=== design 1 ===
Fig. 1: design 1, supply network
Pins as bars on the die edge.
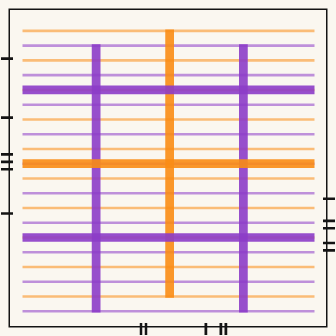

### config.mk
export PLATFORM = sky130hd
export DESIGN_NAME = fsk_jietiao_flat
export DESIGN_NICKNAME = d
export VERILOG_FILES = /design/src/rtl/fsk_jietiao_pkg.sv /design/src/rtl/fsk_jietiao_if.sv /design/src/rtl/fsk_jietiao_edge_sync.sv /design/src/rtl/fsk_jietiao.sv /design/src/flat_wrapper.sv
export SDC_FILE = /design/constraint.sdc
export NUM_CORES = 1
export LEC_CHECK = 0
export CELL_PAD_IN_SITES_DETAIL_PLACEMENT = 0
export CELL_PAD_IN_SITES_GLOBAL_PLACEMENT = 1
export CORE_MARGIN = 2
export CORE_UTILIZATION = 40
export DETAILED_ROUTE_END_ITERATION = 7
export PLACE_DENSITY = 0.83
export SYNTH_ARGS = -nofsm -noshare
export SYNTH_HDL_FRONTEND = slang
export SYNTH_SLANG_ARGS = --single-unit
export TNS_END_PERCENT = 5
### constraint.sdc
create_clock -name clk -period 6.11 [get_ports clk]
set_clock_uncertainty 0.15 [all_clocks]
set_input_delay 1.222 -clock clk [delete_from_list [all_inputs] [get_ports clk]]
set_output_delay 1.222 -clock clk [all_outputs]
set_load 0.02 [all_outputs]
### src/rtl/fsk_jietiao_pkg.sv
// Shared types and default constants for the fsk_jietiao 2FSK demodulator.
package fsk_pkg;
   typedef enum logic [1:0] {IDLE, ALIGN, COUNT} state_e;

   localparam int CNT_W_DEF     = 8;
   localparam int THRESH_DEF    = 4;
   localparam int MIN_EDGES_DEF = 1;
   localparam int MAX_EDGES_DEF = 12;
endpackage

### src/rtl/fsk_jietiao_if.sv
// Demodulator stream bundle: FSK/bit-clock inputs and decoded-bit outputs.
interface fsk_jietiao_if import fsk_pkg::*; #(parameter int CNT_W = CNT_W_DEF);
   logic             enable;
   logic             fsk_in;
   logic             bit_clk;
   logic             data_out;
   logic             data_valid;
   logic             err;
   logic [CNT_W-1:0] edge_cnt_dbg;

   modport master (output enable, fsk_in, bit_clk,
                   input  data_out, data_valid, err, edge_cnt_dbg);
   modport slave  (input  enable, fsk_in, bit_clk,
                   output data_out, data_valid, err, edge_cnt_dbg);
endinterface

### src/rtl/fsk_jietiao_edge_sync.sv
// 2-FF synchronizer plus registered rising-edge pulse, with optional
// 3-sample majority filter (FILTER) or one matching delay flop (EXTRA_DLY).
module edge_sync #(
   parameter bit FILTER    = 1'b0,
   parameter bit EXTRA_DLY = 1'b0
) (
   input  logic clk,
   input  logic rst_n,
   input  logic d,
   output logic rise
);
   logic s1_q, s2_q, prev_q, rise_q;
   logic cond;
   logic rise_d;

   always_ff @(posedge clk or negedge rst_n) begin
      if (!rst_n) begin
         s1_q   <= 1'b0;
         s2_q   <= 1'b0;
         prev_q <= 1'b0;
         rise_q <= 1'b0;
      end else begin
         s1_q   <= d;
         s2_q   <= s1_q;
         prev_q <= cond;
         rise_q <= rise_d;
      end
   end

   generate
      if (FILTER) begin : g_filt
         // Window is {hist_q[1], hist_q[0], s2_q}; a single-cycle pulse never wins the vote.
         logic [1:0] hist_q;
         always_ff @(posedge clk or negedge rst_n) begin
            if (!rst_n) hist_q <= 2'b00;
            else        hist_q <= {hist_q[0], s2_q};
         end
         assign cond = (s2_q & hist_q[0]) | (s2_q & hist_q[1]) | (hist_q[0] & hist_q[1]);
      end else if (EXTRA_DLY) begin : g_dly
         logic dly_q;
         always_ff @(posedge clk or negedge rst_n) begin
            if (!rst_n) dly_q <= 1'b0;
            else        dly_q <= s2_q;
         end
         assign cond = dly_q;
      end else begin : g_pass
         assign cond = s2_q;
      end
   endgenerate

   always_comb begin
      rise_d = cond & ~prev_q;
   end

   assign rise = rise_q;
endmodule

### src/rtl/fsk_jietiao.sv
// Non-coherent 2FSK demodulator: counts FSK rising edges per bit period.
// Define FSK_DEGLITCH_EN to add a majority filter on fsk_in (+1 cycle latency).
module fsk_jietiao import fsk_pkg::*; #(
   parameter int CNT_W       = CNT_W_DEF,
   parameter int THRESH      = THRESH_DEF,
   parameter int MIN_EDGES   = MIN_EDGES_DEF,
   parameter int MAX_EDGES   = MAX_EDGES_DEF,
   parameter bit HIGH_IS_ONE = 1'b1
) (
   input  logic          clk,
   input  logic          rst_n,
   fsk_jietiao_if.slave  bus
);
`ifdef FSK_DEGLITCH_EN
   localparam bit DEGLITCH = 1'b1;
`else
   localparam bit DEGLITCH = 1'b0;
`endif

   localparam logic [CNT_W-1:0] CNT_MAX = '1;

   logic fsk_rise, bit_rise;

   edge_sync #(.FILTER(DEGLITCH), .EXTRA_DLY(1'b0)) u_fsk_sync (
      .clk(clk), .rst_n(rst_n), .d(bus.fsk_in), .rise(fsk_rise)
   );

   // bit_clk gets the same extra delay as the filter so periods stay aligned.
   edge_sync #(.FILTER(1'b0), .EXTRA_DLY(DEGLITCH)) u_bit_sync (
      .clk(clk), .rst_n(rst_n), .d(bus.bit_clk), .rise(bit_rise)
   );

   state_e           state_q, state_d;
   logic [CNT_W-1:0] cnt_q, cnt_d;
   logic [CNT_W-1:0] dbg_q, dbg_d;
   logic             data_out_q, data_out_d;
   logic             valid_q, valid_d;
   logic             err_q, err_d;
   logic [CNT_W-1:0] closing;

   always_ff @(posedge clk or negedge rst_n) begin
      if (!rst_n) begin
         state_q    <= IDLE;
         cnt_q      <= '0;
         dbg_q      <= '0;
         data_out_q <= 1'b0;
         valid_q    <= 1'b0;
         err_q      <= 1'b0;
      end else begin
         state_q    <= state_d;
         cnt_q      <= cnt_d;
         dbg_q      <= dbg_d;
         data_out_q <= data_out_d;
         valid_q    <= valid_d;
         err_q      <= err_d;
      end
   end

   always_comb begin
      state_d    = state_q;
      cnt_d      = cnt_q;
      dbg_d      = dbg_q;
      data_out_d = data_out_q;
      valid_d    = 1'b0;
      err_d      = err_q;
      // An edge coinciding with the boundary belongs to the closing period.
      closing    = (fsk_rise && cnt_q != CNT_MAX) ? cnt_q + CNT_W'(1) : cnt_q;

      if (!bus.enable) begin
         state_d = IDLE;
         cnt_d   = '0;
      end else begin
         case (state_q)
            IDLE: begin
               cnt_d   = '0;
               state_d = ALIGN;
            end
            ALIGN: begin
               cnt_d = '0;
               if (bit_rise) state_d = COUNT;
            end
            COUNT: begin
               if (bit_rise) begin
                  dbg_d      = closing;
                  data_out_d = ((int'(closing) >= THRESH) == HIGH_IS_ONE);
                  err_d      = (int'(closing) < MIN_EDGES) || (int'(closing) > MAX_EDGES);
                  valid_d    = 1'b1;
                  cnt_d      = '0;
               end else begin
                  cnt_d = closing;
               end
            end
            default: begin
               state_d = IDLE;
               cnt_d   = '0;
            end
         endcase
      end
   end

   assign bus.data_out     = data_out_q;
   assign bus.data_valid   = valid_q;
   assign bus.err          = err_q;
   assign bus.edge_cnt_dbg = dbg_q;
endmodule
### src/flat_wrapper.sv
// flat-port wrapper written by rule: the top's interface ports become plain ports
module fsk_jietiao_flat import fsk_pkg::*;
#(
   parameter int CNT_W       = CNT_W_DEF,
   parameter int THRESH      = THRESH_DEF,
   parameter int MIN_EDGES   = MIN_EDGES_DEF,
   parameter int MAX_EDGES   = MAX_EDGES_DEF,
   parameter bit HIGH_IS_ONE = 1'b1
)
  (clk, rst_n, bus_enable, bus_fsk_in, bus_bit_clk, bus_data_out, bus_data_valid, bus_err, bus_edge_cnt_dbg);
  fsk_jietiao_if #(.CNT_W(CNT_W)) bus_i ();
  input  logic clk;
  input  logic rst_n;
  input wire logic [$bits(bus_i.enable)-1:0] bus_enable;
  input wire logic [$bits(bus_i.fsk_in)-1:0] bus_fsk_in;
  input wire logic [$bits(bus_i.bit_clk)-1:0] bus_bit_clk;
  output wire logic [$bits(bus_i.data_out)-1:0] bus_data_out;
  output wire logic [$bits(bus_i.data_valid)-1:0] bus_data_valid;
  output wire logic [$bits(bus_i.err)-1:0] bus_err;
  output wire logic [$bits(bus_i.edge_cnt_dbg)-1:0] bus_edge_cnt_dbg;
  assign bus_i.enable = bus_enable;
  assign bus_i.fsk_in = bus_fsk_in;
  assign bus_i.bit_clk = bus_bit_clk;
  assign bus_data_out = bus_i.data_out;
  assign bus_data_valid = bus_i.data_valid;
  assign bus_err = bus_i.err;
  assign bus_edge_cnt_dbg = bus_i.edge_cnt_dbg;
  fsk_jietiao #(.CNT_W(CNT_W), .THRESH(THRESH), .MIN_EDGES(MIN_EDGES), .MAX_EDGES(MAX_EDGES), .HIGH_IS_ONE(HIGH_IS_ONE)) u_core (.clk(clk), .rst_n(rst_n), .bus(bus_i));
endmodule
=== design 2 ===
### src/rtl/instr_fetch_unit.sv
// ---------------------------------------------------------------------------
// instr_fetch_unit
//   Program counter and fetch stage in front of the instruction memory.
//   The PC is driven to the memory from posedge. The memory updates its output
//   on negedge, and the returned word is captured into the IR on the next
//   posedge. The block also handles stall, taken-branch redirect with a
//   one-cycle flush bubble, and halt detection.
//
// Ports
//   clk           in   1       system clock, all state changes on posedge
//   rst           in   1       synchronous active-high reset
//   run           in   1       leave IDLE and start fetching (level)
//   stall         in   1       hold PC and IR
//   branch_taken  in   1       redirect request from execute
//   branch_target in   ADDR_W  redirect byte address (bit0 forced to 0)
//   mem_inst      in   INST_W  word returned by instruction memory
//   curr_addr     out  ADDR_W  PC, address to instruction memory
//   ir            out  INST_W  captured instruction
//   ir_pc         out  ADDR_W  address the IR word was fetched from
//   ir_valid      out  1       IR holds a live, non-flushed instruction
//   halted        out  1       fetch stopped on HALT_OPCODE
//   misalign      out  1       sticky flag, odd branch_target seen
// ---------------------------------------------------------------------------
module instr_fetch_unit #(
    parameter int unsigned        ADDR_W      = 8,
    parameter int unsigned        INST_W      = 16,
    parameter int unsigned        PC_STEP     = 2,
    parameter logic [ADDR_W-1:0]  RESET_PC    = '0,
    parameter logic [3:0]         HALT_OPCODE = 4'b1100
) (
    input  logic              clk,
    input  logic              rst,
    input  logic              run,
    input  logic              stall,
    input  logic              branch_taken,
    input  logic [ADDR_W-1:0] branch_target,
    input  logic [INST_W-1:0] mem_inst,
    output logic [ADDR_W-1:0] curr_addr,
    output logic [INST_W-1:0] ir,
    output logic [ADDR_W-1:0] ir_pc,
    output logic              ir_valid,
    output logic              halted,
    output logic              misalign
);

    typedef enum logic [1:0] {
        IDLE,
        FETCH,
        HALT
    } state_t;

    state_t            state;
    state_t            next_state;
    logic [ADDR_W-1:0] pc;
    logic              is_halt_word;
    logic              do_branch;
    logic              do_capture;

    assign is_halt_word = (mem_inst[INST_W-1:INST_W-4] == HALT_OPCODE);
    assign curr_addr    = pc;

    // State register
    always_ff @(posedge clk) begin
        if (rst) begin
            state <= IDLE;
        end else begin
            state <= next_state;
        end
    end

    // Next-state logic; a branch on the same edge as a halt word wins
    always_comb begin
        next_state = state;
        case (state)
            IDLE:    if (run) next_state = FETCH;
            FETCH:   if (!branch_taken && !stall && is_halt_word) next_state = HALT;
            HALT:    next_state = HALT;
            default: next_state = IDLE;
        endcase
    end

    // Output / datapath-control decode
    always_comb begin
        halted     = 1'b0;
        do_branch  = 1'b0;
        do_capture = 1'b0;
        case (state)
            FETCH: begin
                do_branch  = branch_taken;
                do_capture = !branch_taken && !stall;
            end
            HALT:    halted = 1'b1;
            default: ;
        endcase
    end

    // PC / IR datapath. A stall in FETCH falls through every branch and holds
    // all registers, including ir_valid.
    always_ff @(posedge clk) begin
        if (rst) begin
            pc       <= RESET_PC;
            ir       <= '0;
            ir_pc    <= '0;
            ir_valid <= 1'b0;
            misalign <= 1'b0;
        end else if (do_branch) begin
            pc       <= {branch_target[ADDR_W-1:1], 1'b0};
            ir_valid <= 1'b0;
            if (branch_target[0]) misalign <= 1'b1;
        end else if (do_capture) begin
            ir       <= mem_inst;
            ir_pc    <= pc;
            ir_valid <= 1'b1;
            if (!is_halt_word) pc <= pc + ADDR_W'(PC_STEP);
        end else if (state != FETCH) begin
            ir_valid <= 1'b0;
        end
    end

endmodule

### config.mk
export PLATFORM = sky130hd
export DESIGN_NAME = instr_fetch_unit
export DESIGN_NICKNAME = d
export VERILOG_FILES = /design/src/rtl/instr_fetch_unit.sv
export SDC_FILE = /design/constraint.sdc
export NUM_CORES = 1
export LEC_CHECK = 0
export CAP_MARGIN = 20
export CORE_ASPECT_RATIO = 1.2
export CORE_MARGIN = 4
export CORE_UTILIZATION = 38
export CTS_BUF_LIST = sky130_fd_sc_hd__clkbuf_4 sky130_fd_sc_hd__clkbuf_8 sky130_fd_sc_hd__clkbuf_16
export DETAILED_ROUTE_END_ITERATION = 8
export PLACE_DENSITY = 0.75
export SLEW_MARGIN = 10
export SYNTH_ARGS = -nofsm -noshare
export SYNTH_HDL_FRONTEND = slang
export SYNTH_SLANG_ARGS = --single-unit
### constraint.sdc
create_clock -name clk -period 1.6 [get_ports clk]
set_clock_uncertainty 0.1 [all_clocks]
set_input_delay 0.24 -clock clk [delete_from_list [all_inputs] [get_ports clk]]
set_output_delay 0.24 -clock clk [all_outputs]
set_load 0.1 [all_outputs]
=== design 3 ===
<file path="src/rtl/uart_pkg.sv">
// Shared types and helpers for the parametrised UART receiver (and the
// transmitter that will later reuse the baud tick generator).
package uart_pkg;

    // Receiver frame state machine encoding
    typedef enum logic [2:0] {
        IDLE,
        START,
        DATA,
        PARITY,
        STOP1,
        STOP2,
        DELIVER,
        WAIT_HIGH
    } uart_state_e;

    // parity_mode encodings; 2'b11 also means "no parity"
    localparam logic [1:0] PAR_NONE = 2'b00;
    localparam logic [1:0] PAR_EVEN = 2'b01;
    localparam logic [1:0] PAR_ODD  = 2'b10;

    // Expected parity bit for a word. Narrower words are zero-extended
    // by the caller, which leaves the XOR reduction unchanged.
    function automatic logic parity_calc(input logic [31:0] data,
                                         input logic [1:0]  mode);
        logic p;
        p = ^data;
        return (mode == PAR_ODD) ? ~p : p;
    endfunction

    // Only the two explicit modes carry a parity bit on the line
    function automatic logic parity_enabled(input logic [1:0] mode);
        return (mode == PAR_EVEN) || (mode == PAR_ODD);
    endfunction

endpackage

</file>
<file path="src/rtl/uart_baud_tick.sv">
// Oversample tick generator: counts 0..baud_div_i and pulses tick_o on the
// terminal count, then wraps. baud_div_i = 0 gives a tick every cycle.
// clr_i holds the counter at zero so a frame starts on a fresh tick phase.
module uart_baud_tick #(
    parameter int unsigned DIV_W = 16
) (
    input  logic             clk_i,
    input  logic             rst_n_i,
    input  logic             clr_i,
    input  logic [DIV_W-1:0] baud_div_i,
    output logic             tick_o
);

    logic [DIV_W-1:0] cnt_q;
    logic [DIV_W-1:0] cnt_d;

    // >= keeps the counter bounded if baud_div shrinks while running
    assign tick_o = !clr_i && (cnt_q >= baud_div_i);

    // Next count: wrap on tick, otherwise advance
    always_comb begin
        cnt_d = cnt_q + 1'b1;
        if (clr_i || tick_o) begin
            cnt_d = '0;
        end
    end

    // Divider counter register
    always_ff @(posedge clk_i) begin
        if (!rst_n_i) begin
            cnt_q <= '0;
        end else begin
            cnt_q <= cnt_d;
        end
    end

endmodule

</file>
<file path="src/rtl/uart_rx_param.sv">
// Parametrised UART receiver with majority-vote sampling, runtime baud
// divider, parity mode and stop-bit count, valid/ready output handshake
// and overrun detection.
// Optional build macro: UART_RX_BREAK_DETECT_EN adds the brk output; an
// all-zero frame then pulses brk instead of delivering a word.
module uart_rx_param
    import uart_pkg::*;
#(
    parameter int unsigned DATA_W     = 8,
    parameter int unsigned OVERSAMPLE = 16,
    parameter int unsigned DIV_W      = 16
) (
    input  logic              clk,
    input  logic              rst_n,
    input  logic              rx,
    input  logic [DIV_W-1:0]  baud_div,
    input  logic [1:0]        parity_mode,
    input  logic              two_stop,
    output logic [DATA_W-1:0] m_data,
    output logic              m_valid,
    input  logic              m_ready,
    output logic              parity_err,
    output logic              frame_err,
    output logic              overrun,
`ifdef UART_RX_BREAK_DETECT_EN
    output logic              brk,
`endif
    output logic              busy
);

    localparam int unsigned OS_W  = $clog2(OVERSAMPLE);
    localparam int unsigned IDX_W = (DATA_W > 1) ? $clog2(DATA_W) : 1;

    localparam logic [OS_W-1:0]  OS_LAST  = OS_W'(OVERSAMPLE - 1);
    localparam logic [OS_W-1:0]  SAMP_A   = OS_W'(OVERSAMPLE / 2 - 1);
    localparam logic [OS_W-1:0]  SAMP_B   = OS_W'(OVERSAMPLE / 2);
    localparam logic [OS_W-1:0]  SAMP_C   = OS_W'(OVERSAMPLE / 2 + 1);
    localparam logic [IDX_W-1:0] LAST_BIT = IDX_W'(DATA_W - 1);

    // Synchroniser and edge detect
    logic sync1_q;
    logic sync2_q;
    logic prev_q;
    logic rx_s;
    logic fall;

    // Frame timing
    logic            tick;
    logic [OS_W-1:0] os_cnt_q;
    logic [1:0]      samp_q;
    logic            decide;
    logic            bit_d;

    // Frame state
    uart_state_e       state_q;
    logic [IDX_W-1:0]  bit_idx_q;
    logic [DATA_W-1:0] shreg_q;
    logic [1:0]        par_mode_q;
    logic              two_stop_q;
    logic              perr_q;
    logic              ferr_q;
    logic              zero_q;

    // Output registers
    logic [DATA_W-1:0] m_data_q;
    logic              m_valid_q;
    logic              perr_out_q;
    logic              ferr_out_q;
    logic              overrun_q;
`ifdef UART_RX_BREAK_DETECT_EN
    logic              brk_q;
`endif

    assign rx_s = sync2_q;
    assign fall = prev_q && !rx_s;

    // The third vote is the live synchronised sample at the decision tick
    assign decide = tick && (os_cnt_q == SAMP_C);
    assign bit_d  = (samp_q[0] & samp_q[1]) | (samp_q[0] & rx_s) | (samp_q[1] & rx_s);

    // Tick phase is held at zero in IDLE so START begins a fresh bit period
    uart_baud_tick #(
        .DIV_W (DIV_W)
    ) u_tick (
        .clk_i      (clk),
        .rst_n_i    (rst_n),
        .clr_i      (state_q == IDLE),
        .baud_div_i (baud_div),
        .tick_o     (tick)
    );

    // Two-flop synchroniser plus previous-value flop for falling-edge detect
    always_ff @(posedge clk) begin
        if (!rst_n) begin
            sync1_q <= 1'b1;
            sync2_q <= 1'b1;
            prev_q  <= 1'b1;
        end else begin
            sync1_q <= rx;
            sync2_q <= sync1_q;
            prev_q  <= sync2_q;
        end
    end

    // Frame FSM with oversample counter, bit assembly and registered outputs
    always_ff @(posedge clk) begin
        if (!rst_n) begin
            state_q    <= IDLE;
            os_cnt_q   <= '0;
            samp_q     <= '0;
            bit_idx_q  <= '0;
            shreg_q    <= '0;
            par_mode_q <= PAR_NONE;
            two_stop_q <= 1'b0;
            perr_q     <= 1'b0;
            ferr_q     <= 1'b0;
            zero_q     <= 1'b0;
            m_data_q   <= '0;
            m_valid_q  <= 1'b0;
            perr_out_q <= 1'b0;
            ferr_out_q <= 1'b0;
            overrun_q  <= 1'b0;
`ifdef UART_RX_BREAK_DETECT_EN
            brk_q      <= 1'b0;
`endif
        end else begin
            overrun_q <= 1'b0;
`ifdef UART_RX_BREAK_DETECT_EN
            brk_q     <= 1'b0;
`endif
            // Accept clears valid; a DELIVER load below overrides this
            if (m_valid_q && m_ready) begin
                m_valid_q <= 1'b0;
            end

            if (tick) begin
                os_cnt_q <= (os_cnt_q == OS_LAST) ? '0 : os_cnt_q + 1'b1;
                if (os_cnt_q == SAMP_A) samp_q[0] <= rx_s;
                if (os_cnt_q == SAMP_B) samp_q[1] <= rx_s;
            end

            case (state_q)
                IDLE: begin
                    os_cnt_q <= '0;
                    if (fall) begin
                        state_q    <= START;
                        par_mode_q <= parity_mode;
                        two_stop_q <= two_stop;
                        bit_idx_q  <= '0;
                        perr_q     <= 1'b0;
                        ferr_q     <= 1'b0;
                        zero_q     <= 1'b1;
                    end
                end

                START: begin
                    if (decide) begin
                        bit_idx_q <= '0;
                        state_q   <= bit_d ? IDLE : DATA;
                    end
                end

                DATA: begin
                    if (decide) begin
                        shreg_q[bit_idx_q] <= bit_d;
                        zero_q             <= zero_q & ~bit_d;
                        if (bit_idx_q == LAST_BIT) begin
                            state_q <= parity_enabled(par_mode_q) ? PARITY : STOP1;
                        end else begin
                            bit_idx_q <= bit_idx_q + 1'b1;
                        end
                    end
                end

                PARITY: begin
                    if (decide) begin
                        perr_q  <= (bit_d != parity_calc(32'(shreg_q), par_mode_q));
                        zero_q  <= zero_q & ~bit_d;
                        state_q <= STOP1;
                    end
                end

                STOP1: begin
                    if (decide) begin
                        ferr_q  <= ferr_q | ~bit_d;
                        zero_q  <= zero_q & ~bit_d;
                        state_q <= two_stop_q ? STOP2 : DELIVER;
                    end
                end

                STOP2: begin
                    if (decide) begin
                        ferr_q  <= ferr_q | ~bit_d;
                        zero_q  <= zero_q & ~bit_d;
                        state_q <= DELIVER;
                    end
                end

                DELIVER: begin
`ifdef UART_RX_BREAK_DETECT_EN
                    if (zero_q) begin
                        brk_q   <= 1'b1;
                        state_q <= WAIT_HIGH;
                    end else
`endif
                    begin
                        if (!m_valid_q || m_ready) begin
                            m_data_q   <= shreg_q;
                            perr_out_q <= perr_q;
                            ferr_out_q <= ferr_q;
                            m_valid_q  <= 1'b1;
                        end else begin
                            overrun_q <= 1'b1;
                        end
                        state_q <= rx_s ? IDLE : WAIT_HIGH;
                    end
                end

                WAIT_HIGH: begin
                    if (rx_s) begin
                        state_q <= IDLE;
                    end
                end

                default: begin
                    state_q <= IDLE;
                end
            endcase
        end
    end

    assign m_data     = m_data_q;
    assign m_valid    = m_valid_q;
    assign parity_err = perr_out_q;
    assign frame_err  = ferr_out_q;
    assign overrun    = overrun_q;
    assign busy       = (state_q != IDLE);
`ifdef UART_RX_BREAK_DETECT_EN
    assign brk        = brk_q;
`endif

endmodule

</file>
<file path="config.mk">
export PLATFORM = sky130hd
export DESIGN_NAME = uart_rx_param
export DESIGN_NICKNAME = d
export VERILOG_FILES = /design/src/rtl/uart_pkg.sv /design/src/rtl/uart_baud_tick.sv /design/src/rtl/uart_rx_param.sv
export SDC_FILE = /design/constraint.sdc
export NUM_CORES = 1
export LEC_CHECK = 0
export CAP_MARGIN = 0
export CORE_ASPECT_RATIO = 1.5
export CORE_UTILIZATION = 51
export DETAILED_ROUTE_END_ITERATION = 10
export PLACE_DENSITY = 0.77
export SLEW_MARGIN = 0
export SYNTH_ARGS = -nofsm -noshare
export SYNTH_HDL_FRONTEND = slang
export SYNTH_SLANG_ARGS = --single-unit
</file>
<file path="constraint.sdc">
create_clock -name clk -period 2.2 [get_ports clk]
set_input_delay 0.22 -clock clk [delete_from_list [all_inputs] [get_ports clk]]
set_output_delay 0.22 -clock clk [all_outputs]
set_load 0.005 [all_outputs]
</file>
=== design 4 ===
File: src/rtl/multi_channel_delay_gen.sv
// Trigger-locked multi-channel pulse delay generator.
// Define DG_TRIG_SYNC_EN to add a 2-flop synchronizer on trig.
module multi_channel_delay_gen #(
  parameter int NCH = 4,
  parameter int CW  = 16,
  parameter int AW  = 2
) (
  input  logic           clk,
  input  logic           rst,
  input  logic           enable,
  input  logic           trig,
  input  logic           cfg_we,
  input  logic [AW-1:0]  cfg_addr,
  input  logic           cfg_sel,
  input  logic [CW-1:0]  cfg_data,
  output logic [NCH-1:0] ch_out,
  output logic           busy
);

  typedef enum logic {S_IDLE, S_RUN} state_t;

  localparam logic [CW-1:0] SAT = '1;

  state_t r_state;
  state_t w_next;

  logic [CW-1:0] r_dly_s [NCH];
  logic [CW-1:0] r_wid_s [NCH];
  logic [CW-1:0] r_dly_a [NCH];
  logic [CW-1:0] r_wid_a [NCH];
  logic [CW-1:0] r_cnt;
  logic          r_trig_d;

  logic          w_trig;
  logic          w_accept;
  logic          w_run;
  logic          w_done;
  logic [CW:0]   w_sum [NCH];
  logic [CW:0]   w_end;
  logic [CW-1:0] w_end_c;
  logic [NCH-1:0] w_ch;
  logic          w_busy;

`ifdef DG_TRIG_SYNC_EN
  logic [1:0] r_sync;

  always_ff @(posedge clk) begin
    if (rst) r_sync <= '0;
    else     r_sync <= {r_sync[0], trig};
  end

  assign w_trig = r_sync[1];
`else
  assign w_trig = trig;
`endif

  assign w_run    = (r_state == S_RUN);
  assign w_accept = enable & w_trig & ~r_trig_d;

  always_comb begin
    w_end = '0;
    for (int i = 0; i < NCH; i++) begin
      w_sum[i] = {1'b0, r_dly_a[i]} + {1'b0, r_wid_a[i]};
      if (w_sum[i] > w_end) w_end = w_sum[i];
    end
  end

  // A sequence longer than the counter range ends at saturation
  assign w_end_c = w_end[CW] ? SAT : w_end[CW-1:0];
  assign w_done  = (r_cnt == w_end_c);

  always_comb begin
    w_next = r_state;
    unique case (r_state)
      S_IDLE: if (w_accept) w_next = S_RUN;
      S_RUN: begin
        if (!enable)                w_next = S_IDLE;
        else if (!w_accept && w_done) w_next = S_IDLE;
      end
    endcase
  end

  // Outputs drop on a retrigger edge so every channel re-times cleanly
  always_comb begin
    w_busy = w_run & enable;
    w_ch   = '0;
    for (int i = 0; i < NCH; i++) begin
      w_ch[i] = w_busy & ~w_accept
              & (r_cnt >= r_dly_a[i])
              & ({1'b0, r_cnt} < w_sum[i]);
    end
  end

  always_ff @(posedge clk) begin
    if (rst) begin
      r_state  <= S_IDLE;
      r_trig_d <= 1'b0;
      r_cnt    <= '0;
      ch_out   <= '0;
      busy     <= 1'b0;
    end else begin
      r_state  <= w_next;
      r_trig_d <= w_trig;
      ch_out   <= w_ch;
      busy     <= w_busy;
      if (w_accept)
        r_cnt <= '0;
      else if (w_busy && r_cnt != SAT)
        r_cnt <= r_cnt + CW'(1);
    end
  end

  always_ff @(posedge clk) begin
    if (rst) begin
      for (int i = 0; i < NCH; i++) begin
        r_dly_s[i] <= '0;
        r_wid_s[i] <= '0;
        r_dly_a[i] <= '0;
        r_wid_a[i] <= '0;
      end
    end else begin
      for (int i = 0; i < NCH; i++) begin
        if (w_accept) begin
          r_dly_a[i] <= r_dly_s[i];
          r_wid_a[i] <= r_wid_s[i];
        end
        if (cfg_we && cfg_addr == AW'(i)) begin
          if (cfg_sel) r_wid_s[i] <= cfg_data;
          else         r_dly_s[i] <= cfg_data;
        end
      end
    end
  end

endmodule

File: config.mk
export PLATFORM = sky130hd
export DESIGN_NAME = multi_channel_delay_gen
export DESIGN_NICKNAME = d
export VERILOG_FILES = /design/src/rtl/multi_channel_delay_gen.sv
export SDC_FILE = /design/constraint.sdc
export NUM_CORES = 1
export LEC_CHECK = 0
export CAP_MARGIN = 20
export CORE_UTILIZATION = 55
export CTS_CLUSTER_SIZE = 25
export DETAILED_ROUTE_END_ITERATION = 10
export PLACE_DENSITY = 0.78
export REMOVE_ABC_BUFFERS = 1
export SLEW_MARGIN = 15
export SYNTH_ARGS = -nofsm -noshare
export SYNTH_HDL_FRONTEND = slang
export SYNTH_SLANG_ARGS = --single-unit
File: constraint.sdc
create_clock -name clk -period 12.7 [get_ports clk]
set_input_delay 1.905 -clock clk [delete_from_list [all_inputs] [get_ports clk]]
set_output_delay 1.905 -clock clk [all_outputs]
set_load 0.02 [all_outputs]
Fig. 2: design 1, clock network drawn from the DEF
Scale bar: 20 µm.
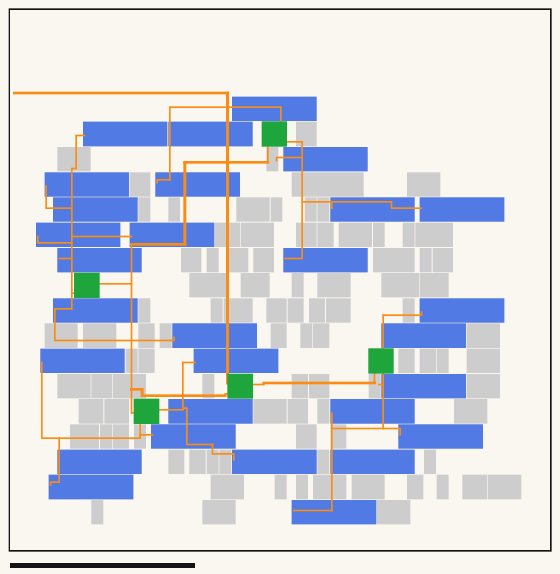
Key: blue = flip-flops [count 29]; orange = clock wires [length 339 µm]; green = clock drivers [count 5]
There are 6 routed clock nets.
clock network power consumption: 0.000104 W
proportion of power drawn by the clock network: 31.5%
Late-Pin Clk Latency: 310 ps

## Picture notes: Fig. 1
Key: orange = VDD; purple = VSS
16 signal pins sit on the boundary. 3 straps on met4. 20 met1 rails follow the rows.
horizontal die dimension: 58.3 µm
Die Height: 58.3 µm

==> flow_summary.html, design 1 <==
<h3>Run summary</h3>
<table>
<tr><th>Metric</th><th>Value</th></tr>
<tr><th colspan="2">Outcome</th></tr>
<tr><td>Run status</td><td>completed</td></tr>
<tr><th colspan="2">Logic synthesis</th></tr>
<tr><td>Dominant cell area share</td><td>61.6%</td></tr>
<tr><td>Yosys chip area</td><td>around 0.0012 mm²</td></tr>
<tr><th colspan="2">Hold path</th></tr>
<tr><td>Start point of the worst min-delay path</td><td>u_core.u_fsk_sync.s1_q</td></tr>
<tr><th colspan="2">Run</th></tr>
<tr><td>Number of maximum-capacitance violations</td><td>0</td></tr>
<tr><th colspan="2">GRT</th></tr>
<tr><td>Initial antenna violation count</td><td>0</td></tr>
<tr><td>Overflow after GRT</td><td>0</td></tr>
<tr><th colspan="2">Clock tree</th></tr>
<tr><td>Post-CTS setup-driven buffer insertion count</td><td>0</td></tr>
<tr><td>Number of instances resized during post-cts repair</td><td>0</td></tr>
<tr><td>CTS buffer count</td><td>5</td></tr>
<tr><th colspan="2">Worst setup path</th></tr>
<tr><td>Destination of the worst register-to-register timing path</td><td>u_core.bus.err</td></tr>
<tr><td>Sequence of cells on the critical path</td><td>clkdlybuf4s50_1 -&gt; nand3_1 -&gt; inv_1 -&gt; and4b_1 -&gt; a31oi_1</td></tr>
<tr><td>Slowest stage cell, crit path</td><td>sky130_fd_sc_hd__clkdlybuf4s50_1</td></tr>
<tr><th colspan="2">STA</th></tr>
<tr><td>Relative slew margins</td><td>65.1%</td></tr>
<tr><td>Final critical path time including I/O delays and setup</td><td>2670 ps</td></tr>
<tr><th colspan="2">Route</th></tr>
<tr><td>Initial DRT Pass Iterations</td><td>4</td></tr>
<tr><td>Wirelength per Cell</td><td>13.3 µm</td></tr>
<tr><th colspan="2">Final layout</th></tr>
<tr><td>Area of all placed cells without fillers</td><td>0.00142 mm²</td></tr>
</table>
## design 1: where the power goes
group | total (W) | switching (W) | internal [W]
Clock | 0.000104 | 0.0000579 | 0.0000458
Sequential | 0.000202 | 0.00000338 | 0.000198
Combinational | 0.0000238 | 0.0000124 | 0.0000114
## design 1: kinds of logic after synthesis
logic type / count (synthesis) / synth area share [%]
simple gates: 46 / 20.2
fa+ha+maj: 1 / 1.06
buf+inv: 3 / 0.956
flops: 29 / 61.6
xor+xnor: 1 / 0.744
compound gates: 20 / 11.9
mux: 4 / 3.51
Fig. 3: design 4, clock routing
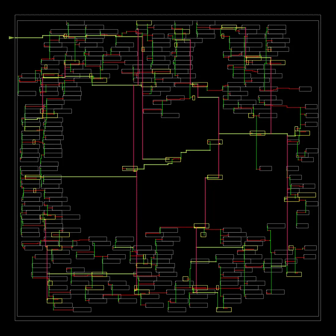
CTS buffer count: 30
clock network power consumption: 0.000890 W
FF+latch count: 279

==> flow_summary.html, design 4 <==
<h3>Run summary</h3>
<table>
<tr><th>Metric</th><th>Value</th></tr>
<tr><th colspan="2">Logic synthesis</th></tr>
<tr><td>Top cell type by total area after synthesis</td><td>sky130_fd_sc_hd__edfxtp_1</td></tr>
<tr><td>Library cells used by synthesis</td><td>91</td></tr>
<tr><td>Complex Gates by Area</td><td>14.9%</td></tr>
<tr><td>Proportion of synthesized area in mux cells</td><td>0.445%</td></tr>
<tr><td>Dominant cells by area after synthesis</td><td>sky130_fd_sc_hd__edfxtp_1, sky130_fd_sc_hd__ha_1, sky130_fd_sc_hd__and2_1, sky130_fd_sc_hd__a21o_1, sky130_fd_sc_hd__inv_1</td></tr>
<tr><th colspan="2">Final layout</th></tr>
<tr><td>Number of multi-input combinational cells</td><td>1369</td></tr>
<tr><td>Final core utilization</td><td>61.8%</td></tr>
<tr><th colspan="2">Outcome</th></tr>
<tr><td>Run status</td><td>completed</td></tr>
<tr><th colspan="2">Route</th></tr>
<tr><td>Initial DRT Pass Iterations</td><td>5</td></tr>
<tr><th colspan="2">Clock tree</th></tr>
<tr><td>Clock-pin slew of the registers on the worst-case setup and hold paths</td><td>60 ps</td></tr>
<tr><th colspan="2">Worst setup path</th></tr>
<tr><td>Kind of end point of the critical path</td><td>register</td></tr>
<tr><td>Cells on worst reg2reg path</td><td>33</td></tr>
<tr><th colspan="2">GRT</th></tr>
<tr><td>GR met3 Demand/Resource</td><td>about 3.3%</td></tr>
<tr><th colspan="2">Hold path</th></tr>
<tr><td>Hold Path Stages</td><td>1</td></tr>
<tr><th colspan="2">Placed design</th></tr>
<tr><td>Placed Cells</td><td>2288</td></tr>
<tr><td>Routability congestion estimate</td><td>0.951</td></tr>
<tr><th colspan="2">Power</th></tr>
<tr><td>Top Consumer</td><td>combinational logic</td></tr>
<tr><td>Comb pwr share</td><td>37.9%</td></tr>
<tr><th colspan="2">Die</th></tr>
<tr><td>Die Height</td><td>188 µm</td></tr>
</table>
## design 4: cell families after synthesis
kind of cell,count (synthesis)
AND/OR/NAND/NOR,634
AND-OR/OR-AND,408
flip-flops,279
adder cells (fa/ha/maj),244
buffers and inverters,193
XOR/XNOR,75
multiplexers,8
## design 4: state kept, by name, indices dropped and copies added, names as in the netlist
signal	cells
r_wid_a	64
r_cnt	16
r_state	1
r_dly_s	64
r_trig_d	1
ch_out	4
busy	1
r_wid_s	64
r_dly_a	64
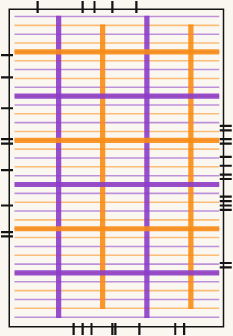
Fig. 4. Supply network (design 3).
Pins as bars on the die edge.
Key: purple = VSS; orange = VDD
4 straps on met4. The core has 34 rows. 35 met1 rails follow the rows. 6 straps on met5. 36 signal pins sit on the boundary.
Die Height: 97.2 µm
horizontal die dimension: 65.5 µm
maximum vdd drop: 0.490 mV

==> flow_summary.html, design 3 <==
<h3>Run summary</h3>
<table>
<tr><th>Metric</th><th>Value</th></tr>
<tr><th colspan="2">Hold path</th></tr>
<tr><td>Start point of the worst min-delay path</td><td>sync1_q</td></tr>
<tr><th colspan="2">Die</th></tr>
<tr><td>Number of top-level pins</td><td>36</td></tr>
<tr><td>Overall chip area</td><td>0.00636 mm²</td></tr>
<tr><th colspan="2">Route</th></tr>
<tr><td>Wirelength per Cell</td><td>13.3 µm</td></tr>
<tr><th colspan="2">Final layout</th></tr>
<tr><td>Number of nets in the layout</td><td>433</td></tr>
<tr><td>Filler instances</td><td>495</td></tr>
<tr><th colspan="2">Worst setup path</th></tr>
<tr><td>Crit Reg-Reg Startpoint</td><td>u_tick.cnt_q[0]</td></tr>
<tr><th colspan="2">Placed design</th></tr>
<tr><td>PortBufs</td><td>35</td></tr>
<tr><th colspan="2">GRT</th></tr>
<tr><td>GR met3 Demand/Resource</td><td>3.29%</td></tr>
<tr><th colspan="2">Outcome</th></tr>
<tr><td>Run status</td><td>completed</td></tr>
<tr><th colspan="2">Logic synthesis</th></tr>
<tr><td>Dominant cell area share</td><td>36.4%</td></tr>
<tr><th colspan="2">STA</th></tr>
<tr><td>Final Hold Violation Tally</td><td>0</td></tr>
<tr><th colspan="2">Power</th></tr>
<tr><td>Total power</td><td>0.00190 W</td></tr>
<tr><td>Comb pwr share</td><td>7.9%</td></tr>
<tr><th colspan="2">Clock tree</th></tr>
<tr><td>Late-Pin Clk Latency</td><td>between 300 and 400 ps</td></tr>
<tr><td>Number of instances resized during post-cts repair</td><td>0</td></tr>
</table>
## design 3: worst max-delay path by stage
stage                          from      endpoint  slack (ps)  depth (start not counted)
floorplan           u_tick.cnt_q[0]  bit_idx_q[0]         150                          9
global placement       baud_div[15]    shreg_q[6]        -190                          9
detailed placement     baud_div[15]    shreg_q[6]        -320                          9
CTS                    baud_div[15]    shreg_q[6]          30                          9
global route           baud_div[13]    shreg_q[6]          -9                          9
finish              u_tick.cnt_q[0]  bit_idx_q[0]         110                          8
Fig. 5: design 2, supply network
Pins as bars on the die edge.
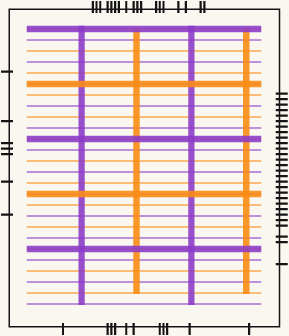
Key: purple = VSS; orange = VDD
26 met1 rails follow the rows. 5 straps on met5. The core has 25 rows. 4 straps on met4.
Die Height: 78.1 µm
area of the core: 0.00394 mm²
horizontal die dimension: 66.4 µm
maximum vdd drop: 0.756 mV

==> flow_summary.html, design 2 <==
<h3>Run summary</h3>
<table>
<tr><th>Metric</th><th>Value</th></tr>
<tr><th colspan="2">Outcome</th></tr>
<tr><td>Run status</td><td>completed</td></tr>
<tr><th colspan="2">Logic synthesis</th></tr>
<tr><td>Ys flop type</td><td>sky130_fd_sc_hd__dfxtp_1</td></tr>
<tr><td>Yosys warnings</td><td>0</td></tr>
<tr><th colspan="2">Final layout</th></tr>
<tr><td>Cell kind with the greatest summed area</td><td>buffers</td></tr>
<tr><td>Top cell excl fill/tap</td><td>sky130_fd_sc_hd__nand2_1</td></tr>
<tr><td>Antenna cells</td><td>0</td></tr>
<tr><td>Clock buf/inv share</td><td>3.29%</td></tr>
<tr><td>Filler instances</td><td>282</td></tr>
<tr><th colspan="2">Worst setup path</th></tr>
<tr><td>Startpoint Class</td><td>input port</td></tr>
<tr><td>Sequence of cells on the critical path</td><td>clkdlybuf4s50_1 -&gt; and4bb_4 -&gt; or3_1 -&gt; a32o_1</td></tr>
<tr><td>Crit path arrival time</td><td>1660 ps</td></tr>
<tr><td>Crit Path Category</td><td>in -&gt; reg</td></tr>
<tr><td>Reg2Reg Setup Slack</td><td>around 30 ps</td></tr>
<tr><th colspan="2">GRT</th></tr>
<tr><td>GR met3 Demand/Resource</td><td>4.29%</td></tr>
<tr><td>Tot GR Track Use</td><td>17.0%</td></tr>
<tr><td>GR Util met2</td><td>31.5%</td></tr>
<tr><th colspan="2">Route</th></tr>
<tr><td>Met3 layer wire length in the routed design</td><td>approximately 280 µm</td></tr>
<tr><td>Routed wire length</td><td>4.47 mm</td></tr>
<tr><td>Metal2 WL</td><td>roughly 2.3 mm</td></tr>
<tr><th colspan="2">Power</th></tr>
<tr><td>Leakage power</td><td>1.06 nW</td></tr>
<tr><th colspan="2">Placed design</th></tr>
<tr><td>PortBufs</td><td>61</td></tr>
<tr><td>Routability congestion estimate</td><td>0.913</td></tr>
<tr><th colspan="2">STA</th></tr>
<tr><td>Setup total negative slack</td><td>0 ps</td></tr>
<tr><th colspan="2">Hold path</th></tr>
<tr><td>Path type of the worst min-delay path</td><td>in -&gt; reg</td></tr>
<tr><th colspan="2">Die</th></tr>
<tr><td>Initial Utilization</td><td>39.5%</td></tr>
<tr><th colspan="2">Clock tree</th></tr>
<tr><td>Clock Sink Count</td><td>34</td></tr>
</table>
-- design 2: power by group --
group / total [W] / switching (W) / internal [W]
Combinational: 0.000977 / 0.000566 / 0.000411
Clock: 0.000668 / 0.000322 / 0.000347
Sequential: 0.000948 / 0.0000532 / 0.000895
-- design 2: cell families after synthesis --
family	Yosys count	share of synthesized area, %
AND-OR/OR-AND	48	20.6
other	1	0.241
flip-flops	34	43.7
multiplexers	1	0.643
adder cells (fa/ha/maj)	5	4.02
AND/OR/NAND/NOR	86	24.9
buffers and inverters	17	5.86

==> notes/layouts.md <==
Pictures saved along the way, in no particular order.

Routed metal, one color a layer.
Two of the layers only.
shot_01.png
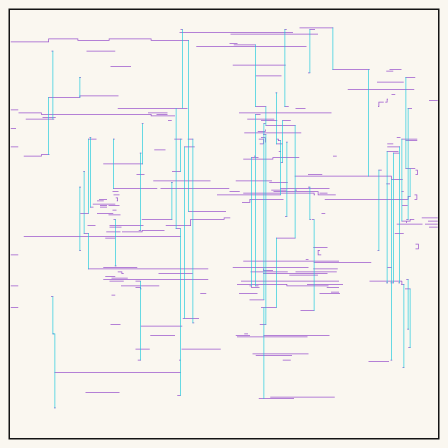
shot_02.png
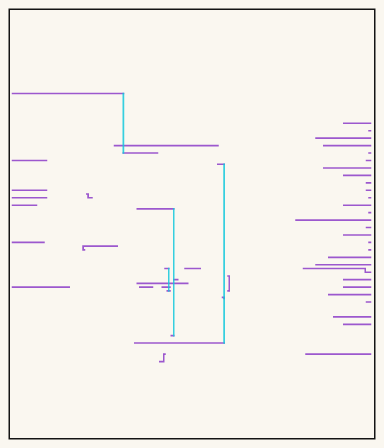
shot_03.png
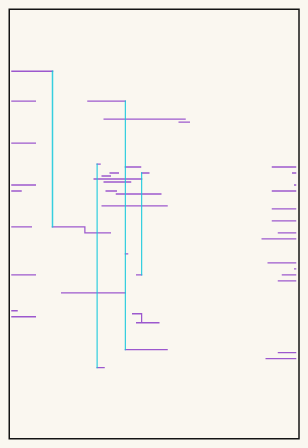
shot_04.png
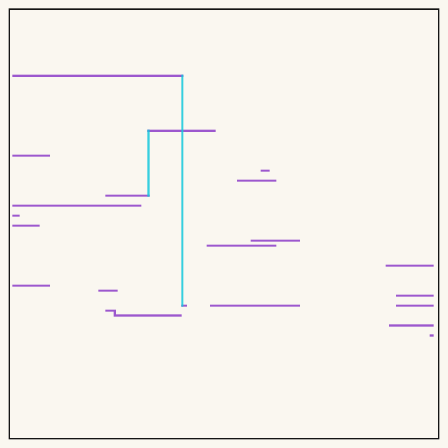
Of these, least wire: shot_04.png
Of these, most wire: shot_01.png
design 4 -> shot_01.png
design 3 -> shot_03.png
design 1 -> shot_04.png
design 2 -> shot_02.png

Key to shot_02.png:
Key: cyan = metal 4 [wire length 70.7 µm]; purple = metal 3 [wire length 276 µm]


=== design 5 ===
Fig. 6: design 5, clock routing
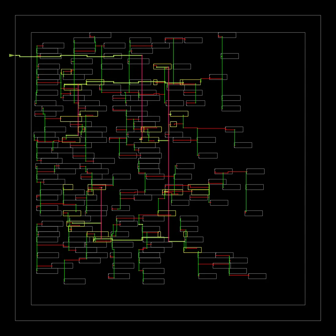

## config.mk

```make
export PLATFORM = sky130hd
export DESIGN_NAME = i2s_tx_serializer
export DESIGN_NICKNAME = d
export VERILOG_FILES = /design/src/rtl/i2s_tx_serializer.sv
export SDC_FILE = /design/constraint.sdc
export NUM_CORES = 1
export LEC_CHECK = 0
export ABC_AREA = 1
export CAP_MARGIN = 10
export CORE_MARGIN = 8
export CORE_UTILIZATION = 35
export CTS_CLUSTER_SIZE = 28
export DETAILED_ROUTE_END_ITERATION = 16
export GPL_TIMING_DRIVEN = 1
export SLEW_MARGIN = 40
export SYNTH_ARGS = -nofsm -noshare
export SYNTH_HDL_FRONTEND = slang
export SYNTH_SLANG_ARGS = --single-unit
```

## constraint.sdc

```tcl
create_clock -name aud_mclk -period 8.45 [get_ports aud_mclk]
set_clock_uncertainty 0.1 [all_clocks]
set_input_delay 1.2675 -clock aud_mclk [delete_from_list [all_inputs] [get_ports aud_mclk]]
set_output_delay 1.2675 -clock aud_mclk [all_outputs]
set_load 0.03 [all_outputs]
```

## src/rtl/i2s_tx_serializer.sv

```systemverilog
// I2S transmit serializer: buffers tagged audio subframes from a stream
// interface in a small FIFO and shifts them out as a 64-SCLK I2S frame
// (32 SCLK per channel slot, MSB first, one-bit delay after word select).
module i2s_tx_serializer #(
  parameter int AUD_WIDTH             = 24,
  parameter int AXI_STREAM_DATA_WIDTH = 32,
  parameter int AXI_STREAM_TID_WIDTH  = 3,
  parameter int FIFO_DEPTH            = 4
) (
  input  logic                             aud_mclk,
  input  logic                             aud_mresetn,
  input  logic                             enable,
  input  logic [7:0]                       sclk_div,
  input  logic [AXI_STREAM_DATA_WIDTH-1:0] s_axis_tdata,
  input  logic [AXI_STREAM_TID_WIDTH-1:0]  s_axis_tid,
  input  logic                             s_axis_tvalid,
  output logic                             s_axis_tready,
  output logic                             sclk_out,
  output logic                             lrclk_out,
  output logic                             sdata_out,
  output logic                             underflow,
  output logic                             chan_err,
  output logic [$clog2(FIFO_DEPTH):0]      fifo_level
);

  localparam int PW = $clog2(FIFO_DEPTH);
  localparam int LW = PW + 1;
  localparam logic [LW-1:0] DEPTH_LEVEL   = LW'(FIFO_DEPTH);
  localparam logic [5:0]    LAST_DATA_POS = 6'(AUD_WIDTH);

  // FIFO storage: each entry is {channel, sample}
  logic [AUD_WIDTH:0] fifo_mem [FIFO_DEPTH];
  logic [PW-1:0]      wr_ptr;
  logic [PW-1:0]      rd_ptr;
  logic [AUD_WIDTH:0] fifo_head;

  logic               enable_d;
  logic               running;
  logic [7:0]         div_reg;
  logic [7:0]         div_cnt;
  logic               div_tc;
  logic               sclk_fall;
  logic [5:0]         bit_cnt;
  logic [5:0]         bit_cnt_nxt;
  logic               slot_start;
  logic               fifo_empty;
  logic               push;
  logic               pop;
  logic               head_chan_ok;
  logic [AUD_WIDTH-1:0] shift_reg;
  logic               unused_bits;

  // Only the sample field and the channel bit of the stream are meaningful
  assign unused_bits = ^{s_axis_tdata[AXI_STREAM_DATA_WIDTH-1:AUD_WIDTH+4],
                         s_axis_tdata[3:0],
                         s_axis_tid[AXI_STREAM_TID_WIDTH-1:1]};

  // The divider only counts once the enable rising edge has been seen and
  // the divisor captured, so the first SCLK rise lands div cycles later
  assign running      = enable && enable_d;
  assign s_axis_tready = enable && aud_mresetn && (fifo_level < DEPTH_LEVEL);
  assign push         = s_axis_tvalid && s_axis_tready;
  assign fifo_empty   = (fifo_level == '0);
  assign fifo_head    = fifo_mem[rd_ptr];
  assign div_tc       = running && (div_cnt == (div_reg - 8'd1));
  assign sclk_fall    = div_tc && sclk_out;
  assign bit_cnt_nxt  = bit_cnt + 6'd1;
  assign slot_start   = sclk_fall && (bit_cnt_nxt[4:0] == 5'd0);
  assign pop          = slot_start && !fifo_empty;
  assign head_chan_ok = (fifo_head[AUD_WIDTH] == bit_cnt_nxt[5]);

  // Remember last cycle's enable to find its rising edge
  always_ff @(posedge aud_mclk or negedge aud_mresetn) begin
    if (!aud_mresetn) enable_d <= 1'b0;
    else              enable_d <= enable;
  end

  // FIFO pointers and occupancy; disabling the core drops everything buffered
  always_ff @(posedge aud_mclk or negedge aud_mresetn) begin
    if (!aud_mresetn) begin
      wr_ptr     <= '0;
      rd_ptr     <= '0;
      fifo_level <= '0;
    end else if (!enable) begin
      wr_ptr     <= '0;
      rd_ptr     <= '0;
      fifo_level <= '0;
    end else begin
      if (push) wr_ptr <= wr_ptr + PW'(1);
      if (pop)  rd_ptr <= rd_ptr + PW'(1);
      case ({push, pop})
        2'b10:   fifo_level <= fifo_level + LW'(1);
        2'b01:   fifo_level <= fifo_level - LW'(1);
        default: fifo_level <= fifo_level;
      endcase
    end
  end

  // FIFO data array, written on accepted stream beats
  always_ff @(posedge aud_mclk) begin
    if (push) fifo_mem[wr_ptr] <= {s_axis_tid[0], s_axis_tdata[AUD_WIDTH+3:4]};
  end

  // SCLK generation: divisor latched at enable rise, 0 behaves like 1
  always_ff @(posedge aud_mclk or negedge aud_mresetn) begin
    if (!aud_mresetn) begin
      div_reg  <= 8'd1;
      div_cnt  <= 8'd0;
      sclk_out <= 1'b0;
    end else if (!enable) begin
      div_cnt  <= 8'd0;
      sclk_out <= 1'b0;
    end else if (!enable_d) begin
      div_reg  <= (sclk_div == 8'd0) ? 8'd1 : sclk_div;
      div_cnt  <= 8'd0;
      sclk_out <= 1'b0;
    end else if (div_tc) begin
      div_cnt  <= 8'd0;
      sclk_out <= ~sclk_out;
    end else begin
      div_cnt  <= div_cnt + 8'd1;
    end
  end

  // Frame sequencing on SCLK falling edges: slot loading, word select,
  // serial data and the underflow / channel-mismatch pulses
  always_ff @(posedge aud_mclk or negedge aud_mresetn) begin
    if (!aud_mresetn) begin
      bit_cnt   <= 6'd63;
      lrclk_out <= 1'b0;
      sdata_out <= 1'b0;
      shift_reg <= '0;
      underflow <= 1'b0;
      chan_err  <= 1'b0;
    end else if (!enable) begin
      bit_cnt   <= 6'd63;
      lrclk_out <= 1'b0;
      sdata_out <= 1'b0;
      shift_reg <= '0;
      underflow <= 1'b0;
      chan_err  <= 1'b0;
    end else begin
      underflow <= 1'b0;
      chan_err  <= 1'b0;
      if (sclk_fall) begin
        bit_cnt   <= bit_cnt_nxt;
        lrclk_out <= bit_cnt_nxt[5];
        if (slot_start) begin
          sdata_out <= 1'b0;
          if (fifo_empty) begin
            underflow <= 1'b1;
            shift_reg <= '0;
          end else if (!head_chan_ok) begin
            chan_err  <= 1'b1;
            shift_reg <= '0;
          end else begin
            shift_reg <= fifo_head[AUD_WIDTH-1:0];
          end
        end else if ({1'b0, bit_cnt_nxt[4:0]} <= LAST_DATA_POS) begin
          sdata_out <= shift_reg[AUD_WIDTH-1];
          shift_reg <= {shift_reg[AUD_WIDTH-2:0], 1'b0};
        end else begin
          sdata_out <= 1'b0;
        end
      end
    end
  end

endmodule

```

=== design 6 ===
### src/rtl/vr_link_pkg.sv
// vr_link_pkg: shared types and constants for the vr_link valid/ready transfer link.
//   WORD_W      - link data width
//   word_t      - one link word
//   src_state_e - source stage state (IDLE only while in reset, SEND afterwards)
package vr_link_pkg;

  localparam int unsigned WORD_W = 16;

  typedef logic [WORD_W-1:0] word_t;

  typedef enum logic {
    IDLE,
    SEND
  } src_state_e;

endpackage

### src/rtl/vr_sink.sv
// vr_sink: sink stage of vr_link. Drives ready from a rotating backpressure mask,
// captures each accepted word and counts completed transfers.
// Ports:
//   clk        - rising-edge clock
//   rst        - synchronous active-high reset
//   data       - link data from the source
//   valid      - link valid from the source
//   ready      - registered sink ready (bit 0 of the mask as of the previous edge)
//   data_out   - last accepted word
//   xfer_count - completed transfers, wraps at 2^16
module vr_sink
  import vr_link_pkg::*;
#(
  parameter logic [3:0] READY_PATTERN = 4'b1111
) (
  input  logic  clk,
  input  logic  rst,
  input  word_t data,
  input  logic  valid,
  output logic  ready,
  output word_t data_out,
  output word_t xfer_count
);

  logic [3:0] mask_q, mask_d;
  logic       ready_q, ready_d;
  word_t      data_out_q, data_out_d;
  word_t      xfer_count_q, xfer_count_d;
  logic       xfer;

  // ready is a flop, so it cannot depend on valid combinationally.
  assign xfer = valid & ready_q;

  always_comb begin
    mask_d       = {mask_q[0], mask_q[3:1]};
    ready_d      = mask_q[0];
    data_out_d   = data_out_q;
    xfer_count_d = xfer_count_q;
    if (xfer) begin
      data_out_d   = data;
      xfer_count_d = xfer_count_q + 16'd1;
    end
  end

  always_ff @(posedge clk) begin
    if (rst) begin
      mask_q       <= READY_PATTERN;
      ready_q      <= 1'b0;
      data_out_q   <= '0;
      xfer_count_q <= '0;
    end else begin
      mask_q       <= mask_d;
      ready_q      <= ready_d;
      data_out_q   <= data_out_d;
      xfer_count_q <= xfer_count_d;
    end
  end

  assign ready      = ready_q;
  assign data_out   = data_out_q;
  assign xfer_count = xfer_count_q;

endmodule

### src/rtl/vr_link.sv
// vr_link: self-contained valid/ready link. An incrementing-word source feeds a
// vr_sink with a programmable ready pattern; all bus signals are exported.
// Optional feature macro: VR_LINK_PROTOCOL_CHECK_EN enables the sticky protocol
// checker driving proto_err; otherwise proto_err is constant 0.
// Ports:
//   clk        - rising-edge clock
//   rst        - synchronous active-high reset
//   bus_data   - source data on the link
//   bus_valid  - source valid
//   bus_ready  - sink ready
//   data_out   - last word accepted by the sink
//   xfer_count - completed transfers, wraps at 2^16
//   proto_err  - sticky protocol-violation flag
module vr_link
  import vr_link_pkg::*;
#(
  parameter logic [15:0] START         = 16'h0000,
  parameter logic [15:0] STEP          = 16'h0001,
  parameter logic [3:0]  READY_PATTERN = 4'b1111
) (
  input  logic        clk,
  input  logic        rst,
  output logic [15:0] bus_data,
  output logic        bus_valid,
  output logic        bus_ready,
  output logic [15:0] data_out,
  output logic [15:0] xfer_count,
  output logic        proto_err
);

  src_state_e state_q, state_d;
  word_t      data_q, data_d;
  logic       xfer;

  assign xfer = bus_valid & bus_ready;

  // State register
  always_ff @(posedge clk) begin
    if (rst) begin
      state_q <= IDLE;
      data_q  <= '0;
    end else begin
      state_q <= state_d;
      data_q  <= data_d;
    end
  end

  // Next-state
  always_comb begin
    state_d = state_q;
    data_d  = data_q;
    unique case (state_q)
      IDLE: begin
        state_d = SEND;
        data_d  = START;
      end
      SEND: begin
        if (xfer) data_d = data_q + STEP;
      end
      default: state_d = IDLE;
    endcase
  end

  // Outputs
  always_comb begin
    bus_valid = (state_q == SEND);
    bus_data  = data_q;
  end

  vr_sink #(
    .READY_PATTERN(READY_PATTERN)
  ) u_sink (
    .clk       (clk),
    .rst       (rst),
    .data      (bus_data),
    .valid     (bus_valid),
    .ready     (bus_ready),
    .data_out  (data_out),
    .xfer_count(xfer_count)
  );

`ifdef VR_LINK_PROTOCOL_CHECK_EN
  // Compares the bus against its value on the previous edge; a stalled word
  // (valid without ready) must be held, and valid may not drop before it moves.
  logic  last_valid_q, last_ready_q;
  word_t last_data_q;
  logic  err_q, err_d;
  logic  stalled;

  assign stalled = last_valid_q & ~last_ready_q;

  always_comb begin
    err_d = err_q;
    if (stalled && (!bus_valid || (bus_data != last_data_q))) err_d = 1'b1;
  end

  always_ff @(posedge clk) begin
    if (rst) begin
      last_valid_q <= 1'b0;
      last_ready_q <= 1'b0;
      last_data_q  <= '0;
      err_q        <= 1'b0;
    end else begin
      last_valid_q <= bus_valid;
      last_ready_q <= bus_ready;
      last_data_q  <= bus_data;
      err_q        <= err_d;
    end
  end

  assign proto_err = err_q;
`else
  assign proto_err = 1'b0;
`endif

endmodule

### config.mk
export PLATFORM = sky130hd
export DESIGN_NAME = vr_link
export DESIGN_NICKNAME = d
export VERILOG_FILES = /design/src/rtl/vr_link_pkg.sv /design/src/rtl/vr_sink.sv /design/src/rtl/vr_link.sv
export SDC_FILE = /design/constraint.sdc
export NUM_CORES = 1
export LEC_CHECK = 0
export CAP_MARGIN = 10
export CELL_PAD_IN_SITES_DETAIL_PLACEMENT = 1
export CELL_PAD_IN_SITES_GLOBAL_PLACEMENT = 2
export CORE_ASPECT_RATIO = 0.75
export CORE_UTILIZATION = 30
export DETAILED_ROUTE_END_ITERATION = 8
export GPL_ROUTABILITY_DRIVEN = 1
export PLACE_DENSITY = 0.91
export SYNTH_ARGS = -nofsm -noshare
export SYNTH_HDL_FRONTEND = slang
export SYNTH_SLANG_ARGS = --single-unit
### constraint.sdc
create_clock -name clk -period 2.8 [get_ports clk]
set_input_delay 0.56 -clock clk [delete_from_list [all_inputs] [get_ports clk]]
set_output_delay 0.56 -clock clk [all_outputs]
set_load 0.005 [all_outputs]
=== design 7 ===
## src/rtl/tcu_reg_bridge.sv

```systemverilog
// Request/response bridge onto the TCU register mux (IF2 port).
// Define TCU_REG_BRIDGE_TIMEOUT_EN to abort accesses stalled for TIMEOUT_CYCLES.
module tcu_reg_bridge #(
    parameter int TCU_REG_DATA_SIZE = 64,
    parameter int TCU_REG_ADDR_SIZE = 32,
    parameter int TCU_REG_BSEL_SIZE = 8,
    parameter int TIMEOUT_CYCLES    = 255
) (
    input  logic                         clk_i,
    input  logic                         reset_n_i,
    input  logic                         req_valid_i,
    output logic                         req_ready_o,
    input  logic                         req_we_i,
    input  logic [1:0]                   req_src_i,
    input  logic [TCU_REG_BSEL_SIZE-1:0] req_bsel_i,
    input  logic [TCU_REG_ADDR_SIZE-1:0] req_addr_i,
    input  logic [TCU_REG_DATA_SIZE-1:0] req_wdata_i,
    output logic                         resp_valid_o,
    input  logic                         resp_ready_i,
    output logic [TCU_REG_DATA_SIZE-1:0] resp_rdata_o,
    output logic                         resp_err_o,
    output logic [2:0]                   reg_en_o,
    output logic [TCU_REG_DATA_SIZE-1:0] reg_wben_o,
    output logic [TCU_REG_ADDR_SIZE-1:0] reg_addr_o,
    output logic [TCU_REG_DATA_SIZE-1:0] reg_wdata_o,
    input  logic [TCU_REG_DATA_SIZE-1:0] reg_rdata_i,
    input  logic                         reg_stall_i
);

    if (TIMEOUT_CYCLES < 1) begin : g_bad_timeout
        $error("TIMEOUT_CYCLES must be at least 1");
    end

    typedef enum logic [1:0] {IDLE, ISSUE, RDWAIT, RESP} state_t;

    state_t                         state;
    state_t                         state_nxt;
    logic                           we_q;
    logic [1:0]                     src_q;
    logic [TCU_REG_BSEL_SIZE-1:0]   bsel_q;
    logic [TCU_REG_ADDR_SIZE-1:0]   addr_q;
    logic [TCU_REG_DATA_SIZE-1:0]   wdata_q;
    logic [TCU_REG_DATA_SIZE-1:0]   rdata_q;
    logic                           accept;
    logic                           done;
    logic                           timeout;

`ifdef TCU_REG_BRIDGE_TIMEOUT_EN
    localparam int CNT_W = ($clog2(TIMEOUT_CYCLES + 1) > 8) ?
                           $clog2(TIMEOUT_CYCLES + 1) : 8;

    logic [CNT_W-1:0] cnt_q;
    logic             err_q;

    // Fires on the stalled cycle that brings the count to TIMEOUT_CYCLES.
    assign timeout = (state == ISSUE) && reg_stall_i &&
                     (cnt_q == CNT_W'(TIMEOUT_CYCLES - 1));

    always_ff @(posedge clk_i) begin
        if (!reset_n_i) begin
            cnt_q <= '0;
            err_q <= 1'b0;
        end else begin
            if (state != ISSUE)
                cnt_q <= '0;
            else if (reg_stall_i)
                cnt_q <= cnt_q + 1'b1;
            if (timeout)
                err_q <= 1'b1;
            else if (done)
                err_q <= 1'b0;
        end
    end

    assign resp_err_o = err_q;
`else
    assign timeout    = 1'b0;
    assign resp_err_o = 1'b0;
`endif

    assign req_ready_o = (state == IDLE) && reset_n_i;
    assign accept      = req_valid_i && req_ready_o;
    assign done        = (state == ISSUE) && !reg_stall_i;

    always_ff @(posedge clk_i) begin
        if (!reset_n_i)
            state <= IDLE;
        else
            state <= state_nxt;
    end

    always_comb begin
        state_nxt = state;
        unique case (state)
            IDLE:   if (accept) state_nxt = ISSUE;
            ISSUE: begin
                if (done)
                    state_nxt = we_q ? RESP : RDWAIT;
                else if (timeout)
                    state_nxt = RESP;
            end
            RDWAIT: state_nxt = RESP;
            RESP:   if (resp_ready_i) state_nxt = IDLE;
        endcase
    end

    always_ff @(posedge clk_i) begin
        if (!reset_n_i) begin
            we_q    <= 1'b0;
            src_q   <= '0;
            bsel_q  <= '0;
            addr_q  <= '0;
            wdata_q <= '0;
            rdata_q <= '0;
        end else begin
            if (accept) begin
                we_q    <= req_we_i;
                src_q   <= req_src_i;
                bsel_q  <= req_bsel_i;
                addr_q  <= req_addr_i;
                wdata_q <= req_wdata_i;
            end
            if ((done && we_q) || timeout)
                rdata_q <= '0;
            else if (state == RDWAIT)
                rdata_q <= reg_rdata_i;
        end
    end

    always_comb begin
        reg_en_o    = '0;
        reg_wben_o  = '0;
        reg_addr_o  = '0;
        reg_wdata_o = '0;
        if (state == ISSUE) begin
            reg_en_o    = {src_q[1], src_q[0], 1'b1};
            reg_addr_o  = addr_q;
            reg_wdata_o = wdata_q;
            for (int i = 0; i < TCU_REG_BSEL_SIZE; i++)
                reg_wben_o[i*8 +: 8] = {8{bsel_q[i] & we_q}};
        end
    end

    assign resp_valid_o = (state == RESP);
    assign resp_rdata_o = rdata_q;

endmodule

```

## config.mk

```make
export PLATFORM = sky130hd
export DESIGN_NAME = tcu_reg_bridge
export DESIGN_NICKNAME = d
export VERILOG_FILES = /design/src/rtl/tcu_reg_bridge.sv
export SDC_FILE = /design/constraint.sdc
export NUM_CORES = 1
export LEC_CHECK = 0
export ABC_AREA = 1
export CAP_MARGIN = 20
export CELL_PAD_IN_SITES_DETAIL_PLACEMENT = 1
export CELL_PAD_IN_SITES_GLOBAL_PLACEMENT = 2
export CORE_ASPECT_RATIO = 1.1
export CORE_MARGIN = 5
export CORE_UTILIZATION = 21
export DETAILED_ROUTE_END_ITERATION = 12
export HOLD_SLACK_MARGIN = 0.15
export PLACE_DENSITY = 0.82
export SLEW_MARGIN = 20
export SYNTH_ARGS = -nofsm -noshare
export SYNTH_HDL_FRONTEND = slang
export SYNTH_SLANG_ARGS = --single-unit
```

## constraint.sdc

```tcl
create_clock -name clk_i -period 2.4 [get_ports clk_i]
set_input_delay 0.36 -clock clk_i [delete_from_list [all_inputs] [get_ports clk_i]]
set_output_delay 0.36 -clock clk_i [all_outputs]
set_load 0.05 [all_outputs]
```

=== design 8 ===
## src/rtl/conv_pool_sequencer.sv

```systemverilog
// Convolution + max-pool layer sequencer.
// Drives the address generator one kernel tap per cycle, lines the MAC and
// pool-compare enables up with the memory read latency, and hands each pooled
// result downstream over a valid/ready handshake.
//
// state   | meaning
// --------+------------------------------------------------------------
// S_IDLE  | waiting for go_i; address generator held at first address
// S_RUN   | issuing taps (frozen while a result waits for out_ready_i)
// S_DRAIN | all taps issued; in-flight taps and final result draining
// S_DONE  | one-cycle completion pulse, then back to S_IDLE
//
// All counts (TAPS, POOL_WIN, POOL_OUTS, MAPS) must be at least 2 so every
// counter has a non-zero width.
module conv_pool_sequencer #(
   parameter int TAPS      = 25,
   parameter int POOL_WIN  = 4,
   parameter int POOL_OUTS = 144,
   parameter int MAPS      = 16,
   parameter int MEM_LAT   = 1
) (
   input  logic                          clk,
   input  logic                          n_reset,
   input  logic                          go_i,
   input  logic                          abort_i,
   output logic                          busy_o,
   output logic                          done_o,
   output logic                          agen_start_o,
   output logic                          agen_hold_o,
   output logic                          mac_en_o,
   output logic                          mac_clr_o,
   output logic                          pool_en_o,
   output logic                          pool_clr_o,
   output logic                          out_valid_o,
   input  logic                          out_ready_i,
   output logic [$clog2(MAPS)-1:0]       out_map_o,
   output logic [$clog2(POOL_OUTS)-1:0]  out_idx_o
);

   localparam int TW = $clog2(TAPS);
   localparam int CW = $clog2(POOL_WIN);
   localparam int OW = $clog2(POOL_OUTS);
   localparam int MW = $clog2(MAPS);

   localparam logic [TW-1:0] TAP_MAX  = TW'(TAPS - 1);
   localparam logic [CW-1:0] CONV_MAX = CW'(POOL_WIN - 1);
   localparam logic [OW-1:0] POUT_MAX = OW'(POOL_OUTS - 1);
   localparam logic [MW-1:0] MAP_MAX  = MW'(MAPS - 1);

   typedef enum logic [1:0] {
      S_IDLE  = 2'd0,
      S_RUN   = 2'd1,
      S_DRAIN = 2'd2,
      S_DONE  = 2'd3
   } state_t;

   state_t state_q, state_d;

   // issue-side counters: tap within conv within pooled output within map
   logic [TW-1:0] tap_q,  tap_d;
   logic [CW-1:0] conv_q, conv_d;
   logic [OW-1:0] pout_q, pout_d;
   logic [MW-1:0] map_q,  map_d;

   // read-latency delay line carrying {valid, first_tap, last_tap}
   logic [MEM_LAT-1:0] dl_vld_q,   dl_vld_d;
   logic [MEM_LAT-1:0] dl_first_q, dl_first_d;
   logic [MEM_LAT-1:0] dl_last_q,  dl_last_d;

   // pool side: window element counter and registered enables
   logic [CW-1:0] win_q, win_d;
   logic          pool_en_q,   pool_en_d;
   logic          pool_clr_q,  pool_clr_d;
   logic          pool_last_q, pool_last_d;

   // result side
   logic          out_valid_q, out_valid_d;
   logic [OW-1:0] res_idx_q,   res_idx_d;
   logic [MW-1:0] res_map_q,   res_map_d;

   logic run;
   logic hold;
   logic issue;
   logic last_issue;
   logic accept;
   logic res_last;
   logic tail_last;

   assign run        = (state_q == S_RUN);
   assign hold       = run && out_valid_q && !out_ready_i;
   assign issue      = run && !hold;
   assign last_issue = issue && (tap_q == TAP_MAX) && (conv_q == CONV_MAX) &&
                       (pout_q == POUT_MAX) && (map_q == MAP_MAX);
   assign accept     = out_valid_q && out_ready_i;
   assign res_last   = (res_idx_q == POUT_MAX) && (res_map_q == MAP_MAX);
   assign tail_last  = dl_vld_q[MEM_LAT-1] && dl_last_q[MEM_LAT-1];

   assign busy_o       = (state_q != S_IDLE);
   assign done_o       = (state_q == S_DONE);
   assign agen_start_o = run;
   assign agen_hold_o  = hold;
   assign mac_en_o     = dl_vld_q[MEM_LAT-1];
   assign mac_clr_o    = dl_vld_q[MEM_LAT-1] && dl_first_q[MEM_LAT-1];
   assign pool_en_o    = pool_en_q;
   assign pool_clr_o   = pool_clr_q;
   assign out_valid_o  = out_valid_q;
   assign out_map_o    = res_map_q;
   assign out_idx_o    = res_idx_q;

   // state register
   always_ff @(posedge clk or negedge n_reset) begin
      if (!n_reset) begin
         state_q <= S_IDLE;
      end else begin
         state_q <= state_d;
      end
   end

   // next-state logic; abort wins over everything including go
   always_comb begin
      state_d = state_q;
      case (state_q)
         S_IDLE:  if (go_i) state_d = S_RUN;
         S_RUN:   if (last_issue) state_d = S_DRAIN;
         S_DRAIN: if (accept && res_last) state_d = S_DONE;
         S_DONE:  state_d = S_IDLE;
         default: state_d = S_IDLE;
      endcase
      if (abort_i) begin
         state_d = S_IDLE;
      end
   end

   // nested issue counters, stepping once per issued tap
   always_comb begin
      tap_d  = tap_q;
      conv_d = conv_q;
      pout_d = pout_q;
      map_d  = map_q;
      if (abort_i || (state_q == S_IDLE)) begin
         tap_d  = '0;
         conv_d = '0;
         pout_d = '0;
         map_d  = '0;
      end else if (issue) begin
         if (tap_q == TAP_MAX) begin
            tap_d = '0;
            if (conv_q == CONV_MAX) begin
               conv_d = '0;
               if (pout_q == POUT_MAX) begin
                  pout_d = '0;
                  map_d  = (map_q == MAP_MAX) ? '0 : map_q + 1'b1;
               end else begin
                  pout_d = pout_q + 1'b1;
               end
            end else begin
               conv_d = conv_q + 1'b1;
            end
         end else begin
            tap_d = tap_q + 1'b1;
         end
      end
   end

   // datapath alignment: delay line, pool enables and result handshake
   always_comb begin
      dl_vld_d      = '0;
      dl_first_d    = '0;
      dl_last_d     = '0;
      dl_vld_d[0]   = issue;
      dl_first_d[0] = issue && (tap_q == '0);
      dl_last_d[0]  = issue && (tap_q == TAP_MAX);
      for (int i = 1; i < MEM_LAT; i++) begin
         dl_vld_d[i]   = dl_vld_q[i-1];
         dl_first_d[i] = dl_first_q[i-1];
         dl_last_d[i]  = dl_last_q[i-1];
      end

      pool_en_d   = tail_last;
      pool_clr_d  = tail_last && (win_q == '0);
      pool_last_d = tail_last && (win_q == CONV_MAX);
      win_d       = win_q;
      if (tail_last) begin
         win_d = (win_q == CONV_MAX) ? '0 : win_q + 1'b1;
      end

      // a completed window never lands on a pending result, so set/clear
      // cannot both be needed for the same result
      out_valid_d = out_valid_q;
      if (accept) begin
         out_valid_d = 1'b0;
      end
      if (pool_en_q && pool_last_q) begin
         out_valid_d = 1'b1;
      end

      res_idx_d = res_idx_q;
      res_map_d = res_map_q;
      if (accept) begin
         if (res_idx_q == POUT_MAX) begin
            res_idx_d = '0;
            res_map_d = (res_map_q == MAP_MAX) ? '0 : res_map_q + 1'b1;
         end else begin
            res_idx_d = res_idx_q + 1'b1;
         end
      end

      if (abort_i) begin
         dl_vld_d    = '0;
         dl_first_d  = '0;
         dl_last_d   = '0;
         pool_en_d   = 1'b0;
         pool_clr_d  = 1'b0;
         pool_last_d = 1'b0;
         win_d       = '0;
         out_valid_d = 1'b0;
         res_idx_d   = '0;
         res_map_d   = '0;
      end
   end

   // counter and pipeline registers
   always_ff @(posedge clk or negedge n_reset) begin
      if (!n_reset) begin
         tap_q       <= '0;
         conv_q      <= '0;
         pout_q      <= '0;
         map_q       <= '0;
         dl_vld_q    <= '0;
         dl_first_q  <= '0;
         dl_last_q   <= '0;
         win_q       <= '0;
         pool_en_q   <= 1'b0;
         pool_clr_q  <= 1'b0;
         pool_last_q <= 1'b0;
         out_valid_q <= 1'b0;
         res_idx_q   <= '0;
         res_map_q   <= '0;
      end else begin
         tap_q       <= tap_d;
         conv_q      <= conv_d;
         pout_q      <= pout_d;
         map_q       <= map_d;
         dl_vld_q    <= dl_vld_d;
         dl_first_q  <= dl_first_d;
         dl_last_q   <= dl_last_d;
         win_q       <= win_d;
         pool_en_q   <= pool_en_d;
         pool_clr_q  <= pool_clr_d;
         pool_last_q <= pool_last_d;
         out_valid_q <= out_valid_d;
         res_idx_q   <= res_idx_d;
         res_map_q   <= res_map_d;
      end
   end

   // a full window takes at least TAPS*POOL_WIN issue cycles, which must
   // cover the latency from issue to out_valid plus the accept cycle
   a_param_spacing: assert property (@(posedge clk) (TAPS * POOL_WIN) >= (MEM_LAT + 3));

   // a newly completed window must never overwrite a pending result
   a_no_collision: assert property (@(posedge clk) disable iff (!n_reset)
      !(pool_en_q && pool_last_q && out_valid_q && !out_ready_i));

endmodule

```

## config.mk

```make
export PLATFORM = sky130hd
export DESIGN_NAME = conv_pool_sequencer
export DESIGN_NICKNAME = d
export VERILOG_FILES = /design/src/rtl/conv_pool_sequencer.sv
export SDC_FILE = /design/constraint.sdc
export NUM_CORES = 1
export LEC_CHECK = 0
export ABC_AREA = 1
export CORE_UTILIZATION = 56
export DETAILED_ROUTE_END_ITERATION = 10
export PLACE_DENSITY = 0.85
export SLEW_MARGIN = 20
export SYNTH_ARGS = -nofsm -noshare
export SYNTH_HDL_FRONTEND = slang
export SYNTH_SLANG_ARGS = --single-unit
export TNS_END_PERCENT = 1
```

## constraint.sdc

```tcl
create_clock -name clk -period 2.14 [get_ports clk]
set_input_delay 0.428 -clock clk [delete_from_list [all_inputs] [get_ports clk]]
set_output_delay 0.428 -clock clk [all_outputs]
set_load 0.005 [all_outputs]
```

Fig. 7: design 8, routed metal, one color a layer
Two of the layers only.
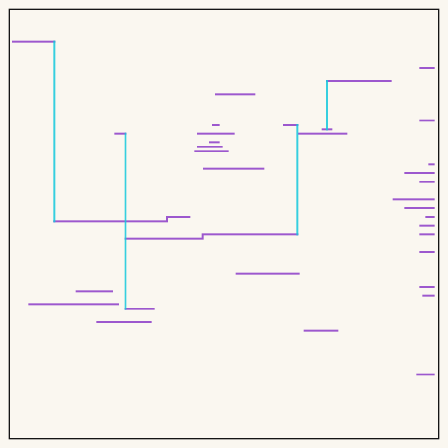
Key: cyan = metal 4 [wire length 79.6 µm]; purple = metal 3 [wire length 192 µm]
Wirelength per Cell: 12.4 µm
Tot GR Track Use: 23.7%
routed wire length: 4.66 mm
via count: 1980

==> flow_summary.html, design 8 <==
<h3>Run summary</h3>
<table>
<tr><th>Metric</th><th>Value</th></tr>
<tr><th colspan="2">Outcome</th></tr>
<tr><td>Run status</td><td>completed</td></tr>
<tr><th colspan="2">Logic synthesis</th></tr>
<tr><td>Post-synthesis cell type with the largest instance count</td><td>sky130_fd_sc_hd__nand2_1</td></tr>
<tr><td>Synth async-reset ratio</td><td>100%</td></tr>
<tr><td>Net count after synthesis</td><td>just over 300</td></tr>
<tr><td>Summed instance area of the synthesized netlist</td><td>0.00233 mm²</td></tr>
<tr><th colspan="2">Route</th></tr>
<tr><td>Number of nets still failing antenna checks after routing</td><td>0</td></tr>
<tr><td>Detailed Route Iter0 Violations</td><td>140</td></tr>
<tr><th colspan="2">Die</th></tr>
<tr><td>Area of the core</td><td>0.00400 mm²</td></tr>
<tr><th colspan="2">Worst setup path</th></tr>
<tr><td>Peak fanout along the critical path</td><td>5</td></tr>
<tr><td>Number of buffer and inverter instances along the worst setup path</td><td>3</td></tr>
<tr><td>CP Launch Point</td><td>state_q[0]</td></tr>
<tr><td>Destination of the worst register-to-register timing path</td><td>map_q[2]</td></tr>
<tr><td>Kind of end point of the critical path</td><td>primary output</td></tr>
<tr><td>Crit Reg-Reg Startpoint</td><td>state_q[0]</td></tr>
<tr><th colspan="2">Clock tree</th></tr>
<tr><td>Late-Pin Clk Latency</td><td>approximately 300 ps</td></tr>
<tr><td>Clock-pin slew of the registers on the worst-case setup and hold paths</td><td>about 90 ps</td></tr>
<tr><td>Root buffer cell</td><td>sky130_fd_sc_hd__clkbuf_8</td></tr>
<tr><th colspan="2">STA</th></tr>
<tr><td>Final critical path time including I/O delays and setup</td><td>roughly 2100 ps</td></tr>
<tr><td>Setup total negative slack</td><td>0 ps</td></tr>
<tr><td>Final Skew</td><td>11.4 ps</td></tr>
<tr><td>Period utilisation layout</td><td>99.0%</td></tr>
<tr><th colspan="2">Power</th></tr>
<tr><td>Clock network power consumption</td><td>0.000635 W</td></tr>
<tr><td>Power attributed to sequential cells</td><td>0.000896 W</td></tr>
<tr><th colspan="2">Final layout</th></tr>
<tr><td>Antenna cells</td><td>0</td></tr>
<tr><th colspan="2">GRT</th></tr>
<tr><td>Wire length of the first global-routing pass</td><td>7.89 mm</td></tr>
<tr><th colspan="2">Placed design</th></tr>
<tr><td>Routability congestion estimate</td><td>between 0.8 and 0.9</td></tr>
</table>
## design 8: per-layer routing
metal	up-vias	share of wire [%]
li1	999	-
met1	921	47
met2	51	47
met3	9	4.1
met4	0	1.7
met5	-	0
## design 8: cell type report
class,instances,area (µm²)
Sequential cell,42,1050
Multi-Input combinational cell,199,1100
Fill cell,338,1210
Clock inverter,2,37.5
Timing Repair Buffer,32,298
Clock buffer,6,72.6
Tap cell,50,62.6
Inverter,45,170
## design 8: kinds of logic after synthesis
kind of cell	count (synthesis)
fa+ha+maj	13
compound gates	40
buf+inv	47
xor+xnor	6
simple gates	140
flops	42
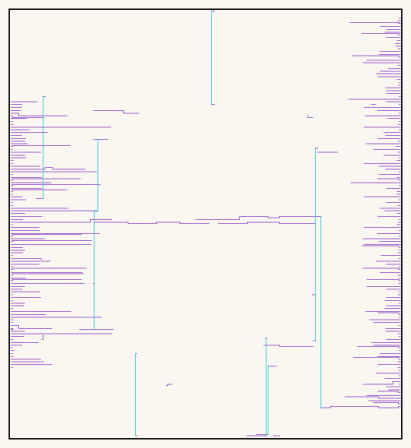
Fig. 8. Routed metal, one color a layer (design 7).
Two of the layers only.
Key: cyan = metal 4 [wire length 498 µm]; purple = metal 3 [wire length 2870 µm]
routed wire length: 30.8 mm
Wirelength per Cell: 16.5 µm
Tot GR Track Use: 15.1%
via count: 7822

==> flow_summary.html, design 7 <==
<h3>Run summary</h3>
<table>
<tr><th>Metric</th><th>Value</th></tr>
<tr><th colspan="2">Outcome</th></tr>
<tr><td>Run status</td><td>completed</td></tr>
<tr><th colspan="2">STA</th></tr>
<tr><td>Slew at the pin closest to its max-slew limit</td><td>769 ps</td></tr>
<tr><td>Period utilisation layout</td><td>between 90 and 100%</td></tr>
<tr><th colspan="2">Logic synthesis</th></tr>
<tr><td>Dominant cell area share</td><td>46.1%</td></tr>
<tr><th colspan="2">Final layout</th></tr>
<tr><td>Multi-input gate share of the layout cell area</td><td>20.7%</td></tr>
<tr><td>Final-layout non-clock buffer area share</td><td>42.3%</td></tr>
<tr><td>Clock buffers</td><td>17</td></tr>
<tr><th colspan="2">Worst setup path</th></tr>
<tr><td>Crit Path Category</td><td>reg -&gt; out</td></tr>
<tr><td>Sequence of cells on the critical path</td><td>inv_1 -&gt; ha_1 -&gt; nand2_1 -&gt; clkinv_2 -&gt; buf_8 -&gt; buf_12</td></tr>
<tr><td>Cells on worst reg2reg path</td><td>8</td></tr>
<tr><td>Reg2Reg Setup Slack</td><td>570 ps</td></tr>
<tr><td>Number of buffer and inverter instances along the worst setup path</td><td>4</td></tr>
<tr><th colspan="2">Clock tree</th></tr>
<tr><td>CTS buffer count</td><td>17</td></tr>
<tr><td>CTS tree</td><td>built</td></tr>
<tr><th colspan="2">Power</th></tr>
<tr><td>Maximum vdd drop</td><td>0.448 mV</td></tr>
<tr><th colspan="2">GRT</th></tr>
<tr><td>Via count of the first global-routing pass</td><td>8157</td></tr>
<tr><th colspan="2">Die</th></tr>
<tr><td>Horizontal die dimension</td><td>190 µm</td></tr>
</table>
[design 7: sequential cells by signal (all words and copies together) (netlist names)]
register	cells
resp_rdata_o	64
wdata_q	64
addr_q	32
bsel_q	8
src_q	2
state	2
we_q	1
[design 7: metal layers]
layer | global-route usage, % | part of all wire [%] | vias to the layer above
met4 | 4.56 | 1.6 | 0
met3 | 6.55 | 9.3 | 20
met5 | 0 | 0 | -
met2 | 26.1 | 49 | 274
met1 | 16.9 | 40 | 3672
li1 | - | - | 3856
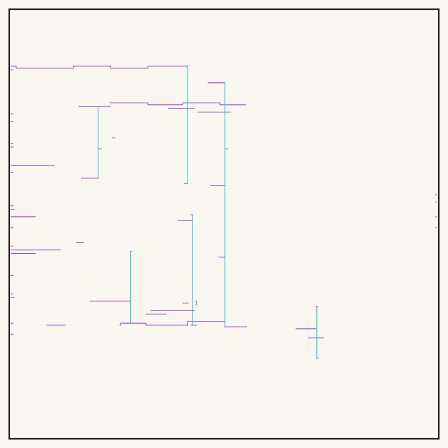
Fig. 9. Routed metal, one color a layer (design 5).
Two of the layers only.
Key: cyan = metal 4 [wire length 247 µm]; purple = metal 3 [wire length 364 µm]
routed wire length: 14.9 mm
Wirelength per Cell: 14.5 µm
Tot GR Track Use: 12.8%
via count: 4853

Notes on Fig. 6 above:
Late-Pin Clk Latency: 420 ps
FF+latch count: 159
Clock Sink Count: 159
CTS buffer count: 17

==> flow_summary.html, design 5 <==
<h3>Run summary</h3>
<table>
<tr><th>Metric</th><th>Value</th></tr>
<tr><th colspan="2">Worst setup path</th></tr>
<tr><td>Req. time, crit path</td><td>around 7100 ps</td></tr>
<tr><td>CP Launch Point</td><td>enable</td></tr>
<tr><td>Crit path arrival time</td><td>2960 ps</td></tr>
<tr><td>Slowest cell delay on critical path</td><td>760 ps</td></tr>
<tr><td>Cell family contributing the most delay on the critical path</td><td>buffers and inverters</td></tr>
<tr><td>Number of buffer and inverter instances along the worst setup path</td><td>2</td></tr>
<tr><th colspan="2">Logic synthesis</th></tr>
<tr><td>Ys cells</td><td>699</td></tr>
<tr><td>Yosys chip area</td><td>0.00711 mm²</td></tr>
<tr><td>Register bit total from synthesis</td><td>159</td></tr>
<tr><td>Net count after synthesis</td><td>755</td></tr>
<tr><th colspan="2">Route</th></tr>
<tr><td>Metal2 WL</td><td>approximately 7.5 mm</td></tr>
<tr><th colspan="2">Final layout</th></tr>
<tr><td>Buffer count excluding the clock tree in the final layout</td><td>between 50 and 60</td></tr>
<tr><td>Number of nets in the layout</td><td>798</td></tr>
<tr><td>Clock buf/inv share</td><td>between 7 and 8%</td></tr>
<tr><td>Area of the multi-input gates</td><td>~0.0023 mm²</td></tr>
<tr><th colspan="2">GRT</th></tr>
<tr><td>Busiest grt layer</td><td>met2</td></tr>
<tr><th colspan="2">Hold path</th></tr>
<tr><td>Terminating pin of the worst hold path</td><td>shift_reg[4]</td></tr>
<tr><th colspan="2">Outcome</th></tr>
<tr><td>Run status</td><td>completed</td></tr>
<tr><th colspan="2">Clock tree</th></tr>
<tr><td>Clock-pin slew of the registers on the worst-case setup and hold paths</td><td>60 ps</td></tr>
<tr><td>Worst-case clock buffer depth</td><td>2</td></tr>
<tr><th colspan="2">Placed design</th></tr>
<tr><td>Placed Cells</td><td>993</td></tr>
<tr><th colspan="2">Die</th></tr>
<tr><td>Die Height</td><td>159 µm</td></tr>
<tr><th colspan="2">Power</th></tr>
<tr><td>Leakage power</td><td>3.46 nW</td></tr>
<tr><th colspan="2">STA</th></tr>
<tr><td>Final critical path time including I/O delays and setup</td><td>around 4300 ps</td></tr>
</table>
## design 5: placed cells by master (no fill, tap or decap), drive strengths merged, types with 5 or more instances in the layout
cell / count
nand2: 182
buf: 12
clkinv: 8
o22ai: 24
ha: 8
nor2: 86
a21oi: 9
dfstp: 7
inv: 50
edfxtp: 100
o21ai: 90
dfrtp: 52
clkbuf: 20
clkdlybuf4s50: 44
nand4: 5
nand3: 26
xor2: 7
nor3: 7
## design 5: report_power, final
group          switching [W]  internal, W  total, W
Combinational      0.0000803    0.0000459  0.000126
Sequential         0.0000115     0.000847  0.000858
Clock               0.000297     0.000476  0.000773
Fig. 10: design 6, supply network
Pins as bars on the die edge.
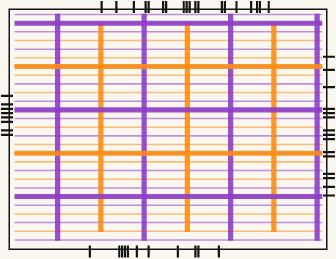
Key: orange = VDD; purple = VSS
The core has 26 rows. 7 straps on met4. 27 met1 rails follow the rows.
maximum vdd drop: 0.236 mV
area of the core: 0.00683 mm²
Die Height: 74.9 µm
horizontal die dimension: 99.1 µm

==> flow_summary.html, design 6 <==
<h3>Run summary</h3>
<table>
<tr><th>Metric</th><th>Value</th></tr>
<tr><th colspan="2">Outcome</th></tr>
<tr><td>Run status</td><td>completed</td></tr>
<tr><th colspan="2">Power</th></tr>
<tr><td>Net Sw Power</td><td>0.000296 W</td></tr>
<tr><td>Comb pwr share</td><td>3.4%</td></tr>
<tr><td>Cell internal power dissipation</td><td>0.00106 W</td></tr>
<tr><th colspan="2">Worst setup path</th></tr>
<tr><td>Crit path to</td><td>bus_ready</td></tr>
<tr><th colspan="2">Final layout</th></tr>
<tr><td>Most numerous logic cells after layout</td><td>sky130_fd_sc_hd__dfxtp_1, sky130_fd_sc_hd__clkdlybuf4s50_1, sky130_fd_sc_hd__nand2_1, sky130_fd_sc_hd__nor2_1, sky130_fd_sc_hd__a21oi_1</td></tr>
<tr><td>Non-filler instance count after layout</td><td>382</td></tr>
<tr><th colspan="2">GRT</th></tr>
<tr><td>Busiest grt layer</td><td>met2</td></tr>
<tr><td>GR Util met2</td><td>23.2%</td></tr>
<tr><th colspan="2">Route</th></tr>
<tr><td>Routed wire length</td><td>5.29 mm</td></tr>
<tr><td>Wirelength per Cell</td><td>13.9 µm</td></tr>
<tr><th colspan="2">Hold path</th></tr>
<tr><td>Start point of the worst min-delay path</td><td>u_sink.mask_q[1]</td></tr>
<tr><th colspan="2">STA</th></tr>
<tr><td>F_max</td><td>0.496 GHz</td></tr>
<tr><td>Period utilisation layout</td><td>72.0%</td></tr>
<tr><th colspan="2">Placed design</th></tr>
<tr><td>Placement Setup Slack</td><td>~910 ps</td></tr>
<tr><td>PortBufs</td><td>51</td></tr>
<tr><th colspan="2">Die</th></tr>
<tr><td>Number of top-level pins</td><td>about 53</td></tr>
<tr><th colspan="2">Logic synthesis</th></tr>
<tr><td>Dominant cells by area after synthesis</td><td>sky130_fd_sc_hd__dfxtp_1, sky130_fd_sc_hd__nand2_1, sky130_fd_sc_hd__xnor2_1, sky130_fd_sc_hd__a21oi_1, sky130_fd_sc_hd__nor2_1</td></tr>
</table>
-- design 6: layout make-up --
class / instances / area share [%]
flip-flops and latches: 54 / 38.4
multi-input cells: 176 / 34.2
repair buffers: 54 / 18.9
clock inverters: 2 / 1.33
inverters: 6 / 0.800
clock buffers: 6 / 2.58
well taps: 84 / 3.73
-- design 6: layer usage --
layer	wire length [µm]	vias to the layer above
li1	-	925
met1	2740	879
met2	2360	31
met3	159	2
met4	42	0
met5	0	-

## Gallery

Clock routing.
image #1
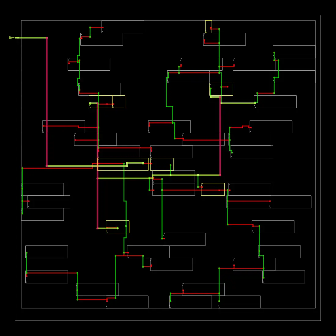
image #2
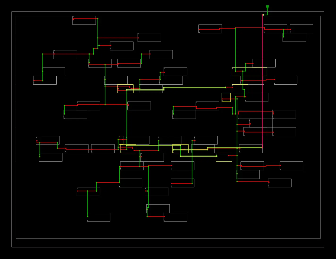
image #3
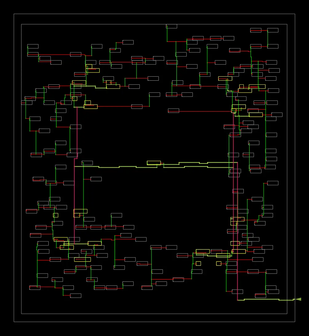
image #3 -> design 7
image #2 -> design 6
image #1 -> design 8
The one with the most clock buffers is image #3.


=== design 9 ===
Fig. 11: design 9, clock routing
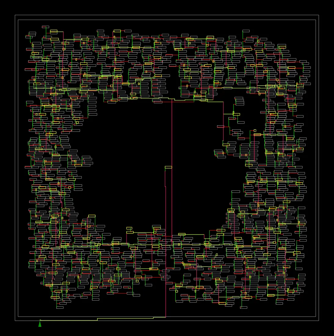

File: src/rtl/h14tx_pkg.sv
`default_nettype none
// ============================================================================
// h14tx_pkg : shared HDMI 1.4 TX types, period encodings and timing lengths
// Rev 1.1 : data-island scheduling constants added
// ============================================================================
package h14tx_pkg;

    localparam int IslandPreambleLen   = 8;
    localparam int GuardLen            = 2;
    localparam int PacketCycles        = 32;
    localparam int MinControlLen       = 12;
    localparam int VideoLeadLen        = 10;
    localparam int MaxPacketsPerIsland = 18;

    typedef enum logic [2:0] {
        Control            = 3'd0,
        VideoPreamble      = 3'd1,
        VideoGuard         = 3'd2,
        VideoActive        = 3'd3,
        DataIslandPreamble = 3'd4,
        DataIslandGuard    = 3'd5,
        DataIslandActive   = 3'd6
    } period_t;

    typedef struct packed {
        logic [23:0]      header;
        logic [3:0][55:0] sub;
    } packet_t;

    typedef enum logic [2:0] {
        S_IDLE   = 3'd0,
        S_PRE    = 3'd1,
        S_LGUARD = 3'd2,
        S_ACTIVE = 3'd3,
        S_TGUARD = 3'd4
    } island_state_t;

endpackage
`default_nettype wire

File: src/rtl/h14tx_island_scheduler_if.sv
`default_nettype none
// ============================================================================
// h14tx_island_scheduler_if : packet source handshake and island output bus
// Rev 1.0
// ============================================================================
interface h14tx_island_scheduler_if import h14tx_pkg::*; #(
    parameter int NumSources = 3,
    parameter int FifoDepth  = 4
);
    logic [NumSources-1:0]          src_valid;
    packet_t [NumSources-1:0]       src_packet;
    logic [NumSources-1:0]          src_ready;
    period_t                        period;
    packet_t                        packet;
    logic                           pkt_start;
    logic [$clog2(FifoDepth):0]     fifo_level;

    modport master (
        output src_valid, src_packet,
        input  src_ready, period, packet, pkt_start, fifo_level
    );

    modport slave (
        input  src_valid, src_packet,
        output src_ready, period, packet, pkt_start, fifo_level
    );
endinterface
`default_nettype wire

File: src/rtl/h14tx_packet_fifo.sv
`default_nettype none
// ============================================================================
// h14tx_packet_fifo : synchronous packet FIFO, power-of-two depth
// Rev 1.0
// ============================================================================
module h14tx_packet_fifo import h14tx_pkg::*; #(
    parameter int Depth = 4
) (
    input  wire logic                   clk,
    input  wire logic                   rst_n,
    input  wire logic                   push,
    input  wire packet_t                push_data,
    input  wire logic                   pop,
    output packet_t                     head,
    output logic [$clog2(Depth):0]      level,
    output logic                        full,
    output logic                        empty
);
    localparam int AW = $clog2(Depth);

    packet_t        r_mem [Depth];
    logic [AW-1:0]  r_wr;
    logic [AW-1:0]  r_rd;
    logic [AW:0]    r_level;
    logic           w_do_push;
    logic           w_do_pop;

    assign full      = (r_level == (AW+1)'(Depth));
    assign empty     = (r_level == '0);
    assign w_do_push = push && !full;
    assign w_do_pop  = pop && !empty;
    assign head      = r_mem[r_rd];
    assign level     = r_level;

    always_ff @(posedge clk or negedge rst_n) begin
        if (!rst_n) begin
            r_wr    <= '0;
            r_rd    <= '0;
            r_level <= '0;
        end else begin
            if (w_do_push) r_wr <= r_wr + 1'b1;
            if (w_do_pop)  r_rd <= r_rd + 1'b1;
            case ({w_do_push, w_do_pop})
                2'b10:   r_level <= r_level + 1'b1;
                2'b01:   r_level <= r_level - 1'b1;
                default: r_level <= r_level;
            endcase
        end
    end

    always_ff @(posedge clk) begin
        if (w_do_push) r_mem[r_wr] <= push_data;
    end
endmodule
`default_nettype wire

File: src/rtl/h14tx_island_scheduler.sv
`default_nettype none
// ============================================================================
// h14tx_island_scheduler : period generator with round-robin packet ingress
// and per-line data-island scheduling.  Rev 1.0
// ============================================================================
module h14tx_island_scheduler import h14tx_pkg::*; #(
    parameter int BitWidth     = 12,
    parameter int BitHeight    = 11,
    parameter int FrameWidth   = 1650,
    parameter int FrameHeight  = 750,
    parameter int ActiveWidth  = 1280,
    parameter int ActiveHeight = 720,
    parameter int IslandOffset = 4,
    parameter int NumSources   = 3,
    parameter int FifoDepth    = 4,
    parameter int MaxIsland    = 2
) (
    input  wire logic                 clk,
    input  wire logic                 rst_n,
    input  wire logic [BitWidth-1:0]  x,
    input  wire logic [BitHeight-1:0] y,
    h14tx_island_scheduler_if.slave   bus
);
    localparam int XS      = ActiveWidth + IslandOffset;
    localparam int MaxFit  = (FrameWidth - MinControlLen - VideoLeadLen - XS - MinControlLen) / PacketCycles;
    localparam int CAP     = (MaxIsland < MaxFit) ? MaxIsland : MaxFit;
    localparam int PtrW    = (NumSources > 1) ? $clog2(NumSources) : 1;
    localparam int LevelW  = $clog2(FifoDepth) + 1;

    localparam logic [BitWidth-1:0]  X_START  = BitWidth'(XS);
    localparam logic [BitWidth-1:0]  X_ACT    = BitWidth'(ActiveWidth);
    localparam logic [BitWidth-1:0]  X_VPRE   = BitWidth'(FrameWidth - VideoLeadLen);
    localparam logic [BitWidth-1:0]  X_VGUARD = BitWidth'(FrameWidth - GuardLen);
    localparam logic [BitWidth-1:0]  X_END    = BitWidth'(FrameWidth);
    localparam logic [BitHeight-1:0] Y_ACT    = BitHeight'(ActiveHeight);
    localparam logic [BitHeight-1:0] Y_PRELST = BitHeight'(ActiveHeight - 1);
    localparam logic [BitHeight-1:0] Y_LAST   = BitHeight'(FrameHeight - 1);

    if (MaxFit < 1) begin : g_fit_check
        $error("island window cannot hold a single packet");
    end
    if (MaxIsland < 1 || MaxIsland > MaxPacketsPerIsland || NumSources < 1 || NumSources > 8) begin : g_param_check
        $error("MaxIsland or NumSources out of range");
    end

    island_state_t          r_state;
    period_t                r_period;
    packet_t                r_packet;
    logic                   r_pkt_start;
    logic [2:0]             r_pre;
    logic [4:0]             r_chunk;
    logic [4:0]             r_pcnt;
    logic [4:0]             r_n;
    logic [NumSources-1:0]  r_ready;
    logic [PtrW-1:0]        r_ptr;
    logic [PtrW-1:0]        r_gnt;

    period_t                w_video;
    logic                   w_next_active;
    logic [4:0]             w_n;
    logic                   w_start;
    logic                   w_push;
    logic                   w_pop;
    logic                   w_full;
    logic                   w_empty;
    logic                   w_will_full;
    logic [LevelW-1:0]      w_level;
    packet_t                w_head;
    logic [PtrW-1:0]        w_base;
    logic [PtrW-1:0]        w_after_gnt;
    logic [NumSources-1:0]  w_rot;
    logic [PtrW:0]          w_k;
    logic [PtrW:0]          w_sum;
    logic [PtrW-1:0]        w_gnt;
    logic                   w_found;

    h14tx_packet_fifo #(.Depth(FifoDepth)) u_fifo (
        .clk       (clk),
        .rst_n     (rst_n),
        .push      (w_push),
        .push_data (bus.src_packet[r_gnt]),
        .pop       (w_pop),
        .head      (w_head),
        .level     (w_level),
        .full      (w_full),
        .empty     (w_empty)
    );

    assign w_next_active = (y < Y_PRELST) || (y == Y_LAST);
    assign w_push        = |(bus.src_valid & r_ready) && !w_full;
    assign w_pop         = (r_state == S_ACTIVE) && (r_chunk == 5'(PacketCycles - 1)) && !w_empty;
    assign w_will_full   = (int'(w_level) + int'(w_push) - int'(w_pop)) >= FifoDepth;
    assign w_after_gnt   = (r_gnt == PtrW'(NumSources - 1)) ? '0 : r_gnt + 1'b1;
    assign w_start       = (r_state == S_IDLE) && (x == X_START) && (w_n != 5'd0);

    always_comb begin
        w_video = Control;
        if (x < X_ACT && y < Y_ACT)
            w_video = VideoActive;
        else if (w_next_active && x >= X_VPRE && x < X_VGUARD)
            w_video = VideoPreamble;
        else if (w_next_active && x >= X_VGUARD && x < X_END)
            w_video = VideoGuard;
    end

    always_comb begin
        w_n = 5'(CAP);
        if (int'(w_level) < CAP) w_n = 5'(w_level);
    end

    // Search starts just past the source accepted this cycle, else at the pointer.
    always_comb begin
        w_base  = w_push ? w_after_gnt : r_ptr;
        w_rot   = NumSources'({bus.src_valid, bus.src_valid} >> w_base);
        w_k     = '0;
        w_found = 1'b0;
        for (int i = NumSources - 1; i >= 0; i--) begin
            if (w_rot[i]) begin
                w_found = 1'b1;
                w_k     = (PtrW+1)'(i);
            end
        end
        w_sum = {1'b0, w_base} + w_k;
        if (w_sum >= (PtrW+1)'(NumSources)) w_sum = w_sum - (PtrW+1)'(NumSources);
        w_gnt = w_sum[PtrW-1:0];
    end

    always_ff @(posedge clk or negedge rst_n) begin
        if (!rst_n) begin
            r_ready <= '0;
            r_ptr   <= '0;
            r_gnt   <= '0;
        end else begin
            r_ready <= (w_found && !w_will_full) ? (NumSources'(1) << w_gnt) : '0;
            r_gnt   <= w_gnt;
            if (w_push) r_ptr <= w_after_gnt;
        end
    end

    always_ff @(posedge clk or negedge rst_n) begin
        if (!rst_n) begin
            r_state     <= S_IDLE;
            r_period    <= Control;
            r_packet    <= '0;
            r_pkt_start <= 1'b0;
            r_pre       <= '0;
            r_chunk     <= '0;
            r_pcnt      <= '0;
            r_n         <= '0;
        end else begin
            r_packet    <= '0;
            r_pkt_start <= 1'b0;
            case (r_state)
                S_IDLE: begin
                    if (w_start) begin
                        r_period <= DataIslandPreamble;
                        r_pre    <= 3'd1;
                        r_n      <= w_n;
                        r_state  <= S_PRE;
                    end else begin
                        r_period <= w_video;
                    end
                end
                S_PRE: begin
                    r_period <= DataIslandPreamble;
                    r_pre    <= r_pre + 1'b1;
                    if (r_pre == 3'(IslandPreambleLen - 1)) begin
                        r_pre   <= '0;
                        r_state <= S_LGUARD;
                    end
                end
                S_LGUARD: begin
                    r_period <= DataIslandGuard;
                    r_pre    <= r_pre + 1'b1;
                    if (r_pre == 3'(GuardLen - 1)) begin
                        r_pre   <= '0;
                        r_chunk <= '0;
                        r_pcnt  <= '0;
                        r_state <= S_ACTIVE;
                    end
                end
                S_ACTIVE: begin
                    r_period    <= DataIslandActive;
                    r_packet    <= w_head;
                    r_pkt_start <= (r_chunk == 5'd0);
                    r_chunk     <= r_chunk + 1'b1;
                    if (r_chunk == 5'(PacketCycles - 1)) begin
                        r_pcnt <= r_pcnt + 1'b1;
                        if (r_pcnt == r_n - 1'b1) r_state <= S_TGUARD;
                    end
                end
                S_TGUARD: begin
                    r_period <= DataIslandGuard;
                    r_pre    <= r_pre + 1'b1;
                    if (r_pre == 3'(GuardLen - 1)) begin
                        r_pre   <= '0;
                        r_state <= S_IDLE;
                    end
                end
                default: r_state <= S_IDLE;
            endcase
        end
    end

    assign bus.src_ready  = r_ready;
    assign bus.period     = r_period;
    assign bus.packet     = r_packet;
    assign bus.pkt_start  = r_pkt_start;
    assign bus.fifo_level = w_level;
endmodule
`default_nettype wire
File: src/flat_wrapper.sv
// flat-port wrapper written by rule: the top's interface ports become plain ports
module h14tx_island_scheduler_flat import h14tx_pkg::*;
#(
    parameter int BitWidth     = 12,
    parameter int BitHeight    = 11,
    parameter int FrameWidth   = 1650,
    parameter int FrameHeight  = 750,
    parameter int ActiveWidth  = 1280,
    parameter int ActiveHeight = 720,
    parameter int IslandOffset = 4,
    parameter int NumSources   = 3,
    parameter int FifoDepth    = 4,
    parameter int MaxIsland    = 2
)
  (clk, rst_n, x, y, bus_src_valid, bus_src_packet, bus_src_ready, bus_period, bus_packet, bus_pkt_start, bus_fifo_level);
  h14tx_island_scheduler_if #(.NumSources(NumSources), .FifoDepth(FifoDepth)) bus_i ();
  input  wire logic clk;
  input  wire logic rst_n;
  input  wire logic [BitWidth-1:0] x;
  input  wire logic [BitHeight-1:0] y;
  input wire logic [$bits(bus_i.src_valid)-1:0] bus_src_valid;
  input wire logic [$bits(bus_i.src_packet)-1:0] bus_src_packet;
  output wire logic [$bits(bus_i.src_ready)-1:0] bus_src_ready;
  output wire logic [$bits(bus_i.period)-1:0] bus_period;
  output wire logic [$bits(bus_i.packet)-1:0] bus_packet;
  output wire logic [$bits(bus_i.pkt_start)-1:0] bus_pkt_start;
  output wire logic [$bits(bus_i.fifo_level)-1:0] bus_fifo_level;
  assign bus_i.src_valid = bus_src_valid;
  assign bus_i.src_packet = bus_src_packet;
  assign bus_src_ready = bus_i.src_ready;
  assign bus_period = bus_i.period;
  assign bus_packet = bus_i.packet;
  assign bus_pkt_start = bus_i.pkt_start;
  assign bus_fifo_level = bus_i.fifo_level;
  h14tx_island_scheduler #(.BitWidth(BitWidth), .BitHeight(BitHeight), .FrameWidth(FrameWidth), .FrameHeight(FrameHeight), .ActiveWidth(ActiveWidth), .ActiveHeight(ActiveHeight), .IslandOffset(IslandOffset), .NumSources(NumSources), .FifoDepth(FifoDepth), .MaxIsland(MaxIsland)) u_core (.clk(clk), .rst_n(rst_n), .x(x), .y(y), .bus(bus_i));
endmodule
File: config.mk
export PLATFORM = sky130hd
export DESIGN_NAME = h14tx_island_scheduler_flat
export DESIGN_NICKNAME = d
export VERILOG_FILES = /design/src/rtl/h14tx_pkg.sv /design/src/rtl/h14tx_island_scheduler_if.sv /design/src/rtl/h14tx_packet_fifo.sv /design/src/rtl/h14tx_island_scheduler.sv /design/src/flat_wrapper.sv
export SDC_FILE = /design/constraint.sdc
export NUM_CORES = 1
export LEC_CHECK = 0
export ABC_AREA = 1
export CORE_AREA = 4 4 403 405
export CTS_CLUSTER_SIZE = 30
export DETAILED_ROUTE_END_ITERATION = 10
export DIE_AREA = 0 0 407 409
export PLACE_DENSITY_LB_ADDON = 0.3
export SYNTH_ARGS = -nofsm -noshare
export SYNTH_HDL_FRONTEND = slang
export SYNTH_HIERARCHICAL = 1
export SYNTH_SLANG_ARGS = --single-unit
File: constraint.sdc
create_clock -name clk -period 37.6 [get_ports clk]
set_clock_uncertainty 0.05 [all_clocks]
set_input_delay 9.4 -clock clk [delete_from_list [all_inputs] [get_ports clk]]
set_output_delay 9.4 -clock clk [all_outputs]
set_load 0.02 [all_outputs]
=== design 10 ===
--- src/rtl/obi_tcdm_rid_tracker.sv ---
// Returns the OBI aid of each granted request as rid on its (in-order) TCDM response,
// caps outstanding transactions at MaxTrans and flags responses with nothing outstanding.
module obi_tcdm_rid_tracker #(
  parameter int unsigned IdWidth   = 4,
  parameter int unsigned DataWidth = 32,
  parameter int unsigned MaxTrans  = 4,
  parameter bit          RspReg    = 1'b1,
  localparam int unsigned CntW     = $clog2(MaxTrans + 1)
) (
  input  logic                 clk_i,
  input  logic                 rst_ni,
  input  logic                 up_req_i,
  input  logic [IdWidth-1:0]   up_aid_i,
  output logic                 up_gnt_o,
  output logic                 up_rvalid_o,
  output logic [IdWidth-1:0]   up_rid_o,
  output logic [DataWidth-1:0] up_rdata_o,
  output logic                 dn_req_o,
  input  logic                 dn_gnt_i,
  input  logic                 dn_rvalid_i,
  input  logic [DataWidth-1:0] dn_rdata_i,
  output logic [CntW-1:0]      outstanding_o,
  output logic                 spurious_o
);

  localparam int unsigned PtrW = (MaxTrans > 1) ? $clog2(MaxTrans) : 1;

  logic [MaxTrans-1:0][IdWidth-1:0] fifo_q;
  logic [PtrW-1:0]                  wptr_q, rptr_q;
  logic [CntW-1:0]                  cnt_q;
  logic                             spur_q;
  logic                             full, empty, push, pop;

  // Explicit wrap so non-power-of-2 depths work.
  function automatic logic [PtrW-1:0] ptr_inc(input logic [PtrW-1:0] p);
    return (p == PtrW'(MaxTrans - 1)) ? '0 : p + PtrW'(1);
  endfunction

  assign full     = (cnt_q == CntW'(MaxTrans));
  assign empty    = (cnt_q == '0);
  // Full blocks the grant even on a same-cycle pop, keeping gnt off the rvalid path.
  assign dn_req_o = up_req_i & ~full;
  assign up_gnt_o = dn_gnt_i & ~full;
  assign push     = up_req_i & up_gnt_o;
  assign pop      = dn_rvalid_i & ~empty;

  always_ff @(posedge clk_i or negedge rst_ni) begin
    if (!rst_ni) begin
      fifo_q <= '0;
      wptr_q <= '0;
      rptr_q <= '0;
      cnt_q  <= '0;
      spur_q <= 1'b0;
    end else begin
      if (push) begin
        fifo_q[wptr_q] <= up_aid_i;
        wptr_q         <= ptr_inc(wptr_q);
      end
      if (pop) rptr_q <= ptr_inc(rptr_q);
      case ({push, pop})
        2'b10:   cnt_q <= cnt_q + CntW'(1);
        2'b01:   cnt_q <= cnt_q - CntW'(1);
        default: cnt_q <= cnt_q;
      endcase
      if (dn_rvalid_i && empty) spur_q <= 1'b1;
    end
  end

  assign outstanding_o = cnt_q;
  assign spurious_o    = spur_q;

  generate
    if (RspReg) begin : g_rsp_reg
      logic                 rvalid_q;
      logic [IdWidth-1:0]   rid_q;
      logic [DataWidth-1:0] rdata_q;

      // rid/rdata only load on a live response so they hold while rvalid is low.
      always_ff @(posedge clk_i or negedge rst_ni) begin
        if (!rst_ni) begin
          rvalid_q <= 1'b0;
          rid_q    <= '0;
          rdata_q  <= '0;
        end else begin
          rvalid_q <= pop;
          if (pop) begin
            rid_q   <= fifo_q[rptr_q];
            rdata_q <= dn_rdata_i;
          end
        end
      end

      assign up_rvalid_o = rvalid_q;
      assign up_rid_o    = rid_q;
      assign up_rdata_o  = rdata_q;
    end else begin : g_rsp_comb
      assign up_rvalid_o = pop;
      assign up_rid_o    = fifo_q[rptr_q];
      assign up_rdata_o  = dn_rdata_i;
    end
  endgenerate

endmodule

--- config.mk ---
export PLATFORM = sky130hd
export DESIGN_NAME = obi_tcdm_rid_tracker
export DESIGN_NICKNAME = d
export VERILOG_FILES = /design/src/rtl/obi_tcdm_rid_tracker.sv
export SDC_FILE = /design/constraint.sdc
export NUM_CORES = 1
export LEC_CHECK = 0
export CELL_PAD_IN_SITES_DETAIL_PLACEMENT = 0
export CELL_PAD_IN_SITES_GLOBAL_PLACEMENT = 1
export CORE_ASPECT_RATIO = 0.8
export CORE_MARGIN = 4
export CORE_UTILIZATION = 33
export DETAILED_ROUTE_END_ITERATION = 16
export MAX_ROUTING_LAYER = met4
export PLACE_DENSITY = 0.76
export SYNTH_ARGS = -nofsm -noshare
export SYNTH_HDL_FRONTEND = slang
export SYNTH_SLANG_ARGS = --single-unit
--- constraint.sdc ---
create_clock -name clk_i -period 2.2 [get_ports clk_i]
set_input_delay 0.22 -clock clk_i [delete_from_list [all_inputs] [get_ports clk_i]]
set_output_delay 0.22 -clock clk_i [all_outputs]
set_load 0.05 [all_outputs]
=== design 11 ===
`src/rtl/contador_secuencia.sv`:
```
`default_nettype none
// ============================================================================
//  Module      : contador_secuencia
//  Description : Arbitrary-sequence counter. A writable table of DEPTH
//                entries is stepped through by an index register moving
//                forward or backward on the falling clock edge, with load,
//                programmable length, terminal count and sticky error flag.
//  Revision    : 1.0 - initial release
// ============================================================================
module contador_secuencia #(
  parameter int WIDTH = 4,
  parameter int DEPTH = 16,
  parameter int AW    = 4
) (
  input  logic             C,
  input  logic             nR,
  input  logic             EN,
  input  logic             UP,
  input  logic             LD,
  input  logic [AW-1:0]    LI,
  input  logic [AW-1:0]    LEN,
  input  logic             WE,
  input  logic [AW-1:0]    WA,
  input  logic [WIDTH-1:0] WD,
  output logic [WIDTH-1:0] Q,
  output logic [AW-1:0]    IDX,
  output logic             TC,
  output logic             ERR
);

  // One extra bit so DEPTH == 2**AW is representable in the address check.
  localparam logic [AW:0]   c_depth = (AW+1)'(DEPTH);
  localparam logic [AW-1:0] c_one   = AW'(1);

  logic [AW-1:0]    r_idx;
  logic             r_err;
  logic [WIDTH-1:0] r_table [DEPTH];

  logic [AW-1:0]    w_nextIdx;
  logic             w_idxErr;
  logic             w_wrErr;
  logic             w_idxInRange;
  logic             w_atLast;
  logic             w_atFirst;
  logic             w_liInRange;
  logic             w_waValid;
  logic [WIDTH-1:0] w_q;

  assign w_idxInRange = (r_idx <= LEN);
  assign w_atLast     = (r_idx == LEN);
  assign w_atFirst    = (r_idx == '0);
  assign w_liInRange  = (LI <= LEN);
  assign w_waValid    = ({1'b0, WA} < c_depth);
  assign w_wrErr      = WE & ~w_waValid;

  // Next index: load beats count; an index stranded above LEN is recovered.
  // Increment only happens when r_idx < LEN, so it never overflows AW bits.
  always_comb begin
    w_nextIdx = r_idx;
    w_idxErr  = 1'b0;
    if (LD) begin
      if (w_liInRange) begin
        w_nextIdx = LI;
      end else begin
        w_nextIdx = '0;
        w_idxErr  = 1'b1;
      end
    end else if (EN) begin
      if (!w_idxInRange) begin
        w_nextIdx = UP ? '0 : LEN;
        w_idxErr  = 1'b1;
      end else if (UP) begin
        w_nextIdx = w_atLast ? '0 : (r_idx + c_one);
      end else begin
        w_nextIdx = w_atFirst ? LEN : (r_idx - c_one);
      end
    end
  end

  // Index and sticky error register, falling edge, async active-low clear.
  always_ff @(negedge C or negedge nR) begin
    if (!nR) begin
      r_idx <= '0;
      r_err <= 1'b0;
    end else begin
      r_idx <= w_nextIdx;
      if (w_idxErr || w_wrErr) begin
        r_err <= 1'b1;
      end
    end
  end

  // Table storage; each entry resets to its own index (identity sequence).
  generate
    for (genvar i = 0; i < DEPTH; i++) begin : g_table
      localparam logic [WIDTH-1:0] c_init = WIDTH'(i);
      localparam logic [AW-1:0]    c_addr = AW'(i);
      // Entry i captures write data when addressed.
      always_ff @(negedge C or negedge nR) begin
        if (!nR) begin
          r_table[i] <= c_init;
        end else if (WE && (WA == c_addr)) begin
          r_table[i] <= WD;
        end
      end
    end
  endgenerate

  // Combinational table read at the current index.
  always_comb begin
    w_q = '0;
    for (int i = 0; i < DEPTH; i++) begin
      if (r_idx == AW'(i)) begin
        w_q = r_table[i];
      end
    end
  end

  assign Q   = w_q;
  assign IDX = r_idx;
  assign ERR = r_err;
  assign TC  = EN & w_idxInRange & ((UP & w_atLast) | (~UP & w_atFirst));

endmodule
`default_nettype wire

```
`config.mk`:
```
export PLATFORM = sky130hd
export DESIGN_NAME = contador_secuencia
export DESIGN_NICKNAME = d
export VERILOG_FILES = /design/src/rtl/contador_secuencia.sv
export SDC_FILE = /design/constraint.sdc
export NUM_CORES = 1
export LEC_CHECK = 0
export ABC_AREA = 1
export CORE_UTILIZATION = 50
export DETAILED_ROUTE_END_ITERATION = 16
export PLACE_DENSITY_LB_ADDON = 0.05
export SYNTH_ARGS = -nofsm -noshare
export SYNTH_HDL_FRONTEND = slang
export SYNTH_SLANG_ARGS = --single-unit
```
`constraint.sdc`:
```
create_clock -name C -period 3.8 [get_ports C]
set_input_delay 0.57 -clock C [delete_from_list [all_inputs] [get_ports C]]
set_output_delay 0.57 -clock C [all_outputs]
set_load 0.005 [all_outputs]
```
Fig. 12: design 11, routed metal, one color a layer
Two of the layers only.
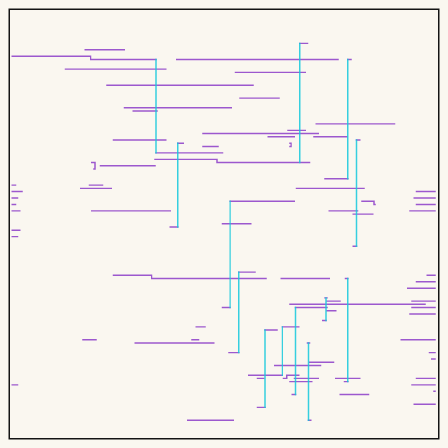
Key: purple = metal 3 [wire length 651 µm]; cyan = metal 4 [wire length 237 µm]
routed wire length: 11.7 mm
Wirelength per Cell: 14.7 µm

==> flow_summary.html, design 11 <==
<h3>Run summary</h3>
<table>
<tr><th>Metric</th><th>Value</th></tr>
<tr><th colspan="2">Die</th></tr>
<tr><td>Initial Utilization</td><td>52.7%</td></tr>
<tr><td>Die Height</td><td>90.3 µm</td></tr>
<tr><td>Overall chip area</td><td>0.00816 mm²</td></tr>
<tr><td>Area of the core</td><td>0.00741 mm²</td></tr>
<tr><th colspan="2">Route</th></tr>
<tr><td>Metal2 WL</td><td>just under 6 mm</td></tr>
<tr><td>Via count</td><td>4155</td></tr>
<tr><th colspan="2">Final layout</th></tr>
<tr><td>Number of flip-flops in the largest register</td><td>64</td></tr>
<tr><td>Biggest register</td><td>r_table</td></tr>
<tr><td>Ratio of cells with drive above 1 in the final layout</td><td>32.1%</td></tr>
<tr><td>Non-filler instance count after layout</td><td>796</td></tr>
<tr><th colspan="2">Logic synthesis</th></tr>
<tr><td>Gate count of the mapped netlist</td><td>528</td></tr>
<tr><td>Yosys warnings</td><td>0</td></tr>
<tr><td>Ys cells</td><td>528</td></tr>
<tr><td>Net count after synthesis</td><td>563</td></tr>
<tr><th colspan="2">Outcome</th></tr>
<tr><td>Run status</td><td>finished with violations</td></tr>
<tr><td>Violated checks</td><td>negative setup slack</td></tr>
<tr><th colspan="2">STA</th></tr>
<tr><td>Final count of negative-setup-slack endpoints</td><td>5</td></tr>
<tr><td>Worst Slack Setup Final</td><td>-1110 ps</td></tr>
<tr><th colspan="2">Power</th></tr>
<tr><td>Clock network power consumption</td><td>slightly below 0.0008 W</td></tr>
<tr><td>Sequential fraction of design power</td><td>35.3%</td></tr>
<tr><td>Maximum vdd drop</td><td>0.306 mV</td></tr>
<tr><th colspan="2">Hold path</th></tr>
<tr><td>Start point of the worst min-delay path</td><td>r_table[41]</td></tr>
<tr><th colspan="2">GRT</th></tr>
<tr><td>Overflow after GRT</td><td>0</td></tr>
<tr><td>Wire length of the first global-routing pass</td><td>18.9 mm</td></tr>
<tr><td>Via count of the first global-routing pass</td><td>about 4.1k</td></tr>
<tr><th colspan="2">Clock tree</th></tr>
<tr><td>CTS H-Tree Depth</td><td>3</td></tr>
<tr><td>Clock-pin slew of the registers on the worst-case setup and hold paths</td><td>60 ps</td></tr>
</table>
design 11: stage by stage:
stage                     utilization (%)  setup slack (ps)  total power, W  setup TNS (ps)
after global routing                 76.9             -1290         0.00316           -5940
final                                76.9             -1110         0.00297           -4930
after detailed placement             66.4             -1120         0.00198          -10400
after floorplan                         -              -442         0.00157           -1760
after CTS                            75.4             -1060         0.00286           -4730
after global placement               66.4             -1060         0.00195           -8310
design 11: cell type report:
cell class	count	area (µm²)
multi-input cells	391	2140
flip-flops and latches	69	1770
fillers	524	1710
repair buffers	127	1090
inverters	62	240
clock buffers	11	174
clock inverters	37	166
well taps	99	124
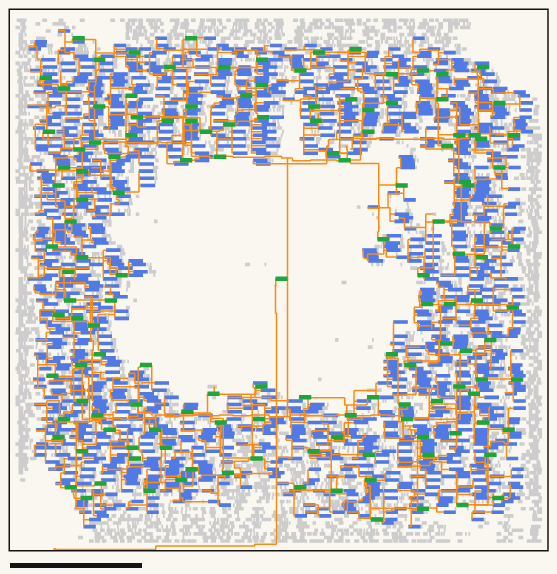
Fig. 13. Clock network drawn from the DEF (design 9).
Scale bar: 100 µm.
Key: orange = clock wires [length 15000 µm]; green = clock drivers [count 139]; blue = flip-flops [count 1277]
There are 140 routed clock nets.
proportion of power drawn by the clock network: 29.5%
Late-Pin Clk Latency: 750 ps
clock network power consumption: 0.00133 W

## Picture notes: Fig. 11
Clock Sink Count: 1277
FF+latch count: 1277
CTS buffer count: 139
clock buffers: 182

==> flow_summary.html, design 9 <==
<h3>Run summary</h3>
<table>
<tr><th>Metric</th><th>Value</th></tr>
<tr><th colspan="2">Logic synthesis</th></tr>
<tr><td>Yosys warnings</td><td>6</td></tr>
<tr><td>Proportion of synthesized area in mux cells</td><td>0%</td></tr>
<tr><td>Dominant cell area share</td><td>54.9%</td></tr>
<tr><td>Gate count of the mapped netlist</td><td>4867</td></tr>
<tr><td>Commonest cells in the synthesized netlist</td><td>sky130_fd_sc_hd__nand2_1, sky130_fd_sc_hd__edfxtp_1, sky130_fd_sc_hd__inv_1</td></tr>
<tr><td>Post-synthesis adder-cell area fraction</td><td>0.618%</td></tr>
<tr><th colspan="2">Route</th></tr>
<tr><td>Detailed Route Iter0 Violations</td><td>between 2k and 2.5k</td></tr>
<tr><td>Initial DRT Pass Iterations</td><td>5</td></tr>
<tr><td>Number of nets still failing antenna checks after routing</td><td>0</td></tr>
<tr><th colspan="2">Clock tree</th></tr>
<tr><td>Clock-pin slew of the registers on the worst-case setup and hold paths</td><td>60 ps</td></tr>
<tr><th colspan="2">GRT</th></tr>
<tr><td>Largest net degree at the start of global routing</td><td>143</td></tr>
<tr><td>Busiest grt layer</td><td>met2</td></tr>
<tr><td>Via count of the first global-routing pass</td><td>36.8k</td></tr>
<tr><th colspan="2">Worst setup path</th></tr>
<tr><td>Kind of end point of the critical path</td><td>register</td></tr>
<tr><th colspan="2">Placed design</th></tr>
<tr><td>Detailed placer's ending HPWL</td><td>roughly 110 mm</td></tr>
<tr><td>Placement Setup Slack</td><td>~24000 ps</td></tr>
<tr><th colspan="2">Outcome</th></tr>
<tr><td>Run status</td><td>completed</td></tr>
<tr><th colspan="2">Final layout</th></tr>
<tr><td>Sequential portion of the cell area</td><td>52.4%</td></tr>
</table>
[design 9: through the flow]
| stage | hold slack, ps | instances | total power [W] |
|---|---|---|---|
| finish | 435 | 8008 | 0.00449 |
| global route | 464 | 8005 | 0.00473 |
| CTS | 442 | 8000 | 0.00455 |
| detailed placement | 429 | 7743 | 0.00321 |
| global placement | 429 | 7743 | 0.00319 |
| floorplan | 388 | 4867 | 0.00268 |
[design 9: critical path, delay by kind of cell]
kind | cells | cell delay (ps)
and+or+nand+nor | 5 | 830
buffers and inverters | 5 | 2920
Fig. 14: design 10, clock routing
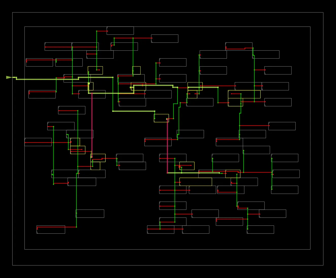
clock buffers: 9
CTS buffer count: 9
Clock Sink Count: 61
Final Skew: 8.33 ps
Late-Pin Clk Latency: 330 ps

Fig. 15: design 10, supply network
Pins as bars on the die edge.
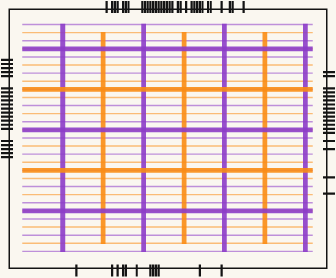
Key: purple = VSS; orange = VDD
29 met1 rails follow the rows. 7 straps on met4. 5 straps on met5. 84 signal pins sit on the boundary.
horizontal die dimension: 106 µm
maximum vdd drop: 1.05 mV
Die Height: 86.5 µm

==> flow_summary.html, design 10 <==
<h3>Run summary</h3>
<table>
<tr><th>Metric</th><th>Value</th></tr>
<tr><th colspan="2">Final layout</th></tr>
<tr><td>Number of multi-input combinational cells</td><td>85</td></tr>
<tr><td>Area of all placed cells without fillers</td><td>0.00378 mm²</td></tr>
<tr><td>Sequential portion of the cell area</td><td>40.5%</td></tr>
<tr><td>Clock buf/inv share</td><td>5.90%</td></tr>
<tr><td>Final core utilization</td><td>50.8%</td></tr>
<tr><td>Most numerous logic cells after layout</td><td>sky130_fd_sc_hd__clkdlybuf4s50_1, sky130_fd_sc_hd__dfrtp_1, sky130_fd_sc_hd__mux2_2, sky130_fd_sc_hd__mux2_1, sky130_fd_sc_hd__buf_4</td></tr>
<tr><td>Sequential cell area</td><td>0.00153 mm²</td></tr>
<tr><td>FF+latch count</td><td>~61</td></tr>
<tr><th colspan="2">Outcome</th></tr>
<tr><td>Run status</td><td>completed</td></tr>
<tr><th colspan="2">STA</th></tr>
<tr><td>Final critical path time including I/O delays and setup</td><td>2010 ps</td></tr>
<tr><td>Period utilisation layout</td><td>between 90% and 100%</td></tr>
<tr><th colspan="2">Clock tree</th></tr>
<tr><td>Hold buffers post-CTS</td><td>0</td></tr>
<tr><th colspan="2">Power</th></tr>
<tr><td>Top Consumer</td><td>combinational logic</td></tr>
<tr><th colspan="2">Run</th></tr>
<tr><td>Number of OpenROAD warnings</td><td>29</td></tr>
<tr><th colspan="2">Hold path</th></tr>
<tr><td>Path type of the worst min-delay path</td><td>in -&gt; async</td></tr>
</table>
==> design 10: per-layer routing <==
metal | routed length [µm] | up-vias | GRT usage (%)
met2 | 2520 | 50 | 18.7
met4 | 40 | 0 | 3.53
met5 | 0 | - | -
li1 | - | 762 | -
met3 | 332 | 4 | 5.14
met1 | 2390 | 794 | 15.5
==> design 10: cell families after synthesis <==
group | synth area share, %
AOI/OAI and AO/OA | 0.887
xor gates and xnor gates | 1.03
buffers and inverters | 2.02
and+or+nand+nor | 3.89
muxes | 28.3
adders and majority gates | 3.74
DFF | 60.1

=== design 12 ===
Fig. 16: design 12, clock routing
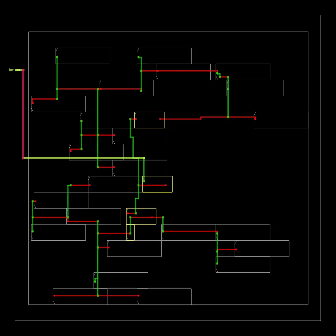

<file path="src/rtl/controller_pad_responder_if.sv">
// Serial controller link between the host-side controller and the pad responder.
// Carries the button word, latch/clock/data lines and pad status.
interface controller_pad_responder_if #(
    parameter int unsigned NBITS = 8,
    parameter int unsigned CNT_W = 4
);
    logic [NBITS-1:0] buttons;
    logic             contWrite;
    logic             contCLK;
    logic             contRead;
    logic             frame_done;
    logic             overrun;
    logic [CNT_W-1:0] bit_cnt;

    modport master (
        output buttons, contWrite, contCLK,
        input  contRead, frame_done, overrun, bit_cnt
    );

    modport slave (
        input  buttons, contWrite, contCLK,
        output contRead, frame_done, overrun, bit_cnt
    );
endinterface

</file>
<file path="src/rtl/controller_pad_responder.sv">
// Pad emulator for the serial controller link: latches a button word on contWrite
// and returns it active-low, one bit per synchronised contCLK rising edge.
module controller_pad_responder #(
    parameter int unsigned NBITS       = 8,
    parameter int unsigned SYNC_STAGES = 2,
    parameter logic        FILL_LEVEL  = 1'b0,
    parameter int unsigned CNT_W       = 4
) (
    input  logic                          SYSCLK,
    input  logic                          SYSRESET,
    controller_pad_responder_if.slave     pad
);
    localparam logic [CNT_W-1:0] LAST = CNT_W'(NBITS);

    typedef enum logic [1:0] {IDLE, LATCH, SHIFT, DONE} state_t;

    state_t                 state_q, state_nxt;
    logic [SYNC_STAGES-1:0] lat_sync, clk_sync;
    logic                   lat_lvl, clk_hist;
    logic                   lat_fall, clk_rise;
    logic [NBITS-1:0]       sreg_q, sreg_nxt;
    logic                   read_q, read_nxt;
    logic                   done_q, done_nxt;
    logic                   ovr_q, ovr_nxt;
    logic [CNT_W-1:0]       cnt_q, cnt_nxt, cnt_inc;

    // Synchronisers, history flops and registered edge strobes
    always_ff @(posedge SYSCLK or posedge SYSRESET) begin
        if (SYSRESET) begin
            lat_sync <= '0;
            clk_sync <= '0;
            lat_lvl  <= 1'b0;
            clk_hist <= 1'b0;
            lat_fall <= 1'b0;
            clk_rise <= 1'b0;
        end else begin
            lat_sync <= {lat_sync[SYNC_STAGES-2:0], pad.contWrite};
            clk_sync <= {clk_sync[SYNC_STAGES-2:0], pad.contCLK};
            lat_lvl  <= lat_sync[SYNC_STAGES-1];
            clk_hist <= clk_sync[SYNC_STAGES-1];
            lat_fall <= lat_lvl & ~lat_sync[SYNC_STAGES-1];
            clk_rise <= ~clk_hist & clk_sync[SYNC_STAGES-1];
        end
    end

    assign cnt_inc = cnt_q + CNT_W'(1);

    // State register
    always_ff @(posedge SYSCLK or posedge SYSRESET) begin
        if (SYSRESET) state_q <= IDLE;
        else          state_q <= state_nxt;
    end

    // Next state; a synchronised latch high overrides every state
    always_comb begin
        state_nxt = state_q;
        if (lat_lvl) begin
            state_nxt = LATCH;
        end else begin
            case (state_q)
                IDLE:    state_nxt = IDLE;
                LATCH:   if (lat_fall) state_nxt = SHIFT;
                SHIFT:   if (clk_rise && cnt_inc == LAST) state_nxt = DONE;
                DONE:    state_nxt = DONE;
                default: state_nxt = IDLE;
            endcase
        end
    end

    // Next values of the registered outputs and shift register
    always_comb begin
        sreg_nxt = sreg_q;
        read_nxt = read_q;
        cnt_nxt  = cnt_q;
        ovr_nxt  = ovr_q;
        done_nxt = 1'b0;
        if (lat_lvl || state_q == LATCH) begin
            // Transparent reload: the word seen on the last latch cycle is the frame
            sreg_nxt = pad.buttons;
            read_nxt = ~pad.buttons[0];
            cnt_nxt  = '0;
            ovr_nxt  = 1'b0;
        end else begin
            case (state_q)
                IDLE: read_nxt = 1'b1;
                SHIFT: begin
                    if (clk_rise) begin
                        sreg_nxt = sreg_q >> 1;
                        cnt_nxt  = cnt_inc;
                        if (cnt_inc == LAST) begin
                            read_nxt = FILL_LEVEL;
                            done_nxt = 1'b1;
                        end else begin
                            read_nxt = ~sreg_q[1];
                        end
                    end
                end
                DONE: begin
                    read_nxt = FILL_LEVEL;
                    if (clk_rise) ovr_nxt = 1'b1;
                end
                default: read_nxt = 1'b1;
            endcase
        end
    end

    always_ff @(posedge SYSCLK or posedge SYSRESET) begin
        if (SYSRESET) begin
            sreg_q <= '0;
            read_q <= 1'b1;
            cnt_q  <= '0;
            ovr_q  <= 1'b0;
            done_q <= 1'b0;
        end else begin
            sreg_q <= sreg_nxt;
            read_q <= read_nxt;
            cnt_q  <= cnt_nxt;
            ovr_q  <= ovr_nxt;
            done_q <= done_nxt;
        end
    end

    assign pad.contRead   = read_q;
    assign pad.bit_cnt    = cnt_q;
    assign pad.overrun    = ovr_q;
    assign pad.frame_done = done_q;
endmodule

</file>
<file path="src/flat_wrapper.sv">
// flat-port wrapper written by rule: the top's interface ports become plain ports
module controller_pad_responder_flat 
#(
    parameter int unsigned NBITS       = 8,
    parameter int unsigned SYNC_STAGES = 2,
    parameter logic        FILL_LEVEL  = 1'b0,
    parameter int unsigned CNT_W       = 4
)
  (SYSCLK, SYSRESET, pad_buttons, pad_contWrite, pad_contCLK, pad_contRead, pad_frame_done, pad_overrun, pad_bit_cnt);
  controller_pad_responder_if #(.NBITS(NBITS), .CNT_W(CNT_W)) pad_i ();
  input  logic SYSCLK;
  input  logic SYSRESET;
  input wire logic [$bits(pad_i.buttons)-1:0] pad_buttons;
  input wire logic [$bits(pad_i.contWrite)-1:0] pad_contWrite;
  input wire logic [$bits(pad_i.contCLK)-1:0] pad_contCLK;
  output wire logic [$bits(pad_i.contRead)-1:0] pad_contRead;
  output wire logic [$bits(pad_i.frame_done)-1:0] pad_frame_done;
  output wire logic [$bits(pad_i.overrun)-1:0] pad_overrun;
  output wire logic [$bits(pad_i.bit_cnt)-1:0] pad_bit_cnt;
  assign pad_i.buttons = pad_buttons;
  assign pad_i.contWrite = pad_contWrite;
  assign pad_i.contCLK = pad_contCLK;
  assign pad_contRead = pad_i.contRead;
  assign pad_frame_done = pad_i.frame_done;
  assign pad_overrun = pad_i.overrun;
  assign pad_bit_cnt = pad_i.bit_cnt;
  controller_pad_responder #(.NBITS(NBITS), .SYNC_STAGES(SYNC_STAGES), .FILL_LEVEL(FILL_LEVEL), .CNT_W(CNT_W)) u_core (.SYSCLK(SYSCLK), .SYSRESET(SYSRESET), .pad(pad_i));
endmodule
</file>
<file path="config.mk">
export PLATFORM = sky130hd
export DESIGN_NAME = controller_pad_responder_flat
export DESIGN_NICKNAME = d
export VERILOG_FILES = /design/src/rtl/controller_pad_responder_if.sv /design/src/rtl/controller_pad_responder.sv /design/src/flat_wrapper.sv
export SDC_FILE = /design/constraint.sdc
export NUM_CORES = 1
export LEC_CHECK = 0
export CAP_MARGIN = 40
export CORE_MARGIN = 2
export CORE_UTILIZATION = 45
export CTS_BUF_LIST = sky130_fd_sc_hd__clkbuf_8
export DETAILED_ROUTE_END_ITERATION = 16
export GPL_ROUTABILITY_DRIVEN = 0
export PLACE_DENSITY = 0.7
export SLEW_MARGIN = 40
export SYNTH_ARGS = -nofsm -noshare
export SYNTH_HDL_FRONTEND = slang
export SYNTH_SLANG_ARGS = --single-unit
</file>
<file path="constraint.sdc">
create_clock -name SYSCLK -period 1.5 [get_ports SYSCLK]
set_input_delay 0.225 -clock SYSCLK [delete_from_list [all_inputs] [get_ports SYSCLK]]
set_output_delay 0.225 -clock SYSCLK [all_outputs]
set_load 0.02 [all_outputs]
</file>
=== design 13 ===
[src/rtl/cram_ld_seq_pkg.sv]
// Shared types for the CRAM load sequencer: token structs, token decode,
// FSM state encoding and config-word field positions.
package cram_ld_seq_pkg;

  localparam int unsigned FTK_DATA_W = 32;

  // Forward token: valid, acquire, release, continue, data
  typedef struct packed {
    logic                  v;
    logic                  a;
    logic                  r;
    logic                  c;
    logic [FTK_DATA_W-1:0] d;
  } FTk_t;

  // Back token: nack/busy, terminate
  typedef struct packed {
    logic n;
    logic t;
  } BTk_t;

  typedef enum logic [1:0] {
    TOK_DATA,
    TOK_ACQUIRE,
    TOK_RELEASE
  } tok_kind_t;

  typedef enum logic [2:0] {
    IDLE,
    CFG,
    LEN,
    STR,
    BASE,
    RUN,
    DRAIN,
    RLS
  } cram_ld_state_t;

  // Config word field positions
  localparam int unsigned CFG_DEC_BIT   = 0;
  localparam int unsigned CFG_SHARE_BIT = 1;
  localparam int unsigned CFG_MODE_LSB  = 2;

  // Classify a forward token by its acquire/release flags
  function automatic tok_kind_t TokenDec(input FTk_t tk);
    if (tk.a && tk.r) return TOK_RELEASE;
    else if (tk.a)    return TOK_ACQUIRE;
    else              return TOK_DATA;
  endfunction

endpackage

[src/rtl/cram_ld_seq_skid.sv]
// Small circular FIFO that absorbs CRAM read data while downstream nacks.
module cram_ld_seq_skid #(
  parameter int unsigned WIDTH = 32,
  parameter int unsigned DEPTH = 2
) (
  input  logic                       clock,
  input  logic                       reset,
  input  logic                       push,
  input  logic [WIDTH-1:0]           push_data,
  input  logic                       pop,
  output logic [WIDTH-1:0]           pop_data,
  output logic [$clog2(DEPTH+1)-1:0] occupancy,
  output logic                       empty,
  output logic                       full
);

  localparam int unsigned PW = (DEPTH > 1) ? $clog2(DEPTH) : 1;
  localparam int unsigned OW = $clog2(DEPTH+1);

  logic [WIDTH-1:0] mem_q [DEPTH];
  logic [PW-1:0]    wr_ptr_q, rd_ptr_q;
  logic             do_pop;

  assign empty    = (occupancy == '0);
  assign full     = (occupancy == OW'(DEPTH));
  assign do_pop   = pop && !empty;
  assign pop_data = mem_q[rd_ptr_q];

  // Storage, pointers and occupancy; push+pop together leaves occupancy unchanged
  always_ff @(posedge clock or posedge reset) begin
    if (reset) begin
      for (int unsigned i = 0; i < DEPTH; i++) mem_q[i] <= '0;
      wr_ptr_q  <= '0;
      rd_ptr_q  <= '0;
      occupancy <= '0;
    end else begin
      if (push) begin
        mem_q[wr_ptr_q] <= push_data;
        wr_ptr_q <= (wr_ptr_q == PW'(DEPTH-1)) ? '0 : wr_ptr_q + PW'(1);
      end
      if (do_pop) rd_ptr_q <= (rd_ptr_q == PW'(DEPTH-1)) ? '0 : rd_ptr_q + PW'(1);
      if (push && !do_pop)      occupancy <= occupancy + OW'(1);
      else if (!push && do_pop) occupancy <= occupancy - OW'(1);
    end
  end

endmodule

[src/rtl/cram_ld_seq.sv]
// CRAM load sequencer: takes acquire/config/length/stride/base tokens,
// issues strided CRAM reads and streams the data out, ending with release.
module cram_ld_seq
  import cram_ld_seq_pkg::*;
#(
  parameter int unsigned WIDTH_DATA = 32,
  parameter int unsigned WIDTH_ADDR = 8,
  parameter int unsigned RD_LATENCY = 1,
  parameter int unsigned DEPTH_SKID = 2
) (
  input  logic                  clock,
  input  logic                  reset,
  input  FTk_t                  I_FTk,
  output BTk_t                  O_BTk,
  output logic                  O_Ld_Req,
  output logic [WIDTH_ADDR-1:0] O_Ld_Addr,
  input  logic [WIDTH_DATA-1:0] I_Ld_Data,
  output FTk_t                  O_FTk,
  input  BTk_t                  I_BTk,
  output logic [1:0]            O_Mode,
  output logic                  O_AccessEnd,
  output logic                  O_Busy
);

  localparam int unsigned OW = $clog2(DEPTH_SKID+1);

  if (RD_LATENCY != 1) begin : g_bad_latency
    $error("cram_ld_seq: only RD_LATENCY == 1 is supported");
  end
  if (DEPTH_SKID < RD_LATENCY + 1) begin : g_bad_depth
    $error("cram_ld_seq: DEPTH_SKID must be at least RD_LATENCY+1");
  end
  if (WIDTH_DATA != FTK_DATA_W) begin : g_bad_width
    $error("cram_ld_seq: WIDTH_DATA must match FTk_t data width");
  end

  cram_ld_state_t state_q, state_d;

  logic                  dec_q, share_q, inflight_q;
  logic [1:0]            mode_q;
  logic [WIDTH_ADDR-1:0] stride_q, addr_q;
  logic [WIDTH_ADDR:0]   count_q;

  logic cap_cfg, cap_len, cap_str, cap_base, clear_cfg;
  logic issue, last_issue, pop;
  logic [OW:0] pending;
  tok_kind_t in_kind;

  logic [WIDTH_DATA-1:0] skid_data;
  logic [OW-1:0]         skid_occ;
  logic                  skid_empty, skid_full;

  cram_ld_seq_skid #(
    .WIDTH (WIDTH_DATA),
    .DEPTH (DEPTH_SKID)
  ) u_skid (
    .clock     (clock),
    .reset     (reset),
    .push      (inflight_q),
    .push_data (I_Ld_Data),
    .pop       (pop),
    .pop_data  (skid_data),
    .occupancy (skid_occ),
    .empty     (skid_empty),
    .full      (skid_full)
  );

  assign in_kind    = TokenDec(I_FTk);
  assign pending    = {1'b0, skid_occ} + (OW+1)'(inflight_q);
  assign issue      = (state_q == RUN) && (count_q != '0) && (pending < (OW+1)'(DEPTH_SKID));
  assign last_issue = issue && (count_q == (WIDTH_ADDR+1)'(1));
  assign pop        = !skid_empty && !I_BTk.n;

  assign O_Ld_Req    = issue;
  assign O_Ld_Addr   = addr_q;
  assign O_AccessEnd = last_issue;
  assign O_Mode      = mode_q;
  assign O_Busy      = (state_q != IDLE);

  // State register
  always_ff @(posedge clock or posedge reset) begin
    if (reset) state_q <= IDLE;
    else       state_q <= state_d;
  end

  // Next-state, capture strobes and token outputs
  always_comb begin
    state_d   = state_q;
    cap_cfg   = 1'b0;
    cap_len   = 1'b0;
    cap_str   = 1'b0;
    cap_base  = 1'b0;
    clear_cfg = 1'b0;
    O_BTk     = '0;
    O_FTk     = '0;
    O_FTk.v   = !skid_empty;
    O_FTk.d   = skid_empty ? '0 : skid_data;

    case (state_q)
      IDLE: if (I_FTk.v && in_kind == TOK_ACQUIRE) state_d = CFG;
      CFG, LEN, STR, BASE: begin
        if (I_FTk.v) begin
          if (in_kind == TOK_RELEASE) begin
            clear_cfg = 1'b1;
            state_d   = IDLE;
          end else begin
            case (state_q)
              CFG:     begin cap_cfg  = 1'b1; state_d = LEN;  end
              LEN:     begin cap_len  = 1'b1; state_d = STR;  end
              STR:     begin cap_str  = 1'b1; state_d = BASE; end
              default: begin cap_base = 1'b1; state_d = RUN;  end
            endcase
          end
        end
      end
      RUN: begin
        O_BTk.n = 1'b1;
        if (last_issue) state_d = DRAIN;
      end
      DRAIN: begin
        O_BTk.n = 1'b1;
        if (!inflight_q && skid_empty) state_d = RLS;
      end
      RLS: begin
        O_BTk.n = 1'b1;
        O_FTk.v = 1'b1;
        O_FTk.a = 1'b1;
        O_FTk.r = 1'b1;
        O_FTk.d = '0;
        if (!I_BTk.n) begin
          O_BTk.t   = 1'b1;
          clear_cfg = 1'b1;
          state_d   = IDLE;
        end
      end
      default: state_d = IDLE;
    endcase
  end

  // Captured config, length counter, address generator and read-in-flight flag
  always_ff @(posedge clock or posedge reset) begin
    if (reset) begin
      dec_q      <= 1'b0;
      share_q    <= 1'b0;
      mode_q     <= '0;
      stride_q   <= '0;
      addr_q     <= '0;
      count_q    <= '0;
      inflight_q <= 1'b0;
    end else begin
      inflight_q <= issue;
      if (clear_cfg) begin
        dec_q    <= 1'b0;
        share_q  <= 1'b0;
        mode_q   <= '0;
        stride_q <= '0;
        addr_q   <= '0;
        count_q  <= '0;
      end
      if (cap_cfg) begin
        dec_q   <= I_FTk.d[CFG_DEC_BIT];
        share_q <= I_FTk.d[CFG_SHARE_BIT];
        mode_q  <= I_FTk.d[CFG_MODE_LSB +: 2];
      end
      if (cap_len)
        count_q <= {1'b0, I_FTk.d[WIDTH_ADDR-1:0]} + (WIDTH_ADDR+1)'(share_q)
                   + (WIDTH_ADDR+1)'(1);
      if (cap_str)  stride_q <= I_FTk.d[WIDTH_ADDR-1:0];
      if (cap_base) addr_q   <= I_FTk.d[WIDTH_ADDR-1:0];
      if (issue) begin
        count_q <= count_q - (WIDTH_ADDR+1)'(1);
        addr_q  <= dec_q ? addr_q - stride_q : addr_q + stride_q;
      end
    end
  end

  logic unused_skid_full;
  assign unused_skid_full = skid_full;

endmodule
[config.mk]
export PLATFORM = sky130hd
export DESIGN_NAME = cram_ld_seq
export DESIGN_NICKNAME = d
export VERILOG_FILES = /design/src/rtl/cram_ld_seq_pkg.sv /design/src/rtl/cram_ld_seq_skid.sv /design/src/rtl/cram_ld_seq.sv
export SDC_FILE = /design/constraint.sdc
export NUM_CORES = 1
export LEC_CHECK = 0
export CORE_MARGIN = 2
export CORE_UTILIZATION = 51
export DETAILED_ROUTE_END_ITERATION = 7
export GPL_TIMING_DRIVEN = 0
export PLACE_DENSITY = 0.81
export RECOVER_POWER = 25
export SLEW_MARGIN = 20
export SYNTH_ARGS = -nofsm -noshare
export SYNTH_HDL_FRONTEND = slang
export SYNTH_SLANG_ARGS = --single-unit
[constraint.sdc]
create_clock -name clock -period 3.8 [get_ports clock]
set_input_delay 0.57 -clock clock [delete_from_list [all_inputs] [get_ports clock]]
set_output_delay 0.57 -clock clock [all_outputs]
set_load 0.03 [all_outputs]
=== design 14 ===
**src/rtl/bridge_pkg.sv**
```systemverilog
// -----------------------------------------------------------------------------
// bridge_pkg
// Shared definitions for the 16-bit Bridge link: bus direction and category
// encodings, the state sets of the host-side master and of the Bridge itself,
// and the link data width.
// -----------------------------------------------------------------------------
package bridge_pkg;

    localparam int DATA_W  = 16;
    localparam int TIMER_W = 16;

    typedef enum logic {
        WRITE = 1'b0,
        READ  = 1'b1
    } bus_direction_e;

    typedef enum logic [2:0] {
        SYSTEM  = 3'b000,
        ADDRESS = 3'b001,
        DEBUG   = 3'b100,
        STAT    = 3'b101
    } category_e;

    // Host-side initiator states.
    typedef enum logic [2:0] {
        IDLE,
        SEND,
        WRITE_CHECK,
        READ_WAIT,
        READ_ACK,
        RESPOND
    } master_state_e;

    // Bridge (target) states, shared so models of the far end speak the same terms.
    typedef enum logic [1:0] {
        BR_IDLE,
        BR_RECEIVE,
        BR_PROCESS,
        BR_TRANSMIT
    } bridge_state_e;

endpackage

```
**src/rtl/bridge_phase_timer.sv**
```systemverilog
// -----------------------------------------------------------------------------
// bridge_phase_timer
// Saturating cycle counter for the current phase of a Bridge transaction.
//   clk       in   clock
//   rst_n     in   asynchronous active-low reset
//   clear_i   in   restart the count at 0 on the next edge
//   count_o   out  cycles spent in the current phase (0 on the first cycle)
//   expired_o out  high on the last allowed cycle, i.e. LIMIT cycles have
//                  been spent once the current edge is taken
// -----------------------------------------------------------------------------
module bridge_phase_timer
    import bridge_pkg::*;
#(
    parameter int unsigned LIMIT = 64
) (
    input  logic               clk,
    input  logic               rst_n,
    input  logic               clear_i,
    output logic [TIMER_W-1:0] count_o,
    output logic               expired_o
);

    localparam logic [TIMER_W-1:0] LAST = TIMER_W'(LIMIT - 1);

    logic [TIMER_W-1:0] count_q;

    always_ff @(posedge clk or negedge rst_n) begin
        // NOTE: flops use non-blocking assignments so every register samples pre-edge values.
        if (!rst_n) begin
            count_q <= '0;
        end else if (clear_i) begin
            count_q <= '0;
        end else if (count_q != '1) begin
            count_q <= count_q + 1'b1;
        end
    end

    assign count_o   = count_q;
    assign expired_o = (count_q >= LAST);

endmodule

```
**src/rtl/bridge_master.sv**
```systemverilog
// -----------------------------------------------------------------------------
// bridge_master
// Host-side initiator for the 16-bit Bridge link. Accepts one command at a
// time, strobes it onto the Bridge for two cycles, then either checks the
// write acknowledge or waits for, captures and acknowledges read data, and
// finally returns a one-cycle response (data or error) to the host.
//   aClock/aResetN            clock, asynchronous active-low reset
//   aCommandValid/Ready       host command handshake (ready only in IDLE)
//   aCommandDirection/Category/Data   command fields
//   aResponseValid/Data/Error one-cycle completion pulse with result
//   anOutInterface            data to the Bridge (0 outside SEND)
//   aDirection/aCategory      registered command direction/category
//   aTransmission             transaction strobe (SEND state)
//   anInInterface/aRequest/anAcknowledge   Bridge return path
//   anAcknowledgeMaster       master acknowledge of read data
// -----------------------------------------------------------------------------
module bridge_master
    import bridge_pkg::*;
#(
    parameter int unsigned TIMEOUT_CYCLES = 64
) (
    input  logic              aClock,
    input  logic              aResetN,
    input  logic              aCommandValid,
    output logic              aCommandReady,
    input  logic              aCommandDirection,
    input  logic [2:0]        aCommandCategory,
    input  logic [DATA_W-1:0] aCommandData,
    output logic              aResponseValid,
    output logic [DATA_W-1:0] aResponseData,
    output logic              aResponseError,
    output logic [DATA_W-1:0] anOutInterface,
    output logic              aDirection,
    output logic [2:0]        aCategory,
    output logic              aTransmission,
    input  logic [DATA_W-1:0] anInInterface,
    input  logic              aRequest,
    input  logic              anAcknowledge,
    output logic              anAcknowledgeMaster
);

    master_state_e      state_q, state_d;
    logic               ready_q;
    bus_direction_e     dir_q;
    logic [2:0]         cat_q;
    logic [DATA_W-1:0]  data_q;
    logic [DATA_W-1:0]  rdata_q, rdata_d;
    logic               error_q, error_d;
    logic [TIMER_W-1:0] phase_count;
    logic               phase_expired;
    logic               accept;

    // ready_q is a register so it stays low through reset and rises on the
    // first edge afterwards; it otherwise tracks "state is IDLE".
    assign accept = aCommandValid && ready_q;

    // The phase counter restarts on every state change, so SEND can be timed
    // from it and each wait phase gets its own timeout window.
    bridge_phase_timer #(
        .LIMIT (TIMEOUT_CYCLES)
    ) u_timer (
        .clk       (aClock),
        .rst_n     (aResetN),
        .clear_i   (state_d != state_q),
        .count_o   (phase_count),
        .expired_o (phase_expired)
    );

    always_comb begin
        // NOTE: every signal gets a default first, so no path leaves one unassigned and no latch is inferred.
        state_d = state_q;
        rdata_d = rdata_q;
        error_d = error_q;
        unique case (state_q)
            IDLE: begin
                if (accept) begin
                    state_d = SEND;
                    rdata_d = '0;
                    error_d = 1'b0;
                end
            end
            SEND: begin
                // Strobe is held for exactly two cycles (count 0 and 1).
                if (phase_count == TIMER_W'(1)) begin
                    state_d = (dir_q == READ) ? READ_WAIT : WRITE_CHECK;
                end
            end
            WRITE_CHECK: begin
                error_d = !anAcknowledge;
                state_d = RESPOND;
            end
            READ_WAIT: begin
                // Bridge data-valid: request raised while its acknowledge is low.
                if (aRequest && !anAcknowledge) begin
                    rdata_d = anInInterface;
                    state_d = READ_ACK;
                end else if (phase_expired) begin
                    error_d = 1'b1;
                    state_d = RESPOND;
                end
            end
            READ_ACK: begin
                if (!aRequest) begin
                    state_d = RESPOND;
                end else if (phase_expired) begin
                    error_d = 1'b1;
                    state_d = RESPOND;
                end
            end
            RESPOND: begin
                state_d = IDLE;
            end
            default: begin
                state_d = IDLE;
            end
        endcase
    end

    always_ff @(posedge aClock or negedge aResetN) begin
        if (!aResetN) begin
            state_q <= IDLE;
            ready_q <= 1'b0;
            dir_q   <= WRITE;
            cat_q   <= '0;
            data_q  <= '0;
            rdata_q <= '0;
            error_q <= 1'b0;
        end else begin
            state_q <= state_d;
            ready_q <= (state_d == IDLE);
            rdata_q <= rdata_d;
            error_q <= error_d;
            if (accept) begin
                dir_q  <= bus_direction_e'(aCommandDirection);
                cat_q  <= aCommandCategory;
                data_q <= aCommandData;
            end
        end
    end

    // Bus and response outputs decode directly from the state register, so
    // an asynchronous reset clears them immediately.
    assign aCommandReady       = ready_q;
    assign aDirection          = dir_q;
    assign aCategory           = cat_q;
    assign aTransmission       = (state_q == SEND);
    assign anOutInterface      = (state_q == SEND) ? data_q : '0;
    assign anAcknowledgeMaster = (state_q == READ_ACK);
    assign aResponseValid      = (state_q == RESPOND);
    assign aResponseError      = (state_q == RESPOND) && error_q;
    // A read that timed out in READ_ACK may hold captured data; errors report 0.
    assign aResponseData       = ((state_q == RESPOND) && !error_q) ? rdata_q : '0;

endmodule
```
**config.mk**
```make
export PLATFORM = sky130hd
export DESIGN_NAME = bridge_master
export DESIGN_NICKNAME = d
export VERILOG_FILES = /design/src/rtl/bridge_pkg.sv /design/src/rtl/bridge_phase_timer.sv /design/src/rtl/bridge_master.sv
export SDC_FILE = /design/constraint.sdc
export NUM_CORES = 1
export LEC_CHECK = 0
export ABC_CLOCK_PERIOD_IN_PS = 2310
export CAP_MARGIN = 20
export CORE_MARGIN = 3
export CORE_UTILIZATION = 35
export DETAILED_ROUTE_END_ITERATION = 16
export DONT_BUFFER_PORTS = 1
export GPL_TIMING_DRIVEN = 0
export SYNTH_ARGS = -nofsm -noshare
export SYNTH_HDL_FRONTEND = slang
export SYNTH_SLANG_ARGS = --single-unit
```
**constraint.sdc**
```tcl
create_clock -name aClock -period 2.31 [get_ports aClock]
set_clock_uncertainty 0.15 [all_clocks]
set_input_delay 0.5775 -clock aClock [delete_from_list [all_inputs] [get_ports aClock]]
set_output_delay 0.5775 -clock aClock [all_outputs]
set_load 0.01 [all_outputs]
```
=== design 15 ===
$ cat config.mk
export PLATFORM = sky130hd
export DESIGN_NAME = truth_table_sweeper
export DESIGN_NICKNAME = d
export VERILOG_FILES = /design/src/rtl/truth_table_sweeper.sv
export SDC_FILE = /design/constraint.sdc
export NUM_CORES = 1
export LEC_CHECK = 0
export ABC_CLOCK_PERIOD_IN_PS = 3200
export CAP_MARGIN = 20
export CORE_ASPECT_RATIO = 0.5
export CORE_UTILIZATION = 45
export DETAILED_ROUTE_END_ITERATION = 10
export PLACE_DENSITY = 0.74
export RECOVER_POWER = 100
export SETUP_SLACK_MARGIN = 0.5
export SLEW_MARGIN = 20
export SYNTH_ARGS = -nofsm -noshare
export SYNTH_HDL_FRONTEND = slang
export SYNTH_SLANG_ARGS = --single-unit
$ cat constraint.sdc
create_clock -name clk -period 3.2 [get_ports clk]
set_input_delay 0.64 -clock clk [delete_from_list [all_inputs] [get_ports clk]]
set_output_delay 0.64 -clock clk [all_outputs]
set_load 0.05 [all_outputs]
$ cat src/rtl/truth_table_sweeper.sv
// Exhaustive-stimulus engine: walks every N_IN-bit input vector in binary order, holds each for
// SETTLE+1 cycles, and checks the DUT output against a golden truth table latched at start.
module truth_table_sweeper #(
    parameter int unsigned N_IN   = 4,
    parameter int unsigned SETTLE = 1
) (
    input  logic                  clk,
    input  logic                  rst_n,
    input  logic                  start,
    input  logic                  abort,
    input  logic [(2**N_IN)-1:0]  expected,
    input  logic                  dut_y,
    output logic [N_IN-1:0]       vec_out,
    output logic                  busy,
    output logic                  done,
    output logic                  pass,
    output logic [N_IN:0]         err_count,
    output logic [N_IN-1:0]       first_fail_vec,
    output logic                  first_fail_valid
);

    localparam int unsigned NumVec  = 2 ** N_IN;
    localparam logic [7:0]      HoldMax = 8'(SETTLE);
    localparam logic [N_IN-1:0] VecLast = {N_IN{1'b1}};
    localparam logic [N_IN-1:0] VecOne  = N_IN'(1);
    localparam logic [N_IN:0]   ErrOne  = (N_IN + 1)'(1);

    typedef enum logic [1:0] {StIdle, StRun, StDone} state_e;

    state_e              state_q, state_d;
    logic [N_IN-1:0]     vec_q, vec_d;
    logic [7:0]          hold_q, hold_d;
    logic [NumVec-1:0]   exp_q, exp_d;
    logic [N_IN:0]       err_q, err_d;
    logic [N_IN-1:0]     ff_vec_q, ff_vec_d;
    logic                ff_valid_q, ff_valid_d;
    logic                mismatch;

    always_ff @(posedge clk or negedge rst_n) begin
        if (!rst_n) begin
            state_q <= StIdle;
        end else begin
            state_q <= state_d;
        end
    end

    always_ff @(posedge clk or negedge rst_n) begin
        if (!rst_n) begin
            vec_q      <= '0;
            hold_q     <= '0;
            exp_q      <= '0;
            err_q      <= '0;
            ff_vec_q   <= '0;
            ff_valid_q <= 1'b0;
        end else begin
            vec_q      <= vec_d;
            hold_q     <= hold_d;
            exp_q      <= exp_d;
            err_q      <= err_d;
            ff_vec_q   <= ff_vec_d;
            ff_valid_q <= ff_valid_d;
        end
    end

    assign mismatch = (dut_y != exp_q[vec_q]);

    always_comb begin
        state_d    = state_q;
        vec_d      = vec_q;
        hold_d     = hold_q;
        exp_d      = exp_q;
        err_d      = err_q;
        ff_vec_d   = ff_vec_q;
        ff_valid_d = ff_valid_q;
        unique case (state_q)
            StIdle, StDone: begin
                if (start) begin
                    state_d    = StRun;
                    exp_d      = expected;
                    err_d      = '0;
                    ff_vec_d   = '0;
                    ff_valid_d = 1'b0;
                    vec_d      = '0;
                    hold_d     = '0;
                end
            end
            StRun: begin
                // Abort wins over a sample on the same edge; that sample is discarded.
                if (abort) begin
                    state_d = StIdle;
                    vec_d   = '0;
                    hold_d  = '0;
                end else if (hold_q != HoldMax) begin
                    hold_d = hold_q + 8'd1;
                end else begin
                    if (mismatch) begin
                        err_d = err_q + ErrOne;
                        if (!ff_valid_q) begin
                            ff_vec_d   = vec_q;
                            ff_valid_d = 1'b1;
                        end
                    end
                    hold_d = '0;
                    if (vec_q == VecLast) begin
                        state_d = StDone;
                        vec_d   = '0;
                    end else begin
                        vec_d = vec_q + VecOne;
                    end
                end
            end
            default: state_d = StIdle;
        endcase
    end

    always_comb begin
        busy = (state_q == StRun);
        done = (state_q == StDone);
        pass = (state_q == StDone) && (err_q == '0);
    end

    assign vec_out          = vec_q;
    assign err_count        = err_q;
    assign first_fail_vec   = ff_vec_q;
    assign first_fail_valid = ff_valid_q;

endmodule

Fig. 17: design 13, cell classes on the final placement
Scale bar: 20 µm.
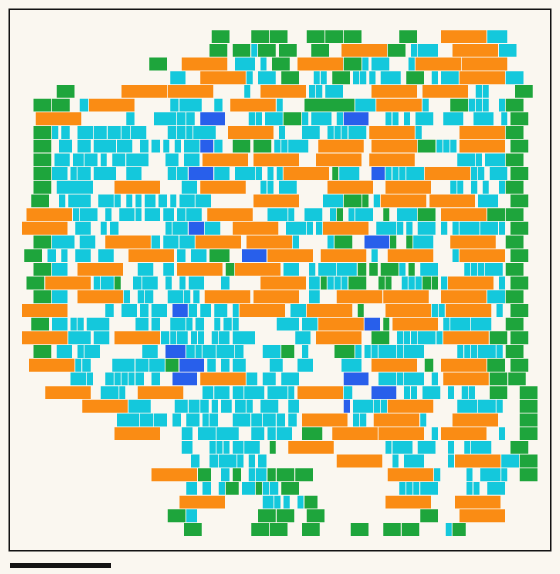
Key: cyan = combinational and other logic [cells 429, share of their area 42%]; green = other buffers and delay cells [cells 128, share of their area 17%]; orange = flops [cells 101, share of their area 38%]; blue = clock drivers and dummy loads [cells 16, share of their area 2.7%]
Rows: 37
area of the core: 0.0103 mm²
sequential portion of the cell area: 37.3%
area of all placed cells without fillers: 0.00677 mm²
final core utilization: 65.6%

Fig. 18: design 13, clock routing
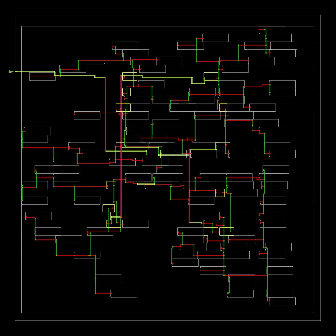
Late-Pin Clk Latency: 370 ps
clock network power consumption: 0.000642 W
clock buffers: 10
Clock Sink Count: 101
FF+latch count: 101

==> flow_summary.html, design 13 <==
<h3>Run summary</h3>
<table>
<tr><th>Metric</th><th>Value</th></tr>
<tr><th colspan="2">Outcome</th></tr>
<tr><td>Run status</td><td>completed</td></tr>
<tr><th colspan="2">Worst setup path</th></tr>
<tr><td>Slowest cell delay on critical path</td><td>680 ps</td></tr>
<tr><td>Req. time, crit path</td><td>3230 ps</td></tr>
<tr><td>Sequence of cells on the critical path</td><td>inv_1 -&gt; ha_1 -&gt; nor4b_1 -&gt; a221o_1 -&gt; buf_4 -&gt; inv_2 -&gt; buf_6 -&gt; clkdlybuf4s50_1</td></tr>
<tr><th colspan="2">Placed design</th></tr>
<tr><td>Placement Setup Slack</td><td>between 800 and 900 ps</td></tr>
<tr><th colspan="2">Final layout</th></tr>
<tr><td>Ratio of cells with drive above 1 in the final layout</td><td>10.8%</td></tr>
<tr><td>Area of the multi-input gates</td><td>0.00265 mm²</td></tr>
<tr><td>Layout overhead on the synthesized area</td><td>24.4%</td></tr>
<tr><td>Filler instances</td><td>between 800 and 900</td></tr>
<tr><td>Number of flip-flops in the largest register</td><td>64</td></tr>
<tr><th colspan="2">Power</th></tr>
<tr><td>Maximum vdd drop</td><td>0.573 mV</td></tr>
<tr><td>Power attributed to sequential cells</td><td>0.00192 W</td></tr>
<tr><th colspan="2">STA</th></tr>
<tr><td>Relative slew margins</td><td>5.08%</td></tr>
<tr><th colspan="2">Logic synthesis</th></tr>
<tr><td>Post-synthesis adder-cell area fraction</td><td>~3.8%</td></tr>
<tr><td>Summed instance area of the synthesized netlist</td><td>0.00544 mm²</td></tr>
<tr><td>Dominant cells by area after synthesis</td><td>sky130_fd_sc_hd__dfrtp_1, sky130_fd_sc_hd__nand2_1, sky130_fd_sc_hd__mux2_2, sky130_fd_sc_hd__mux2i_1, sky130_fd_sc_hd__nor2_1</td></tr>
<tr><td>Commonest cells in the synthesized netlist</td><td>sky130_fd_sc_hd__nand2_1, sky130_fd_sc_hd__dfrtp_1, sky130_fd_sc_hd__nor2_1</td></tr>
<tr><th colspan="2">Clock tree</th></tr>
<tr><td>Hold buffers post-CTS</td><td>0</td></tr>
<tr><td>Post-CTS setup-driven buffer insertion count</td><td>0</td></tr>
</table>
[design 13: tightest hold or removal path, cell delays in order (launching register included)]
cell                      delay (ps)
sky130_fd_sc_hd__dfrtp_1         350
sky130_fd_sc_hd__nand2_1          50
sky130_fd_sc_hd__nand2_1          50
[design 13: metal layers]
layer	share of wire (%)	track usage, %	vias up
met1	43	30.9	2250
met4	1.8	5.57	0
met5	0	0	-
met2	50	41.2	142
met3	5.3	4.48	19
li1	-	-	2148
Fig. 19: design 15, routed metal, one color a layer
Two of the layers only.
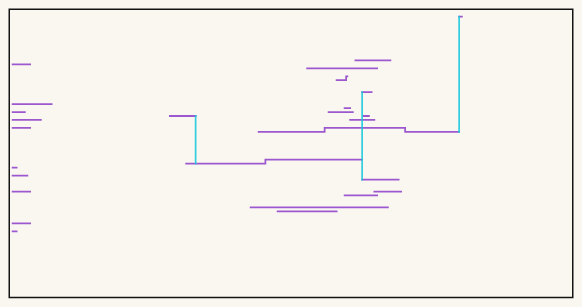
Key: purple = metal 3 [wire length 183 µm]; cyan = metal 4 [wire length 42.8 µm]
via count: 1617
Tot GR Track Use: 20.1%
Wirelength per Cell: 14.3 µm
routed wire length: 4.34 mm

Fig. 20: design 15, cell classes on the final placement
Scale bar: 20 µm.
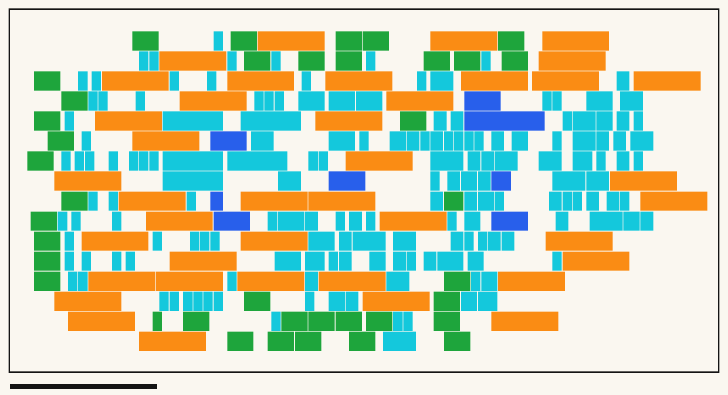
Key: orange = flops [cells 40, share of their area 41%]; cyan = combinational and other logic [cells 164, share of their area 39%]; green = other buffers and delay cells [cells 38, share of their area 15%]; blue = clock drivers and dummy loads [cells 8, share of their area 4.6%]
area of the core: 0.00406 mm²
final core utilization: 61.6%
area of all placed cells without fillers: 0.00250 mm²
sequential portion of the cell area: 40.0%

==> flow_summary.html, design 15 <==
<h3>Run summary</h3>
<table>
<tr><th>Metric</th><th>Value</th></tr>
<tr><th colspan="2">Logic synthesis</th></tr>
<tr><td>Area share of xor/xnor cells in the synthesized design</td><td>4.02%</td></tr>
<tr><td>Post-synthesis cell type with the largest instance count</td><td>sky130_fd_sc_hd__nand2_1</td></tr>
<tr><th colspan="2">Worst setup path</th></tr>
<tr><td>Crit path arrival time</td><td>2860 ps</td></tr>
<tr><th colspan="2">STA</th></tr>
<tr><td>Relative slew margins</td><td>-40.5%</td></tr>
<tr><td>Unrepaired setup endpoints after global routing</td><td>false</td></tr>
<tr><td>Final max-slew violation count</td><td>41</td></tr>
<tr><td>Final count of negative-setup-slack endpoints</td><td>0</td></tr>
<tr><th colspan="2">Placed design</th></tr>
<tr><td>Placed Cells</td><td>~300</td></tr>
<tr><td>Placed instance area</td><td>0.00241 mm²</td></tr>
<tr><th colspan="2">Run</th></tr>
<tr><td>Number of maximum-capacitance violations</td><td>1</td></tr>
<tr><th colspan="2">Outcome</th></tr>
<tr><td>Run status</td><td>finished with violations</td></tr>
<tr><td>Violated checks</td><td>max-capacitance violations, max-slew violations</td></tr>
<tr><th colspan="2">Power</th></tr>
<tr><td>Comb pwr share</td><td>38.4%</td></tr>
<tr><th colspan="2">Final layout</th></tr>
<tr><td>Layout overhead on the synthesized area</td><td>25.5%</td></tr>
<tr><td>Number of flip-flops in the largest register</td><td>16</td></tr>
<tr><th colspan="2">Clock tree</th></tr>
<tr><td>Hold buffers post-CTS</td><td>0</td></tr>
<tr><th colspan="2">Die</th></tr>
<tr><td>Overall chip area</td><td>0.00472 mm²</td></tr>
<tr><td>Die Height</td><td>49.1 µm</td></tr>
</table>
==> design 15: path summary, 6_finish.rpt <==
check                                start           endpoint  slack (ps)  depth (start not counted)
max in group asynchronous            rst_n          hold_q[4]        1050                          1
worst min-delay path              exp_q[1]           exp_q[1]         480                          2
worst max register to register  vec_out[0]  first_fail_vec[1]         550                          5
worst max-delay path            vec_out[0]  first_fail_vec[1]         550                          5
min in group asynchronous            rst_n           exp_q[3]         940                          1
worst min register to register    exp_q[1]           exp_q[1]         480                          2
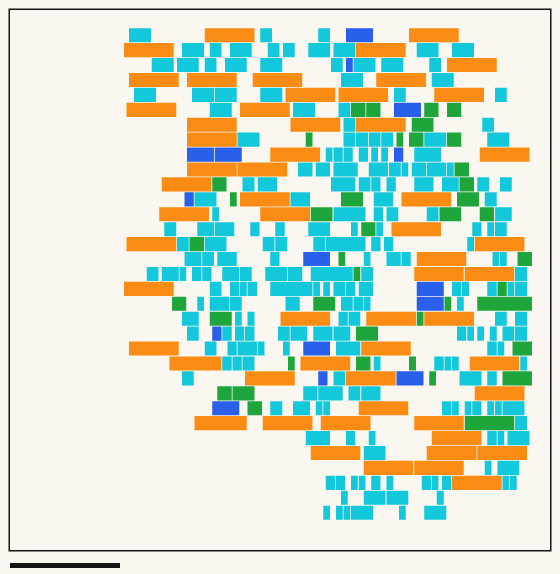
Fig. 21. Cell classes on the final placement (design 14).
Scale bar: 20 µm.
Key: green = other buffers and delay cells [cells 41, share of their area 9.9%]; orange = flops [cells 57, share of their area 40%]; blue = clock drivers and dummy loads [cells 15, share of their area 4.6%]; cyan = combinational and other logic [cells 228, share of their area 45%]
area of the core: 0.00826 mm²
final core utilization: 44.4%

==> flow_summary.html, design 14 <==
<h3>Run summary</h3>
<table>
<tr><th>Metric</th><th>Value</th></tr>
<tr><th colspan="2">STA</th></tr>
<tr><td>Worst Slack Setup Final</td><td>-34.8 ps</td></tr>
<tr><td>Final count of negative-setup-slack endpoints</td><td>12</td></tr>
<tr><td>Final critical path time including I/O delays and setup</td><td>between 2000 and 2500 ps</td></tr>
<tr><th colspan="2">Final layout</th></tr>
<tr><td>Antenna cells</td><td>0</td></tr>
<tr><td>Cell kind with the greatest summed area</td><td>combinational gates</td></tr>
<tr><td>Area of the multi-input gates</td><td>0.00158 mm²</td></tr>
<tr><td>FF+latch count</td><td>57</td></tr>
<tr><td>Sequential portion of the cell area</td><td>39.0%</td></tr>
<tr><td>Clock buffers</td><td>11</td></tr>
<tr><th colspan="2">Logic synthesis</th></tr>
<tr><td>Proportion of synthesized area in mux cells</td><td>8.54%</td></tr>
<tr><td>Area share of xor/xnor cells in the synthesized design</td><td>1.76%</td></tr>
<tr><th colspan="2">Worst setup path</th></tr>
<tr><td>Cell family contributing the most delay on the critical path</td><td>simple AND/OR/NAND/NOR gates</td></tr>
<tr><td>Crit path to</td><td>u_timer.count_o[13]</td></tr>
<tr><td>Sequence of cells on the critical path</td><td>or4_4 -&gt; buf_6 -&gt; nor4_4 -&gt; a211oi_2 -&gt; o21ai_4 -&gt; buf_6 -&gt; nor2_2</td></tr>
<tr><td>Destination of the worst register-to-register timing path</td><td>u_timer.count_o[13]</td></tr>
<tr><td>Cells on worst reg2reg path</td><td>7</td></tr>
<tr><td>Crit path arrival time</td><td>2420 ps</td></tr>
<tr><th colspan="2">Outcome</th></tr>
<tr><td>Violated checks</td><td>negative setup slack</td></tr>
<tr><td>Run status</td><td>finished with violations</td></tr>
<tr><th colspan="2">Clock tree</th></tr>
<tr><td>CTS H-Tree Depth</td><td>3</td></tr>
<tr><th colspan="2">Power</th></tr>
<tr><td>Clock network power consumption</td><td>0.000792 W</td></tr>
<tr><td>Sequential fraction of design power</td><td>37.9%</td></tr>
<tr><td>Net Sw Power</td><td>0.00146 W</td></tr>
<tr><th colspan="2">GRT</th></tr>
<tr><td>Busiest grt layer</td><td>met2</td></tr>
<tr><td>GR Util met2</td><td>25.7%</td></tr>
<tr><td>Overflow after GRT</td><td>0</td></tr>
<tr><th colspan="2">Hold path</th></tr>
<tr><td>Terminating pin of the worst hold path</td><td>rdata_q[11]</td></tr>
</table>
[design 14: Yosys cell counts, drive strengths merged, types with 4 or more instances]
cell type | number | area, µm²
mux2 | 20 | 225
nor3 | 8 | 40.0
buf | 7 | 57.6
and3 | 39 | 244
nand3 | 10 | 50.1
nor2 | 20 | 100
nand2b | 5 | 31.3
a21oi | 4 | 20.0
clkbuf | 13 | 48.8
xnor2 | 5 | 43.8
nand2 | 43 | 161
o21ai | 22 | 114
a211oi | 7 | 57.6
dfrtp | 57 | 1430
Fig. 22: design 12, clock network drawn from the DEF
Scale bar: 20 µm.
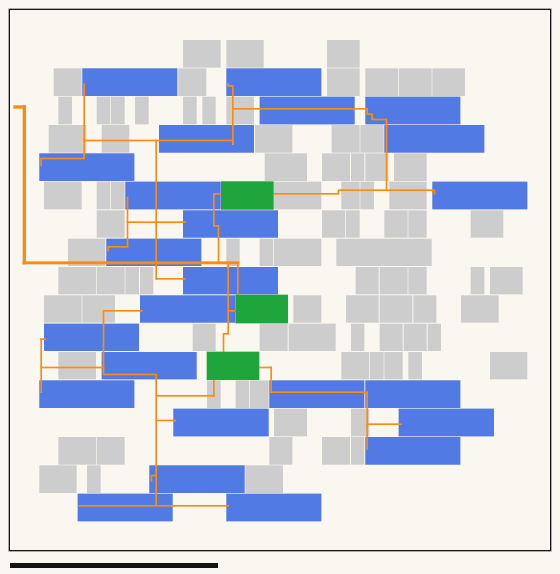
Key: blue = flip-flops [count 24]; orange = clock wires [length 256 µm]; green = clock drivers [count 3]
There are 4 routed clock nets. Position of the flops: widely spread.
Final Skew: 2.81 ps
Late-Pin Clk Latency: 260 ps
proportion of power drawn by the clock network: 30.5%

Fig. 23: design 12, cell classes on the final placement
Scale bar: 20 µm.
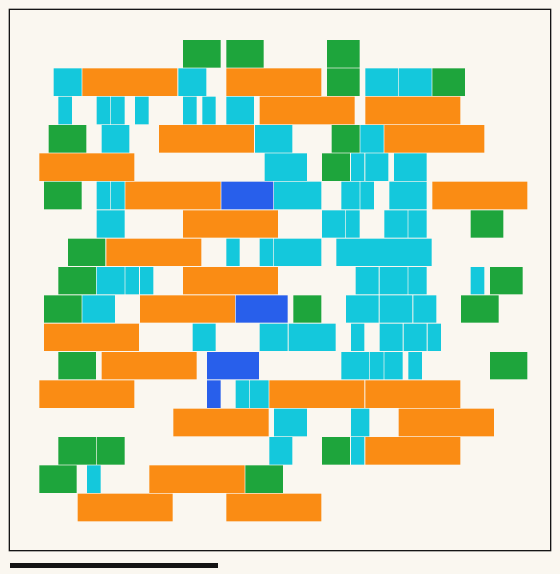
Key: blue = clock drivers and dummy loads [cells 4, share of their area 3.6%]; cyan = combinational and other logic [cells 62, share of their area 32%]; orange = flops [cells 24, share of their area 48%]; green = other buffers and delay cells [cells 23, share of their area 17%]
sequential portion of the cell area: 46.5%
Rows: 17
area of the core: 0.00219 mm²

## Picture notes: Fig. 16
FF+latch count: 24
CTS buffer count: 3
clock buffers: 3

==> flow_summary.html, design 12 <==
<h3>Run summary</h3>
<table>
<tr><th>Metric</th><th>Value</th></tr>
<tr><th colspan="2">Die</th></tr>
<tr><td>Number of top-level pins</td><td>19</td></tr>
<tr><td>Initial Utilization</td><td>46.9%</td></tr>
<tr><td>Horizontal die dimension</td><td>just over 50 µm</td></tr>
<tr><th colspan="2">Worst setup path</th></tr>
<tr><td>Kind of end point of the critical path</td><td>register</td></tr>
<tr><td>Depth of the critical timing path with buffers and inverters included</td><td>6</td></tr>
<tr><th colspan="2">Final layout</th></tr>
<tr><td>Number of nets in the layout</td><td>128</td></tr>
<tr><td>Filler instances</td><td>193</td></tr>
<tr><td>Number of flip-flops in the largest register</td><td>7</td></tr>
<tr><th colspan="2">Logic synthesis</th></tr>
<tr><td>Post-synthesis adder-cell area fraction</td><td>2.43%</td></tr>
<tr><td>Gate count of the mapped netlist</td><td>90</td></tr>
<tr><td>Area share of xor/xnor cells in the synthesized design</td><td>less than 1%</td></tr>
<tr><td>Synth async-reset ratio</td><td>100%</td></tr>
<tr><td>Proportion of synthesized area in mux cells</td><td>1.09%</td></tr>
<tr><th colspan="2">STA</th></tr>
<tr><td>Final critical path time including I/O delays and setup</td><td>1490 ps</td></tr>
<tr><td>Relative slew margins</td><td>about 80%</td></tr>
<tr><th colspan="2">Outcome</th></tr>
<tr><td>Run status</td><td>completed</td></tr>
<tr><th colspan="2">Clock tree</th></tr>
<tr><td>CTS tree</td><td>built</td></tr>
<tr><th colspan="2">Power</th></tr>
<tr><td>Clock network power consumption</td><td>0.000365 W</td></tr>
<tr><th colspan="2">Route</th></tr>
<tr><td>Met3 layer wire length in the routed design</td><td>roughly 66 µm</td></tr>
<tr><th colspan="2">GRT</th></tr>
<tr><td>Busiest grt layer</td><td>met2</td></tr>
</table>
-- design 12: per-stage QoR --
| stage | cell area [µm²] | total power, W | std cells | TNS, ps | hold WS (ps) |
|---|---|---|---|---|---|
| after CTS | 1280 | 0.00122 | 141 | 0 | 312 |
| after global placement | 1240 | 0.000844 | 137 | 0 | 332 |
| after global routing | 1290 | 0.00126 | 141 | -21.0 | 353 |
| after detailed placement | 1240 | 0.000850 | 137 | 0 | 336 |
| final | 1290 | 0.00120 | 141 | 0 | 301 |
| after floorplan | 1030 | 0.000796 | 90 | 0 | 239 |

==> layout pictures side by side <==
Supply network.
Pins as bars on the die edge.
(a)
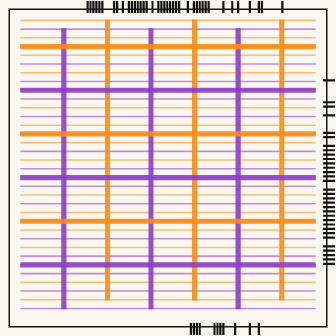
(b)
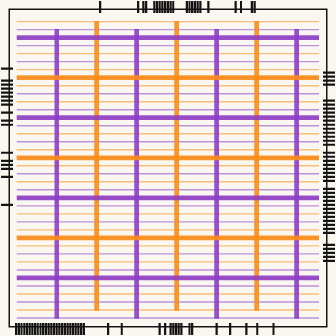
(c)
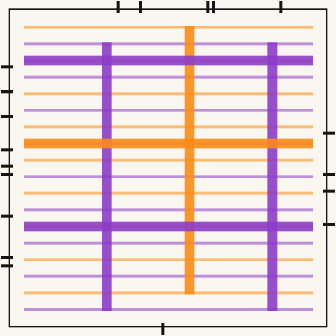
(d)
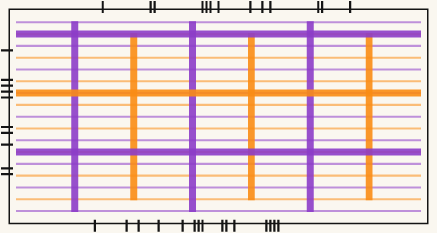
- (d) = design 15
- (c) = design 12
- (a) = design 14
- (b) = design 13



## Gallery

Supply network.
Pins as bars on the die edge.
Plate I
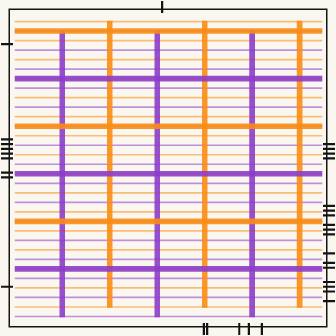
Plate II
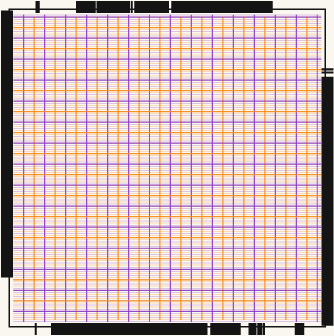
Plate III
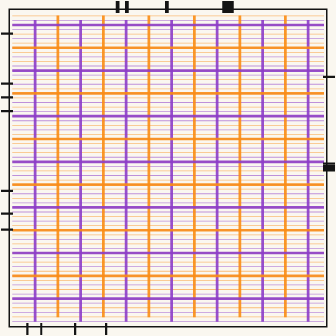
Plate IV
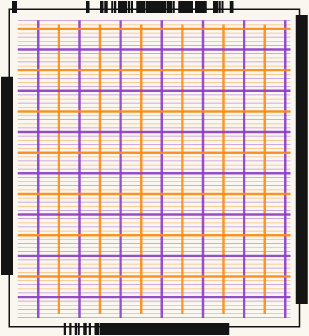
Plate V
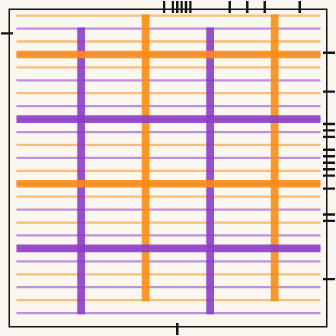
Plate VI
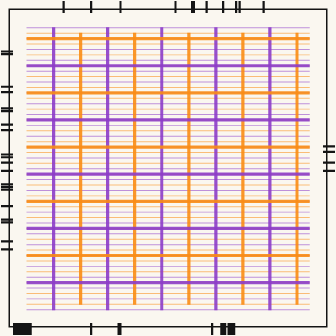
The one with the smallest die is Plate V.
The one with the largest die is Plate II.
Plate IV is design 7.
Plate VI is design 5.
Plate III is design 4.
Plate I is design 11.
Plate II is design 9.
Plate V is design 8.


==> screenshots <==
Routed metal, one color a layer.
Two of the layers only.
picture 1
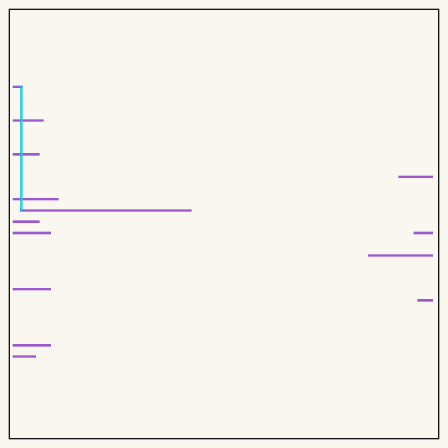
picture 2
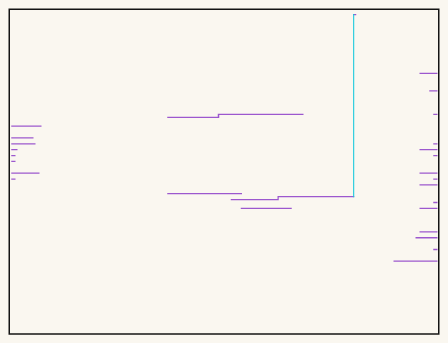
picture 3
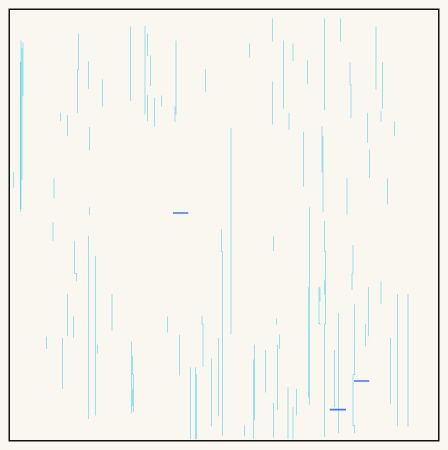
picture 4
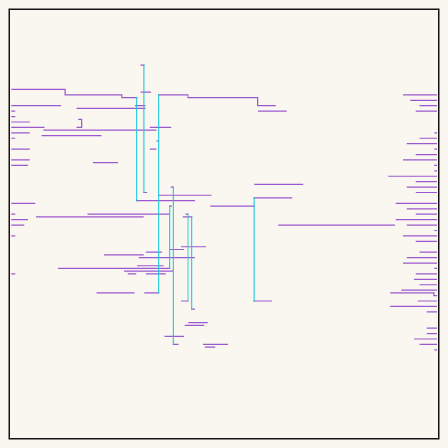
picture 5
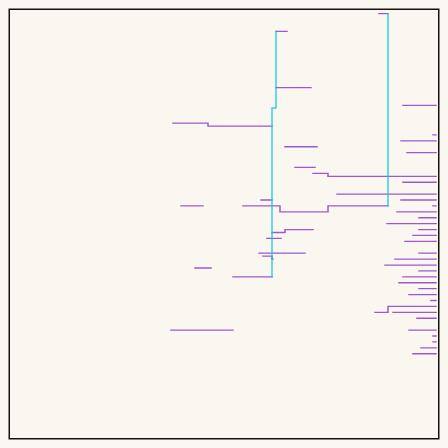
picture 6
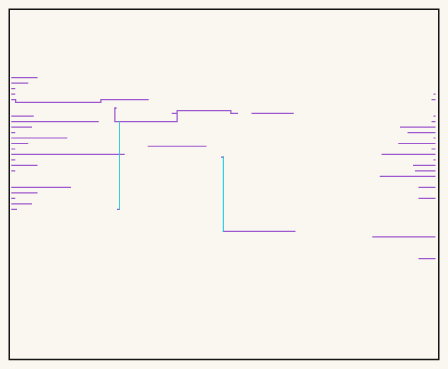
design 6 -> picture 2
design 10 -> picture 6
design 12 -> picture 1
design 14 -> picture 5
design 9 -> picture 3
design 13 -> picture 4
- most wire: picture 3

Power and IR drop assume default switching activity.
